# ---- uart_reg_ctrl ----
Figure 1. Signal wires on met1 (uart_reg_ctrl).
Supply wires on this layer in gray.
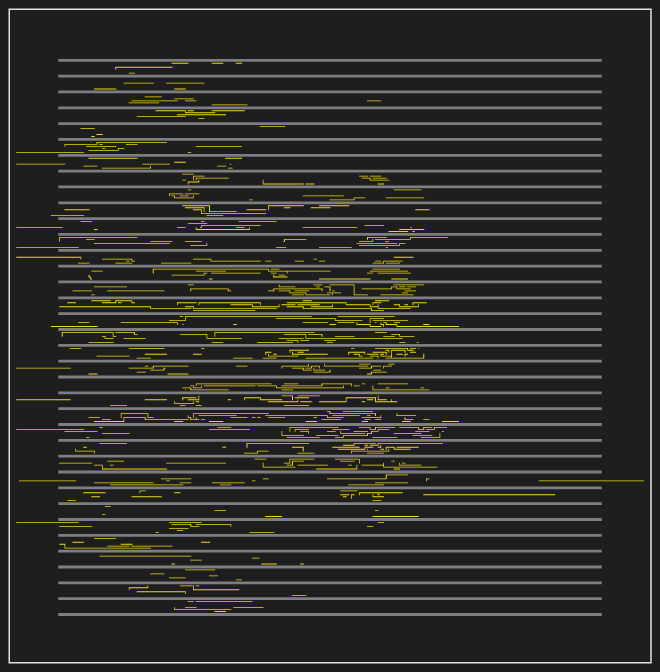
==> src/rtl/uart_pkg.sv <==
// Shared definitions for the UART host interface: register offsets, status
// layout, command byte format and the command sequencer state encoding.
package uart_pkg;

  localparam logic [2:0] UART_CR_OFFSET    = 3'd0;
  localparam logic [2:0] UART_SR_OFFSET    = 3'd1;
  localparam logic [2:0] UART_DIN0_OFFSET  = 3'd2;
  localparam logic [2:0] UART_DIN1_OFFSET  = 3'd3;
  localparam logic [2:0] UART_DOUT0_OFFSET = 3'd4;
  localparam logic [2:0] UART_DOUT1_OFFSET = 3'd5;

  typedef struct packed {
    logic [5:0] rsvd;
    logic       busy;
    logic       done;
  } uart_sr_t;

  // Host command byte: upper nibble must be zero, rw=1 is a write.
  typedef struct packed {
    logic [3:0] rsvd;
    logic [2:0] addr;
    logic       rw;
  } uart_cmd_t;

  typedef enum logic [2:0] {
    IDLE      = 3'd0,
    WAIT_DATA = 3'd1,
    WRITE     = 3'd2,
    READ      = 3'd3,
    RDWAIT    = 3'd4,
    SEND      = 3'd5
  } uart_ctrl_state_t;

endpackage

==> src/rtl/uart_cmd_timer.sv <==
// Saturating cycle counter used to bound the wait for a write-data byte.
// expired_o is high while the count sits at TIMEOUT_CYCLES-1.
module uart_cmd_timer #(
  parameter int TIMEOUT_CYCLES = 20000
) (
  input  logic clk,
  input  logic rst_n,
  input  logic clear_i,
  input  logic enable_i,
  output logic expired_o
);
  localparam int TW = $clog2(TIMEOUT_CYCLES + 1);

  logic [TW-1:0] cnt_q, cnt_d;

  always_comb begin
    cnt_d = cnt_q;
    if (clear_i)
      cnt_d = '0;
    else if (enable_i && cnt_q != TW'(TIMEOUT_CYCLES))
      cnt_d = cnt_q + TW'(1);
  end

  always_ff @(posedge clk or negedge rst_n) begin
    if (!rst_n) cnt_q <= '0;
    else        cnt_q <= cnt_d;
  end

  assign expired_o = (cnt_q == TW'(TIMEOUT_CYCLES - 1));

endmodule

==> src/rtl/uart_reg_ctrl.sv <==
// Host-command sequencer: decodes UART command bytes into single register
// writes or reads and returns read data as one byte to the UART transmitter.
module uart_reg_ctrl
  import uart_pkg::*;
#(
  parameter int ADDR_WIDTH     = 3,
  parameter int DATA_WIDTH     = 8,
  parameter int TIMEOUT_CYCLES = 20000
) (
  input  logic                  clk,
  input  logic                  rst_n,
  input  logic [DATA_WIDTH-1:0] rx_data,
  input  logic                  rx_valid,
  output logic [DATA_WIDTH-1:0] tx_data,
  output logic                  tx_valid,
  input  logic                  tx_ready,
  output logic [ADDR_WIDTH-1:0] reg_addr,
  output logic [DATA_WIDTH-1:0] reg_wdata,
  output logic                  reg_we,
  output logic                  reg_re,
  input  logic [DATA_WIDTH-1:0] reg_rdata,
  output logic                  busy,
  output logic                  cmd_err,
  output logic                  timeout_err
);

  uart_ctrl_state_t      state_q, state_d;
  logic [ADDR_WIDTH-1:0] addr_q, addr_d;
  logic [DATA_WIDTH-1:0] wdata_q, wdata_d;
  logic [DATA_WIDTH-1:0] tx_data_q, tx_data_d;
  logic                  tx_valid_q, tx_valid_d;
  logic                  we_q, we_d, re_q, re_d;
  logic                  cmd_err_q, cmd_err_d, to_err_q, to_err_d;
  logic                  tmr_clr, tmr_en, tmr_exp;
  uart_cmd_t             cmd;

  assign cmd = uart_cmd_t'(rx_data);

  uart_cmd_timer #(.TIMEOUT_CYCLES(TIMEOUT_CYCLES)) u_timer (
    .clk       (clk),
    .rst_n     (rst_n),
    .clear_i   (tmr_clr),
    .enable_i  (tmr_en),
    .expired_o (tmr_exp)
  );

  always_comb begin
    state_d    = state_q;
    addr_d     = addr_q;
    wdata_d    = wdata_q;
    tx_data_d  = tx_data_q;
    tx_valid_d = tx_valid_q;
    we_d       = 1'b0;
    re_d       = 1'b0;
    cmd_err_d  = 1'b0;
    to_err_d   = 1'b0;
    tmr_clr    = 1'b0;
    tmr_en     = 1'b0;
    case (state_q)
      IDLE: begin
        tmr_clr = 1'b1;
        if (rx_valid) begin
          if (cmd.rsvd != 4'd0) begin
            cmd_err_d = 1'b1;
          end else begin
            addr_d  = cmd.addr;
            state_d = cmd.rw ? WAIT_DATA : READ;
          end
        end
      end
      WAIT_DATA: begin
        tmr_en = 1'b1;
        if (rx_valid) begin
          wdata_d = rx_data;
          state_d = WRITE;
        end else if (tmr_exp) begin
          to_err_d = 1'b1;
          state_d  = IDLE;
        end
      end
      WRITE: begin
        we_d    = 1'b1;
        state_d = IDLE;
      end
      READ: begin
        re_d    = 1'b1;
        state_d = RDWAIT;
      end
      RDWAIT: begin
        // First RDWAIT cycle carries the read strobe; data lands the cycle after.
        if (!re_q) begin
          tx_data_d  = reg_rdata;
          tx_valid_d = 1'b1;
          state_d    = SEND;
        end
      end
      SEND: begin
        if (tx_ready) begin
          tx_valid_d = 1'b0;
          state_d    = IDLE;
        end
      end
      default: state_d = IDLE;
    endcase
    if (rx_valid && (state_q == WRITE || state_q == READ ||
                     state_q == RDWAIT || state_q == SEND))
      cmd_err_d = 1'b1;
  end

  always_ff @(posedge clk or negedge rst_n) begin
    if (!rst_n) begin
      state_q    <= IDLE;
      addr_q     <= '0;
      wdata_q    <= '0;
      tx_data_q  <= '0;
      tx_valid_q <= 1'b0;
      we_q       <= 1'b0;
      re_q       <= 1'b0;
      cmd_err_q  <= 1'b0;
      to_err_q   <= 1'b0;
    end else begin
      state_q    <= state_d;
      addr_q     <= addr_d;
      wdata_q    <= wdata_d;
      tx_data_q  <= tx_data_d;
      tx_valid_q <= tx_valid_d;
      we_q       <= we_d;
      re_q       <= re_d;
      cmd_err_q  <= cmd_err_d;
      to_err_q   <= to_err_d;
    end
  end

  assign tx_data     = tx_data_q;
  assign tx_valid    = tx_valid_q;
  assign reg_addr    = addr_q;
  assign reg_wdata   = wdata_q;
  assign reg_we      = we_q;
  assign reg_re      = re_q;
  assign busy        = (state_q != IDLE);
  assign cmd_err     = cmd_err_q;
  assign timeout_err = to_err_q;

endmodule

==> config.mk <==
export PLATFORM = sky130hd
export DESIGN_NAME = uart_reg_ctrl
export DESIGN_NICKNAME = d
export VERILOG_FILES = /design/src/rtl/uart_pkg.sv /design/src/rtl/uart_cmd_timer.sv /design/src/rtl/uart_reg_ctrl.sv
export SDC_FILE = /design/constraint.sdc
export NUM_CORES = 1
export LEC_CHECK = 0
export CAP_MARGIN = 20
export CORE_AREA = 8 8 102 104
export CTS_BUF_LIST = sky130_fd_sc_hd__clkbuf_4 sky130_fd_sc_hd__clkbuf_8
export DETAILED_ROUTE_END_ITERATION = 7
export DIE_AREA = 0 0 110 112
export GPL_ROUTABILITY_DRIVEN = 0
export PLACE_DENSITY_LB_ADDON = 0.3
export SLEW_MARGIN = 10
export SYNTH_ARGS = -nofsm -noshare
export SYNTH_HDL_FRONTEND = slang
export SYNTH_SLANG_ARGS = --single-unit
==> constraint.sdc <==
create_clock -name clk -period 1.89 [get_ports clk]
set_input_delay 0.2835 -clock clk [delete_from_list [all_inputs] [get_ports clk]]
set_output_delay 0.2835 -clock clk [all_outputs]
set_load 0.02 [all_outputs]
==> qor.txt <==
Final Hold Fails: 0
grt peak-use layer: met2
DR pass1 iterations: 4
Worst EP required: 1610 ps
post-synth design cell area: 1987 um^2
post-synthesis compound-gate area fraction: 0.07242
Crit Path Class: reg2out
total sequential power: 1.35 mW
Tcrit/Tclk final: 0.9223
CP Launch Type: flip-flop
wire length on met2: 2382 um
Power Density: 1358 nW/um^2
Tapcells: 111
uppermost routed layer: met4
Via-to-Cell Ratio: 4.411
outcome: completed
GRT Util Overall: 0.08620
Syn Area/Cell: 11.23 um^2
Leading power group: combinational cells
number of DRC markers in iteration 0: 49
Notes on Figure 1 above:
main direction: horizontal
wire length on this layer: 2,130 um
share of all routed wire: 44%
longest straight run: 22.5 um
nets with wire on the layer: 235
DR vias: 1,544
met1 Usage GRT: 0.1017
WL final: 4864 um


# ---- pipeline_regfile ----
Figure 2. Metal layers overlaid (pipeline_regfile).
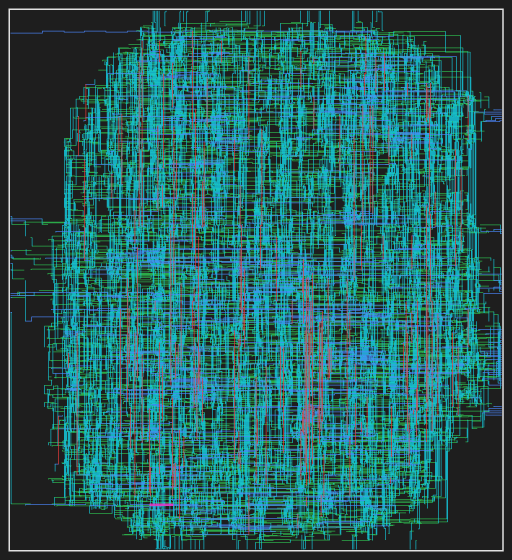
Figure 3. Cell placement (pipeline_regfile).
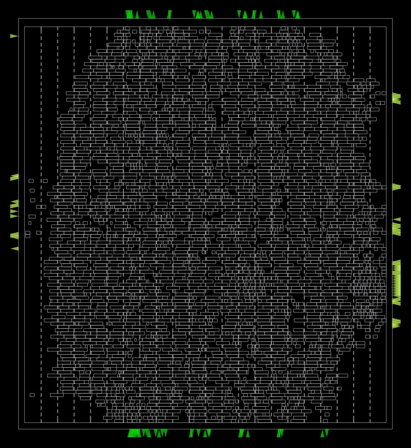
File: src/rtl/cpu_pkg.sv
// Shared CPU types and defaults for the register file and its read ports.
// No logic, no latency.
// No flow control; constants and types only.
package cpu_pkg;

  localparam int RF_DATA_W    = 32;
  localparam int RF_ADDR_W    = 5;
  localparam int RF_ZERO_ADDR = 0;

  typedef enum logic {
    RF_CLEAR = 1'b0,
    RF_RUN   = 1'b1
  } rf_state_t;

endpackage

File: src/rtl/rf_read_port.sv
// One register-file read port: zero mask, write-to-read bypass, output register.
// Latency 1 cycle from rd_en to rd_data.
// No backpressure; rd_data holds its value while rd_en is low.
module rf_read_port #(
  parameter int DATA_W   = 32,
  parameter int ADDR_W   = 5,
  parameter int ZERO_REG = 1,
  parameter int BYPASS   = 1
) (
  input  logic              clk,
  input  logic              rst,
  input  logic              clearing,
  input  logic              rd_en,
  input  logic [ADDR_W-1:0] rd_addr,
  input  logic [DATA_W-1:0] reg_val,
  input  logic              wr_act,
  input  logic [ADDR_W-1:0] wr_addr,
  input  logic [DATA_W-1:0] wr_data,
  output logic [DATA_W-1:0] rd_data
);
  import cpu_pkg::*;

  logic              is_zero;
  logic              wr_hit;
  logic [DATA_W-1:0] next_val;

  // Register 0 is masked even when a write to it would otherwise be forwarded.
  assign is_zero = (ZERO_REG != 0) && (rd_addr == ADDR_W'(RF_ZERO_ADDR));
  assign wr_hit  = (BYPASS != 0) && wr_act && (wr_addr == rd_addr);

  // Select the value captured this edge: clear/zero first, then bypass, then storage.
  always_comb begin
    next_val = reg_val;
    if (clearing || is_zero) begin
      next_val = '0;
    end else if (wr_hit) begin
      next_val = wr_data;
    end
  end

  // Output register: cleared on reset, updated only on a read strobe.
  always_ff @(posedge clk) begin
    if (rst) begin
      rd_data <= '0;
    end else if (rd_en) begin
      rd_data <= next_val;
    end
  end

endmodule

File: src/rtl/pipeline_regfile.sv
// Multi-read, single-write register file with a post-reset clear sequence.
// Reads: 1-cycle latency; writes land at the edge; clear takes DEPTH cycles.
// No backpressure; ready stays low and writes are ignored until the clear finishes.
module pipeline_regfile
  import cpu_pkg::*;
#(
  parameter int DATA_W   = RF_DATA_W,
  parameter int ADDR_W   = RF_ADDR_W,
  parameter int NUM_RD   = 2,
  parameter int ZERO_REG = 1,
  parameter int BYPASS   = 1
) (
  input  logic                     clk,
  input  logic                     rst,
  output logic                     ready,
  input  logic [NUM_RD-1:0]        rd_en,
  input  logic [NUM_RD*ADDR_W-1:0] rd_addr,
  output logic [NUM_RD*DATA_W-1:0] rd_data,
  input  logic                     wr_en,
  input  logic                     wr_dst_sel,
  input  logic [ADDR_W-1:0]        wr_addr_rd,
  input  logic [ADDR_W-1:0]        wr_addr_rt,
  input  logic [DATA_W-1:0]        wr_data
);

  localparam int DEPTH = 1 << ADDR_W;
  // Counter is one bit wider than an address so the last-entry compare never wraps.
  localparam logic [ADDR_W:0] CLR_LAST = (ADDR_W + 1)'(DEPTH - 1);

  logic [DATA_W-1:0] regs [DEPTH];
  rf_state_t         state;
  logic [ADDR_W:0]   clr_cnt;
  logic [ADDR_W-1:0] waddr;
  logic              clearing;
  logic              wr_act;
  logic              wr_drop;

  assign clearing = (state == RF_CLEAR);
  assign ready    = (state == RF_RUN);
  assign waddr    = wr_dst_sel ? wr_addr_rd : wr_addr_rt;
  assign wr_act   = wr_en && !clearing;
  assign wr_drop  = (ZERO_REG != 0) && (waddr == ADDR_W'(RF_ZERO_ADDR));

  // Clear sequencer: walk every entry once after reset, then hand over to normal operation.
  always_ff @(posedge clk) begin
    if (rst) begin
      state   <= RF_CLEAR;
      clr_cnt <= '0;
    end else if (clearing) begin
      clr_cnt <= clr_cnt + 1'b1;
      if (clr_cnt == CLR_LAST) begin
        state <= RF_RUN;
      end
    end
  end

  // Storage: zero-fill during the clear sequence, otherwise take the single write port.
  always_ff @(posedge clk) begin
    if (!rst) begin
      if (clearing) begin
        regs[clr_cnt[ADDR_W-1:0]] <= '0;
      end else if (wr_en && !wr_drop) begin
        regs[waddr] <= wr_data;
      end
    end
  end

  for (genvar i = 0; i < NUM_RD; i++) begin : g_rd
    logic [ADDR_W-1:0] addr_i;
    logic [DATA_W-1:0] reg_val_i;

    assign addr_i    = rd_addr[i*ADDR_W +: ADDR_W];
    assign reg_val_i = regs[addr_i];

    rf_read_port #(
      .DATA_W   (DATA_W),
      .ADDR_W   (ADDR_W),
      .ZERO_REG (ZERO_REG),
      .BYPASS   (BYPASS)
    ) u_rd (
      .clk      (clk),
      .rst      (rst),
      .clearing (clearing),
      .rd_en    (rd_en[i]),
      .rd_addr  (addr_i),
      .reg_val  (reg_val_i),
      .wr_act   (wr_act),
      .wr_addr  (waddr),
      .wr_data  (wr_data),
      .rd_data  (rd_data[i*DATA_W +: DATA_W])
    );
  end

endmodule

File: config.mk
export PLATFORM = sky130hd
export DESIGN_NAME = pipeline_regfile
export DESIGN_NICKNAME = d
export VERILOG_FILES = /design/src/rtl/cpu_pkg.sv /design/src/rtl/rf_read_port.sv /design/src/rtl/pipeline_regfile.sv
export SDC_FILE = /design/constraint.sdc
export NUM_CORES = 2
export LEC_CHECK = 0
export CAP_MARGIN = 40
export CORE_ASPECT_RATIO = 1.1
export CORE_MARGIN = 5
export CORE_UTILIZATION = 50
export DETAILED_ROUTE_END_ITERATION = 8
export PLACE_DENSITY = 0.67
export SLEW_MARGIN = 20
export SYNTH_ARGS = -nofsm -noshare
export SYNTH_HDL_FRONTEND = slang
export SYNTH_SLANG_ARGS = --single-unit
File: constraint.sdc
create_clock -name clk -period 7.3 [get_ports clk]
set_input_delay 1.46 -clock clk [delete_from_list [all_inputs] [get_ports clk]]
set_output_delay 1.46 -clock clk [all_outputs]
set_load 0.05 [all_outputs]
==> qor.txt <==
most frequent logic cell in the layout: edfxtp_1
final instance area: 58,190 um^2
DIE WIDTH: 313.8 um
Most used DFF post-synth: edfxtp_1
Leading power group: registers
Non-clock buffers: 250
grt met3 use: 0.05870
worst r2r dst: regs[21][16]
syn nets: 2,782
simple share: 0.03711
flops out of synthesis: 1,095
outcome: completed
buffer count from post-CTS setup fixing: 0
Relative slew margins: 0.2153
sequential share of the synthesized area: 0.6336
CTS buffer count: 109
Pre-Place Util: 0.5040
total sequential power: 6.83 mW
Largest register FFs: 1,024
Syn Area/Cell: 18.65 um^2
inverter count: 1
Top logic family: multiplexers
About Figure 2:
legend:
  M5:
    color: magenta
    wire_length: 13.8 um
  M3:
    color: blue
    wire_length: 16,500 um
  M4:
    color: red
    wire_length: 6,370 um
  M1:
    color: green
    wire_length: 58.3 mm
  M2:
    color: cyan
    wire_length: 76.2 mm
GRT Util Overall: 0.2878
DR vias: 30,250
WL final: 157,300 um
wire per inst: 36.97 um

About Figure 3:
fillers: 7,340
Final Non-Filler Cells: 4,255
seq_cells: 1,095
Core Region: 100,700 um^2
final core occ: 0.5776


# ---- mem_access_unit_flat ----
Figure 4. Signal wires on met1 (mem_access_unit_flat).
Supply wires on this layer in gray.
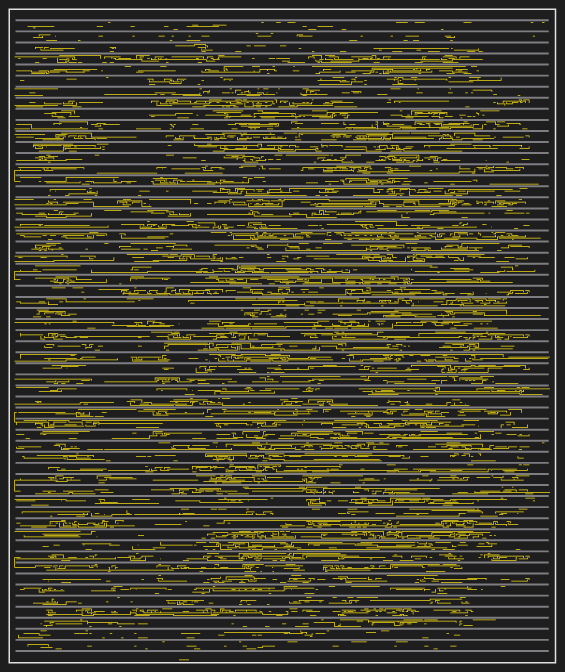
Figure 5. Cell placement (mem_access_unit_flat).
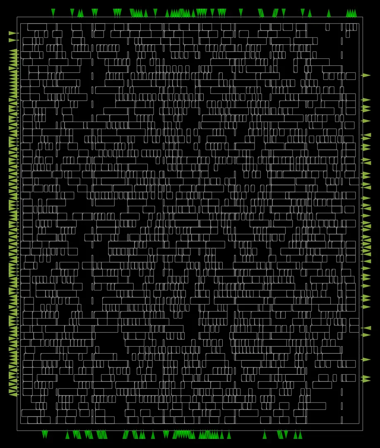
Figure 6. Placement by cell class (mem_access_unit_flat).
Bar = 50 um. Fill, decap, tap and diode cells in gray.
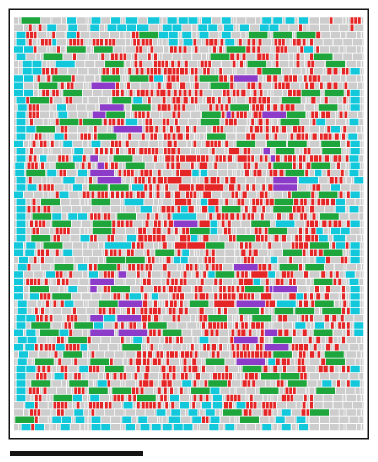
`src/rtl/mem_access_pkg.sv`:
```
`default_nettype none
// ============================================================================
// Module   : mem_access_pkg
// Purpose  : Shared types for the memory access unit: FSM state encoding,
//            request size encoding and small request-decode helpers.
// Ports    : none (package)
// Revision : 1.0 - initial release
// ============================================================================
package mem_access_pkg;

    localparam int c_BUS_WIDTH = 32;

    typedef enum logic [2:0] {
        ST_IDLE    = 3'd0,
        ST_RD_ADDR = 3'd1,
        ST_RD_DATA = 3'd2,
        ST_WR      = 3'd3,
        ST_RESP    = 3'd4
    } state_t;

    typedef enum logic [1:0] {
        SZ_BYTE     = 2'b00,
        SZ_HALF     = 2'b01,
        SZ_WORD     = 2'b10,
        SZ_WORD_ALT = 2'b11
    } size_t;

    // Fold the spare size code onto word so downstream logic sees 3 sizes.
    function automatic size_t norm_size(input logic [1:0] size);
        size_t s;
        s = size_t'(size);
        if (s == SZ_WORD_ALT) begin
            s = SZ_WORD;
        end
        return s;
    endfunction

    function automatic logic is_misaligned(input size_t size, input logic [1:0] offset);
        return ((size == SZ_HALF) && offset[0]) ||
               ((size == SZ_WORD) && (offset != 2'b00));
    endfunction

endpackage
`default_nettype wire

```
`src/rtl/mem_access_if.sv`:
```
`default_nettype none
// ============================================================================
// Module   : mem_access_if
// Purpose  : Bundles the core-side request/response signals and the
//            memory-side bus of the memory access unit.
// Modports : slave  - the access unit (takes requests, drives memory bus)
//            master - the environment (core requester plus memory)
// Revision : 1.0 - initial release
// ============================================================================
interface mem_access_if #(
    parameter int BUS_WIDTH = 32
);
    // Core side
    logic                 req_valid;
    logic                 req_write;
    logic [1:0]           req_size;
    logic                 req_unsigned;
    logic [BUS_WIDTH-1:0] req_addr;
    logic [BUS_WIDTH-1:0] req_wdata;
    logic                 req_ready;
    logic                 resp_valid;
    logic [BUS_WIDTH-1:0] resp_rdata;
    logic                 resp_error;
    // Memory side
    logic                 mem_write_en;
    logic [BUS_WIDTH-1:0] mem_addr_write;
    logic [BUS_WIDTH-1:0] mem_data_write;
    logic [BUS_WIDTH-1:0] mem_addr_read;
    logic [BUS_WIDTH-1:0] mem_data_read;
    logic                 mem_ready;

    modport slave (
        input  req_valid, req_write, req_size, req_unsigned, req_addr, req_wdata,
        input  mem_data_read, mem_ready,
        output req_ready, resp_valid, resp_rdata, resp_error,
        output mem_write_en, mem_addr_write, mem_data_write, mem_addr_read
    );

    modport master (
        output req_valid, req_write, req_size, req_unsigned, req_addr, req_wdata,
        output mem_data_read, mem_ready,
        input  req_ready, resp_valid, resp_rdata, resp_error,
        input  mem_write_en, mem_addr_write, mem_data_write, mem_addr_read
    );

endinterface
`default_nettype wire

```
`src/rtl/mem_lane_format.sv`:
```
`default_nettype none
// ============================================================================
// Module   : mem_lane_format
// Purpose  : Combinational little-endian lane handling.
//            Load path : extract byte/half at offset, sign- or zero-extend.
//            Store path: merge low bytes of wdata into the addressed lanes
//                        of the given word (word stores pass wdata through).
// Ports    : i_word       word read from memory (or captured copy)
//            i_offset     address bits [1:0]
//            i_size       normalised access size
//            i_unsigned   zero-extend loads when set
//            i_wdata      store data
//            o_load_data  extended load result
//            o_merge_data word to write back
// Revision : 1.0 - initial release
// ============================================================================
module mem_lane_format
    import mem_access_pkg::*;
#(
    parameter int BUS_WIDTH = 32
) (
    input  logic [BUS_WIDTH-1:0] i_word,
    input  logic [1:0]           i_offset,
    input  size_t                i_size,
    input  logic                 i_unsigned,
    input  logic [BUS_WIDTH-1:0] i_wdata,
    output logic [BUS_WIDTH-1:0] o_load_data,
    output logic [BUS_WIDTH-1:0] o_merge_data
);

    logic [7:0]  w_byte;
    logic [15:0] w_half;

    assign w_byte = i_word[{i_offset, 3'b000} +: 8];
    assign w_half = i_word[{i_offset[1], 4'b0000} +: 16];

    always_comb begin
        o_load_data = i_word;
        case (i_size)
            SZ_BYTE: o_load_data = {{(BUS_WIDTH-8){w_byte[7] & ~i_unsigned}}, w_byte};
            SZ_HALF: o_load_data = {{(BUS_WIDTH-16){w_half[15] & ~i_unsigned}}, w_half};
            default: o_load_data = i_word;
        endcase
    end

    always_comb begin
        o_merge_data = i_word;
        case (i_size)
            SZ_BYTE: o_merge_data[{i_offset, 3'b000} +: 8]     = i_wdata[7:0];
            SZ_HALF: o_merge_data[{i_offset[1], 4'b0000} +: 16] = i_wdata[15:0];
            default: o_merge_data = i_wdata;
        endcase
    end

endmodule
`default_nettype wire

```
`src/rtl/mem_access_unit.sv`:
```
`default_nettype none
// ============================================================================
// Module   : mem_access_unit
// Purpose  : Single-outstanding load/store unit between a core and a word
//            memory with one-cycle registered read data. Byte/half stores
//            are done as read-modify-write; word stores write directly.
// Ports    : clk     - clock, posedge
//            nreset  - synchronous active-low reset
//            bus     - mem_access_if.slave (core request/response and
//                      memory read/write bus)
// Config   : MISALIGN_TRAP_EN - when defined, misaligned half/word requests
//            answer immediately with resp_error; otherwise the low address
//            bits are forced to alignment and resp_error is tied 0.
// Revision : 1.0 - initial release
// ============================================================================
module mem_access_unit
    import mem_access_pkg::*;
#(
    parameter int BUS_WIDTH = 32
) (
    input  logic        clk,
    input  logic        nreset,
    mem_access_if.slave bus
);

    state_t               r_state;
    state_t               w_state_next;
    logic [BUS_WIDTH-1:0] r_addr;
    logic [BUS_WIDTH-1:0] r_wdata;
    logic [BUS_WIDTH-1:0] r_rdword;
    logic [BUS_WIDTH-1:0] r_resp_rdata;
    size_t                r_size;
    logic                 r_write;
    logic                 r_unsigned;
    logic                 r_resp_error;

    logic                 w_req_ready;
    logic                 w_accept;
    logic                 w_trap;
    logic                 w_resp_valid;
    size_t                w_req_size;
    logic [BUS_WIDTH-1:0] w_req_addr;
    logic [BUS_WIDTH-1:0] w_word_addr;
    logic [BUS_WIDTH-1:0] w_fmt_word;
    logic [BUS_WIDTH-1:0] w_load_data;
    logic [BUS_WIDTH-1:0] w_merge_data;

    // nreset is folded in so ready stays low for the whole reset cycle.
    assign w_req_ready = nreset && (r_state == ST_IDLE) && bus.mem_ready;
    assign w_accept    = bus.req_valid && w_req_ready;
    assign w_req_size  = norm_size(bus.req_size);

`ifdef MISALIGN_TRAP_EN
    assign w_trap     = is_misaligned(w_req_size, bus.req_addr[1:0]);
    assign w_req_addr = bus.req_addr;
`else
    assign w_trap = 1'b0;
    always_comb begin
        w_req_addr = bus.req_addr;
        if (w_req_size == SZ_HALF) begin
            w_req_addr[0] = 1'b0;
        end else if (w_req_size == SZ_WORD) begin
            w_req_addr[1:0] = 2'b00;
        end
    end
`endif

    always_comb begin
        w_state_next = r_state;
        case (r_state)
            ST_IDLE: begin
                if (w_accept) begin
                    if (w_trap) begin
                        w_state_next = ST_RESP;
                    end else if (bus.req_write && (w_req_size == SZ_WORD)) begin
                        w_state_next = ST_WR;
                    end else begin
                        w_state_next = ST_RD_ADDR;
                    end
                end
            end
            ST_RD_ADDR: w_state_next = ST_RD_DATA;
            ST_RD_DATA: w_state_next = r_write ? ST_WR : ST_RESP;
            ST_WR:      w_state_next = ST_RESP;
            ST_RESP:    w_state_next = ST_IDLE;
            default:    w_state_next = ST_IDLE;
        endcase
    end

    // In WR the merge works on the word captured during RD_DATA; in RD_DATA
    // the load path works on the live memory read data.
    assign w_fmt_word = (r_state == ST_WR) ? r_rdword : bus.mem_data_read;

    mem_lane_format #(
        .BUS_WIDTH (BUS_WIDTH)
    ) u_lane_format (
        .i_word       (w_fmt_word),
        .i_offset     (r_addr[1:0]),
        .i_size       (r_size),
        .i_unsigned   (r_unsigned),
        .i_wdata      (r_wdata),
        .o_load_data  (w_load_data),
        .o_merge_data (w_merge_data)
    );

    assign w_word_addr  = {r_addr[BUS_WIDTH-1:2], 2'b00};
    assign w_resp_valid = (r_state == ST_RESP);

    assign bus.req_ready      = w_req_ready;
    assign bus.resp_valid     = w_resp_valid;
    assign bus.resp_rdata     = w_resp_valid ? r_resp_rdata : '0;
    assign bus.resp_error     = w_resp_valid & r_resp_error;
    assign bus.mem_write_en   = (r_state == ST_WR);
    assign bus.mem_addr_write = (r_state != ST_IDLE) ? w_word_addr : '0;
    assign bus.mem_addr_read  = (r_state != ST_IDLE) ? w_word_addr : '0;
    assign bus.mem_data_write = (r_state == ST_WR) ? w_merge_data : '0;

    always_ff @(posedge clk) begin
        if (!nreset) begin
            r_state      <= ST_IDLE;
            r_addr       <= '0;
            r_wdata      <= '0;
            r_rdword     <= '0;
            r_resp_rdata <= '0;
            r_size       <= SZ_BYTE;
            r_write      <= 1'b0;
            r_unsigned   <= 1'b0;
            r_resp_error <= 1'b0;
        end else begin
            r_state <= w_state_next;
            case (r_state)
                ST_IDLE: begin
                    if (w_accept) begin
                        r_addr       <= w_req_addr;
                        r_wdata      <= bus.req_wdata;
                        r_size       <= w_req_size;
                        r_write      <= bus.req_write;
                        r_unsigned   <= bus.req_unsigned;
                        r_resp_error <= w_trap;
                    end
                end
                ST_RD_DATA: begin
                    r_rdword <= bus.mem_data_read;
                    if (!r_write) begin
                        r_resp_rdata <= w_load_data;
                    end
                end
                ST_RESP: begin
                    r_resp_rdata <= '0;
                    r_resp_error <= 1'b0;
                end
                default: begin
                end
            endcase
        end
    end

endmodule
`default_nettype wire

```
`src/flat_wrapper.sv`:
```
// flat-port wrapper written by rule: the top's interface ports become plain ports
module mem_access_unit_flat import mem_access_pkg::*;
#(
    parameter int BUS_WIDTH = 32
)
  (clk, nreset, bus_req_valid, bus_req_write, bus_req_size, bus_req_unsigned, bus_req_addr, bus_req_wdata, bus_mem_data_read, bus_mem_ready, bus_req_ready, bus_resp_valid, bus_resp_rdata, bus_resp_error, bus_mem_write_en, bus_mem_addr_write, bus_mem_data_write, bus_mem_addr_read);
  mem_access_if #(.BUS_WIDTH(BUS_WIDTH)) bus_i ();
  input  logic clk;
  input  logic nreset;
  input wire logic [$bits(bus_i.req_valid)-1:0] bus_req_valid;
  input wire logic [$bits(bus_i.req_write)-1:0] bus_req_write;
  input wire logic [$bits(bus_i.req_size)-1:0] bus_req_size;
  input wire logic [$bits(bus_i.req_unsigned)-1:0] bus_req_unsigned;
  input wire logic [$bits(bus_i.req_addr)-1:0] bus_req_addr;
  input wire logic [$bits(bus_i.req_wdata)-1:0] bus_req_wdata;
  input wire logic [$bits(bus_i.mem_data_read)-1:0] bus_mem_data_read;
  input wire logic [$bits(bus_i.mem_ready)-1:0] bus_mem_ready;
  output wire logic [$bits(bus_i.req_ready)-1:0] bus_req_ready;
  output wire logic [$bits(bus_i.resp_valid)-1:0] bus_resp_valid;
  output wire logic [$bits(bus_i.resp_rdata)-1:0] bus_resp_rdata;
  output wire logic [$bits(bus_i.resp_error)-1:0] bus_resp_error;
  output wire logic [$bits(bus_i.mem_write_en)-1:0] bus_mem_write_en;
  output wire logic [$bits(bus_i.mem_addr_write)-1:0] bus_mem_addr_write;
  output wire logic [$bits(bus_i.mem_data_write)-1:0] bus_mem_data_write;
  output wire logic [$bits(bus_i.mem_addr_read)-1:0] bus_mem_addr_read;
  assign bus_i.req_valid = bus_req_valid;
  assign bus_i.req_write = bus_req_write;
  assign bus_i.req_size = bus_req_size;
  assign bus_i.req_unsigned = bus_req_unsigned;
  assign bus_i.req_addr = bus_req_addr;
  assign bus_i.req_wdata = bus_req_wdata;
  assign bus_i.mem_data_read = bus_mem_data_read;
  assign bus_i.mem_ready = bus_mem_ready;
  assign bus_req_ready = bus_i.req_ready;
  assign bus_resp_valid = bus_i.resp_valid;
  assign bus_resp_rdata = bus_i.resp_rdata;
  assign bus_resp_error = bus_i.resp_error;
  assign bus_mem_write_en = bus_i.mem_write_en;
  assign bus_mem_addr_write = bus_i.mem_addr_write;
  assign bus_mem_data_write = bus_i.mem_data_write;
  assign bus_mem_addr_read = bus_i.mem_addr_read;
  mem_access_unit #(.BUS_WIDTH(BUS_WIDTH)) u_core (.clk(clk), .nreset(nreset), .bus(bus_i));
endmodule
```
`config.mk`:
```
export PLATFORM = sky130hd
export DESIGN_NAME = mem_access_unit_flat
export DESIGN_NICKNAME = d
export VERILOG_FILES = /design/src/rtl/mem_access_pkg.sv /design/src/rtl/mem_access_if.sv /design/src/rtl/mem_lane_format.sv /design/src/rtl/mem_access_unit.sv /design/src/flat_wrapper.sv
export SDC_FILE = /design/constraint.sdc
export NUM_CORES = 1
export LEC_CHECK = 0
export ABC_AREA = 1
export CAP_MARGIN = 5
export CORE_ASPECT_RATIO = 1.2
export CORE_UTILIZATION = 40
export CTS_CLUSTER_DIAMETER = 200
export CTS_CLUSTER_SIZE = 16
export DETAILED_ROUTE_END_ITERATION = 6
export GPL_ROUTABILITY_DRIVEN = 0
export HOLD_SLACK_MARGIN = 0.05
export MAX_ROUTING_LAYER = met4
export PLACE_DENSITY_LB_ADDON = 0.08
export REMOVE_ABC_BUFFERS = 1
export SLEW_MARGIN = 40
export SYNTH_ARGS = -nofsm -noshare
export SYNTH_HDL_FRONTEND = slang
export SYNTH_HIERARCHICAL = 1
export SYNTH_SLANG_ARGS = --single-unit
export TNS_END_PERCENT = 30
```
`constraint.sdc`:
```
create_clock -name clk -period 3.5 [get_ports clk]
set_input_delay 0.7 -clock clk [delete_from_list [all_inputs] [get_ports clk]]
set_output_delay 0.7 -clock clk [all_outputs]
set_load 0.01 [all_outputs]
```
==> qor.txt <==
most common cell in the netlist: nand2_1
Power Density: 396.9 nW/um^2
Log Warnings: 32
clock network power share: 0.433
Worst EP required: 2800 ps
RR Startpoint: u_core/r_state[2]
clk tree area frac: 0.05639
outcome: completed
worst path cell trace: nand3_4, clkinvlp_4, buf_6, nand2_1, nand2_1, nand3_1, and3_1, nand2_1, inv_1, nor2_1, clkdlybuf4s50_1
Clk Latency, worst-skew pair: 420 ps
GRT Util Overall: 0.2526
peak supply drop: 0.0003399 V
Reg2Reg Setup Slack: 1140 ps
TritonCTS clock tree: yes
DR pass1 iterations: 5
crit path buf inv count: 4
first-pass GRT wire length: 41,810 um
Most used DFF post-synth: dfxtp_1
Worst Hold Launch: u_core/r_resp_rdata[10]
Synth cell types: 31
WL final: 26,350 um
sequential share of the synthesized area: 0.3235
## Picture notes: Figure 4
nets with wire on the layer: 1,536
wire length on this layer: 11,400 um
longest straight run: 50.1 um

## Picture notes: Figure 5
seq_cells: 135
fillers: 2,140

## Picture notes: Figure 6
legend:
  remaining buffers and delay cells:
    color: cyan
    cells: 260
  clock drivers and dummy loads:
    color: purple
    cells: 32
  remaining logic cells:
    color: red
    cells: 1,210
  registers:
    color: green
    cells: 135
final instance area: 11,360 um^2
final core occ: 0.5589
Core Region: 20,330 um^2
# rows: 57


# ---- wb_mem_responder_flat ----
===== src/rtl/wb_mem_responder_if.sv =====
// rtl/wb_mem_responder_if.sv - L2-facing request/response bus of the main-memory responder
interface wb_mem_responder_if #(
    parameter int DATA_W = 11,
    parameter int ADDR_W = 3
);
    logic              req_valid;
    logic              req_write;
    logic [ADDR_W-1:0] req_addr;
    logic [DATA_W-1:0] req_data;
    logic              req_ready;
    logic              resp_valid;
    logic              resp_ready;
    logic [DATA_W-1:0] resp_data;
    logic [ADDR_W-1:0] resp_addr;
    logic              busy;

    modport master (
        output req_valid, req_write, req_addr, req_data, resp_ready,
        input  req_ready, resp_valid, resp_data, resp_addr, busy
    );

    modport slave (
        input  req_valid, req_write, req_addr, req_data, resp_ready,
        output req_ready, resp_valid, resp_data, resp_addr, busy
    );
endinterface


===== src/rtl/wb_mem_responder.sv =====
// rtl/wb_mem_responder.sv - fixed-latency fill responder with coalescing write-back buffer
module wb_mem_responder #(
    parameter int DATA_W   = 11,
    parameter int ADDR_W   = 3,
    parameter int RD_LAT   = 3,
    parameter int WR_LAT   = 2,
    parameter int WB_DEPTH = 2
) (
    input logic              clk,
    input logic              rst,
    wb_mem_responder_if.slave bus
);
    localparam int MEM_N = 1 << ADDR_W;
    localparam int LAT_W = $clog2(RD_LAT + 1);
    localparam int TMR_W = $clog2(WR_LAT + 1);
    localparam int CNT_W = $clog2(WB_DEPTH + 1);

    localparam logic [LAT_W-1:0] LAT_INIT = LAT_W'(RD_LAT - 1);
    localparam logic [TMR_W-1:0] TMR_LAST = TMR_W'(WR_LAT - 1);
    localparam logic [CNT_W-1:0] DEPTH_C  = CNT_W'(WB_DEPTH);
    localparam logic [CNT_W-1:0] ONE_C    = CNT_W'(1);

    typedef enum logic [1:0] {IDLE, READ_WAIT, RESP} state_t;

    state_t            state_q, state_d;
    logic [LAT_W-1:0]  lat_q, lat_d;
    logic              resp_valid_q, resp_valid_d;
    logic [DATA_W-1:0] resp_data_q, resp_data_d;
    logic [ADDR_W-1:0] resp_addr_q, resp_addr_d;

    logic [DATA_W-1:0] mem_q [MEM_N];
    logic [DATA_W-1:0] mem_d [MEM_N];
    logic [ADDR_W-1:0] wb_addr_q [WB_DEPTH];
    logic [ADDR_W-1:0] wb_addr_d [WB_DEPTH];
    logic [DATA_W-1:0] wb_data_q [WB_DEPTH];
    logic [DATA_W-1:0] wb_data_d [WB_DEPTH];
    logic [CNT_W-1:0]  wb_count_q, wb_count_d;
    logic [TMR_W-1:0]  tmr_q, tmr_d;

    logic              req_ready;
    logic              acc_rd, acc_wr, pop;
    logic [DATA_W-1:0] fwd_data;
    logic              co_hit;
    logic [CNT_W-1:0]  co_idx;

    assign req_ready      = (state_q == IDLE) && (wb_count_q < DEPTH_C);
    assign bus.req_ready  = req_ready;
    assign bus.resp_valid = resp_valid_q;
    assign bus.resp_data  = resp_data_q;
    assign bus.resp_addr  = resp_addr_q;
    assign bus.busy       = (state_q != IDLE) || (wb_count_q != '0);

    // Buffer lookup: newest match forwards to reads; a head that is
    // leaving this cycle cannot absorb a coalescing write.
    always_comb begin
        pop      = (wb_count_q != '0) && (tmr_q == TMR_LAST);
        acc_rd   = bus.req_valid && req_ready && !bus.req_write;
        acc_wr   = bus.req_valid && req_ready && bus.req_write;
        fwd_data = mem_q[bus.req_addr];
        co_hit   = 1'b0;
        co_idx   = '0;
        for (int i = 0; i < WB_DEPTH; i++) begin
            if ((CNT_W'(i) < wb_count_q) && (wb_addr_q[i] == bus.req_addr)) begin
                fwd_data = wb_data_q[i];
                if (!(pop && (i == 0))) begin
                    co_hit = 1'b1;
                    co_idx = CNT_W'(i);
                end
            end
        end
    end

    always_comb begin
        mem_d      = mem_q;
        wb_addr_d  = wb_addr_q;
        wb_data_d  = wb_data_q;
        wb_count_d = wb_count_q;
        tmr_d      = tmr_q;
        if (pop) begin
            mem_d[wb_addr_q[0]] = wb_data_q[0];
            for (int i = 0; i < WB_DEPTH - 1; i++) begin
                wb_addr_d[i] = wb_addr_q[i+1];
                wb_data_d[i] = wb_data_q[i+1];
            end
            wb_count_d = wb_count_q - ONE_C;
            tmr_d      = '0;
        end else if (wb_count_q != '0) begin
            tmr_d = tmr_q + TMR_W'(1);
        end
        // Indices below refer to the already-shifted queue.
        if (acc_wr) begin
            if (co_hit) begin
                wb_data_d[pop ? (co_idx - ONE_C) : co_idx] = bus.req_data;
            end else begin
                wb_addr_d[wb_count_d] = bus.req_addr;
                wb_data_d[wb_count_d] = bus.req_data;
                wb_count_d            = wb_count_d + ONE_C;
            end
        end
    end

    always_comb begin
        state_d      = state_q;
        lat_d        = lat_q;
        resp_valid_d = resp_valid_q;
        resp_data_d  = resp_data_q;
        resp_addr_d  = resp_addr_q;
        case (state_q)
            IDLE: begin
                if (acc_rd) begin
                    state_d     = READ_WAIT;
                    lat_d       = LAT_INIT;
                    resp_data_d = fwd_data;
                    resp_addr_d = bus.req_addr;
                end
            end
            READ_WAIT: begin
                if (lat_q == '0) begin
                    state_d      = RESP;
                    resp_valid_d = 1'b1;
                end else begin
                    lat_d = lat_q - LAT_W'(1);
                end
            end
            RESP: begin
                if (bus.resp_ready) begin
                    state_d      = IDLE;
                    resp_valid_d = 1'b0;
                end
            end
            default: state_d = IDLE;
        endcase
    end

    always_ff @(posedge clk) begin
        if (rst) begin
            state_q      <= IDLE;
            lat_q        <= '0;
            resp_valid_q <= 1'b0;
            resp_data_q  <= '0;
            resp_addr_q  <= '0;
            wb_count_q   <= '0;
            tmr_q        <= '0;
            for (int i = 0; i < MEM_N; i++) begin
                mem_q[i] <= '0;
            end
            for (int i = 0; i < WB_DEPTH; i++) begin
                wb_addr_q[i] <= '0;
                wb_data_q[i] <= '0;
            end
        end else begin
            state_q      <= state_d;
            lat_q        <= lat_d;
            resp_valid_q <= resp_valid_d;
            resp_data_q  <= resp_data_d;
            resp_addr_q  <= resp_addr_d;
            wb_count_q   <= wb_count_d;
            tmr_q        <= tmr_d;
            mem_q        <= mem_d;
            wb_addr_q    <= wb_addr_d;
            wb_data_q    <= wb_data_d;
        end
    end
endmodule


===== src/flat_wrapper.sv =====
// flat-port wrapper written by rule: the top's interface ports become plain ports
module wb_mem_responder_flat 
#(
    parameter int DATA_W   = 11,
    parameter int ADDR_W   = 3,
    parameter int RD_LAT   = 3,
    parameter int WR_LAT   = 2,
    parameter int WB_DEPTH = 2
)
  (clk, rst, bus_req_valid, bus_req_write, bus_req_addr, bus_req_data, bus_resp_ready, bus_req_ready, bus_resp_valid, bus_resp_data, bus_resp_addr, bus_busy);
  wb_mem_responder_if #(.DATA_W(DATA_W), .ADDR_W(ADDR_W)) bus_i ();
  input logic clk;
  input logic rst;
  input wire logic [$bits(bus_i.req_valid)-1:0] bus_req_valid;
  input wire logic [$bits(bus_i.req_write)-1:0] bus_req_write;
  input wire logic [$bits(bus_i.req_addr)-1:0] bus_req_addr;
  input wire logic [$bits(bus_i.req_data)-1:0] bus_req_data;
  input wire logic [$bits(bus_i.resp_ready)-1:0] bus_resp_ready;
  output wire logic [$bits(bus_i.req_ready)-1:0] bus_req_ready;
  output wire logic [$bits(bus_i.resp_valid)-1:0] bus_resp_valid;
  output wire logic [$bits(bus_i.resp_data)-1:0] bus_resp_data;
  output wire logic [$bits(bus_i.resp_addr)-1:0] bus_resp_addr;
  output wire logic [$bits(bus_i.busy)-1:0] bus_busy;
  assign bus_i.req_valid = bus_req_valid;
  assign bus_i.req_write = bus_req_write;
  assign bus_i.req_addr = bus_req_addr;
  assign bus_i.req_data = bus_req_data;
  assign bus_i.resp_ready = bus_resp_ready;
  assign bus_req_ready = bus_i.req_ready;
  assign bus_resp_valid = bus_i.resp_valid;
  assign bus_resp_data = bus_i.resp_data;
  assign bus_resp_addr = bus_i.resp_addr;
  assign bus_busy = bus_i.busy;
  wb_mem_responder #(.DATA_W(DATA_W), .ADDR_W(ADDR_W), .RD_LAT(RD_LAT), .WR_LAT(WR_LAT), .WB_DEPTH(WB_DEPTH)) u_core (.clk(clk), .rst(rst), .bus(bus_i));
endmodule

===== config.mk =====
export PLATFORM = sky130hd
export DESIGN_NAME = wb_mem_responder_flat
export DESIGN_NICKNAME = d
export VERILOG_FILES = /design/src/rtl/wb_mem_responder_if.sv /design/src/rtl/wb_mem_responder.sv /design/src/flat_wrapper.sv
export SDC_FILE = /design/constraint.sdc
export NUM_CORES = 1
export LEC_CHECK = 0
export CAP_MARGIN = 20
export CELL_PAD_IN_SITES_DETAIL_PLACEMENT = 1
export CELL_PAD_IN_SITES_GLOBAL_PLACEMENT = 1
export CORE_UTILIZATION = 50
export DETAILED_ROUTE_END_ITERATION = 12
export PLACE_DENSITY_LB_ADDON = 0.1
export SLEW_MARGIN = 20
export SYNTH_ARGS = -nofsm -noshare
export SYNTH_HDL_FRONTEND = slang
export SYNTH_SLANG_ARGS = --single-unit

===== constraint.sdc =====
create_clock -name clk -period 5.7 [get_ports clk]
set_clock_uncertainty 0.15 [all_clocks]
set_input_delay 1.14 -clock clk [delete_from_list [all_inputs] [get_ports clk]]
set_output_delay 1.14 -clock clk [all_outputs]
set_load 0.03 [all_outputs]

Figure 7. Signal wires on met1 (wb_mem_responder_flat).
Supply wires on this layer in gray.
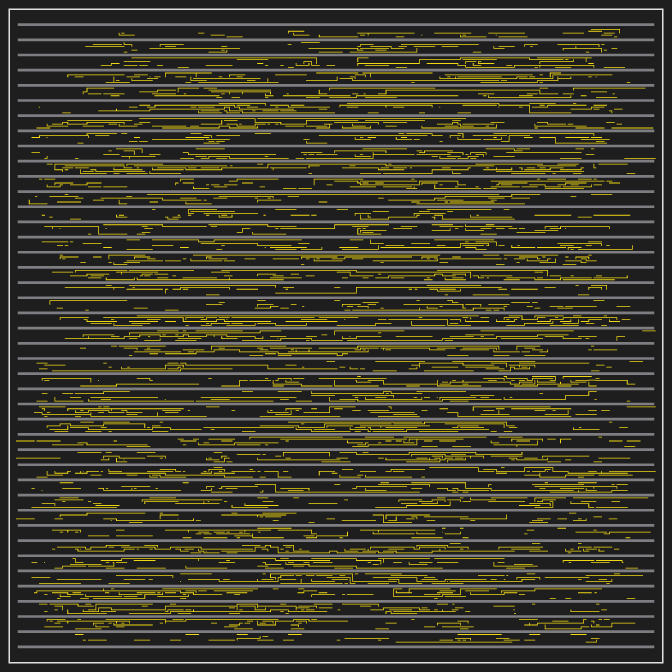
nets with wire on the layer: 719
longest straight run: 63.0 um
wire length on this layer: 8,110 um
main direction: horizontal
share of all routed wire: 46%
met1 Usage GRT: 0.3372
WL final: 17,800 um

==> qor.txt <==
outcome: completed
multi-input combinational area share: 0.4674
fin nets: 758
# setup viols final: 0
RR Startpoint: u_core.wb_count_q[1]
post-route setup TNS: 0 ps
CP startpoint: u_core.wb_count_q[1]
chip area line of the yosys report: 6596 um^2
wire length on met2: 8795 um
number of cells on the critical path: 9
Top logic family: multiplexers
Post-synth EDFFs: 0
Reg2Reg Depth: 9
antenna cells: 0
Largest register FFs: 88
clk tree area frac: 0.07829
Max stage delay on crit path: 830 ps
worst r2r dst: u_core.mem_q[42]
first-pass GRT wire length: 28,250 um
CP top delay family: simple AND/OR/NAND/NOR gates
Internal: 1.854 mW
Syn Inst Count: 736
Seq pwr share: 0.414
Synth cell types: 41
Leading power group: clock
Figure 8. Signal metal coverage by tile (wb_mem_responder_flat).
23 x 23 tiles, from black (low) to pale yellow (high), scaled to the fullest tile. Values are wire area over tile area, all layers added.
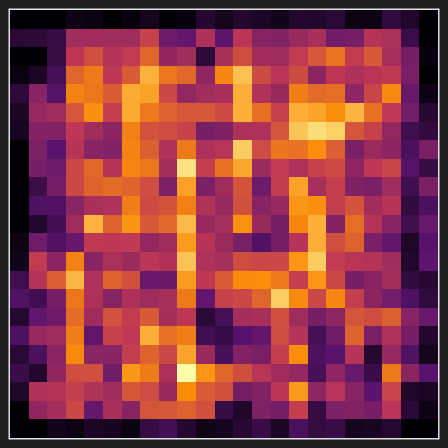
densest ninth of the die: center
mean over tiles: 0.20
emptiest ninth of the die: south-east
tiles over half the peak: 37%
fullest tile: 0.48
nearly empty tiles: 3.8%
GRT Util Overall: 0.2769
DR vias: 5,232
wire per inst: 19.41 um


# ---- ads_adc_emulator ----
Figure 9. Metal layers overlaid (ads_adc_emulator).
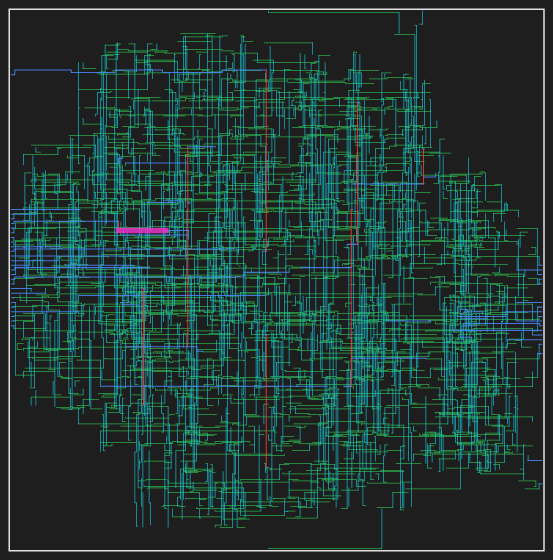
Figure 10. Signal metal coverage by tile (ads_adc_emulator).
31 x 32 tiles, from black (low) to pale yellow (high), scaled to the fullest tile. Values are wire area over tile area, all layers added.
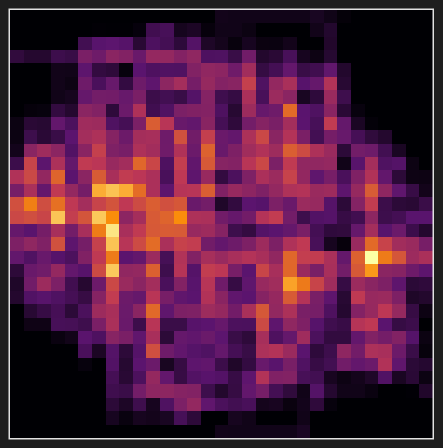
===== src/rtl/ads_emu_pkg.sv =====
// rtl/ads_emu_pkg.sv - shared types, LFSR constants and ramp helper for the ADS-style ADC emulator
// Optional LFSR data pattern is built only when ADS_EMU_LFSR_EN is defined.
package ads_emu_pkg;

  typedef enum logic [2:0] {IDLE, CONV, READY, SHIFT, DONE} state_t;
  typedef enum logic [1:0] {MODE_RAMP, MODE_FIXED, MODE_LFSR} mode_t;

  // Per-lane seed is LFSR_SEED ^ lane.
  localparam logic [15:0] LFSR_SEED = 16'hACE1;
  // Right-shifting Fibonacci form of x^16+x^14+x^13+x^11+1: feedback from bits 0,2,3,5.
  localparam logic [15:0] LFSR_TAPS = 16'h002D;

  function automatic logic [15:0] lfsr_step(input logic [15:0] s);
    return {^(s & LFSR_TAPS), s[15:1]};
  endfunction

  // Channel index in the top nibble, frame count (zero-extended) below it.
  function automatic logic [31:0] ramp_word(input int unsigned sample_w, input logic [3:0] c,
                                            input logic [15:0] frame_cnt);
    logic [31:0] low_mask;
    low_mask = (32'd1 << (sample_w - 4)) - 32'd1;
    return ({16'd0, frame_cnt} & low_mask) | ({28'd0, c} << (sample_w - 4));
  endfunction

endpackage


===== src/rtl/ads_emu_lane.sv =====
// rtl/ads_emu_lane.sv - one SDO lane: frame shift register plus optional per-lane LFSR
// The LFSR register and its step logic exist only when ADS_EMU_LFSR_EN is defined.
module ads_emu_lane
  import ads_emu_pkg::*;
#(
  parameter int SAMPLE_W       = 16,
  parameter int WORDS_PER_LANE = 2,
  parameter int LANE           = 0
) (
  input  logic                clk,
  input  logic                rst_n,
  input  logic                load,
  input  logic                shift,
  input  mode_t               mode,
  input  logic [SAMPLE_W-1:0] fixed,
  input  logic [15:0]         frame_cnt,
  output logic                sdo
);

  localparam int TOTAL = SAMPLE_W * WORDS_PER_LANE;

  logic [TOTAL-1:0]    sr;
  logic [TOTAL-1:0]    load_data;
  logic [SAMPLE_W-1:0] word;
`ifdef ADS_EMU_LFSR_EN
  logic [15:0]         lfsr;
  logic [15:0]         lfsr_next;
`endif

  // Build the whole frame image; word 0 sits at the MSB end so it leaves first.
  always_comb begin
    load_data = '0;
    word      = '0;
`ifdef ADS_EMU_LFSR_EN
    lfsr_next = lfsr;
`endif
    for (int w = 0; w < WORDS_PER_LANE; w++) begin
      case (mode)
        MODE_FIXED: word = fixed;
`ifdef ADS_EMU_LFSR_EN
        MODE_LFSR: begin
          lfsr_next = lfsr_step(lfsr_next);
          word      = SAMPLE_W'(lfsr_next);
        end
`endif
        default:    word = SAMPLE_W'(ramp_word(SAMPLE_W, 4'(LANE * WORDS_PER_LANE + w), frame_cnt));
      endcase
      load_data[TOTAL-1-w*SAMPLE_W -: SAMPLE_W] = word;
    end
  end

  // Latch the frame at READY entry, then shift MSB-first on each accepted sclk fall.
  always_ff @(posedge clk or negedge rst_n) begin
    if (!rst_n) begin
      sr <= '0;
`ifdef ADS_EMU_LFSR_EN
      lfsr <= LFSR_SEED ^ 16'(LANE);
`endif
    end else if (load) begin
      sr <= load_data;
`ifdef ADS_EMU_LFSR_EN
      lfsr <= lfsr_next;
`endif
    end else if (shift) begin
      sr <= {sr[TOTAL-2:0], 1'b0};
    end
  end

  assign sdo = sr[TOTAL-1];

endmodule


===== src/rtl/ads_adc_emulator.sv =====
// rtl/ads_adc_emulator.sv - ADS8568-style convst/busy/fs_n/sclk/sdo ADC emulator top
// Define ADS_EMU_LFSR_EN to make cfg_mode=2 select the per-lane LFSR pattern (otherwise ramp).
module ads_adc_emulator
  import ads_emu_pkg::*;
#(
  parameter int N_LANES        = 4,
  parameter int SAMPLE_W       = 16,
  parameter int WORDS_PER_LANE = 2,
  parameter int CONV_CYCLES    = 55
) (
  input  logic                sys_clk,
  input  logic                sys_rst_n,
  input  logic                ad_convst,
  output logic                ad_busy,
  input  logic                ad_fs_n,
  input  logic                ad_sclk,
  output logic [N_LANES-1:0]  ad_sdo,
  input  logic [1:0]          cfg_mode,
  input  logic [SAMPLE_W-1:0] cfg_fixed,
  output logic                frame_done,
  output logic [15:0]         frame_cnt,
  output logic                err_convst,
  output logic                err_short,
  input  logic                err_clr
);

  localparam int TOTAL = SAMPLE_W * WORDS_PER_LANE;
  localparam int BW    = $clog2(TOTAL + 1);
  localparam int CW    = $clog2(CONV_CYCLES + 1);

  state_t             state;
  logic [CW-1:0]      conv_cnt;
  logic [BW-1:0]      bit_cnt;
  logic               convst_q;
  logic               fs_n_q;
  logic               sclk_q;
  mode_t              mode;
  logic [N_LANES-1:0] lane_bit;

  logic convst_rise;
  logic fs_fall;
  logic fs_rise;
  logic sclk_fall;
  logic conv_last;
  logic load;
  logic shift;

  assign convst_rise = ad_convst & ~convst_q;
  assign fs_fall     = ~ad_fs_n & fs_n_q;
  assign fs_rise     = ad_fs_n & ~fs_n_q;
  assign sclk_fall   = ~ad_sclk & sclk_q;
  assign conv_last   = (state == CONV) && (conv_cnt == CW'(CONV_CYCLES - 1));
  assign load        = conv_last;
  // sclk only counts while the frame is selected; a simultaneous fs_n rise aborts instead.
  assign shift       = (state == SHIFT) && sclk_fall && !ad_fs_n;

  // Decode the configuration pattern; reserved codes fall back to ramp.
  always_comb begin
    mode = MODE_RAMP;
    case (cfg_mode)
      2'd1:    mode = MODE_FIXED;
`ifdef ADS_EMU_LFSR_EN
      2'd2:    mode = MODE_LFSR;
`endif
      default: mode = MODE_RAMP;
    endcase
  end

  // Protocol FSM with input edge registers, counters and sticky error flags.
  always_ff @(posedge sys_clk or negedge sys_rst_n) begin
    if (!sys_rst_n) begin
      state      <= IDLE;
      conv_cnt   <= '0;
      bit_cnt    <= '0;
      convst_q   <= 1'b0;
      fs_n_q     <= 1'b1;
      sclk_q     <= 1'b0;
      ad_busy    <= 1'b0;
      frame_done <= 1'b0;
      frame_cnt  <= '0;
      err_convst <= 1'b0;
      err_short  <= 1'b0;
    end else begin
      convst_q   <= ad_convst;
      fs_n_q     <= ad_fs_n;
      sclk_q     <= ad_sclk;
      frame_done <= 1'b0;
      // Clear first so an error detected in the same cycle overrides it.
      if (err_clr) begin
        err_convst <= 1'b0;
        err_short  <= 1'b0;
      end
      case (state)
        IDLE: begin
          if (convst_rise) begin
            state    <= CONV;
            ad_busy  <= 1'b1;
            conv_cnt <= '0;
          end
        end
        CONV: begin
          if (convst_rise) err_convst <= 1'b1;
          if (conv_last) begin
            state   <= READY;
            ad_busy <= 1'b0;
          end else begin
            conv_cnt <= conv_cnt + 1'b1;
          end
        end
        READY: begin
          if (convst_rise) begin
            state    <= CONV;
            ad_busy  <= 1'b1;
            conv_cnt <= '0;
          end else if (fs_fall) begin
            state   <= SHIFT;
            bit_cnt <= '0;
          end
        end
        SHIFT: begin
          if (convst_rise) err_convst <= 1'b1;
          if (fs_rise) begin
            state     <= IDLE;
            err_short <= 1'b1;
          end else if (shift) begin
            if (bit_cnt == BW'(TOTAL - 1)) begin
              state      <= DONE;
              frame_done <= 1'b1;
              frame_cnt  <= frame_cnt + 16'd1;
            end else begin
              bit_cnt <= bit_cnt + 1'b1;
            end
          end
        end
        DONE: begin
          if (convst_rise) err_convst <= 1'b1;
          if (ad_fs_n) state <= IDLE;
        end
        default: state <= IDLE;
      endcase
    end
  end

  for (genvar i = 0; i < N_LANES; i++) begin : g_lane
    ads_emu_lane #(
      .SAMPLE_W      (SAMPLE_W),
      .WORDS_PER_LANE(WORDS_PER_LANE),
      .LANE          (i)
    ) u_lane (
      .clk      (sys_clk),
      .rst_n    (sys_rst_n),
      .load     (load),
      .shift    (shift),
      .mode     (mode),
      .fixed    (cfg_fixed),
      .frame_cnt(frame_cnt),
      .sdo      (lane_bit[i])
    );
  end

  // Lanes are driven only while a frame is being shifted.
  assign ad_sdo = (state == SHIFT) ? lane_bit : '0;

endmodule


===== config.mk =====
export PLATFORM = sky130hd
export DESIGN_NAME = ads_adc_emulator
export DESIGN_NICKNAME = d
export VERILOG_FILES = /design/src/rtl/ads_emu_pkg.sv /design/src/rtl/ads_emu_lane.sv /design/src/rtl/ads_adc_emulator.sv
export SDC_FILE = /design/constraint.sdc
export NUM_CORES = 1
export LEC_CHECK = 0
export ABC_CLOCK_PERIOD_IN_PS = 2100
export CAP_MARGIN = 20
export CELL_PAD_IN_SITES_DETAIL_PLACEMENT = 1
export CELL_PAD_IN_SITES_GLOBAL_PLACEMENT = 2
export CORE_AREA = 2 2 154 156
export DETAILED_ROUTE_END_ITERATION = 16
export DIE_AREA = 0 0 156 158
export GPL_ROUTABILITY_DRIVEN = 0
export HOLD_SLACK_MARGIN = 0.05
export PLACE_DENSITY = 0.84
export SKIP_CTS_REPAIR_TIMING = 1
export SYNTH_ARGS = -nofsm -noshare
export SYNTH_HDL_FRONTEND = slang
export SYNTH_HIERARCHICAL = 1
export SYNTH_SLANG_ARGS = --single-unit

===== constraint.sdc =====
create_clock -name sys_clk -period 2.1 [get_ports sys_clk]
set_input_delay 0.315 -clock sys_clk [delete_from_list [all_inputs] [get_ports sys_clk]]
set_output_delay 0.315 -clock sys_clk [all_outputs]
set_load 0.005 [all_outputs]

==> qor.txt <==
worst r2r dst: g_lane[2].u_lane/sr[20]
leak pwr: 4.628 nW
IO Count: 48
Root Buffer: clkbuf_16
number of DRC markers in iteration 0: 270
Power Density: 720.9 nW/um^2
Reg2Reg Depth: 8
simple share: 0.1261
flops out of synthesis: 166
H-tree depth: 4
Synth cell types: 60
peak supply drop: 0.0004442 V
DP Area: 9851 um^2
Worst-Margin Slew: 642.5 ps
outcome: completed
Notes on Figure 9 above:
legend:
  M2:
    color: cyan
    wire_length: 11,500 um
  M3:
    color: blue
    wire_length: 929 um
  M5:
    color: magenta
    wire_length: 13.8 um
  M1:
    color: green
    wire_length: 10,100 um
  M4:
    color: red
    wire_length: 290 um
GRT Util Overall: 0.1929
wire per inst: 19.90 um
DR vias: 6,201

Notes on Figure 10 above:
fullest tile: 0.60
mean over tiles: 0.14
densest ninth of the die: west
tiles over half the peak: 10%
nearly empty tiles: 21%
WL final: 22,860 um


# ---- serializer_16_1 ----
Figure 11. Placement by cell class (serializer_16_1).
Bar = 50 um. Fill, decap, tap and diode cells in gray.
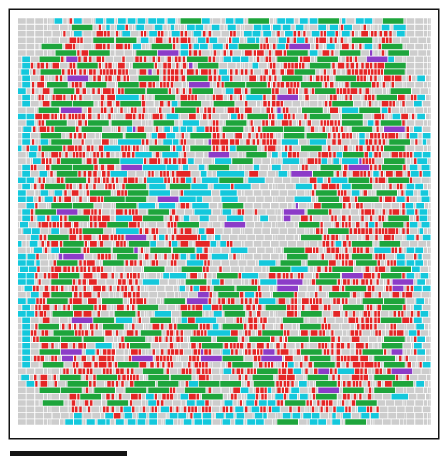
Figure 12. Cell placement (serializer_16_1).
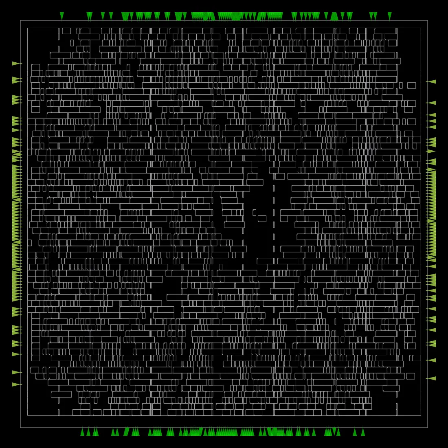
===== config.mk =====
export PLATFORM = sky130hd
export DESIGN_NAME = serializer_16_1
export DESIGN_NICKNAME = d
export VERILOG_FILES = /design/src/rtl/autoenc_pkg.sv /design/src/rtl/mux_16_1.sv /design/src/rtl/serializer_16_1.sv
export SDC_FILE = /design/constraint.sdc
export NUM_CORES = 1
export LEC_CHECK = 0
export ABC_AREA = 1
export CORE_MARGIN = 3
export CORE_UTILIZATION = 46
export DETAILED_ROUTE_END_ITERATION = 7
export PLACE_DENSITY_LB_ADDON = 0.15
export REMOVE_ABC_BUFFERS = 1
export SLEW_MARGIN = 20
export SYNTH_ARGS = -nofsm -noshare
export SYNTH_HDL_FRONTEND = slang
export SYNTH_HIERARCHICAL = 1
export SYNTH_SLANG_ARGS = --single-unit

===== constraint.sdc =====
create_clock -name clk -period 2.2 [get_ports clk]
set_input_delay 0.44 -clock clk [delete_from_list [all_inputs] [get_ports clk]]
set_output_delay 0.44 -clock clk [all_outputs]
set_load 0.01 [all_outputs]

===== src/rtl/autoenc_pkg.sv =====
// Shared constants and types for the 16:1 frame serializer.
// Holds the lane word width, lane count, select width and the FSM state type.
package autoenc_pkg;

    localparam int DATA_W = 16;
    localparam int LANES  = 16;
    localparam int SEL_W  = $clog2(LANES);

    // Index of the final lane; a transfer here closes the frame.
    localparam logic [SEL_W-1:0] LAST_IDX = SEL_W'(LANES - 1);

    typedef enum logic {
        IDLE  = 1'b0,
        SHIFT = 1'b1
    } ser_state_e;

endpackage


===== src/rtl/mux_16_1.sv =====
// Purely combinational 16:1 word selector.
// Picks one DATA_W word out of the packed lane bank using a 4-bit select.
module mux_16_1
    import autoenc_pkg::*;
(
    input  logic [LANES-1:0][DATA_W-1:0] in_words,
    input  logic [SEL_W-1:0]             sel,
    output logic [DATA_W-1:0]            out_word
);

    // Select the addressed lane word.
    always_comb begin
        out_word = in_words[sel];
    end

endmodule


===== src/rtl/serializer_16_1.sv =====
// 16:1 frame serializer: captures a 16-lane parallel frame and emits it one
// word per accepted transfer, lane 1 first, with zero-bubble back-to-back
// frames when the last word and the next frame coincide.
// Optional feature: define SER_LAST_EN to add the out_last port, which flags
// the lane-16 word.
module serializer_16_1
    import autoenc_pkg::*;
(
    input  logic              clk,
    input  logic              rst_n,
    input  logic [DATA_W-1:0] in_data_1,
    input  logic [DATA_W-1:0] in_data_2,
    input  logic [DATA_W-1:0] in_data_3,
    input  logic [DATA_W-1:0] in_data_4,
    input  logic [DATA_W-1:0] in_data_5,
    input  logic [DATA_W-1:0] in_data_6,
    input  logic [DATA_W-1:0] in_data_7,
    input  logic [DATA_W-1:0] in_data_8,
    input  logic [DATA_W-1:0] in_data_9,
    input  logic [DATA_W-1:0] in_data_10,
    input  logic [DATA_W-1:0] in_data_11,
    input  logic [DATA_W-1:0] in_data_12,
    input  logic [DATA_W-1:0] in_data_13,
    input  logic [DATA_W-1:0] in_data_14,
    input  logic [DATA_W-1:0] in_data_15,
    input  logic [DATA_W-1:0] in_data_16,
    input  logic              in_valid,
    output logic              in_ready,
    output logic [DATA_W-1:0] out_data,
    output logic [SEL_W-1:0]  out_sel,
    output logic              out_valid,
    input  logic              out_ready
`ifdef SER_LAST_EN
    ,
    output logic              out_last
`endif
);

    ser_state_e                   state_q, state_d;
    logic [SEL_W-1:0]             index_q, index_d;
    logic [LANES-1:0][DATA_W-1:0] bank_q, bank_d;
    logic [LANES-1:0][DATA_W-1:0] lane_in;
    logic [DATA_W-1:0]            mux_word;
    logic                         accept;
    logic                         xfer;

    // Lane 1 sits at bank index 0 so out_sel maps directly onto the bank.
    assign lane_in = {in_data_16, in_data_15, in_data_14, in_data_13,
                      in_data_12, in_data_11, in_data_10, in_data_9,
                      in_data_8,  in_data_7,  in_data_6,  in_data_5,
                      in_data_4,  in_data_3,  in_data_2,  in_data_1};

    mux_16_1 u_mux (
        .in_words (bank_q),
        .sel      (index_q),
        .out_word (mux_word)
    );

    // Handshake outputs and next-state: load a frame or step through lanes.
    always_comb begin
        // NOTE: every signal gets a default before any branch so no path
        // leaves it unassigned; an unassigned path would infer a latch.
        state_d   = state_q;
        index_d   = index_q;
        bank_d    = bank_q;
        in_ready  = 1'b0;
        out_valid = 1'b0;
        out_data  = '0;
        out_sel   = '0;

        unique case (state_q)
            IDLE: begin
                in_ready = 1'b1;
            end
            SHIFT: begin
                out_valid = 1'b1;
                out_data  = mux_word;
                out_sel   = index_q;
                // The next frame may load only as the last word leaves.
                in_ready  = (index_q == LAST_IDX) && out_ready;
            end
        endcase

        accept = in_valid && in_ready;
        xfer   = out_valid && out_ready;

        if (accept) begin
            // Covers both a fresh frame from IDLE and the zero-bubble
            // reload on the final transfer of the current frame.
            bank_d  = lane_in;
            index_d = '0;
            state_d = SHIFT;
        end else if (xfer) begin
            if (index_q == LAST_IDX) begin
                index_d = '0;
                state_d = IDLE;
            end else begin
                index_d = index_q + 1'b1;
            end
        end
    end

    // State, lane index and lane bank registers.
    always_ff @(posedge clk or negedge rst_n) begin
        if (!rst_n) begin
            // NOTE: the lane bank is cleared on reset on purpose, so no
            // stale frame data survives a reset; a bank that is only read
            // after a load would not strictly need it.
            state_q <= IDLE;
            index_q <= '0;
            bank_q  <= '0;
        end else begin
            // NOTE: non-blocking assignments here so every register samples
            // the pre-edge value of its neighbours.
            state_q <= state_d;
            index_q <= index_d;
            bank_q  <= bank_d;
        end
    end

`ifdef SER_LAST_EN
    assign out_last = out_valid && (index_q == LAST_IDX);
`endif

endmodule


==> qor.txt <==
antenna cells: 1
pin count of the biggest net entering global routing: 73
cell count after placement: 2,587
Relative slew margins: 0.5920
Syn Inst Count: 1,936
total power: 22.80 mW
Leading cell kind: registers
Net Sw Frac: 0.3750
multi-input combinational area share: 0.2775
violated checks: setup timing
area delta synth->final: 37.04%
GRT Util Overall: 0.2281
# setup viols final: 17
wire length on met2: 19,380 um
setup ws final: -432.0 ps
most frequent cells in the layout: nand2_1 (602), inv_1 (473), clkdlybuf4s50_1 (259), dfrtp_1 (258), nand3_1 (159)
Synth cell types: 19
final instance area: 19,730 um^2
outcome: finished with violations
GRT overflow: 0
Logic pwr share: 0.466
flop share of the area: 0.3314
Via-to-Cell Ratio: 4.799
chip area line of the yosys report: 14,400 um^2
## Picture notes: Figure 11
legend:
  clock drivers and dummy loads:
    color: purple
    cells: 49
  remaining logic cells:
    color: red
    cells: 1,565
  remaining buffers and delay cells:
    color: cyan
    cells: 403
  registers:
    color: green
    cells: 261

## Picture notes: Figure 12
fillers: 2,700
Core Region: 30,750 um^2
Final Non-Filler Cells: 2,675


# ---- uart_tx_arbiter ----
Figure 13. Metal layers overlaid (uart_tx_arbiter).
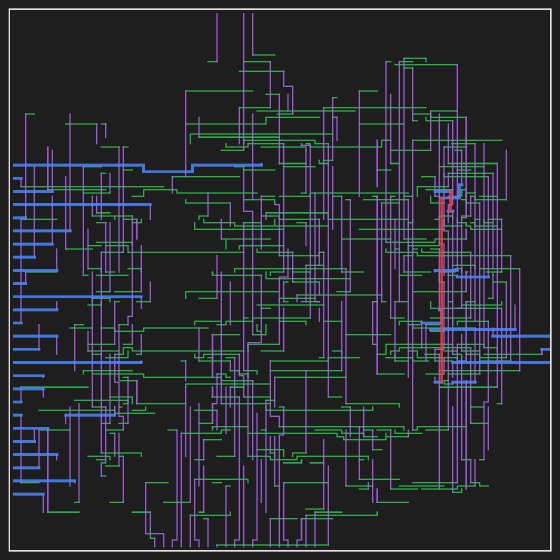
Figure 14. Signal wires on met1 (uart_tx_arbiter).
Supply wires on this layer in gray.
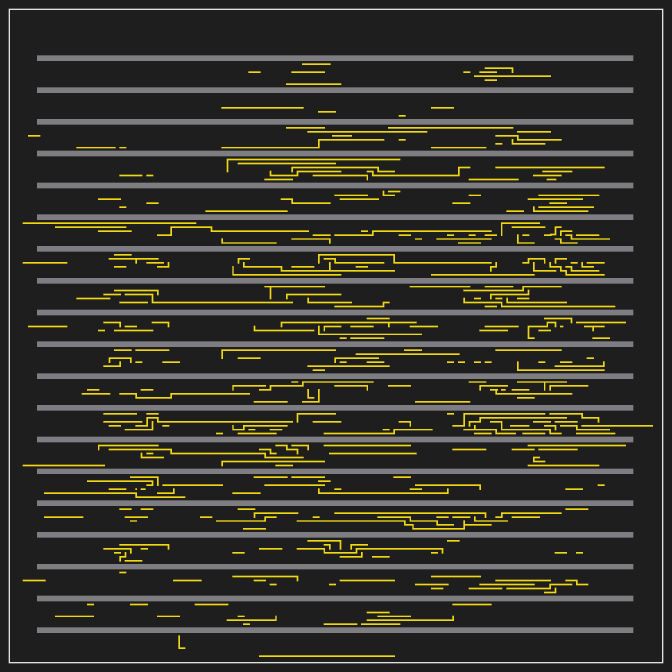
==> config.mk <==
export PLATFORM = sky130hd
export DESIGN_NAME = uart_tx_arbiter
export DESIGN_NICKNAME = d
export VERILOG_FILES = /design/src/rtl/uart_pkg.sv /design/src/rtl/rr_pick.sv /design/src/rtl/uart_tx_arbiter.sv
export SDC_FILE = /design/constraint.sdc
export NUM_CORES = 1
export LEC_CHECK = 0
export CORE_MARGIN = 2
export CORE_UTILIZATION = 35
export DETAILED_ROUTE_END_ITERATION = 10
export GPL_TIMING_DRIVEN = 0
export MAX_ROUTING_LAYER = met4
export PLACE_DENSITY = 0.79
export SLEW_MARGIN = 20
export SYNTH_ARGS = -nofsm -noshare
export SYNTH_HDL_FRONTEND = slang
export SYNTH_HIERARCHICAL = 1
export SYNTH_SLANG_ARGS = --single-unit
==> constraint.sdc <==
create_clock -name clk -period 2.1 [get_ports clk]
set_clock_uncertainty 0.1 [all_clocks]
set_input_delay 0.315 -clock clk [delete_from_list [all_inputs] [get_ports clk]]
set_output_delay 0.315 -clock clk [all_outputs]
set_load 0.02 [all_outputs]
==> src/rtl/uart_pkg.sv <==
// Shared FSM state type and default sizing for the UART transmit arbiter.
package uart_pkg;

   typedef enum logic {
      ARB_IDLE   = 1'b0,
      ARB_LOCKED = 1'b1
   } arb_state_t;

   localparam int UART_ARB_NUM_REQ_DEF        = 3;
   localparam int UART_ARB_TIMEOUT_CYCLES_DEF = 4096;

endpackage

==> src/rtl/rr_pick.sv <==
// Round-robin picker: one-hot first set request after last_owner, wrapping; purely combinational.
module rr_pick #(
   parameter int NUM_REQ = 3,
   parameter int IDX_W   = $clog2(NUM_REQ)
) (
   input  logic [NUM_REQ-1:0] req,
   input  logic [IDX_W-1:0]   last_owner,
   output logic [NUM_REQ-1:0] pick,
   output logic               found
);

   logic [IDX_W-1:0] idx;

   always_comb begin
      pick  = '0;
      found = 1'b0;
      idx   = last_owner;
      // k runs 1..NUM_REQ so the previous owner is searched last
      for (int k = 1; k <= NUM_REQ; k++) begin
         idx = IDX_W'((int'(last_owner) + k) % NUM_REQ);
         if (!found && req[idx]) begin
            pick[idx] = 1'b1;
            found     = 1'b1;
         end
      end
   end

endmodule

==> src/rtl/uart_tx_arbiter.sv <==
// Locks the UART byte transmitter to one requester per message, round-robin; grant 1 cycle after request, data path combinational.
// tx_ready passes straight to the owner's req_ready; optional stall watchdog under `UART_ARB_TIMEOUT_EN.
module uart_tx_arbiter
   import uart_pkg::*;
#(
   parameter int NUM_REQ        = UART_ARB_NUM_REQ_DEF,
   parameter int TIMEOUT_CYCLES = UART_ARB_TIMEOUT_CYCLES_DEF
) (
   input  logic                 clk,
   input  logic                 rst,
   input  logic [NUM_REQ-1:0]   req_valid,
   input  logic [8*NUM_REQ-1:0] req_data,
   input  logic [NUM_REQ-1:0]   req_last,
   output logic [NUM_REQ-1:0]   req_ready,
   output logic                 tx_valid,
   output logic [7:0]           tx_data,
   input  logic                 tx_ready,
   output logic [NUM_REQ-1:0]   grant,
   output logic                 busy,
   output logic                 timeout_pulse
);

   localparam int IDX_W = $clog2(NUM_REQ);

   arb_state_t         state, state_nxt;
   logic [NUM_REQ-1:0] grant_q, grant_nxt;
   logic [IDX_W-1:0]   owner, owner_nxt;
   logic [IDX_W-1:0]   last_owner, last_owner_nxt;
   logic [NUM_REQ-1:0] pick;
   logic               found;
   logic [IDX_W-1:0]   pick_idx;
   logic [7:0]         req_bytes [NUM_REQ];
   logic               xfer;
   logic               msg_done;
   logic               stall_out;

   for (genvar i = 0; i < NUM_REQ; i++) begin : g_bytes
      assign req_bytes[i] = req_data[8*i +: 8];
   end

   rr_pick #(
      .NUM_REQ (NUM_REQ),
      .IDX_W   (IDX_W)
   ) u_rr_pick (
      .req        (req_valid),
      .last_owner (last_owner),
      .pick       (pick),
      .found      (found)
   );

   always_comb begin
      pick_idx = '0;
      for (int i = 0; i < NUM_REQ; i++) begin
         if (pick[i]) pick_idx = IDX_W'(i);
      end
   end

   assign xfer     = (state == ARB_LOCKED) && req_valid[owner] && tx_ready;
   assign msg_done = xfer && req_last[owner];

`ifdef UART_ARB_TIMEOUT_EN
   localparam int CNT_W = $clog2(TIMEOUT_CYCLES + 1);
   logic [CNT_W-1:0] stall_cnt;

   // Counts locked cycles since the last accepted byte
   always_ff @(posedge clk or posedge rst) begin
      if (rst) begin
         stall_cnt <= '0;
      end else if (state != ARB_LOCKED || xfer || stall_out) begin
         stall_cnt <= '0;
      end else begin
         stall_cnt <= stall_cnt + 1'b1;
      end
   end

   assign stall_out = (state == ARB_LOCKED) && !xfer &&
                      (stall_cnt == CNT_W'(TIMEOUT_CYCLES - 1));
`else
   // The stall limit only matters with the watchdog built in
   logic unused_timeout_cfg;
   assign unused_timeout_cfg = ^TIMEOUT_CYCLES;
   assign stall_out          = 1'b0;
`endif

   always_ff @(posedge clk or posedge rst) begin
      if (rst) begin
         state      <= ARB_IDLE;
         grant_q    <= '0;
         owner      <= '0;
         last_owner <= IDX_W'(NUM_REQ - 1);
      end else begin
         state      <= state_nxt;
         grant_q    <= grant_nxt;
         owner      <= owner_nxt;
         last_owner <= last_owner_nxt;
      end
   end

   always_comb begin
      state_nxt      = state;
      grant_nxt      = grant_q;
      owner_nxt      = owner;
      last_owner_nxt = last_owner;
      case (state)
         ARB_IDLE: begin
            if (found) begin
               state_nxt = ARB_LOCKED;
               grant_nxt = pick;
               owner_nxt = pick_idx;
            end
         end
         ARB_LOCKED: begin
            if (msg_done || stall_out) begin
               state_nxt      = ARB_IDLE;
               grant_nxt      = '0;
               last_owner_nxt = owner;
            end
         end
         default: ;
      endcase
   end

   always_comb begin
      tx_valid      = 1'b0;
      tx_data       = 8'h00;
      req_ready     = '0;
      busy          = 1'b0;
      timeout_pulse = 1'b0;
      if (state == ARB_LOCKED) begin
         busy             = 1'b1;
         tx_valid         = req_valid[owner];
         tx_data          = req_bytes[owner];
         req_ready[owner] = tx_ready;
         timeout_pulse    = stall_out;
      end
   end

   assign grant = grant_q;

endmodule

==> qor.txt <==
outcome: finished with violations
violated checks: setup timing
fraction of layout cells with a size suffix above 1: 0.2857
# setup viols final: 4
metal3 WL: 178 um
initial antenna violation count: 0
Synth cell types: 33
Syn Inst Count: 115
most common cell in the netlist: nand2_1
DP Area: 1458 um^2
clk pwr: 127 uW
post-synth design cell area: 939.7 um^2
uppermost routed layer: met4
CTS clock-pin slew for the worst setup and hold paths: 60 ps
# Cells Yosys: 115
Log Warnings: 30
Max stage delay on crit path: 580 ps
fin nets: 213
Core Region: 2500 um^2
final core occ: 0.6562
crit path time final: 2140 ps
setup ws final: -39.59 ps
number of DRC markers in iteration 0: 38
IO Count: 50
crit path buf inv count: 1
RSZ-0062 raised after global routing: true
## Picture notes: Figure 13
legend:
  M4:
    color: red
    wire_length: 21.1 um
  M2:
    color: purple
    wire_length: 1,580 um
  M1:
    color: green
    wire_length: 1,170 um
  M3:
    color: blue
    wire_length: 179 um
WL final: 2948 um
GRT Util Overall: 0.1838

## Picture notes: Figure 14
main direction: horizontal
longest straight run: 14.7 um
met1 Usage GRT: 0.1983
DR vias: 1,060


# ---- mem_port_arbiter ----
File: config.mk
export PLATFORM = sky130hd
export DESIGN_NAME = mem_port_arbiter
export DESIGN_NICKNAME = d
export VERILOG_FILES = /design/src/rtl/cpu_mem_pkg.sv /design/src/rtl/mem_arb_pick.sv /design/src/rtl/mem_port_arbiter.sv
export SDC_FILE = /design/constraint.sdc
export NUM_CORES = 1
export LEC_CHECK = 0
export ABC_AREA = 1
export CAP_MARGIN = 25
export CORE_MARGIN = 2
export CORE_UTILIZATION = 23
export DETAILED_ROUTE_END_ITERATION = 10
export MAX_ROUTING_LAYER = met4
export PLACE_DENSITY_LB_ADDON = 0.3
export SLEW_MARGIN = 20
export SYNTH_ARGS = -nofsm -noshare
export SYNTH_HDL_FRONTEND = slang
export SYNTH_SLANG_ARGS = --single-unit
File: constraint.sdc
create_clock -name clk -period 1.6 [get_ports clk]
set_input_delay 0.32 -clock clk [delete_from_list [all_inputs] [get_ports clk]]
set_output_delay 0.32 -clock clk [all_outputs]
set_load 0.02 [all_outputs]
File: src/rtl/cpu_mem_pkg.sv
// Shared definitions for the CPU memory-port arbiter: FSM states, owner tags
// and default bus widths.
package cpu_mem_pkg;

  localparam int DEF_ADDR_W = 8;
  localparam int DEF_DATA_W = 32;

  typedef enum logic {
    ST_IDLE = 1'b0,
    ST_WAIT = 1'b1
  } state_t;

  typedef enum logic {
    OWN_IF = 1'b0,
    OWN_D  = 1'b1
  } owner_t;

  // Bit positions inside the one-hot winner vector from the picker.
  localparam int WIN_IF = 0;
  localparam int WIN_D  = 1;

endpackage

File: src/rtl/mem_arb_pick.sv
// Combinational picker between fetch and data requests. Data wins ties unless
// fetch has lost STARVE_MAX arbitrations in a row.
module mem_arb_pick
  import cpu_mem_pkg::*;
(
  input  logic       if_req,
  input  logic       d_req,
  input  logic       starve_at_max,
  output logic [1:0] win
);

  assign win[WIN_IF] = if_req && (!d_req || starve_at_max);
  assign win[WIN_D]  = d_req && !win[WIN_IF];

endmodule

File: src/rtl/mem_port_arbiter.sv
// Shares one fixed-latency memory between the fetch and load/store paths,
// one transaction outstanding, with bounded fetch starvation.
module mem_port_arbiter
  import cpu_mem_pkg::*;
#(
  parameter int ADDR_W     = DEF_ADDR_W,
  parameter int DATA_W     = DEF_DATA_W,
  parameter int MEM_LAT    = 2,
  parameter int STARVE_MAX = 4
)(
  input  logic              clk,
  input  logic              rst,
  input  logic              if_req,
  input  logic [ADDR_W-1:0] if_addr,
  output logic              if_gnt,
  output logic              if_rvalid,
  output logic [DATA_W-1:0] if_rdata,
  input  logic              d_req,
  input  logic              d_we,
  input  logic [ADDR_W-1:0] d_addr,
  input  logic [DATA_W-1:0] d_wdata,
  output logic              d_gnt,
  output logic              d_rvalid,
  output logic [DATA_W-1:0] d_rdata,
  output logic              mem_en,
  output logic              mem_we,
  output logic [ADDR_W-1:0] mem_addr,
  output logic [DATA_W-1:0] mem_wdata,
  input  logic [DATA_W-1:0] mem_rdata,
  output logic              busy,
  output state_t            state_dbg,
  output logic [3:0]        starve_cnt_dbg
);

  // Handshake: a requester holds req (address/data may change) until it sees
  // gnt in the same cycle; gnt only happens in IDLE. Exactly MEM_LAT cycles
  // later the owner gets a one-cycle rvalid; there is no back-pressure.

  localparam logic [2:0] LAT_LAST   = 3'(MEM_LAT);
  localparam logic [3:0] STARVE_TOP = 4'(STARVE_MAX);

  state_t     state, state_nxt;
  owner_t     owner;
  logic       we_q;
  logic [2:0] lat_cnt;
  logic [3:0] starve_cnt;
  logic [1:0] win;
  logic       grant;

  mem_arb_pick u_pick (
    .if_req        (if_req),
    .d_req         (d_req),
    .starve_at_max (starve_cnt == STARVE_TOP),
    .win           (win)
  );

  always_comb begin
    state_nxt = state;
    grant     = 1'b0;
    if_gnt    = 1'b0;
    if_rvalid = 1'b0;
    if_rdata  = '0;
    d_gnt     = 1'b0;
    d_rvalid  = 1'b0;
    d_rdata   = '0;
    mem_en    = 1'b0;
    mem_we    = 1'b0;
    mem_addr  = '0;
    mem_wdata = '0;
    busy      = 1'b0;
    // Gating on rst keeps every output quiet while reset is held.
    if (!rst) begin
      unique case (state)
        ST_IDLE: begin
          if (|win) begin
            grant     = 1'b1;
            mem_en    = 1'b1;
            state_nxt = ST_WAIT;
            if (win[WIN_IF]) begin
              if_gnt   = 1'b1;
              mem_addr = if_addr;
            end else begin
              d_gnt     = 1'b1;
              mem_we    = d_we;
              mem_addr  = d_addr;
              mem_wdata = d_wdata;
            end
          end
        end
        ST_WAIT: begin
          busy = 1'b1;
          if (lat_cnt == LAT_LAST) begin
            state_nxt = ST_IDLE;
            if (owner == OWN_IF) begin
              if_rvalid = 1'b1;
              if_rdata  = mem_rdata;
            end else begin
              d_rvalid = 1'b1;
              d_rdata  = we_q ? '0 : mem_rdata;
            end
          end
        end
        default: state_nxt = ST_IDLE;
      endcase
    end
  end

  always_ff @(posedge clk or posedge rst) begin
    if (rst) begin
      state      <= ST_IDLE;
      owner      <= OWN_IF;
      we_q       <= 1'b0;
      lat_cnt    <= 3'd0;
      starve_cnt <= 4'd0;
    end else begin
      state <= state_nxt;
      if (grant) begin
        owner   <= win[WIN_IF] ? OWN_IF : OWN_D;
        we_q    <= mem_we;
        lat_cnt <= 3'd1;
        // Only a data grant that actually blocked a waiting fetch counts as a loss.
        if (win[WIN_IF]) starve_cnt <= 4'd0;
        else if (if_req && starve_cnt != STARVE_TOP) starve_cnt <= starve_cnt + 4'd1;
      end else if (state == ST_WAIT) begin
        lat_cnt <= lat_cnt + 3'd1;
      end
    end
  end

  assign state_dbg      = state;
  assign starve_cnt_dbg = starve_cnt;

endmodule
Figure 15. Metal layers overlaid (mem_port_arbiter).
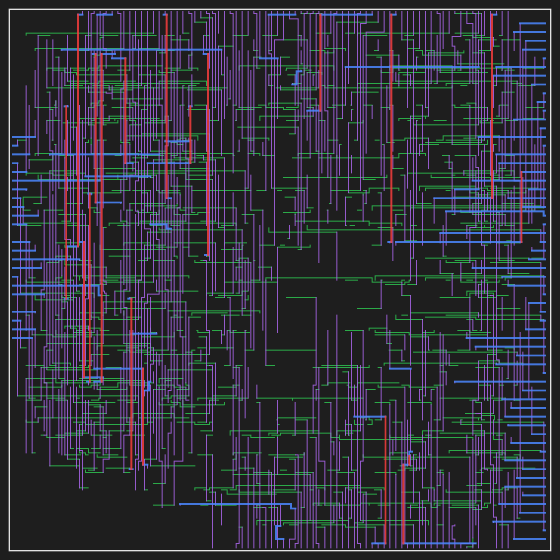
legend:
  M3:
    color: blue
    wire_length: 603 um
  M4:
    color: red
    wire_length: 440 um
  M1:
    color: green
    wire_length: 3,110 um
  M2:
    color: purple
    wire_length: 5,870 um
WL final: 10,020 um
DR vias: 2,789
GRT Util Overall: 0.2402
wire per inst: 16.34 um

Figure 16. Signal wires on met1 (mem_port_arbiter).
Supply wires on this layer in gray.
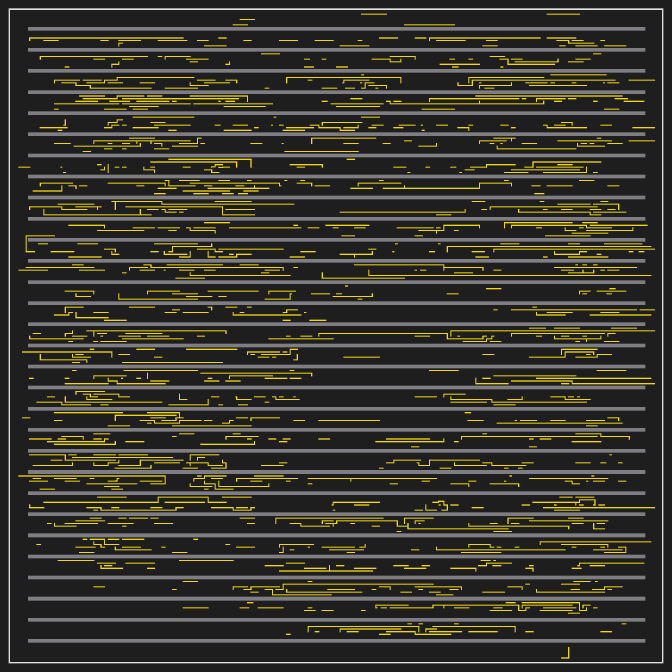
main direction: horizontal
nets with wire on the layer: 532

Figure 17. Cell placement (mem_port_arbiter).
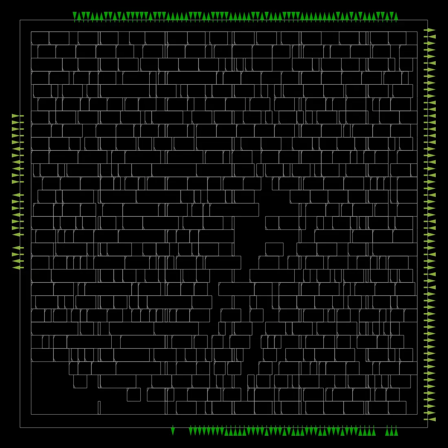
fillers: 378
flop share of the area: 0.04993
Core Region: 6277 um^2

==> qor.txt <==
outcome: finished with violations
violated checks: setup timing
most frequent cells in the layout: buf_6 (88), clkdlybuf4s50_1 (81), inv_1 (80), nor2_4 (77), buf_4 (61)
GRT overflow: 0
Post-synth EDFFs: 0
PortBufs: 200
# setup viols final: 110
final-report max-slew violation count: 0
fraction of layout cells with a size suffix above 1: 0.5765
DR pass1 iterations: 4
setup ws final: -498.4 ps
final instance area: 5087 um^2
Power Density: 746.8 nW/um^2
critical path endpoint category: output pin
cell count after placement: 587
Final Non-Filler Cells: 613
syn nets: 378
Logic pwr share: 0.793
Internal: 2.083 mW

# ---- huff_decoder_flat ----
Figure 18. Signal wires on met1 (huff_decoder_flat).
Supply wires on this layer in gray.
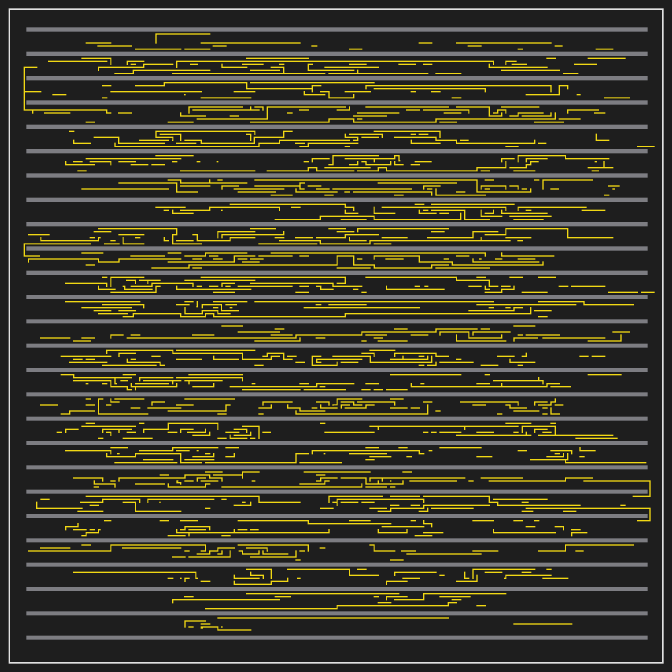
Figure 19. Metal layers overlaid (huff_decoder_flat).
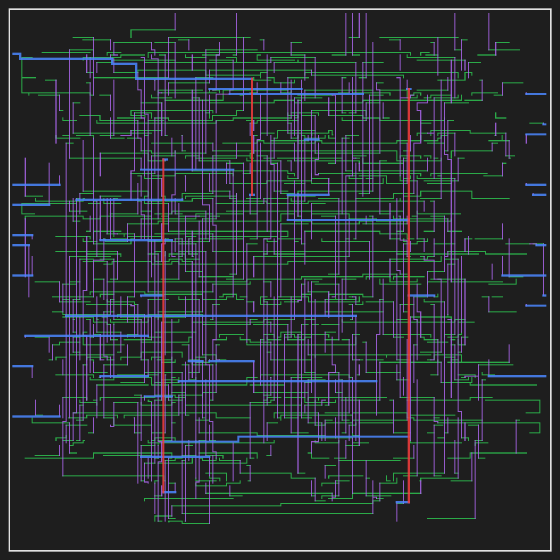
Figure 20. Signal metal coverage by tile (huff_decoder_flat).
15 x 15 tiles, from black (low) to pale yellow (high), scaled to the fullest tile. Values are wire area over tile area, all layers added.
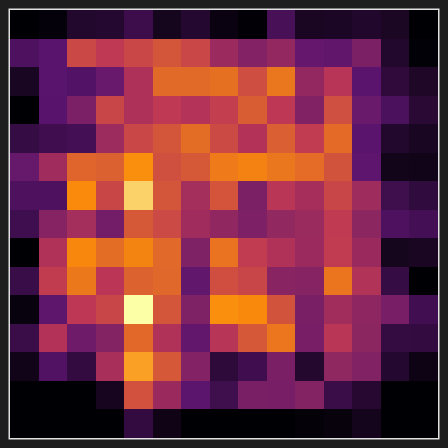
**config.mk**
```make
export PLATFORM = sky130hd
export DESIGN_NAME = huff_decoder_flat
export DESIGN_NICKNAME = d
export VERILOG_FILES = /design/src/rtl/huff_pkg.sv /design/src/rtl/huff_decoder_if.sv /design/src/rtl/huff_code_match.sv /design/src/rtl/huff_decoder.sv /design/src/flat_wrapper.sv
export SDC_FILE = /design/constraint.sdc
export NUM_CORES = 1
export LEC_CHECK = 0
export ABC_CLOCK_PERIOD_IN_PS = 5700
export CAP_MARGIN = 10
export CORE_MARGIN = 1.5
export CORE_UTILIZATION = 57
export CTS_CLUSTER_DIAMETER = 60
export CTS_CLUSTER_SIZE = 40
export DETAILED_ROUTE_END_ITERATION = 8
export GPL_ROUTABILITY_DRIVEN = 0
export GPL_TIMING_DRIVEN = 0
export PLACE_DENSITY = 0.78
export SYNTH_ARGS = -nofsm -noshare
export SYNTH_HDL_FRONTEND = slang
export SYNTH_SLANG_ARGS = --single-unit
```
**constraint.sdc**
```tcl
create_clock -name clk -period 5.7 [get_ports clk]
set_input_delay 1.14 -clock clk [delete_from_list [all_inputs] [get_ports clk]]
set_output_delay 1.14 -clock clk [all_outputs]
set_load 0.005 [all_outputs]
```
**src/rtl/huff_pkg.sv**
```systemverilog
// Shared types and constants for the Huffman decoder: codebook entry layout,
// FSM states and mask/length conversion helpers.
package huff_pkg;
    localparam int NSYM   = 3;
    localparam int MAXLEN = 3;
    localparam int SYMW   = 8;

    typedef struct packed {
        logic [SYMW-1:0]   sym;
        logic [MAXLEN-1:0] code;
        logic [1:0]        len;
    } code_entry_t;

    typedef enum logic [1:0] {
        LOAD_SYM,
        LOAD_CODE,
        DECODE
    } state_t;

    // Only right-aligned contiguous masks are legal codes; anything else is length 0.
    function automatic logic [1:0] mask_to_len(input logic [MAXLEN-1:0] mask);
        case (mask)
            3'b001:  return 2'd1;
            3'b011:  return 2'd2;
            3'b111:  return 2'd3;
            default: return 2'd0;
        endcase
    endfunction

    function automatic logic [MAXLEN-1:0] len_to_mask(input logic [1:0] len);
        case (len)
            2'd1:    return 3'b001;
            2'd2:    return 3'b011;
            2'd3:    return 3'b111;
            default: return 3'b000;
        endcase
    endfunction
endpackage

```
**src/rtl/huff_decoder_if.sv**
```systemverilog
// 12-bit pin envelope shared with the encoder: packed control/data in, status/symbol out.
interface huff_decoder_if;
    logic [11:0] io_in;
    logic [11:0] io_out;

    modport master (output io_in, input  io_out);
    modport slave  (input  io_in, output io_out);
endinterface

```
**src/rtl/huff_code_match.sv**
```systemverilog
// Combinational codebook lookup: finds the lowest-index valid entry whose
// length equals the bit count and whose code equals the low bits of the accumulator.
module huff_code_match
    import huff_pkg::*;
(
    input  code_entry_t       tbl [NSYM],
    input  logic [MAXLEN-1:0] acc_next,
    input  logic [1:0]        n_next,
    output logic              hit,
    output logic [1:0]        hit_idx
);
    always_comb begin
        hit     = 1'b0;
        hit_idx = 2'd0;
        // Descending scan so the lowest matching index is the one left standing.
        for (int i = NSYM - 1; i >= 0; i--) begin
            if (tbl[i].len != 2'd0 && tbl[i].len == n_next &&
                (acc_next & len_to_mask(n_next)) == tbl[i].code) begin
                hit     = 1'b1;
                hit_idx = 2'(i);
            end
        end
    end
endmodule

```
**src/rtl/huff_decoder.sv**
```systemverilog
// Huffman decoder: loads a small codebook over the pin bus, then decodes a
// serial MSB-first bitstream into symbols with registered pulse outputs.
//
// state     | meaning
// LOAD_SYM  | waiting for wr carrying the symbol byte of entry idx
// LOAD_CODE | waiting for wr carrying {mask, value} of entry idx
// DECODE    | shifting stream bits and matching against the table
module huff_decoder
    import huff_pkg::*;
(
    input  logic         clk,
    input  logic         reset,
    huff_decoder_if.slave bus
);
    logic            wr, bit_valid, reload, bit_in;
    logic [7:0]      data;

    assign data      = bus.io_in[7:0];
    assign bit_in    = bus.io_in[8];
    assign reload    = bus.io_in[9];
    assign bit_valid = bus.io_in[10];
    assign wr        = bus.io_in[11];

    state_t            state, state_nxt;
    code_entry_t       tbl [NSYM];
    code_entry_t       tbl_nxt [NSYM];
    logic [1:0]        idx, idx_nxt;
    logic [MAXLEN-1:0] acc, acc_nxt, acc_cand;
    logic [1:0]        n, n_nxt, n_cand;
    logic [SYMW-1:0]   symbol, symbol_nxt;
    logic              sym_valid, sym_valid_nxt;
    logic              code_err, code_err_nxt;
    logic              cfg_err, cfg_err_nxt;
    logic              ready, ready_nxt;
    logic              hit;
    logic [1:0]        hit_idx;
    logic [1:0]        new_len;

    assign acc_cand = {acc[MAXLEN-2:0], bit_in};
    assign n_cand   = n + 2'd1;
    assign new_len  = mask_to_len(data[5:3]);

    huff_code_match u_match (
        .tbl      (tbl),
        .acc_next (acc_cand),
        .n_next   (n_cand),
        .hit      (hit),
        .hit_idx  (hit_idx)
    );

    always_comb begin
        state_nxt     = state;
        tbl_nxt       = tbl;
        idx_nxt       = idx;
        acc_nxt       = acc;
        n_nxt         = n;
        symbol_nxt    = symbol;
        sym_valid_nxt = 1'b0;
        code_err_nxt  = 1'b0;
        cfg_err_nxt   = cfg_err;
        ready_nxt     = ready;
        case (state)
            LOAD_SYM: begin
                if (wr) begin
                    tbl_nxt[idx].sym = data;
                    state_nxt        = LOAD_CODE;
                end
            end
            LOAD_CODE: begin
                if (wr) begin
                    tbl_nxt[idx].len  = new_len;
                    tbl_nxt[idx].code = data[2:0] & data[5:3];
                    if (new_len == 2'd0)
                        cfg_err_nxt = 1'b1;
                    if (idx == 2'(NSYM - 1)) begin
                        idx_nxt   = 2'd0;
                        ready_nxt = 1'b1;
                        state_nxt = DECODE;
                    end else begin
                        idx_nxt   = idx + 2'd1;
                        state_nxt = LOAD_SYM;
                    end
                end
            end
            DECODE: begin
                if (reload) begin
                    for (int i = 0; i < NSYM; i++)
                        tbl_nxt[i].len = 2'd0;
                    idx_nxt     = 2'd0;
                    acc_nxt     = '0;
                    n_nxt       = 2'd0;
                    cfg_err_nxt = 1'b0;
                    ready_nxt   = 1'b0;
                    state_nxt   = LOAD_SYM;
                end else if (bit_valid) begin
                    if (hit) begin
                        symbol_nxt    = tbl[hit_idx].sym;
                        sym_valid_nxt = 1'b1;
                        acc_nxt       = '0;
                        n_nxt         = 2'd0;
                    end else if (n_cand == 2'(MAXLEN)) begin
                        code_err_nxt = 1'b1;
                        acc_nxt      = '0;
                        n_nxt        = 2'd0;
                    end else begin
                        acc_nxt = acc_cand;
                        n_nxt   = n_cand;
                    end
                end
            end
            default: state_nxt = LOAD_SYM;
        endcase
    end

    always_ff @(posedge clk) begin
        if (reset) begin
            state     <= LOAD_SYM;
            tbl       <= '{default: '0};
            idx       <= 2'd0;
            acc       <= '0;
            n         <= 2'd0;
            symbol    <= '0;
            sym_valid <= 1'b0;
            code_err  <= 1'b0;
            cfg_err   <= 1'b0;
            ready     <= 1'b0;
        end else begin
            state     <= state_nxt;
            tbl       <= tbl_nxt;
            idx       <= idx_nxt;
            acc       <= acc_nxt;
            n         <= n_nxt;
            symbol    <= symbol_nxt;
            sym_valid <= sym_valid_nxt;
            code_err  <= code_err_nxt;
            cfg_err   <= cfg_err_nxt;
            ready     <= ready_nxt;
        end
    end

    assign bus.io_out = {ready, cfg_err, code_err, sym_valid, symbol};
endmodule

```
**src/flat_wrapper.sv**
```systemverilog
// flat-port wrapper written by rule: the top's interface ports become plain ports
module huff_decoder_flat import huff_pkg::*;
  (clk, reset, bus_io_in, bus_io_out);
  huff_decoder_if bus_i ();
  input  logic clk;
  input  logic reset;
  input wire logic [$bits(bus_i.io_in)-1:0] bus_io_in;
  output wire logic [$bits(bus_i.io_out)-1:0] bus_io_out;
  assign bus_i.io_in = bus_io_in;
  assign bus_io_out = bus_i.io_out;
  huff_decoder u_core (.clk(clk), .reset(reset), .bus(bus_i));
endmodule
```
==> qor.txt <==
Reg2Reg Depth: 11
outcome: completed
P_sw: 229.1 uW
grt peak-use layer: met2
inverter count: 14
fraction of layout cells with a size suffix above 1: 0.08986
Mux cell area share: 0.1187
Leading power group: registers
multi-input combinational area share: 0.4403
TritonCTS clock tree: yes
DIE WIDTH: 72.89 um
most common cell in the netlist: dfxtp_1
Tcrit/Tclk final: 0.5396
fillers: 398
yosys warns: 0
PortBufs: 25
crit path buf inv count: 2
Pre-Place Util: 0.5894
Notes on Figure 18 above:
longest straight run: 35.4 um
nets with wire on the layer: 335
share of all routed wire: 48%
wire length on this layer: 3,060 um
DR vias: 2,242
met1 Usage GRT: 0.3646
WL final: 6340 um

Notes on Figure 19 above:
legend:
  M4:
    color: red
    wire_length: 116 um
  M3:
    color: blue
    wire_length: 333 um
  M1:
    color: green
    wire_length: 3,060 um
  M2:
    color: purple
    wire_length: 2,840 um
wire per inst: 15.39 um
GRT Util Overall: 0.2633

Notes on Figure 20 above:
tiles over half the peak: 31%
emptiest ninth of the die: south-east
mean over tiles: 0.19
fullest tile: 0.55
nearly empty tiles: 11%


# ---- div_seq ----
**config.mk**
```make
export PLATFORM = sky130hd
export DESIGN_NAME = div_seq
export DESIGN_NICKNAME = d
export VERILOG_FILES = /design/src/rtl/div_seq_pkg.sv /design/src/rtl/div_seq_comp_32.sv /design/src/rtl/div_seq.sv
export SDC_FILE = /design/constraint.sdc
export NUM_CORES = 1
export LEC_CHECK = 0
export ABC_AREA = 1
export CORE_MARGIN = 1.5
export CORE_UTILIZATION = 40
export DETAILED_ROUTE_END_ITERATION = 16
export PLACE_DENSITY = 0.59
export SYNTH_ARGS = -nofsm -noshare
export SYNTH_HDL_FRONTEND = slang
export SYNTH_SLANG_ARGS = --single-unit
```
**constraint.sdc**
```tcl
create_clock -name clock -period 2.6 [get_ports clock]
set_clock_uncertainty 0.2 [all_clocks]
set_input_delay 0.52 -clock clock [delete_from_list [all_inputs] [get_ports clock]]
set_output_delay 0.52 -clock clock [all_outputs]
set_load 0.05 [all_outputs]
```
**src/rtl/div_seq_pkg.sv**
```systemverilog
// Shared definitions for the sequential restoring divider: state encoding,
// default datapath width and iteration-counter sizing.
package div_seq_pkg;

  localparam int DIV_WIDTH = 32;

  typedef enum logic [1:0] {
    IDLE = 2'd0,
    RUN  = 2'd1,
    DONE = 2'd2
  } state_t;

  // One extra bit so the counter can represent WIDTH itself.
  function automatic int cnt_width(input int w);
    return $clog2(w) + 1;
  endfunction

endpackage

```
**src/rtl/div_seq_comp_32.sv**
```systemverilog
// WIDTH-bit unsigned magnitude comparator built from cascaded 8-bit slices;
// the most significant slice consumes the external EQ/GT cascade inputs.
module comp_32 #(
  parameter int WIDTH = 32
) (
  input  logic [WIDTH-1:0] a,
  input  logic [WIDTH-1:0] b,
  input  logic             eq_in,
  input  logic             gt_in,
  output logic             eq_out,
  output logic             gt_out
);

  localparam int SLICES = WIDTH / 8;

  if (WIDTH % 8 != 0) begin : g_width_check
    $error("comp_32: WIDTH must be a multiple of 8");
  end

  // Index SLICES is the cascade input; index 0 is the final result.
  logic [SLICES:0] eq_chain;
  logic [SLICES:0] gt_chain;

  assign eq_chain[SLICES] = eq_in;
  assign gt_chain[SLICES] = gt_in;

  genvar gi;
  for (gi = 0; gi < SLICES; gi++) begin : g_slice
    logic [7:0] a_s;
    logic [7:0] b_s;
    assign a_s = a[gi*8 +: 8];
    assign b_s = b[gi*8 +: 8];
    assign eq_chain[gi] = eq_chain[gi+1] & (a_s == b_s);
    assign gt_chain[gi] = gt_chain[gi+1] | (eq_chain[gi+1] & (a_s > b_s));
  end

  assign eq_out = eq_chain[0];
  assign gt_out = gt_chain[0];

endmodule

```
**src/rtl/div_seq.sv**
```systemverilog
// Multicycle signed restoring divider: one quotient bit per clock, operands
// converted to magnitudes at start and signs re-applied in the DONE cycle.
module div_seq
  import div_seq_pkg::*;
#(
  parameter int WIDTH = DIV_WIDTH
) (
  input  logic             clock,
  input  logic             reset,
  input  logic             ctrl_DIV,
  input  logic [WIDTH-1:0] data_operandA,
  input  logic [WIDTH-1:0] data_operandB,
  output logic [WIDTH-1:0] data_result,
  output logic [WIDTH-1:0] data_remainder,
  output logic             data_exception,
  output logic             data_resultRDY,
  output logic             busy
);

  localparam int CW = cnt_width(WIDTH);

  state_t           state_reg, state_next;
  logic [CW-1:0]    cnt_reg, cnt_next;
  logic [WIDTH-1:0] rem_reg, rem_next;
  logic [WIDTH-1:0] dvd_reg, dvd_next;
  logic [WIDTH-1:0] dsr_reg, dsr_next;
  logic             sign_q_reg, sign_q_next;
  logic             sign_r_reg, sign_r_next;
  logic             dbz_reg, dbz_next;
  logic [WIDTH-1:0] result_reg, result_next;
  logic [WIDTH-1:0] remainder_reg, remainder_next;
  logic             exc_reg, exc_next;
  logic             rdy_reg, rdy_next;

  logic [WIDTH-1:0] rem_shift;
  logic [WIDTH-1:0] rem_diff;
  logic             cmp_eq, cmp_gt, ge;

  // Two's-complement magnitude; INT_MIN maps onto itself, which is the
  // correct unsigned value 2^(WIDTH-1).
  function automatic logic [WIDTH-1:0] mag(input logic [WIDTH-1:0] v);
    return v[WIDTH-1] ? (~v + 1'b1) : v;
  endfunction

  // Quotient bits are shifted into the low end of the dividend register as
  // dividend bits leave the top, so after WIDTH steps it holds the quotient.
  assign rem_shift = {rem_reg[WIDTH-2:0], dvd_reg[WIDTH-1]};
  assign rem_diff  = rem_shift - dsr_reg;

  comp_32 #(.WIDTH(WIDTH)) u_comp (
    .a      (rem_shift),
    .b      (dsr_reg),
    .eq_in  (1'b1),
    .gt_in  (1'b0),
    .eq_out (cmp_eq),
    .gt_out (cmp_gt)
  );

  assign ge = cmp_eq | cmp_gt;

  always_comb begin
    state_next     = state_reg;
    cnt_next       = cnt_reg;
    rem_next       = rem_reg;
    dvd_next       = dvd_reg;
    dsr_next       = dsr_reg;
    sign_q_next    = sign_q_reg;
    sign_r_next    = sign_r_reg;
    dbz_next       = dbz_reg;
    result_next    = result_reg;
    remainder_next = remainder_reg;
    exc_next       = exc_reg;
    rdy_next       = 1'b0;

    case (state_reg)
      IDLE: begin
        if (ctrl_DIV) begin
          dvd_next    = mag(data_operandA);
          dsr_next    = mag(data_operandB);
          sign_q_next = data_operandA[WIDTH-1] ^ data_operandB[WIDTH-1];
          sign_r_next = data_operandA[WIDTH-1];
          rem_next    = '0;
          cnt_next    = '0;
          dbz_next    = (data_operandB == '0);
          state_next  = (data_operandB == '0) ? DONE : RUN;
        end
      end

      RUN: begin
        rem_next = ge ? rem_diff : rem_shift;
        dvd_next = {dvd_reg[WIDTH-2:0], ge};
        cnt_next = cnt_reg + 1'b1;
        if (cnt_reg == CW'(WIDTH - 1)) begin
          state_next = DONE;
        end
      end

      DONE: begin
        rdy_next   = 1'b1;
        state_next = IDLE;
        if (dbz_reg) begin
          exc_next       = 1'b1;
          result_next    = '0;
          remainder_next = '0;
        end else begin
          exc_next       = 1'b0;
          result_next    = sign_q_reg ? (~dvd_reg + 1'b1) : dvd_reg;
          remainder_next = sign_r_reg ? (~rem_reg + 1'b1) : rem_reg;
        end
      end

      default: state_next = IDLE;
    endcase
  end

  always_ff @(posedge clock) begin
    if (reset) begin
      state_reg     <= IDLE;
      cnt_reg       <= '0;
      rem_reg       <= '0;
      dvd_reg       <= '0;
      dsr_reg       <= '0;
      sign_q_reg    <= 1'b0;
      sign_r_reg    <= 1'b0;
      dbz_reg       <= 1'b0;
      result_reg    <= '0;
      remainder_reg <= '0;
      exc_reg       <= 1'b0;
      rdy_reg       <= 1'b0;
    end else begin
      state_reg     <= state_next;
      cnt_reg       <= cnt_next;
      rem_reg       <= rem_next;
      dvd_reg       <= dvd_next;
      dsr_reg       <= dsr_next;
      sign_q_reg    <= sign_q_next;
      sign_r_reg    <= sign_r_next;
      dbz_reg       <= dbz_next;
      result_reg    <= result_next;
      remainder_reg <= remainder_next;
      exc_reg       <= exc_next;
      rdy_reg       <= rdy_next;
    end
  end

  assign data_result    = result_reg;
  assign data_remainder = remainder_reg;
  assign data_exception = exc_reg;
  assign data_resultRDY = rdy_reg;
  assign busy           = (state_reg != IDLE);

endmodule

```
Figure 21. Placement by cell class (div_seq).
Bar = 50 um. Fill, decap, tap and diode cells in gray.
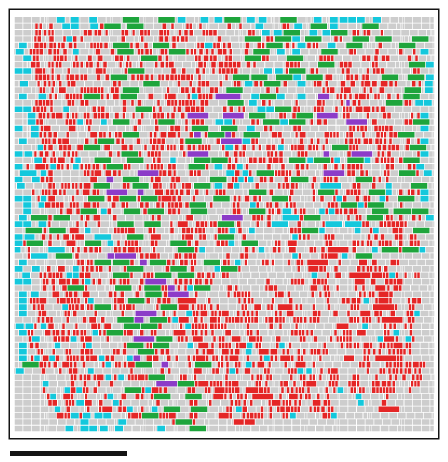
legend:
  remaining logic cells:
    color: red
    cells: 1,928
  clock drivers and dummy loads:
    color: purple
    cells: 31
  remaining buffers and delay cells:
    color: cyan
    cells: 248
  registers:
    color: green
    cells: 173

Figure 22. Signal wires on met1 (div_seq).
Supply wires on this layer in gray.
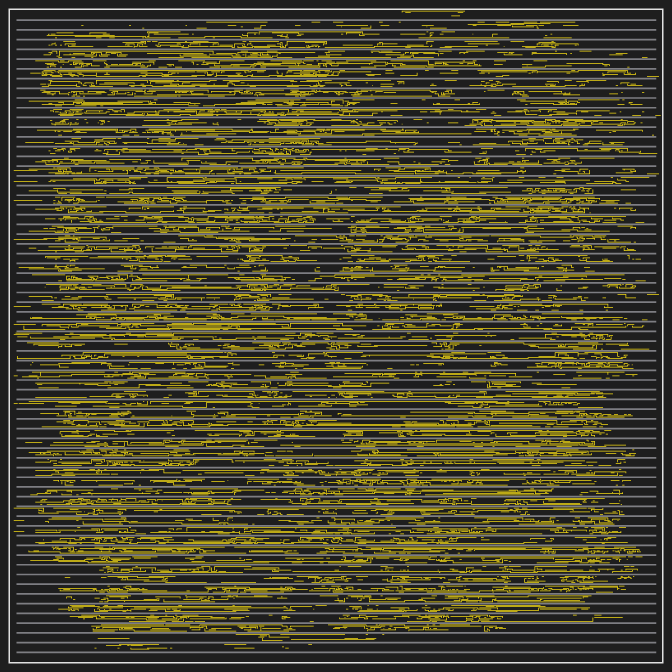
longest straight run: 127 um
wire length on this layer: 22.9 mm
nets with wire on the layer: 2,321

Figure 23. Metal layers overlaid (div_seq).
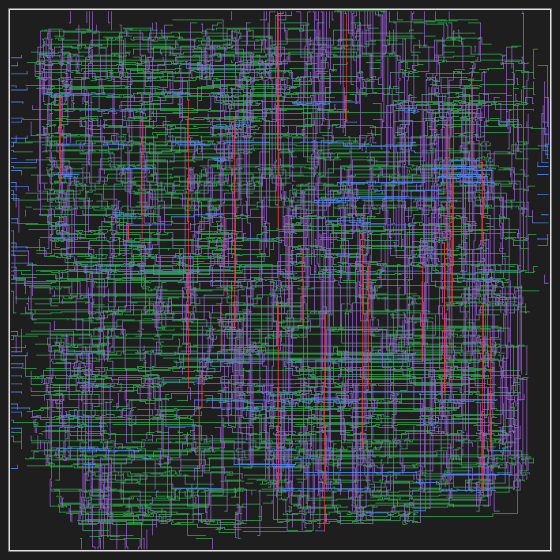
legend:
  M2:
    color: purple
    wire_length: 20.3 mm
  M1:
    color: green
    wire_length: 22.9 mm
  M4:
    color: red
    wire_length: 1,480 um
  M3:
    color: blue
    wire_length: 2,250 um

==> qor.txt <==
Area leader share: 0.2691
most common cell in the netlist: nand2_1
post-synth design cell area: 12,870 um^2
seq_cells: 173
met2 usage: 0.4352
combinational power: 14.5 mW
number of DRC markers in iteration 0: 1,244
first-pass GRT wire length: 73,110 um
buffer count from post-CTS setup fixing: 0
pre-CTS worst setup slack: -26.57 ps
worst r2r dst: rem_reg[2]
PortBufs: 133
Syn Area/Cell: 5.891 um^2
Synth area leader: dfxtp_1
yosys warns: 0
outcome: completed
most frequent cells after synthesis: nand2_1 (655), inv_1 (283), a21oi_1 (210)
CP top delay family: simple AND/OR/NAND/NOR gates
M1 wire length: 22,910 um

# ---- seq_detector ----
<file path="config.mk">
export PLATFORM = sky130hd
export DESIGN_NAME = seq_detector
export DESIGN_NICKNAME = d
export VERILOG_FILES = /design/src/rtl/seq_det_pkg.sv /design/src/rtl/seq_detector_sat_counter.sv /design/src/rtl/seq_detector.sv
export SDC_FILE = /design/constraint.sdc
export NUM_CORES = 1
export LEC_CHECK = 0
export ABC_AREA = 1
export ABC_CLOCK_PERIOD_IN_PS = 2500
export CAP_MARGIN = 5
export CELL_PAD_IN_SITES_DETAIL_PLACEMENT = 0
export CELL_PAD_IN_SITES_GLOBAL_PLACEMENT = 1
export CORE_UTILIZATION = 41
export CTS_BUF_LIST = sky130_fd_sc_hd__clkbuf_16
export CTS_CLUSTER_SIZE = 30
export DETAILED_ROUTE_END_ITERATION = 10
export GPL_ROUTABILITY_DRIVEN = 0
export PLACE_DENSITY = 0.94
export SLEW_MARGIN = 20
export SYNTH_ARGS = -nofsm -noshare
export SYNTH_HDL_FRONTEND = slang
export SYNTH_SLANG_ARGS = --single-unit
</file>
<file path="constraint.sdc">
create_clock -name Clock -period 2.5 [get_ports Clock]
set_input_delay 0.625 -clock Clock [delete_from_list [all_inputs] [get_ports Clock]]
set_output_delay 0.625 -clock Clock [all_outputs]
set_load 0.01 [all_outputs]
</file>
<file path="src/rtl/seq_det_pkg.sv">
// ============================================================================
// Module : seq_det_pkg
// Brief  : State encodings and default pattern for the serial sequence detector.
// Rev    : 1.0
// ============================================================================
`default_nettype none

package seq_det_pkg;

    typedef enum logic [1:0] {
        ST_IDLE  = 2'd0,
        ST_FILL  = 2'd1,
        ST_ARMED = 2'd2,
        ST_BAD   = 2'd3
    } state_t;

    localparam logic [15:0] c_DEFAULT_PAT = 16'h000B;

endpackage

`default_nettype wire

</file>
<file path="src/rtl/seq_detector_sat_counter.sv">
// ============================================================================
// Module : sat_counter
// Brief  : Saturating event counter; a clear coinciding with an event yields 1.
// Rev    : 1.0
// ============================================================================
`default_nettype none

module sat_counter #(
    parameter int CNT_W = 8
) (
    input  logic             Clock,
    input  logic             Reset,
    input  logic             inc,
    input  logic             clr,
    output logic [CNT_W-1:0] count
);

    logic [CNT_W-1:0] r_count;

    always_ff @(posedge Clock or posedge Reset) begin
        if (Reset) begin
            r_count <= '0;
        end else if (clr) begin
            r_count <= inc ? CNT_W'(1) : '0;
        end else if (inc && (r_count != {CNT_W{1'b1}})) begin
            r_count <= r_count + CNT_W'(1);
        end
    end

    assign count = r_count;

endmodule

`default_nettype wire

</file>
<file path="src/rtl/seq_detector.sv">
// ============================================================================
// Module : seq_detector
// Brief  : Serial bit-pattern detector with loadable pattern and match counter.
// Rev    : 1.0
// ============================================================================
`default_nettype none

module seq_detector
    import seq_det_pkg::*;
#(
    parameter int              PAT_W     = 4,
    parameter int              CNT_W     = 8,
    parameter bit              OVERLAP   = 1'b1,
    parameter logic [15:0]     RESET_PAT = c_DEFAULT_PAT
) (
    input  logic             Clock,
    input  logic             Reset,
    input  logic             Enable,
    input  logic             In,
    input  logic             PatLoad,
    input  logic [PAT_W-1:0] PatIn,
    input  logic             Clear,
    output logic             Out,
    output logic [CNT_W-1:0] MatchCount,
    output logic [1:0]       State
);

    localparam int               FILL_W      = $clog2(PAT_W + 1);
    localparam logic [FILL_W-1:0] c_FILL_FULL = FILL_W'(PAT_W);

    state_t             r_state;
    logic [PAT_W-1:0]   r_pat;
    logic [PAT_W-1:0]   r_hist;
    logic [FILL_W-1:0]  r_fill;
    logic               r_out;

    state_t             w_state_nxt;
    logic [PAT_W-1:0]   w_pat_nxt;
    logic [PAT_W-1:0]   w_hist_nxt;
    logic [FILL_W-1:0]  w_fill_nxt;
    logic               w_out_nxt;

    logic [PAT_W-1:0]   w_hist_sh;
    logic [FILL_W-1:0]  w_fill_sh;
    logic               w_accept;
    logic               w_match;

    assign w_hist_sh = {r_hist[PAT_W-2:0], In};
    assign w_fill_sh = (r_fill == c_FILL_FULL) ? r_fill : r_fill + FILL_W'(1);
    assign w_accept  = Enable && !PatLoad && (r_state != ST_BAD);
    assign w_match   = w_accept && (w_fill_sh == c_FILL_FULL) && (w_hist_sh == r_pat);

    always_comb begin
        w_state_nxt = r_state;
        w_pat_nxt   = r_pat;
        w_hist_nxt  = r_hist;
        w_fill_nxt  = r_fill;
        w_out_nxt   = 1'b0;
        if (PatLoad) begin
            w_pat_nxt   = PatIn;
            w_hist_nxt  = '0;
            w_fill_nxt  = '0;
            w_state_nxt = ST_IDLE;
        end else if (r_state == ST_BAD) begin
            w_hist_nxt  = '0;
            w_fill_nxt  = '0;
            w_state_nxt = ST_IDLE;
        end else if (Enable) begin
            w_out_nxt = w_match;
            // Non-overlapping mode restarts history on the very edge that matches.
            if (w_match && !OVERLAP) begin
                w_hist_nxt  = '0;
                w_fill_nxt  = '0;
                w_state_nxt = ST_IDLE;
            end else begin
                w_hist_nxt  = w_hist_sh;
                w_fill_nxt  = w_fill_sh;
                w_state_nxt = (w_fill_sh == c_FILL_FULL) ? ST_ARMED : ST_FILL;
            end
        end
    end

    always_ff @(posedge Clock or posedge Reset) begin
        if (Reset) begin
            r_state <= ST_IDLE;
            r_pat   <= RESET_PAT[PAT_W-1:0];
            r_hist  <= '0;
            r_fill  <= '0;
            r_out   <= 1'b0;
        end else begin
            r_state <= w_state_nxt;
            r_pat   <= w_pat_nxt;
            r_hist  <= w_hist_nxt;
            r_fill  <= w_fill_nxt;
            r_out   <= w_out_nxt;
        end
    end

    sat_counter #(
        .CNT_W (CNT_W)
    ) u_cnt (
        .Clock (Clock),
        .Reset (Reset),
        .inc   (w_match),
        .clr   (Clear),
        .count (MatchCount)
    );

    assign Out   = r_out;
    assign State = r_state;

endmodule

`default_nettype wire

</file>
Figure 24. Metal layers overlaid (seq_detector).
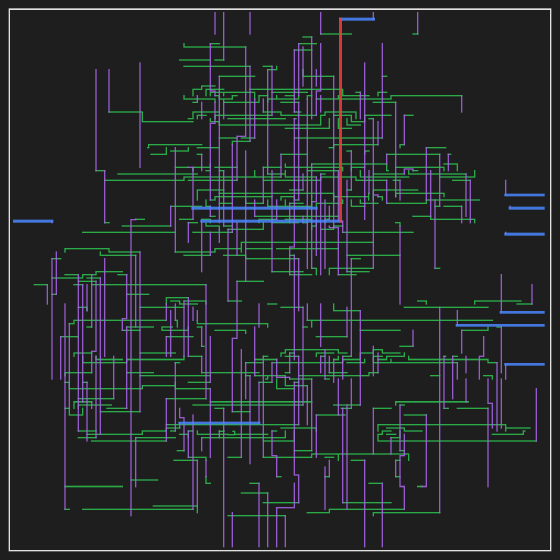
legend:
  M1:
    color: green
    wire_length: 1,140 um
  M2:
    color: purple
    wire_length: 1,210 um
  M3:
    color: blue
    wire_length: 71.5 um
  M4:
    color: red
    wire_length: 21.1 um
wire per inst: 11.94 um
WL final: 2436 um
DR vias: 1,005
GRT Util Overall: 0.1758

Figure 25. Signal metal coverage by tile (seq_detector).
11 x 11 tiles, from black (low) to pale yellow (high), scaled to the fullest tile. Values are wire area over tile area, all layers added.
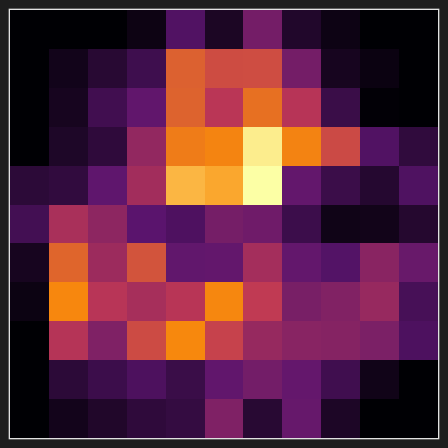
nearly empty tiles: 14%
mean over tiles: 0.12
emptiest ninth of the die: north-west
fullest tile: 0.43

==> qor.txt <==
crit path max fanout: 6
number of DRC markers in iteration 0: 14
crit path time final: 1915 ps
most frequent cells after synthesis: nand2_1 (45), dfrtp_1 (18), nand3_1 (16)
clk pwr: 335 uW
Most used DFF post-synth: dfrtp_1
Mux cell area share: 0.009288
total sequential power: 377 uW
outcome: completed
sequential share of the synthesized area: 0.4365
M1 wire length: 1139 um
Non-clock buffers: 21
chip area line of the yosys report: 1212 um^2
Worst Hold Launch: r_pat[1]
Largest register FFs: 8
number of clock sinks: 21
Post-synth EDFFs: 0
residual DRC count: 0
Syn Area/Cell: 8.029 um^2
Relative slew margins: 0.7810
Async S/R FF share, synth: 1.000
most common cell in the netlist: nand2_1

# ---- spi_slave_burst ----
Figure 26. Placement by cell class (spi_slave_burst).
Bar = 20 um. Fill, decap, tap and diode cells in gray.
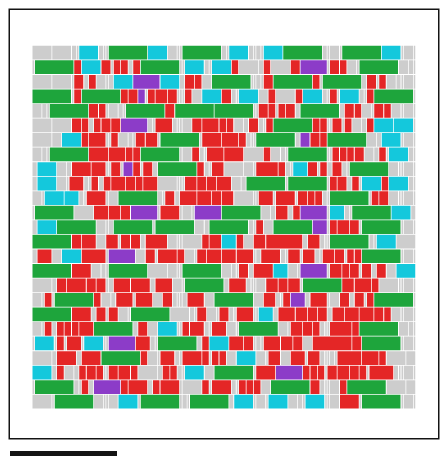
Figure 27. Signal wires on met1 (spi_slave_burst).
Supply wires on this layer in gray.
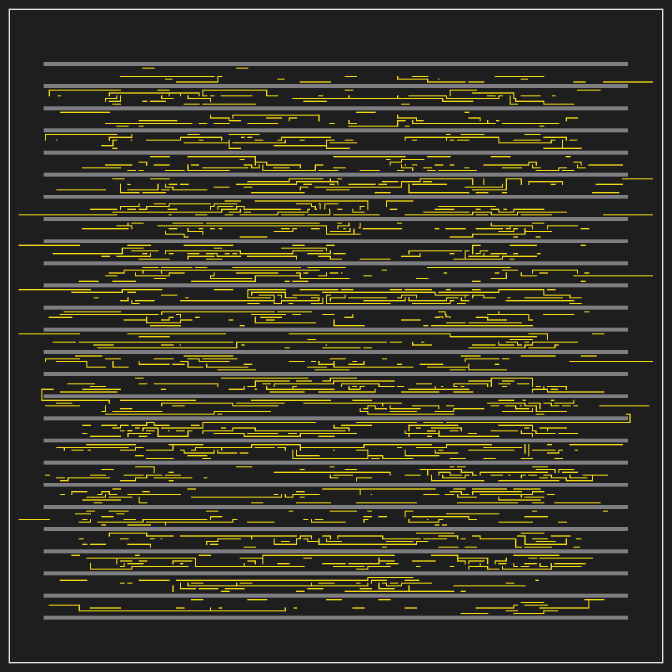
===== src/rtl/spi_slave_burst.sv =====
// SPI slave bridging a system-clock-sampled serial master to a single-port memory.
// Frames are command bit, address, then bursts of write or read words with auto-incrementing address.
module spi_slave_burst #(
  parameter int ADDR_W    = 8,
  parameter int DATA_W    = 8,
  parameter int TA_CYCLES = 2,
  parameter int BURST_EN  = 1
) (
  input  logic              clk,
  input  logic              rst,
  input  logic              SS_n,
  input  logic              MOSI,
  output logic              MISO,
  output logic              wr_en,
  output logic [ADDR_W-1:0] wr_addr,
  output logic [DATA_W-1:0] wr_data,
  output logic              rd_req,
  output logic [ADDR_W-1:0] rd_addr,
  input  logic              rd_valid,
  input  logic [DATA_W-1:0] rd_data,
  output logic              rd_miss
);

  localparam int MAX_AD = (ADDR_W > DATA_W) ? ADDR_W : DATA_W;
  localparam int MAX_W  = (MAX_AD > TA_CYCLES) ? MAX_AD : TA_CYCLES;
  localparam int CNT_W  = $clog2(MAX_W + 1);

  localparam logic [CNT_W-1:0] ADDR_LAST = CNT_W'(ADDR_W - 1);
  localparam logic [CNT_W-1:0] DATA_LAST = CNT_W'(DATA_W - 1);
  localparam logic [CNT_W-1:0] TA_LAST   = CNT_W'(TA_CYCLES - 1);

  localparam logic [2:0] S_IDLE  = 3'd0;
  localparam logic [2:0] S_CMD   = 3'd1;
  localparam logic [2:0] S_ADDR  = 3'd2;
  localparam logic [2:0] S_WDATA = 3'd3;
  localparam logic [2:0] S_TURN  = 3'd4;
  localparam logic [2:0] S_RDATA = 3'd5;
  localparam logic [2:0] S_DONE  = 3'd6;

  logic [2:0]        state_q, state_d;
  logic              cmd_q, cmd_d;
  logic [CNT_W-1:0]  cnt_q, cnt_d;
  logic [ADDR_W-1:0] addr_q, addr_d;
  logic [DATA_W-1:0] rx_q, rx_d;
  logic [DATA_W-1:0] tx_q, tx_d;
  logic [DATA_W-1:0] buf_q, buf_d;
  logic              buf_full_q, buf_full_d;
  logic              wr_en_q, wr_en_d;
  logic [ADDR_W-1:0] wr_addr_q, wr_addr_d;
  logic [DATA_W-1:0] wr_data_q, wr_data_d;
  logic              rd_req_q, rd_req_d;
  logic [ADDR_W-1:0] rd_addr_q, rd_addr_d;
  logic              rd_miss_q, rd_miss_d;
  logic              load_word;

  // A read word starts at the end of turnaround and, in burst mode, at every word boundary.
  always_comb begin
    load_word = !SS_n &&
                (((state_q == S_TURN) && (cnt_q == TA_LAST)) ||
                 ((state_q == S_RDATA) && (cnt_q == DATA_LAST) && (BURST_EN != 0)));
  end

  always_comb begin
    state_d    = state_q;
    cmd_d      = cmd_q;
    cnt_d      = cnt_q;
    addr_d     = addr_q;
    rx_d       = rx_q;
    tx_d       = tx_q;
    buf_d      = buf_q;
    buf_full_d = buf_full_q;
    wr_en_d    = 1'b0;
    wr_addr_d  = wr_addr_q;
    wr_data_d  = wr_data_q;
    rd_req_d   = 1'b0;
    rd_addr_d  = rd_addr_q;
    rd_miss_d  = 1'b0;

    if ((state_q != S_IDLE) && rd_valid) begin
      buf_d      = rd_data;
      buf_full_d = 1'b1;
    end

    if (SS_n) begin
      state_d    = S_IDLE;
      cmd_d      = 1'b0;
      cnt_d      = '0;
      addr_d     = '0;
      rx_d       = '0;
      tx_d       = '0;
      buf_d      = '0;
      buf_full_d = 1'b0;
    end else begin
      case (state_q)
        S_IDLE: begin
          state_d = S_CMD;
        end
        S_CMD: begin
          cmd_d   = MOSI;
          cnt_d   = '0;
          state_d = S_ADDR;
        end
        S_ADDR: begin
          addr_d = (addr_q << 1) | ADDR_W'(MOSI);
          if (cnt_q == ADDR_LAST) begin
            cnt_d = '0;
            if (cmd_q) begin
              state_d   = S_TURN;
              rd_req_d  = 1'b1;
              rd_addr_d = addr_d;
            end else begin
              state_d = S_WDATA;
            end
          end else begin
            cnt_d = cnt_q + CNT_W'(1);
          end
        end
        S_WDATA: begin
          rx_d = (rx_q << 1) | DATA_W'(MOSI);
          if (cnt_q == DATA_LAST) begin
            wr_en_d   = 1'b1;
            wr_addr_d = addr_q;
            wr_data_d = rx_d;
            addr_d    = addr_q + ADDR_W'(1);
            cnt_d     = '0;
            if (BURST_EN == 0) begin
              state_d = S_DONE;
            end
          end else begin
            cnt_d = cnt_q + CNT_W'(1);
          end
        end
        S_TURN: begin
          if (cnt_q == TA_LAST) begin
            cnt_d   = '0;
            state_d = S_RDATA;
          end else begin
            cnt_d = cnt_q + CNT_W'(1);
          end
        end
        S_RDATA: begin
          if (cnt_q == DATA_LAST) begin
            cnt_d = '0;
            if (BURST_EN == 0) begin
              state_d = S_DONE;
              tx_d    = '0;
            end
          end else begin
            cnt_d = cnt_q + CNT_W'(1);
            tx_d  = tx_q << 1;
          end
        end
        S_DONE: begin
          tx_d = '0;
        end
        default: begin
          state_d = S_IDLE;
        end
      endcase

      // Buffered data is older than anything arriving now; otherwise data landing on this edge is used directly.
      if (load_word) begin
        if (buf_full_q) begin
          tx_d       = buf_q;
          buf_full_d = rd_valid;
        end else if (rd_valid) begin
          tx_d       = rd_data;
          buf_full_d = 1'b0;
        end else begin
          tx_d       = '0;
          rd_miss_d  = 1'b1;
          buf_full_d = 1'b0;
        end
        if (BURST_EN != 0) begin
          addr_d    = addr_q + ADDR_W'(1);
          rd_req_d  = 1'b1;
          rd_addr_d = addr_q + ADDR_W'(1);
        end
      end
    end
  end

  always_ff @(posedge clk) begin
    if (rst) begin
      state_q    <= S_IDLE;
      cmd_q      <= 1'b0;
      cnt_q      <= '0;
      addr_q     <= '0;
      rx_q       <= '0;
      tx_q       <= '0;
      buf_q      <= '0;
      buf_full_q <= 1'b0;
      wr_en_q    <= 1'b0;
      wr_addr_q  <= '0;
      wr_data_q  <= '0;
      rd_req_q   <= 1'b0;
      rd_addr_q  <= '0;
      rd_miss_q  <= 1'b0;
    end else begin
      state_q    <= state_d;
      cmd_q      <= cmd_d;
      cnt_q      <= cnt_d;
      addr_q     <= addr_d;
      rx_q       <= rx_d;
      tx_q       <= tx_d;
      buf_q      <= buf_d;
      buf_full_q <= buf_full_d;
      wr_en_q    <= wr_en_d;
      wr_addr_q  <= wr_addr_d;
      wr_data_q  <= wr_data_d;
      rd_req_q   <= rd_req_d;
      rd_addr_q  <= rd_addr_d;
      rd_miss_q  <= rd_miss_d;
    end
  end

  assign MISO    = tx_q[DATA_W-1];
  assign wr_en   = wr_en_q;
  assign wr_addr = wr_addr_q;
  assign wr_data = wr_data_q;
  assign rd_req  = rd_req_q;
  assign rd_addr = rd_addr_q;
  assign rd_miss = rd_miss_q;

endmodule


===== config.mk =====
export PLATFORM = sky130hd
export DESIGN_NAME = spi_slave_burst
export DESIGN_NICKNAME = d
export VERILOG_FILES = /design/src/rtl/spi_slave_burst.sv
export SDC_FILE = /design/constraint.sdc
export NUM_CORES = 1
export LEC_CHECK = 0
export CAP_MARGIN = 25
export CORE_MARGIN = 4
export CORE_UTILIZATION = 59
export DETAILED_ROUTE_END_ITERATION = 10
export PLACE_DENSITY = 0.83
export SETUP_SLACK_MARGIN = 0.5
export SYNTH_ARGS = -nofsm -noshare
export SYNTH_HDL_FRONTEND = slang
export SYNTH_SLANG_ARGS = --single-unit

===== constraint.sdc =====
create_clock -name clk -period 3.05 [get_ports clk]
set_input_delay 0.61 -clock clk [delete_from_list [all_inputs] [get_ports clk]]
set_output_delay 0.61 -clock clk [all_outputs]
set_load 0.01 [all_outputs]

==> qor.txt <==
outcome: completed
Seq pwr share: 0.539
Final Non-Filler Cells: 474
worst path cell trace: clkdlybuf4s50_1, nor4b_1, a21bo_2, o21ai_2, o21ai_0, a32o_1
leak pwr: 1.274 nW
IO Count: 41
wire length on met2: 3230 um
P_sw: 395.3 uW
Reg2Reg Depth: 6
crit path buf inv count: 1
Logic pwr share: 0.047
CTS clock-pin slew for the worst setup and hold paths: 80 ps
sequential share of the synthesized area: 0.4377
antenna cells: 0
DR vias: 2,841
post-synthesis compound-gate area fraction: 0.2058
Hold Path Depth: 2
Post-CTS Resized: 0
About Figure 26:
legend:
  registers:
    color: green
    cells: 67
  remaining buffers and delay cells:
    color: cyan
    cells: 46
  remaining logic cells:
    color: red
    cells: 278
  clock drivers and dummy loads:
    color: purple
    cells: 16

About Figure 27:
main direction: horizontal
share of all routed wire: 46%
longest straight run: 25.3 um
nets with wire on the layer: 385
wire length on this layer: 3,240 um


# ---- lcd_mode_sequencer ----
File: src/rtl/lcd_mode_sequencer.sv
// Purpose : selects one of NUM_SRC RGB565 pixel sources for the LCD port; a debounced
//           button (or, with LCD_MODE_AUTO_CYCLE_EN defined, a frame counter) advances
//           the mode at a frame boundary, followed by BLANK_FRAMES black frames.
// Latency : 1 PixelClk cycle from tim_*/src_rgb to LCD_* (timing and pixels aligned).
// Backpressure: none; the LCD port consumes one pixel per cycle unconditionally.
// Ports   : PixelClk/nRST (sync, active-low); btn_in raw async button;
//           tim_de/tim_hsync/tim_vsync master timing; src_rgb packed sources (k at [16k+15:16k]);
//           LCD_DE/HSYNC/VSYNC/R/G/B registered outputs; mode_idx shown source; switch_pulse.
// Option  : `define LCD_MODE_AUTO_CYCLE_EN adds an AUTO_FRAMES frame counter that advances
//           the mode on its own while idle.
module lcd_mode_sequencer #(
    parameter int          NUM_SRC         = 4,
    parameter logic [15:0] DEBOUNCE_CYCLES = 16'd50000,
    parameter int          BLANK_FRAMES    = 2,
    parameter int          VSYNC_POL       = 0,
    parameter int          HSYNC_POL       = 0,
    parameter int          AUTO_FRAMES     = 120
) (
    input  logic                   PixelClk,
    input  logic                   nRST,
    input  logic                   btn_in,
    input  logic                   tim_de,
    input  logic                   tim_hsync,
    input  logic                   tim_vsync,
    input  logic [NUM_SRC*16-1:0]  src_rgb,
    output logic                   LCD_DE,
    output logic                   LCD_HSYNC,
    output logic                   LCD_VSYNC,
    output logic [4:0]             LCD_R,
    output logic [5:0]             LCD_G,
    output logic [4:0]             LCD_B,
    output logic [2:0]             mode_idx,
    output logic                   switch_pulse
);

    localparam logic           VS_ACT     = VSYNC_POL[0];
    localparam logic           HS_ACT     = HSYNC_POL[0];
    localparam int             BW         = (BLANK_FRAMES > 1) ? $clog2(BLANK_FRAMES + 1) : 1;
    localparam logic [BW-1:0]  BLANK_INIT = BW'(BLANK_FRAMES);
    localparam logic [2:0]     LAST_IDX   = 3'(NUM_SRC - 1);

    typedef enum logic [1:0] {
        IDLE    = 2'd0,
        PENDING = 2'd1,
        BLANK   = 2'd2
    } state_t;

    state_t state, state_nxt;

    // ------------------------------------------------------------------
    // Button: 2-FF synchronizer, then a level filter that only accepts a
    // new level after it has been seen continuously for DEBOUNCE_CYCLES.
    // ------------------------------------------------------------------
    logic        btn_s1, btn_s2;
    logic        btn_filt, btn_filt_d;
    logic [15:0] db_cnt;
    logic        press_evt;

    always_ff @(posedge PixelClk) begin
        if (!nRST) begin
            btn_s1     <= 1'b0;
            btn_s2     <= 1'b0;
            btn_filt   <= 1'b0;
            btn_filt_d <= 1'b0;
            db_cnt     <= '0;
        end else begin
            btn_s1     <= btn_in;
            btn_s2     <= btn_s1;
            btn_filt_d <= btn_filt;
            if (btn_s2 != btn_filt) begin
                if (db_cnt == DEBOUNCE_CYCLES - 16'd1) begin
                    btn_filt <= btn_s2;
                    db_cnt   <= '0;
                end else begin
                    db_cnt <= db_cnt + 16'd1;
                end
            end else begin
                db_cnt <= '0;
            end
        end
    end

    // Rising edge of the filtered level only: a held button gives one event.
    assign press_evt = btn_filt & ~btn_filt_d;

    // ------------------------------------------------------------------
    // Timing register stage. LCD_VSYNC doubles as the registered tim_vsync;
    // vs_prev is its previous sample for edge detection.
    // ------------------------------------------------------------------
    logic        vs_prev;
    logic        frame_bound;
    logic [15:0] rgb_nxt;

    assign frame_bound = (LCD_VSYNC == VS_ACT) && (vs_prev != VS_ACT);

    always_ff @(posedge PixelClk) begin
        if (!nRST) begin
            LCD_DE    <= 1'b0;
            LCD_HSYNC <= ~HS_ACT;
            LCD_VSYNC <= ~VS_ACT;
            vs_prev   <= ~VS_ACT;
            LCD_R     <= '0;
            LCD_G     <= '0;
            LCD_B     <= '0;
        end else begin
            LCD_DE    <= tim_de;
            LCD_HSYNC <= tim_hsync;
            LCD_VSYNC <= tim_vsync;
            vs_prev   <= LCD_VSYNC;
            LCD_R     <= rgb_nxt[15:11];
            LCD_G     <= rgb_nxt[10:5];
            LCD_B     <= rgb_nxt[4:0];
        end
    end

    // Source mux; an out-of-range index falls back to source 0.
    logic [2:0]  sel;
    logic [15:0] pix;

    always_comb begin
        sel = (mode_idx > LAST_IDX) ? 3'd0 : mode_idx;
        pix = '0;
        for (int k = 0; k < NUM_SRC; k++) begin
            if (sel == 3'(k)) begin
                pix = src_rgb[16*k +: 16];
            end
        end
        rgb_nxt = (tim_de && (state != BLANK)) ? pix : 16'd0;
    end

    // ------------------------------------------------------------------
    // Mode advance source
    // ------------------------------------------------------------------
    logic advance;

`ifdef LCD_MODE_AUTO_CYCLE_EN
    localparam int AW = (AUTO_FRAMES > 1) ? $clog2(AUTO_FRAMES + 1) : 1;

    logic [AW-1:0] auto_cnt;
    logic          auto_evt;

    // Counts boundaries spent in IDLE; a real press restarts the count.
    assign auto_evt = (state == IDLE) && frame_bound && (auto_cnt == AW'(AUTO_FRAMES - 1));

    always_ff @(posedge PixelClk) begin
        if (!nRST) begin
            auto_cnt <= '0;
        end else if (press_evt || auto_evt) begin
            auto_cnt <= '0;
        end else if ((state == IDLE) && frame_bound) begin
            auto_cnt <= auto_cnt + 1'b1;
        end
    end

    assign advance = press_evt | auto_evt;
`else
    logic unused_auto_frames;
    assign unused_auto_frames = AUTO_FRAMES[0];
    assign advance            = press_evt;
`endif

    // ------------------------------------------------------------------
    // Mode FSM
    // ------------------------------------------------------------------
    logic [2:0]    next_idx, next_idx_nxt, mode_nxt;
    logic [BW-1:0] blank_cnt, blank_nxt;
    logic          pulse_nxt;

    always_ff @(posedge PixelClk) begin
        if (!nRST) begin
            state        <= IDLE;
            mode_idx     <= 3'd0;
            next_idx     <= 3'd0;
            blank_cnt    <= '0;
            switch_pulse <= 1'b0;
        end else begin
            state        <= state_nxt;
            mode_idx     <= mode_nxt;
            next_idx     <= next_idx_nxt;
            blank_cnt    <= blank_nxt;
            switch_pulse <= pulse_nxt;
        end
    end

    always_comb begin
        state_nxt    = state;
        mode_nxt     = mode_idx;
        next_idx_nxt = next_idx;
        blank_nxt    = blank_cnt;
        pulse_nxt    = 1'b0;
        case (state)
            IDLE: begin
                // A boundary in the same cycle as the press is not used;
                // the switch waits for the following one.
                if (advance) begin
                    next_idx_nxt = (mode_idx == LAST_IDX) ? 3'd0 : mode_idx + 3'd1;
                    state_nxt    = PENDING;
                end
            end
            PENDING: begin
                if (frame_bound) begin
                    mode_nxt  = next_idx;
                    pulse_nxt = 1'b1;
                    if (BLANK_FRAMES == 0) begin
                        state_nxt = IDLE;
                    end else begin
                        state_nxt = BLANK;
                        blank_nxt = BLANK_INIT;
                    end
                end
            end
            BLANK: begin
                if (frame_bound) begin
                    if (blank_cnt <= BW'(1)) begin
                        blank_nxt = '0;
                        state_nxt = IDLE;
                    end else begin
                        blank_nxt = blank_cnt - BW'(1);
                    end
                end
            end
            default: begin
                state_nxt = IDLE;
            end
        endcase
    end

endmodule
File: config.mk
export PLATFORM = sky130hd
export DESIGN_NAME = lcd_mode_sequencer
export DESIGN_NICKNAME = d
export VERILOG_FILES = /design/src/rtl/lcd_mode_sequencer.sv
export SDC_FILE = /design/constraint.sdc
export NUM_CORES = 1
export LEC_CHECK = 0
export CAP_MARGIN = 15
export CORE_UTILIZATION = 30
export CTS_CLUSTER_DIAMETER = 30
export DETAILED_ROUTE_END_ITERATION = 16
export GPL_ROUTABILITY_DRIVEN = 0
export GPL_TIMING_DRIVEN = 0
export PLACE_DENSITY = 0.7
export SYNTH_ARGS = -nofsm -noshare
export SYNTH_HDL_FRONTEND = slang
export SYNTH_SLANG_ARGS = --single-unit
export TNS_END_PERCENT = 10
File: constraint.sdc
create_clock -name PixelClk -period 1.6 [get_ports PixelClk]
set_clock_uncertainty 0.1 [all_clocks]
set_input_delay 0.32 -clock PixelClk [delete_from_list [all_inputs] [get_ports PixelClk]]
set_output_delay 0.32 -clock PixelClk [all_outputs]
set_load 0.02 [all_outputs]
Figure 28. Cell placement (lcd_mode_sequencer).
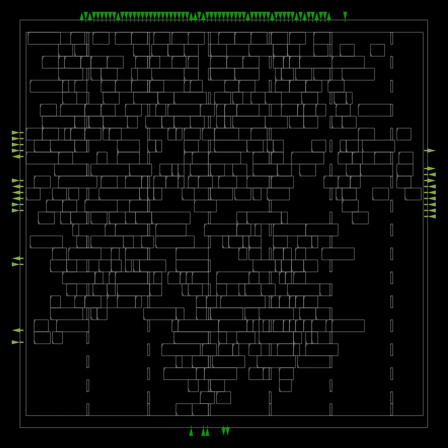
flop share of the area: 0.2682
fillers: 750

Figure 29. Signal metal coverage by tile (lcd_mode_sequencer).
19 x 19 tiles, from black (low) to pale yellow (high), scaled to the fullest tile. Values are wire area over tile area, all layers added.
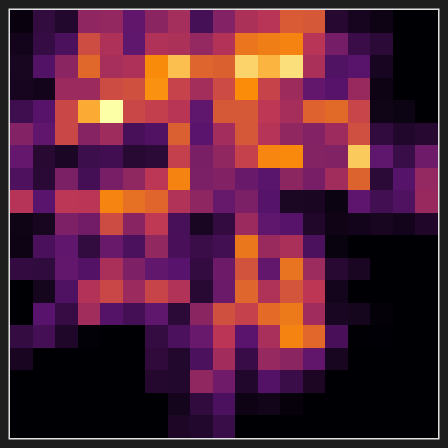
densest ninth of the die: north
nearly empty tiles: 23%
mean over tiles: 0.14
tiles over half the peak: 17%
fullest tile: 0.53
wire per inst: 15.99 um
WL final: 7677 um

==> qor.txt <==
outcome: finished with violations
violated checks: setup timing
yosys warns: 0
# setup viols final: 15
Top logic family: AND-OR/OR-AND gates
largest register by flop count: db_cnt
max-cap viol count: 0
Worst Hold Launch: btn_s1
Async S/R FF share, synth: 0
Tcrit/Tclk final: 1.099
setup ws final: -158.1 ps
Leading cell kind: logic gates
cts hold-fix bufs: 0
buffer count from post-CTS setup fixing: 2
most frequent logic cell in the layout: clkdlybuf4s50_1
Fmax: 0.5688 GHz
data arrival time of the critical path: 1860 ps

# ---- cnt_mon ----
--- src/rtl/cnt_pkg.sv ---
`default_nettype none
// ============================================================================
// Module   : cnt_pkg
// Purpose  : Shared counter-stream definitions: width, wrap point, monitor
//            state codes and the successor function.
// Revision : 1.0  initial release
// ============================================================================
package cnt_pkg;

    localparam int CNT_W         = 16;
    localparam int WRAP_MAX_DFLT = 300;

    typedef enum logic [1:0] {
        IDLE    = 2'd0,
        ACQUIRE = 2'd1,
        LOCKED  = 2'd2,
        ERROR   = 2'd3
    } cnt_mon_state_t;

    // Successor of a stream value; anything at or above the wrap point wraps to 0.
    function automatic logic [CNT_W-1:0] exp_next(input logic [CNT_W-1:0] v,
                                                  input logic [CNT_W-1:0] wmax);
        return (v >= wmax) ? '0 : v + 16'd1;
    endfunction

endpackage
`default_nettype wire

--- src/rtl/cnt_sat16.sv ---
`default_nettype none
// ============================================================================
// Module   : cnt_sat16
// Purpose  : 16-bit event counter with synchronous clear (clear wins, then
//            increment) and optional saturation at 0xFFFF.
// Revision : 1.0  initial release
// ============================================================================
module cnt_sat16 (
    input  logic        clk,
    input  logic        rstn,
    input  logic        inc,
    input  logic        clr,
    input  logic        sat_en,
    output logic [15:0] q
);

    logic [15:0] r_q;
    logic        w_hold;

    assign w_hold = sat_en && (r_q == 16'hFFFF);

    always_ff @(posedge clk or negedge rstn) begin
        if (!rstn) begin
            r_q <= '0;
        end else if (clr) begin
            r_q <= {15'd0, inc};
        end else if (inc && !w_hold) begin
            r_q <= r_q + 16'd1;
        end
    end

    assign q = r_q;

endmodule
`default_nettype wire

--- src/rtl/cnt_mon.sv ---
`default_nettype none
// ============================================================================
// Module   : cnt_mon
// Purpose  : Receive-side monitor for the free-running counter stream: locks
//            on LOCK_CNT correct steps, then flags errors and counts wraps.
//            Build option CNT_MON_STICKY_ERR_EN makes errors sticky (ERROR
//            state, left only via err_clr or reset).
// Revision : 1.0  initial release
// ============================================================================
module cnt_mon
    import cnt_pkg::*;
#(
    parameter int WRAP_MAX = WRAP_MAX_DFLT,
    parameter int LOCK_CNT = 4
) (
    input  logic        clk,
    input  logic        rstn,
    input  logic        in_valid,
    input  logic [15:0] in_cnt,
    input  logic        err_clr,
    output logic        locked,
    output logic [1:0]  state,
    output logic        err_pulse,
    output logic [15:0] err_cnt,
    output logic [15:0] wrap_cnt,
    output logic [15:0] exp_cnt
);

    localparam logic [CNT_W-1:0] c_wrap_max = WRAP_MAX[CNT_W-1:0];
    localparam logic [7:0]       c_lock     = LOCK_CNT[7:0];

    cnt_mon_state_t   r_state, w_state_nxt;
    logic [7:0]       r_run, w_run_nxt, w_run_inc;
    logic [CNT_W-1:0] r_exp, w_exp_nxt, w_seed;
    logic             r_locked, r_pulse;
    logic             w_match, w_err_inc, w_wrap_inc;

    assign w_seed    = exp_next(in_cnt, c_wrap_max);
    assign w_match   = (in_cnt == r_exp) && (in_cnt <= c_wrap_max);
    assign w_run_inc = r_run + 8'd1;

    always_ff @(posedge clk or negedge rstn) begin
        if (!rstn) begin
            r_state  <= IDLE;
            r_run    <= '0;
            r_exp    <= '0;
            r_locked <= 1'b0;
            r_pulse  <= 1'b0;
        end else begin
            r_state  <= w_state_nxt;
            r_run    <= w_run_nxt;
            r_exp    <= w_exp_nxt;
            r_locked <= (w_state_nxt == LOCKED);
            r_pulse  <= w_err_inc;
        end
    end

    always_comb begin
        w_state_nxt = r_state;
        w_run_nxt   = r_run;
        w_exp_nxt   = r_exp;
        w_err_inc   = 1'b0;
        w_wrap_inc  = 1'b0;
        if (r_state == ERROR) begin
`ifdef CNT_MON_STICKY_ERR_EN
            if (err_clr) begin
                w_state_nxt = IDLE;
            end
`endif
        end else if (in_valid) begin
            w_exp_nxt = w_seed;
            case (r_state)
                IDLE: begin
                    w_run_nxt   = '0;
                    w_state_nxt = (c_lock == 8'd1) ? LOCKED : ACQUIRE;
                end
                ACQUIRE: begin
                    if (w_match && (w_run_inc == c_lock)) begin
                        w_run_nxt   = '0;
                        w_state_nxt = LOCKED;
                    end else if (w_match) begin
                        w_run_nxt = w_run_inc;
                    end else begin
                        w_run_nxt = '0;
                    end
                end
                LOCKED: begin
                    if (w_match) begin
                        w_wrap_inc = (r_exp == '0);
                    end else begin
                        w_err_inc = 1'b1;
`ifdef CNT_MON_STICKY_ERR_EN
                        w_exp_nxt   = r_exp;
                        w_state_nxt = ERROR;
`else
                        w_run_nxt   = '0;
                        w_state_nxt = ACQUIRE;
`endif
                    end
                end
                default: ;
            endcase
        end
    end

    cnt_sat16 u_err_cnt (
        .clk    (clk),
        .rstn   (rstn),
        .inc    (w_err_inc),
        .clr    (err_clr),
        .sat_en (1'b1),
        .q      (err_cnt)
    );

    cnt_sat16 u_wrap_cnt (
        .clk    (clk),
        .rstn   (rstn),
        .inc    (w_wrap_inc),
        .clr    (err_clr),
        .sat_en (1'b0),
        .q      (wrap_cnt)
    );

    assign locked    = r_locked;
    assign state     = r_state;
    assign err_pulse = r_pulse;
    assign exp_cnt   = r_exp;

endmodule
`default_nettype wire

--- config.mk ---
export PLATFORM = sky130hd
export DESIGN_NAME = cnt_mon
export DESIGN_NICKNAME = d
export VERILOG_FILES = /design/src/rtl/cnt_pkg.sv /design/src/rtl/cnt_sat16.sv /design/src/rtl/cnt_mon.sv
export SDC_FILE = /design/constraint.sdc
export NUM_CORES = 1
export LEC_CHECK = 0
export ABC_AREA = 1
export CORE_MARGIN = 4
export CORE_UTILIZATION = 53
export DETAILED_ROUTE_END_ITERATION = 10
export GPL_TIMING_DRIVEN = 0
export PLACE_DENSITY = 0.89
export SLEW_MARGIN = 20
export SYNTH_ARGS = -nofsm -noshare
export SYNTH_HDL_FRONTEND = slang
export SYNTH_SLANG_ARGS = --single-unit
--- constraint.sdc ---
create_clock -name clk -period 2.1 [get_ports clk]
set_input_delay 0.42 -clock clk [delete_from_list [all_inputs] [get_ports clk]]
set_output_delay 0.42 -clock clk [all_outputs]
set_load 0.005 [all_outputs]
Figure 30. Cell placement (cnt_mon).
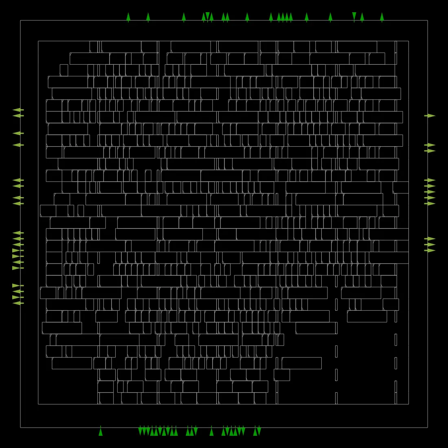
Core Region: 7253 um^2
flop share of the area: 0.2970

Figure 31. Placement by cell class (cnt_mon).
Bar = 20 um. Fill, decap, tap and diode cells in gray.
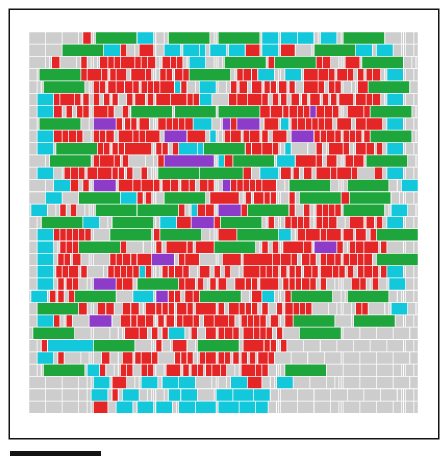
legend:
  remaining buffers and delay cells:
    color: cyan
    cells: 88
  registers:
    color: green
    cells: 60
  remaining logic cells:
    color: red
    cells: 483
  clock drivers and dummy loads:
    color: purple
    cells: 16

Figure 32. Signal metal coverage by tile (cnt_mon).
19 x 19 tiles, from black (low) to pale yellow (high), scaled to the fullest tile. Values are wire area over tile area, all layers added.
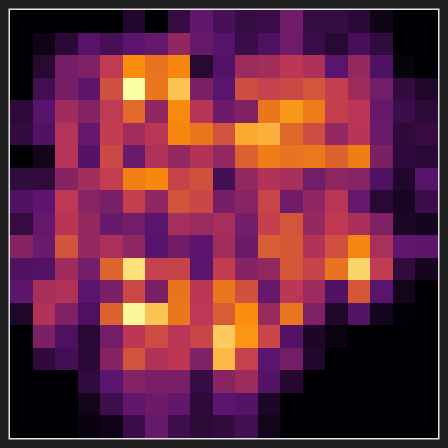
fullest tile: 0.58
tiles over half the peak: 23%
mean over tiles: 0.18
nearly empty tiles: 16%

==> qor.txt <==
outcome: completed
buffer count from post-CTS setup fixing: 0
most frequent cells after synthesis: nand2_1 (157), nor2_1 (69), inv_1 (68)
xor+xnor area frac: 0.09042
uppermost routed layer: met4
number of cells on the critical path: 14
fillers: 588
Non-clock buffers: 88
post-synth design cell area: 3971 um^2
logic area: 2107 um^2
seq_cells: 60
die y size: 94.56 um
Net Sw Frac: 0.2433
Via-to-Cell Ratio: 5.279
met1 Usage GRT: 0.3144
DR vias: 3,938
metal3 WL: 548 um
met2 usage: 0.3918
Fmax: 0.4898 GHz

# ---- dlx_fetch_queue ----
File: config.mk
export PLATFORM = sky130hd
export DESIGN_NAME = dlx_fetch_queue
export DESIGN_NICKNAME = d
export VERILOG_FILES = /design/src/rtl/dlx_fetch_queue.sv
export SDC_FILE = /design/constraint.sdc
export NUM_CORES = 1
export LEC_CHECK = 0
export CAP_MARGIN = 30
export CORE_MARGIN = 2
export CORE_UTILIZATION = 53
export CTS_BUF_LIST = sky130_fd_sc_hd__clkbuf_8
export DETAILED_ROUTE_END_ITERATION = 8
export PLACE_DENSITY = 0.77
export SLEW_MARGIN = 0
export SYNTH_ARGS = -nofsm -noshare
export SYNTH_HDL_FRONTEND = slang
export SYNTH_SLANG_ARGS = --single-unit
File: constraint.sdc
create_clock -name clk -period 7.1 [get_ports clk]
set_input_delay 1.42 -clock clk [delete_from_list [all_inputs] [get_ports clk]]
set_output_delay 1.42 -clock clk [all_outputs]
set_load 0.005 [all_outputs]
File: src/rtl/dlx_fetch_queue.sv
// DLX instruction-fetch front end: owns the PC, keeps a single request to
// instruction memory outstanding, and buffers returned words in an in-order queue.
module dlx_fetch_queue #(
  parameter int          DEPTH    = 4,
  parameter logic [31:0] RESET_PC = 32'h0000_0000
) (
  input  logic        clk,
  input  logic        rst,
  output logic        imem_req,
  output logic [31:0] imem_addr,
  input  logic        imem_ack,
  input  logic [31:0] imem_data,
  input  logic        stall,
  input  logic        redirect,
  input  logic [31:0] redirect_pc,
  output logic        if_valid,
  output logic [31:0] if_instr,
  output logic [31:0] if_pc4
);

  localparam int PTR_W = $clog2(DEPTH);
  localparam int CNT_W = $clog2(DEPTH + 1);
  localparam logic [CNT_W-1:0] FULL = CNT_W'(DEPTH);

  typedef struct packed {
    logic [31:0] pc4;
    logic [31:0] instr;
  } entry_t;

  entry_t             mem_q [DEPTH];
  logic [31:0]        pc_q, pc_d;
  logic [PTR_W-1:0]   rd_ptr_q, rd_ptr_d;
  logic [PTR_W-1:0]   wr_ptr_q, wr_ptr_d;
  logic [CNT_W-1:0]   count_q, count_d;
  logic               squash_q, squash_d;

  logic               ack_ok;
  logic               push;
  logic               pop;
  logic               not_empty;
  logic [31:0]        pc_plus4;
  entry_t             head;

  always_comb begin
    // NOTE: every output of this block gets a default first, so no path
    // through the branches below can leave a signal unassigned and infer a latch.
    pc_d      = pc_q;
    rd_ptr_d  = rd_ptr_q;
    wr_ptr_d  = wr_ptr_q;
    count_d   = count_q;
    squash_d  = squash_q;

    pc_plus4  = pc_q + 32'd4;
    head      = mem_q[rd_ptr_q];
    not_empty = (count_q != '0);

    // Request is held off while reset is asserted and while a dead response is pending.
    imem_req  = rst && (count_q < FULL) && !squash_q;
    imem_addr = pc_q;
    if_valid  = not_empty && !redirect;
    if_instr  = not_empty ? head.instr : 32'd0;
    if_pc4    = not_empty ? head.pc4   : 32'd0;

    ack_ok    = imem_ack && (imem_req || squash_q);
    push      = ack_ok && !squash_q && !redirect;
    pop       = if_valid && !stall;

    if (redirect) begin
      pc_d     = redirect_pc;
      rd_ptr_d = '0;
      wr_ptr_d = '0;
      count_d  = '0;
      // Anything in flight that does not complete now must have its response dropped.
      squash_d = (imem_req || squash_q) && !imem_ack;
    end else begin
      if (ack_ok && squash_q) squash_d = 1'b0;
      if (push) begin
        pc_d     = pc_plus4;
        wr_ptr_d = wr_ptr_q + PTR_W'(1);
      end
      if (pop) rd_ptr_d = rd_ptr_q + PTR_W'(1);
      case ({push, pop})
        2'b10:   count_d = count_q + CNT_W'(1);
        2'b01:   count_d = count_q - CNT_W'(1);
        default: count_d = count_q;
      endcase
    end
  end

  // NOTE: sequential state uses non-blocking assignments so every flop samples
  // the pre-edge values regardless of statement order.
  always_ff @(posedge clk) begin
    if (!rst) begin
      pc_q     <= RESET_PC;
      rd_ptr_q <= '0;
      wr_ptr_q <= '0;
      count_q  <= '0;
      squash_q <= 1'b0;
    end else begin
      pc_q     <= pc_d;
      rd_ptr_q <= rd_ptr_d;
      wr_ptr_q <= wr_ptr_d;
      count_q  <= count_d;
      squash_q <= squash_d;
    end
  end

  // NOTE: queue storage is deliberately not reset; count gates every read, so
  // stale entries are never observed and the array can map to plain RAM.
  always_ff @(posedge clk) begin
    if (push) mem_q[wr_ptr_q] <= '{pc4: pc_plus4, instr: imem_data};
  end

endmodule

Figure 33. Signal metal coverage by tile (dlx_fetch_queue).
31 x 31 tiles, from black (low) to pale yellow (high), scaled to the fullest tile. Values are wire area over tile area, all layers added.
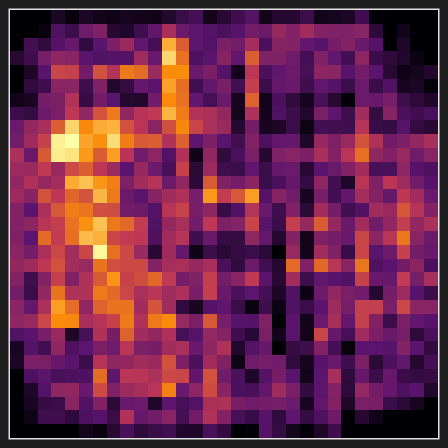
densest ninth of the die: west
tiles over half the peak: 16%
nearly empty tiles: 5.3%
wire per inst: 19.31 um
GRT Util Overall: 0.2048
WL final: 25,290 um

Figure 34. Metal layers overlaid (dlx_fetch_queue).
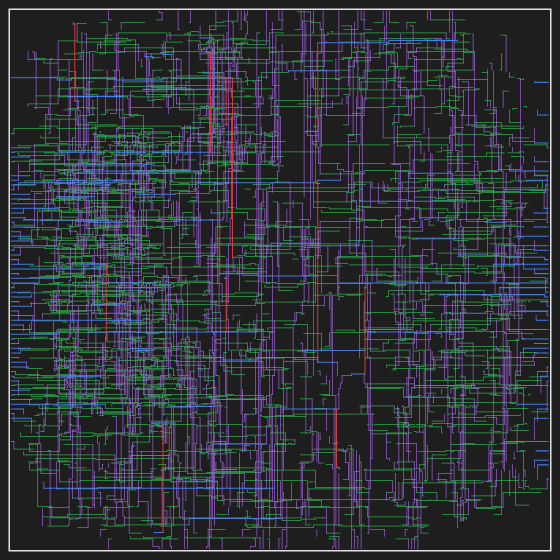
legend:
  M1:
    color: green
    wire_length: 11,000 um
  M4:
    color: red
    wire_length: 416 um
  M2:
    color: purple
    wire_length: 12,000 um
  M3:
    color: blue
    wire_length: 1,850 um
DR vias: 7,341

Figure 35. Cell placement (dlx_fetch_queue).
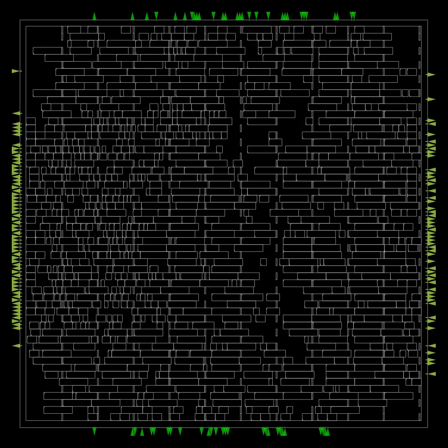
flop share of the area: 0.5555
final core occ: 0.6605
Tapcells: 319
fillers: 1,677
seq_cells: 298

==> qor.txt <==
register area: 8536 um^2
antenna cells: 0
inverter count: 11
Syn Inst Count: 784
Leading power group: registers
pin count of the biggest net entering global routing: 70
M1 wire length: 11,030 um
crit path time final: 5314 ps
residual DRC count: 0
metal3 WL: 1845 um
Leading cell kind: registers
full die area: 24,790 um^2
Final Hold Fails: 0
number of cells on the critical path: 5
Syn Area/Cell: 15.92 um^2
DPL Wire Length: 15,420 um
final-report max-slew violation count: 0
post-synth design cell area: 12,480 um^2
Most used DFF post-synth: edfxtp_1
vias in the first global route: 7,236
Critical Path Sink: imem_req
Tcrit/Tclk final: 0.7484
outcome: completed

# ---- im_loader_flat ----
Figure 36. Placement by cell class (im_loader_flat).
Bar = 20 um. Fill, decap, tap and diode cells in gray.
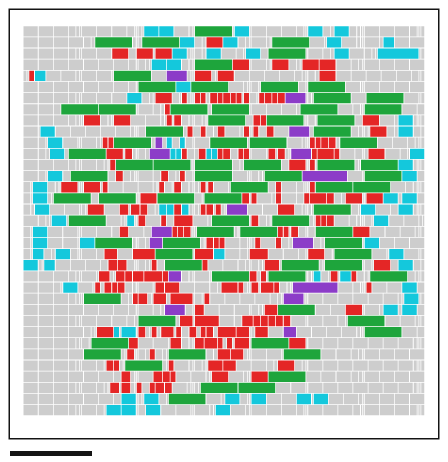
--- src/rtl/im_loader_pkg.sv ---
// im_loader_pkg: shared types, sizes and helpers for the instruction-memory boot loader.
package im_loader_pkg;

    localparam int IM_DEPTH       = 32;
    localparam int IM_ADDR_W      = 5;
    localparam int IM_WORD_W      = 32;
    localparam int BYTES_PER_WORD = 4;

    typedef enum logic [1:0] {IDLE, LOAD, CHECK, DONE} loader_state_t;

    function automatic int clamp_count(input int wc, input int depth);
        return (wc > depth) ? depth : wc;
    endfunction

endpackage

--- src/rtl/im_loader_if.sv ---
// im_loader_if: start/stream/write-port bundle between the boot host (master) and im_loader (slave).
interface im_loader_if #(
    parameter int ADDR_W = im_loader_pkg::IM_ADDR_W,
    parameter int WORD_W = im_loader_pkg::IM_WORD_W
);

    logic              i_start;
    logic [ADDR_W:0]   i_word_count;
    logic [7:0]        i_byte_in;
    logic              i_byte_valid;
    logic              o_byte_ready;
    logic              o_wr_en;
    logic [ADDR_W-1:0] o_wr_addr;
    logic [WORD_W-1:0] o_wr_data;
    logic              o_busy;
    logic              o_cpu_hold;
    logic              o_done;
    logic              o_error;

    modport master (
        output i_start, i_word_count, i_byte_in, i_byte_valid,
        input  o_byte_ready, o_wr_en, o_wr_addr, o_wr_data, o_busy, o_cpu_hold, o_done, o_error
    );

    modport slave (
        input  i_start, i_word_count, i_byte_in, i_byte_valid,
        output o_byte_ready, o_wr_en, o_wr_addr, o_wr_data, o_busy, o_cpu_hold, o_done, o_error
    );

endinterface

--- src/rtl/im_byte_packer.sv ---
// im_byte_packer: shifts big-endian bytes into a word and flags the transfer that completes it.
module im_byte_packer
    import im_loader_pkg::*;
(
    input  logic                        i_clk,
    input  logic                        i_rst_n,
    input  logic                        i_clear,
    input  logic                        i_fire,
    input  logic [7:0]                  i_byte,
    output logic                        o_word_valid,
    output logic [8*BYTES_PER_WORD-1:0] o_word_data
);

    logic [8*(BYTES_PER_WORD-1)-1:0] r_acc;
    logic [1:0]                      r_cnt;

    always_ff @(posedge i_clk or negedge i_rst_n) begin
        if (!i_rst_n) begin
            r_acc <= '0;
            r_cnt <= '0;
        end else if (i_clear) begin
            r_acc <= '0;
            r_cnt <= '0;
        end else if (i_fire) begin
            r_acc <= {r_acc[8*(BYTES_PER_WORD-2)-1:0], i_byte};
            r_cnt <= r_cnt + 2'd1;
        end
    end

    // The completing byte bypasses the accumulator so the word is written on that same edge.
    assign o_word_valid = i_fire && (r_cnt == 2'(BYTES_PER_WORD - 1));
    assign o_word_data  = {r_acc, i_byte};

endmodule

--- src/rtl/im_loader.sv ---
// im_loader: boot-time IM writer; packs a byte stream into words and holds the CPU while loading.
// Define IM_LOADER_CHECKSUM_EN to require an XOR trailer byte after the last word.
module im_loader
    import im_loader_pkg::*;
#(
    parameter int DEPTH  = IM_DEPTH,
    parameter int ADDR_W = IM_ADDR_W,
    parameter int WORD_W = IM_WORD_W
) (
    input  logic        i_clk,
    input  logic        i_rst_n,
    im_loader_if.slave  bus
);

    loader_state_t     r_state;
    logic [ADDR_W:0]   r_n;
    logic [ADDR_W:0]   w_n;
    logic [ADDR_W-1:0] r_idx;
    logic [ADDR_W-1:0] r_wr_addr;
    logic [WORD_W-1:0] r_wr_data;
    logic [WORD_W-1:0] w_word_data;
    logic              r_byte_ready;
    logic              r_wr_en;
    logic              r_busy;
    logic              r_done;
    logic              w_fire;
    logic              w_clear;
    logic              w_word_valid;
    logic              w_last;
`ifdef IM_LOADER_CHECKSUM_EN
    logic [7:0]        r_csum;
    logic              r_error;
`endif

    assign w_n     = (ADDR_W+1)'(clamp_count(int'(bus.i_word_count), DEPTH));
    assign w_fire  = bus.i_byte_valid && r_byte_ready && (r_state == LOAD);
    assign w_clear = bus.i_start && !r_busy;
    assign w_last  = ({1'b0, r_idx} == r_n - (ADDR_W+1)'(1));

    im_byte_packer u_packer (
        .i_clk        (i_clk),
        .i_rst_n      (i_rst_n),
        .i_clear      (w_clear),
        .i_fire       (w_fire),
        .i_byte       (bus.i_byte_in),
        .o_word_valid (w_word_valid),
        .o_word_data  (w_word_data)
    );

    always_ff @(posedge i_clk or negedge i_rst_n) begin
        if (!i_rst_n) begin
            r_state      <= IDLE;
            r_n          <= '0;
            r_idx        <= '0;
            r_wr_addr    <= '0;
            r_wr_data    <= '0;
            r_byte_ready <= 1'b0;
            r_wr_en      <= 1'b0;
            r_busy       <= 1'b0;
            r_done       <= 1'b0;
`ifdef IM_LOADER_CHECKSUM_EN
            r_csum       <= '0;
            r_error      <= 1'b0;
`endif
        end else begin
            r_wr_en <= 1'b0;
            case (r_state)
                IDLE, DONE: if (bus.i_start) begin
                    r_n          <= w_n;
                    r_idx        <= '0;
                    r_done       <= (w_n == '0);
                    r_busy       <= (w_n != '0);
                    r_byte_ready <= (w_n != '0);
                    r_state      <= (w_n == '0) ? DONE : LOAD;
`ifdef IM_LOADER_CHECKSUM_EN
                    r_csum       <= '0;
                    r_error      <= 1'b0;
`endif
                end
                LOAD: if (w_fire) begin
`ifdef IM_LOADER_CHECKSUM_EN
                    r_csum <= r_csum ^ bus.i_byte_in;
`endif
                    if (w_word_valid) begin
                        r_wr_en   <= 1'b1;
                        r_wr_data <= w_word_data;
                        r_wr_addr <= r_idx;
                        r_idx     <= r_idx + ADDR_W'(1);
                        if (w_last) begin
`ifdef IM_LOADER_CHECKSUM_EN
                            r_state      <= CHECK;
`else
                            r_state      <= DONE;
                            r_byte_ready <= 1'b0;
                            r_busy       <= 1'b0;
                            r_done       <= 1'b1;
`endif
                        end
                    end
                end
`ifdef IM_LOADER_CHECKSUM_EN
                CHECK: if (bus.i_byte_valid) begin
                    r_error      <= (bus.i_byte_in != r_csum);
                    r_done       <= 1'b1;
                    r_busy       <= 1'b0;
                    r_byte_ready <= 1'b0;
                    r_state      <= DONE;
                end
`endif
                default: r_state <= IDLE;
            endcase
        end
    end

    assign bus.o_byte_ready = r_byte_ready;
    assign bus.o_wr_en      = r_wr_en;
    assign bus.o_wr_addr    = r_wr_addr;
    assign bus.o_wr_data    = r_wr_data;
    assign bus.o_busy       = r_busy;
    assign bus.o_cpu_hold   = r_busy;
    assign bus.o_done       = r_done;
`ifdef IM_LOADER_CHECKSUM_EN
    assign bus.o_error      = r_error;
`else
    assign bus.o_error      = 1'b0;
`endif

endmodule

--- src/flat_wrapper.sv ---
// flat-port wrapper written by rule: the top's interface ports become plain ports
module im_loader_flat import im_loader_pkg::*;
#(
    parameter int DEPTH  = IM_DEPTH,
    parameter int ADDR_W = IM_ADDR_W,
    parameter int WORD_W = IM_WORD_W
)
  (i_clk, i_rst_n, bus_i_start, bus_i_word_count, bus_i_byte_in, bus_i_byte_valid, bus_o_byte_ready, bus_o_wr_en, bus_o_wr_addr, bus_o_wr_data, bus_o_busy, bus_o_cpu_hold, bus_o_done, bus_o_error);
  im_loader_if #(.ADDR_W(ADDR_W), .WORD_W(WORD_W)) bus_i ();
  input  logic i_clk;
  input  logic i_rst_n;
  input wire logic [$bits(bus_i.i_start)-1:0] bus_i_start;
  input wire logic [$bits(bus_i.i_word_count)-1:0] bus_i_word_count;
  input wire logic [$bits(bus_i.i_byte_in)-1:0] bus_i_byte_in;
  input wire logic [$bits(bus_i.i_byte_valid)-1:0] bus_i_byte_valid;
  output wire logic [$bits(bus_i.o_byte_ready)-1:0] bus_o_byte_ready;
  output wire logic [$bits(bus_i.o_wr_en)-1:0] bus_o_wr_en;
  output wire logic [$bits(bus_i.o_wr_addr)-1:0] bus_o_wr_addr;
  output wire logic [$bits(bus_i.o_wr_data)-1:0] bus_o_wr_data;
  output wire logic [$bits(bus_i.o_busy)-1:0] bus_o_busy;
  output wire logic [$bits(bus_i.o_cpu_hold)-1:0] bus_o_cpu_hold;
  output wire logic [$bits(bus_i.o_done)-1:0] bus_o_done;
  output wire logic [$bits(bus_i.o_error)-1:0] bus_o_error;
  assign bus_i.i_start = bus_i_start;
  assign bus_i.i_word_count = bus_i_word_count;
  assign bus_i.i_byte_in = bus_i_byte_in;
  assign bus_i.i_byte_valid = bus_i_byte_valid;
  assign bus_o_byte_ready = bus_i.o_byte_ready;
  assign bus_o_wr_en = bus_i.o_wr_en;
  assign bus_o_wr_addr = bus_i.o_wr_addr;
  assign bus_o_wr_data = bus_i.o_wr_data;
  assign bus_o_busy = bus_i.o_busy;
  assign bus_o_cpu_hold = bus_i.o_cpu_hold;
  assign bus_o_done = bus_i.o_done;
  assign bus_o_error = bus_i.o_error;
  im_loader #(.DEPTH(DEPTH), .ADDR_W(ADDR_W), .WORD_W(WORD_W)) u_core (.i_clk(i_clk), .i_rst_n(i_rst_n), .bus(bus_i));
endmodule
--- config.mk ---
export PLATFORM = sky130hd
export DESIGN_NAME = im_loader_flat
export DESIGN_NICKNAME = d
export VERILOG_FILES = /design/src/rtl/im_loader_pkg.sv /design/src/rtl/im_loader_if.sv /design/src/rtl/im_byte_packer.sv /design/src/rtl/im_loader.sv /design/src/flat_wrapper.sv
export SDC_FILE = /design/constraint.sdc
export NUM_CORES = 1
export LEC_CHECK = 0
export CORE_MARGIN = 3
export CORE_UTILIZATION = 35
export DETAILED_ROUTE_END_ITERATION = 6
export GPL_TIMING_DRIVEN = 0
export SLEW_MARGIN = 20
export SYNTH_ARGS = -nofsm -noshare
export SYNTH_HDL_FRONTEND = slang
export SYNTH_SLANG_ARGS = --single-unit
--- constraint.sdc ---
create_clock -name i_clk -period 2.7 [get_ports i_clk]
set_input_delay 0.81 -clock i_clk [delete_from_list [all_inputs] [get_ports i_clk]]
set_output_delay 0.81 -clock i_clk [all_outputs]
set_load 0.01 [all_outputs]
==> qor.txt <==
outcome: completed
Area leader share: 0.5824
Seq pwr share: 0.423
IO Count: 61
# setup viols final: 0
Root Buffer: clkbuf_8
Leading power group: registers
antenna cells: 0
residual DRC count: 0
Non-clock buffers: 77
CP startpoint: bus_i_byte_valid
die y size: 104.5 um
pin count of the biggest net entering global routing: 47
CLK BUF: 10
leak pwr: 2.036 nW
Power Density: 1073 nW/um^2
seq_cells: 79
maximum buffer depth of the clock tree: 2
Most used DFF post-synth: dfrtp_1
DP Area: 4172 um^2
logic area: 1299 um^2
data arrival time of the critical path: 2590 ps
antenna-violating nets left: 0
## Picture notes: Figure 36
legend:
  remaining buffers and delay cells:
    color: cyan
    cells: 77
  clock drivers and dummy loads:
    color: purple
    cells: 16
  remaining logic cells:
    color: red
    cells: 204
  registers:
    color: green
    cells: 79
final core occ: 0.4718
flop share of the area: 0.4492
# rows: 35
final instance area: 4400 um^2


# ---- clk_tick_gen ----
[config.mk]
export PLATFORM = sky130hd
export DESIGN_NAME = clk_tick_gen
export DESIGN_NICKNAME = d
export VERILOG_FILES = /design/src/rtl/clk_tick_gen.sv
export SDC_FILE = /design/constraint.sdc
export NUM_CORES = 1
export LEC_CHECK = 0
export CAP_MARGIN = 0
export CORE_MARGIN = 5
export CORE_UTILIZATION = 35
export CTS_BUF_LIST = sky130_fd_sc_hd__clkbuf_4
export DETAILED_ROUTE_END_ITERATION = 6
export HOLD_SLACK_MARGIN = 0.08
export PLACE_DENSITY = 0.59
export RECOVER_POWER = 100
export SLEW_MARGIN = 20
export SYNTH_ARGS = -nofsm -noshare
export SYNTH_HDL_FRONTEND = slang
export SYNTH_SLANG_ARGS = --single-unit
[constraint.sdc]
create_clock -name clk_in -period 11.6 [get_ports clk_in]
set_input_delay 1.16 -clock clk_in [delete_from_list [all_inputs] [get_ports clk_in]]
set_output_delay 1.16 -clock clk_in [all_outputs]
set_load 0.05 [all_outputs]
[src/rtl/clk_tick_gen.sv]
// -----------------------------------------------------------------------------
// clk_tick_gen
//
// Cascaded clock-enable generator. Produces NUM_CH single-cycle tick enables
// and matching 50 % square levels, all synchronous to clk_in. No derived clocks
// are produced. Channel 0 counts clk_in cycles; channel k counts ticks of
// channel k-1. Each channel divides by its own divisor, which can be changed at
// runtime without runt or stretched periods.
//
// Parameters:
//   NUM_CH   number of cascaded channels (1..8)
//   CNT_W    width of each channel counter and divisor
//   DIV_INIT packed reset divisors, channel k in bits [k*CNT_W +: CNT_W]
//   SEL_W    width of div_sel, 2**SEL_W >= NUM_CH
//
// Ports:
//   clk_in    system clock
//   rst       asynchronous, active-low reset
//   run       1 = counting enabled, 0 = counters/levels hold, ticks drop
//   clr       synchronous clear of counters/ticks/levels, overrides run;
//             also applies any pending divisor
//   div_wr    one-cycle divisor write strobe
//   div_sel   channel targeted by the write (values >= NUM_CH are ignored)
//   div_data  new divisor value (0 and 1 both mean "every event")
//   tick      one-cycle enable pulse per channel
//   sq        square level per channel, toggles with each tick
//   pend      divisor update pending per channel
// -----------------------------------------------------------------------------
module clk_tick_gen #(
  parameter int                        NUM_CH   = 3,
  parameter int                        CNT_W    = 24,
  parameter logic [NUM_CH*CNT_W-1:0]   DIV_INIT = {24'd50, 24'd10, 24'd50_000},
  parameter int                        SEL_W    = 2
) (
  input  logic              clk_in,
  input  logic              rst,
  input  logic              run,
  input  logic              clr,
  input  logic              div_wr,
  input  logic [SEL_W-1:0]  div_sel,
  input  logic [CNT_W-1:0]  div_data,
  output logic [NUM_CH-1:0] tick,
  output logic [NUM_CH-1:0] sq,
  output logic [NUM_CH-1:0] pend
);

  for (genvar gi = 0; gi < NUM_CH; gi++) begin : g_ch
    logic [CNT_W-1:0] cnt_reg;
    logic [CNT_W-1:0] div_reg;
    logic [CNT_W-1:0] shadow_reg;
    logic             tick_reg;
    logic             sq_reg;
    logic             pend_reg;

    logic             ev;
    logic             term;
    logic             wr_hit;
    logic [CNT_W-1:0] last_cnt;

    // Channel 0 advances on every running cycle; later stages advance on the
    // upstream tick. A tick already high when run falls is simply dropped.
    if (gi == 0) begin : g_src_clk
      assign ev = run;
    end else begin : g_src_tick
      assign ev = run & g_ch[gi-1].tick_reg;
    end

    // Divisors 0 and 1 both collapse to "terminal on every event".
    assign last_cnt = (div_reg > CNT_W'(1)) ? (div_reg - CNT_W'(1)) : '0;
    assign term     = ev && (cnt_reg == last_cnt);

    // Only channel indices below NUM_CH can ever match, so out-of-range
    // selects fall through without touching any state.
    assign wr_hit   = div_wr && (div_sel == SEL_W'(gi));

    always_ff @(posedge clk_in or negedge rst) begin
      if (!rst) begin
        cnt_reg    <= '0;
        div_reg    <= DIV_INIT[gi*CNT_W +: CNT_W];
        shadow_reg <= DIV_INIT[gi*CNT_W +: CNT_W];
        tick_reg   <= 1'b0;
        sq_reg     <= 1'b0;
        pend_reg   <= 1'b0;
      end else begin
        if (clr) begin
          cnt_reg  <= '0;
          tick_reg <= 1'b0;
          sq_reg   <= 1'b0;
          if (pend_reg) begin
            div_reg  <= shadow_reg;
            pend_reg <= 1'b0;
          end
        end else begin
          tick_reg <= term;
          if (term) begin
            cnt_reg <= '0;
            sq_reg  <= ~sq_reg;
            // New divisor takes over only at a period boundary, and the
            // counter restarts from 0, so it can never exceed the new limit.
            if (pend_reg) begin
              div_reg  <= shadow_reg;
              pend_reg <= 1'b0;
            end
          end else if (ev) begin
            cnt_reg <= cnt_reg + CNT_W'(1);
          end
        end

        // A write lands after any apply in the same cycle: the apply above
        // used the old shadow, and the fresh value stays pending.
        if (wr_hit) begin
          shadow_reg <= div_data;
          pend_reg   <= 1'b1;
        end
      end
    end

    assign tick[gi] = tick_reg;
    assign sq[gi]   = sq_reg;
    assign pend[gi] = pend_reg;
  end

endmodule

Figure 37. Placement by cell class (clk_tick_gen).
Bar = 50 um. Fill, decap, tap and diode cells in gray.
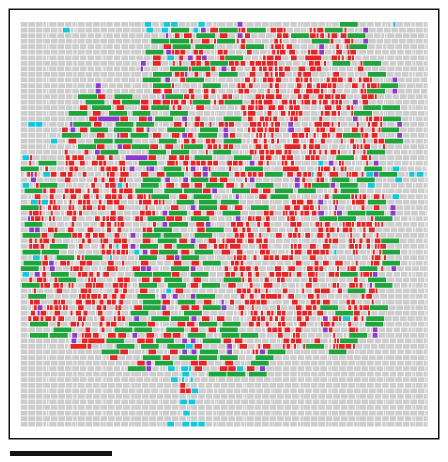
legend:
  remaining logic cells:
    color: red
    cells: 1,115
  registers:
    color: green
    cells: 225
  clock drivers and dummy loads:
    color: purple
    cells: 115
  remaining buffers and delay cells:
    color: cyan
    cells: 53

==> qor.txt <==
Worst Hold Launch: g_ch[1].shadow_reg[7]
antenna-violating nets left: 0
DIE WIDTH: 209.7 um
violated checks: capacitance limit, slew limit
Adder Area Share: 0.008065
uppermost routed layer: met4
Crit Path Class: reg2reg
critical path endpoint category: flip-flop
residual DRC count: 0
outcome: finished with violations
DR pass1 iterations: 5
buffer count from post-CTS setup fixing: 0
Core Region: 39,640 um^2
max-cap viol count: 3
xor+xnor area frac: 0.08083
final-report max-slew violation count: 130
Worst-Margin Slew: 4340 ps
initial antenna violation count: 1

# ---- load_store_unit ----
Figure 38. Metal layers overlaid (load_store_unit).
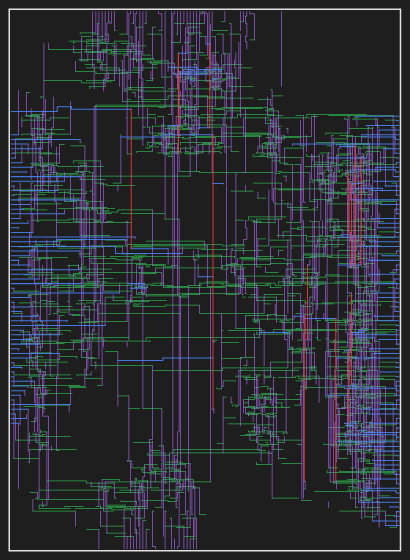
===== config.mk =====
export PLATFORM = sky130hd
export DESIGN_NAME = load_store_unit
export DESIGN_NICKNAME = d
export VERILOG_FILES = /design/src/rtl/load_store_unit.sv
export SDC_FILE = /design/constraint.sdc
export NUM_CORES = 1
export LEC_CHECK = 0
export CORE_ASPECT_RATIO = 1.4
export CORE_MARGIN = 2
export CORE_UTILIZATION = 25
export DETAILED_ROUTE_END_ITERATION = 12
export HOLD_SLACK_MARGIN = 0.02
export PLACE_DENSITY = 0.62
export SLEW_MARGIN = 20
export SYNTH_ARGS = -nofsm -noshare
export SYNTH_HDL_FRONTEND = slang
export SYNTH_SLANG_ARGS = --single-unit

===== constraint.sdc =====
create_clock -name clk_i -period 4.5 [get_ports clk_i]
set_clock_uncertainty 0.1 [all_clocks]
set_input_delay 1.35 -clock clk_i [delete_from_list [all_inputs] [get_ports clk_i]]
set_output_delay 1.35 -clock clk_i [all_outputs]
set_load 0.01 [all_outputs]

===== src/rtl/load_store_unit.sv =====
// Load/store unit: turns core load/store requests into a registered, word-aligned memory
// request, stalls the core until the memory answers, and extends the returned load data.
//
// state | meaning
// ------+--------------------------------------------------------------
// IDLE  | no access in flight; legal aligned core request is captured
// BUSY  | memory request held stable, waiting for mem_ready_i or timeout
module load_store_unit #(
    parameter int unsigned TIMEOUT_CYCLES = 255
) (
    input  logic        clk_i,
    input  logic        rst_i,
    input  logic        core_req_i,
    input  logic        core_we_i,
    input  logic [2:0]  core_size_i,
    input  logic [31:0] core_addr_i,
    input  logic [31:0] core_wd_i,
    output logic [31:0] core_rd_o,
    output logic        core_stall_o,
    output logic        misalign_o,
    output logic        bus_err_o,
    output logic        mem_req_o,
    output logic        mem_we_o,
    output logic [3:0]  mem_be_o,
    output logic [31:0] mem_addr_o,
    output logic [31:0] mem_wd_o,
    input  logic [31:0] mem_rd_i,
    input  logic        mem_ready_i
);

    localparam int unsigned CNT_W = (TIMEOUT_CYCLES > 1) ? $clog2(TIMEOUT_CYCLES) : 1;
    localparam logic [CNT_W-1:0] CNT_LAST = CNT_W'(TIMEOUT_CYCLES - 1);

    localparam logic [2:0] SZ_B  = 3'd0;
    localparam logic [2:0] SZ_H  = 3'd1;
    localparam logic [2:0] SZ_W  = 3'd2;
    localparam logic [2:0] SZ_BU = 3'd4;
    localparam logic [2:0] SZ_HU = 3'd5;

    typedef enum logic {
        IDLE = 1'b0,
        BUSY = 1'b1
    } state_t;

    state_t           state;
    logic [CNT_W-1:0] cnt;
    logic [2:0]       cap_size;
    logic [1:0]       cap_off;

    logic             size_legal;
    logic             aligned;
    logic             req_ok;
    logic             req_bad;
    logic             timeout;
    logic [3:0]       be_next;
    logic [31:0]      wd_next;

    function automatic logic [31:0] extract_load(input logic [31:0] word,
                                                 input logic [2:0]  size,
                                                 input logic [1:0]  off);
        logic [7:0]  byte_v;
        logic [15:0] half_v;
        logic [31:0] res;
        byte_v = word[{off, 3'b000} +: 8];
        half_v = off[1] ? word[31:16] : word[15:0];
        res    = 32'd0;
        case (size)
            SZ_B:    res = {{24{byte_v[7]}}, byte_v};
            SZ_BU:   res = {24'd0, byte_v};
            SZ_H:    res = {{16{half_v[15]}}, half_v};
            SZ_HU:   res = {16'd0, half_v};
            SZ_W:    res = word;
            default: res = 32'd0;
        endcase
        return res;
    endfunction

    always_comb begin
        size_legal = 1'b0;
        aligned    = 1'b0;
        be_next    = 4'b0000;
        wd_next    = 32'd0;
        case (core_size_i)
            SZ_B, SZ_BU: begin
                size_legal = 1'b1;
                aligned    = 1'b1;
                be_next    = 4'b0001 << core_addr_i[1:0];
                wd_next    = {4{core_wd_i[7:0]}};
            end
            SZ_H, SZ_HU: begin
                size_legal = 1'b1;
                aligned    = ~core_addr_i[0];
                be_next    = 4'b0011 << core_addr_i[1:0];
                wd_next    = {2{core_wd_i[15:0]}};
            end
            SZ_W: begin
                size_legal = 1'b1;
                aligned    = (core_addr_i[1:0] == 2'b00);
                be_next    = 4'b1111;
                wd_next    = core_wd_i;
            end
            default: begin
                size_legal = 1'b0;
                aligned    = 1'b0;
            end
        endcase
    end

    assign req_ok  = core_req_i & size_legal & aligned;
    assign req_bad = core_req_i & ~(size_legal & aligned);
    assign timeout = (state == BUSY) && (cnt == CNT_LAST);

    // Core inputs are only meaningful in IDLE; in BUSY the core is frozen on a legal request.
    assign misalign_o = (state == IDLE) & req_bad;

    always_comb begin
        core_stall_o = 1'b0;
        if (!rst_i) begin
            if (state == IDLE) begin
                core_stall_o = req_ok;
            end else begin
                core_stall_o = ~mem_ready_i & ~timeout;
            end
        end
    end

    always_comb begin
        core_rd_o = 32'd0;
        if ((state == BUSY) && mem_ready_i && !mem_we_o) begin
            core_rd_o = extract_load(mem_rd_i, cap_size, cap_off);
        end
    end

    always_ff @(posedge clk_i or posedge rst_i) begin
        if (rst_i) begin
            state      <= IDLE;
            cnt        <= '0;
            cap_size   <= 3'd0;
            cap_off    <= 2'd0;
            bus_err_o  <= 1'b0;
            mem_req_o  <= 1'b0;
            mem_we_o   <= 1'b0;
            mem_be_o   <= 4'b0000;
            mem_addr_o <= 32'd0;
            mem_wd_o   <= 32'd0;
        end else begin
            bus_err_o <= 1'b0;
            case (state)
                IDLE: begin
                    cnt <= '0;
                    if (req_ok) begin
                        state      <= BUSY;
                        cap_size   <= core_size_i;
                        cap_off    <= core_addr_i[1:0];
                        mem_req_o  <= 1'b1;
                        mem_we_o   <= core_we_i;
                        mem_be_o   <= be_next;
                        mem_addr_o <= {core_addr_i[31:2], 2'b00};
                        mem_wd_o   <= wd_next;
                    end
                end
                BUSY: begin
                    if (mem_ready_i || timeout) begin
                        // A ready arriving on the timeout cycle still completes cleanly.
                        state      <= IDLE;
                        cnt        <= '0;
                        bus_err_o  <= ~mem_ready_i;
                        mem_req_o  <= 1'b0;
                        mem_we_o   <= 1'b0;
                        mem_be_o   <= 4'b0000;
                        mem_addr_o <= 32'd0;
                        mem_wd_o   <= 32'd0;
                    end else begin
                        cnt <= cnt + CNT_W'(1);
                    end
                end
                default: begin
                    state <= IDLE;
                end
            endcase
        end
    end

endmodule


==> qor.txt <==
DR vias: 4,140
Syn Inst Count: 401
Hold Path Class: reg2reg
vias in the first global route: 4,365
cell count after placement: 800
Tcrit/Tclk final: 0.9942
met1 Usage GRT: 0.1969
simple share: 0.1152
outcome: completed
Synth cell types: 42
DPL Wire Length: 11,480 um
most frequent cells after synthesis: dfrtp_1 (83), a22o_1 (57), a21oi_1 (38)
signal buffers share of area: 0.3281
Top Registers: mem_wd_o x32, mem_addr_o x30, cnt x8
crit path time final: 4474 ps
Reg2Reg Setup Slack: 2110 ps
## Picture notes: Figure 38
legend:
  M1:
    color: green
    wire_length: 5,880 um
  M2:
    color: purple
    wire_length: 7,540 um
  M3:
    color: blue
    wire_length: 1,380 um
  M4:
    color: red
    wire_length: 448 um


# ---- fifo_rd_packer ----
Figure 39. Cell placement (fifo_rd_packer).
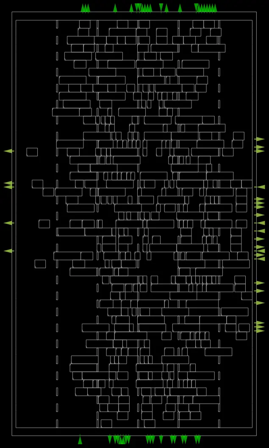
[config.mk]
export PLATFORM = sky130hd
export DESIGN_NAME = fifo_rd_packer
export DESIGN_NICKNAME = d
export VERILOG_FILES = /design/src/rtl/fifo_rd_packer.sv
export SDC_FILE = /design/constraint.sdc
export NUM_CORES = 1
export LEC_CHECK = 0
export CAP_MARGIN = 20
export CORE_ASPECT_RATIO = 1.75
export CORE_UTILIZATION = 32
export CTS_BUF_LIST = sky130_fd_sc_hd__clkbuf_8
export DETAILED_ROUTE_END_ITERATION = 8
export RECOVER_POWER = 100
export SYNTH_ARGS = -nofsm -noshare
export SYNTH_HDL_FRONTEND = slang
export SYNTH_SLANG_ARGS = --single-unit
[constraint.sdc]
create_clock -name rclk -period 5.35 [get_ports rclk]
set_input_delay 1.3375 -clock rclk [delete_from_list [all_inputs] [get_ports rclk]]
set_output_delay 1.3375 -clock rclk [all_outputs]
set_load 0.03 [all_outputs]
[src/rtl/fifo_rd_packer.sv]
// fifo_rd_packer: read-side consumer of the async FIFO (rclk domain).
// Pops one DWIDTH-bit entry per cycle while the FIFO is non-empty. Packs LANES
// consecutive entries, first popped in the low lane, into one word on a
// valid/ready port. A full word waits in the assembly register while the output
// register is occupied.
// Optional feature macro: FLUSH_TIMEOUT_EN. When it is defined, a partial word
// is flushed after TIMEOUT idle cycles, and out_be marks only the filled lanes.
module fifo_rd_packer #(
  parameter int DWIDTH  = 8,
  parameter int LANES   = 4,
  parameter int TIMEOUT = 16
) (
  input  logic                      rclk,
  input  logic                      reset_L,
  input  logic                      empty,
  output logic                      pop,
  input  logic [DWIDTH-1:0]         rdata,
  output logic                      out_valid,
  input  logic                      out_ready,
  output logic [DWIDTH*LANES-1:0]   out_data,
  output logic [LANES-1:0]          out_be,
  output logic [15:0]               words_out
);

  localparam int IDXW = (LANES > 1) ? $clog2(LANES) : 1;
  localparam logic [IDXW-1:0] LAST_IDX = IDXW'(LANES - 1);

  typedef enum logic {
    ST_FILL,
    ST_WAIT
  } state_t;

  state_t                    state;
  logic [IDXW-1:0]           idx;
  logic [DWIDTH*LANES-1:0]   asm_data;
  logic [DWIDTH*LANES-1:0]   full_word;
  logic                      out_free;
  logic                      xfer;
  logic                      flush_due;
  logic [LANES-1:0]          partial_be;

  // Pop only while filling and data is present; held low during reset.
  assign pop      = reset_L && (state == ST_FILL) && !empty;
  assign out_free = !out_valid || out_ready;
  assign xfer     = out_valid && out_ready;

  // Completed word as it will look once this cycle's entry lands in the top lane.
  always_comb begin
    full_word = asm_data;
    full_word[(LANES-1)*DWIDTH +: DWIDTH] = rdata;
  end

`ifdef FLUSH_TIMEOUT_EN
  localparam int CNTW = $clog2(TIMEOUT + 1);
  logic [CNTW-1:0] idle_cnt;

  // The flush fires on the edge that completes the TIMEOUT-th idle cycle.
  assign flush_due = (state == ST_FILL) && (idx != '0) && !pop &&
                     (int'(idle_cnt) >= TIMEOUT - 1);

  // Mask of the lanes already filled in the partial word.
  always_comb begin
    partial_be = '0;
    for (int i = 0; i < LANES; i++) begin
      partial_be[i] = (i < int'(idx));
    end
  end

  // Idle counter: runs while a partial word sits without pops, saturating while the flush is blocked.
  always_ff @(posedge rclk or negedge reset_L) begin
    if (!reset_L) begin
      idle_cnt <= '0;
    end else if ((state != ST_FILL) || (idx == '0) || pop || (flush_due && out_free)) begin
      idle_cnt <= '0;
    end else if (int'(idle_cnt) < TIMEOUT) begin
      idle_cnt <= idle_cnt + 1'b1;
    end
  end
`else
  assign flush_due  = 1'b0;
  assign partial_be = '1;
`endif

  // Packing FSM: fills the assembly register, hands words to the output register, counts transfers.
  always_ff @(posedge rclk or negedge reset_L) begin
    if (!reset_L) begin
      state     <= ST_FILL;
      idx       <= '0;
      asm_data  <= '0;
      out_valid <= 1'b0;
      out_data  <= '0;
      out_be    <= '0;
      words_out <= '0;
    end else begin
      if (xfer) begin
        words_out <= words_out + 16'd1;
        out_valid <= 1'b0;
      end
      case (state)
        ST_FILL: begin
          if (pop) begin
            if (idx == LAST_IDX) begin
              if (out_free) begin
                out_data  <= full_word;
                out_be    <= '1;
                out_valid <= 1'b1;
                asm_data  <= '0;
                idx       <= '0;
              end else begin
                asm_data[(LANES-1)*DWIDTH +: DWIDTH] <= rdata;
                state <= ST_WAIT;
              end
            end else begin
              asm_data[int'(idx)*DWIDTH +: DWIDTH] <= rdata;
              idx <= idx + 1'b1;
            end
          end else if (flush_due && out_free) begin
            out_data  <= asm_data;
            out_be    <= partial_be;
            out_valid <= 1'b1;
            asm_data  <= '0;
            idx       <= '0;
          end
        end
        ST_WAIT: begin
          if (out_ready) begin
            out_data  <= asm_data;
            out_be    <= '1;
            out_valid <= 1'b1;
            asm_data  <= '0;
            idx       <= '0;
            state     <= ST_FILL;
          end
        end
        default: state <= ST_FILL;
      endcase
    end
  end

endmodule
==> qor.txt <==
CP startpoint: empty
Reg2Reg Setup Slack: 2380 ps
final-report max-slew violation count: 110
xor+xnor area frac: 0.03548
CP max stage cell: dlygate4sd3_1
residual DRC count: 0
Top Registers: asm_data x32, out_data x32, words_out x16
cts hold-fix bufs: 0
Final Hold Fails: 0
max-cap viol count: 2
Area leader share: 0.5745
CTS clock-pin slew for the worst setup and hold paths: 80 ps
outcome: finished with violations
maximum buffer depth of the clock tree: 2
sequential share of the synthesized area: 0.5745
leak pwr: 2.259 nW
Worst-Margin Slew: 1760 ps
Worst EP required: 4010 ps
violated checks: capacitance limit, slew limit
signal buffers share of area: 0.1446
critical path endpoint category: output pin
Relative slew margins: -0.1733
Notes on Figure 39 above:
Tapcells: 132
seq_cells: 85



==> gallery <==
Cell placement.
Plate I
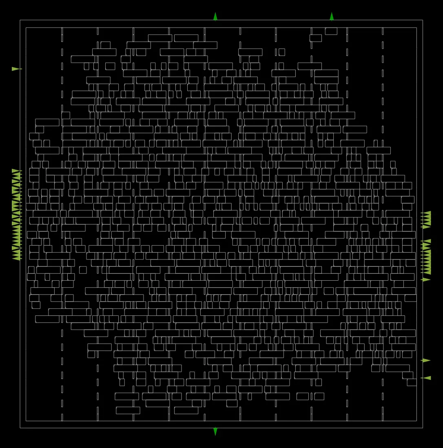
Plate II
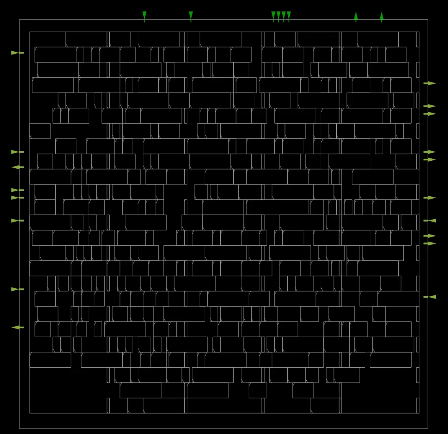
Plate III
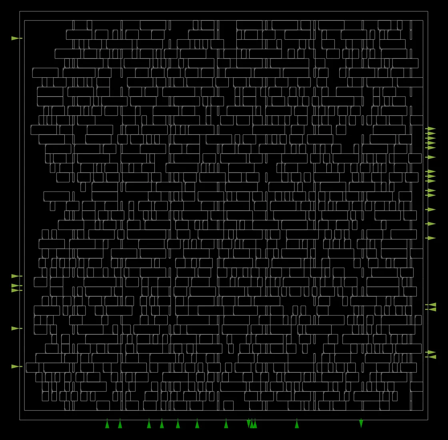
Plate IV
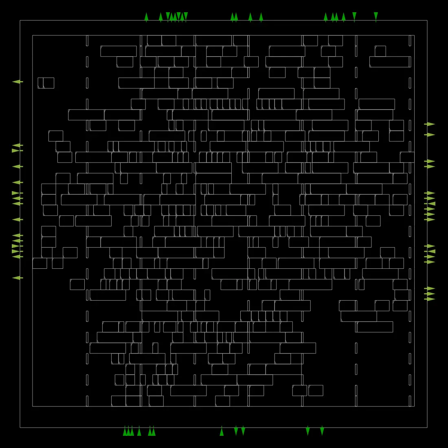
Plate V
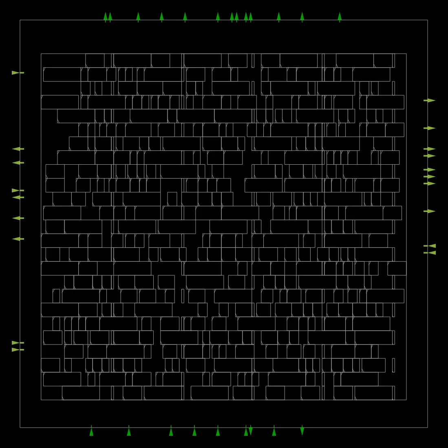
Plate VI
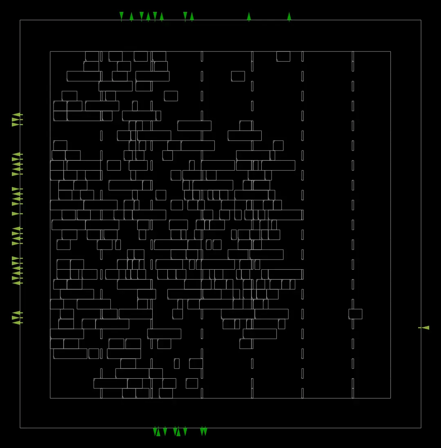
The one with the most sequential cells is Plate I.
The one with the most cells is Plate I.
ads_adc_emulator: Plate I
im_loader_flat: Plate IV
wb_mem_responder_flat: Plate III
spi_slave_burst: Plate V
huff_decoder_flat: Plate II
uart_reg_ctrl: Plate VI


==> screenshots <==
Signal metal coverage by tile.
picture 1
21 x 21 tiles, from black (low) to pale yellow (high), scaled to the fullest tile. Values are wire area over tile area, all layers added.
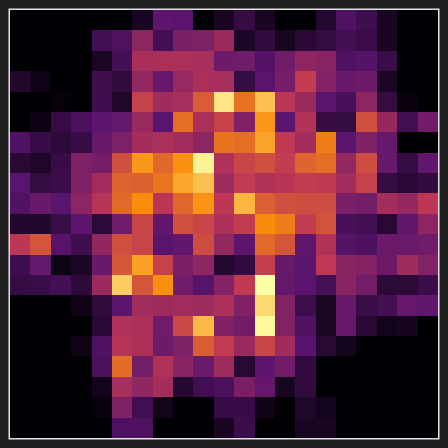
picture 2
11 x 11 tiles, from black (low) to pale yellow (high), scaled to the fullest tile. Values are wire area over tile area, all layers added.
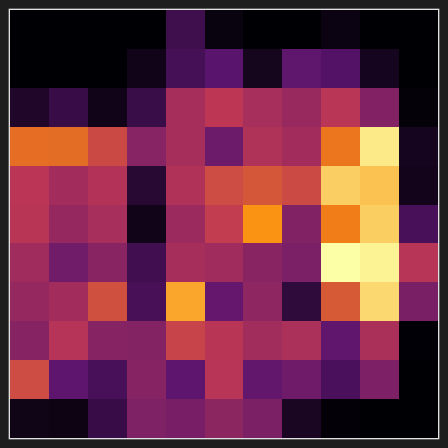
picture 3
36 x 36 tiles, from black (low) to pale yellow (high), scaled to the fullest tile. Values are wire area over tile area, all layers added.
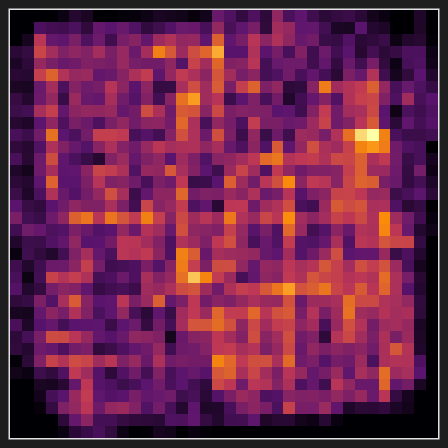
picture 4
31 x 34 tiles, from black (low) to pale yellow (high), scaled to the fullest tile. Values are wire area over tile area, all layers added.
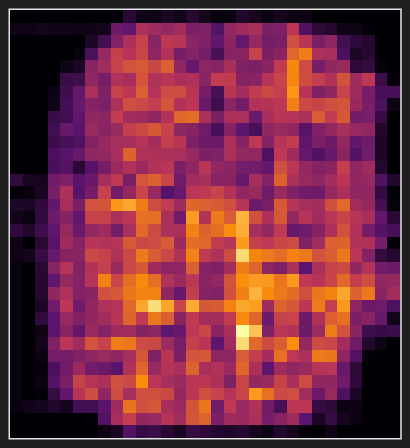
picture 5
17 x 17 tiles, from black (low) to pale yellow (high), scaled to the fullest tile. Values are wire area over tile area, all layers added.
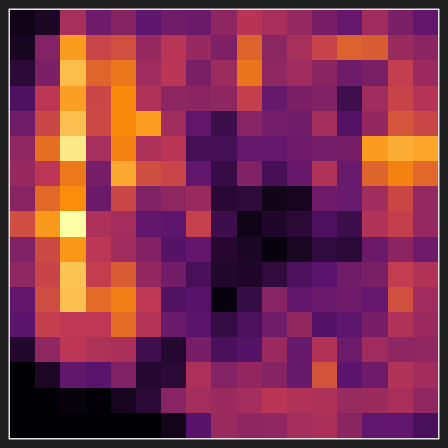
picture 6
22 x 22 tiles, from black (low) to pale yellow (high), scaled to the fullest tile. Values are wire area over tile area, all layers added.
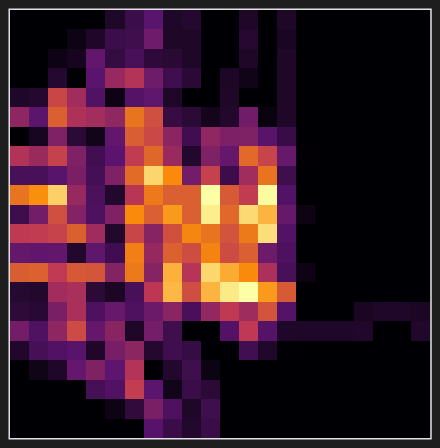
uart_tx_arbiter is picture 2.
uart_reg_ctrl is picture 6.
pipeline_regfile is picture 4.
im_loader_flat is picture 1.
mem_port_arbiter is picture 5.
div_seq is picture 3.

Key to picture 2:
nearly empty tiles: 15%
emptiest ninth of the die: north-west
densest ninth of the die: east
tiles over half the peak: 18%
fullest tile: 0.45

Power is estimated from default activity; no workload was simulated.
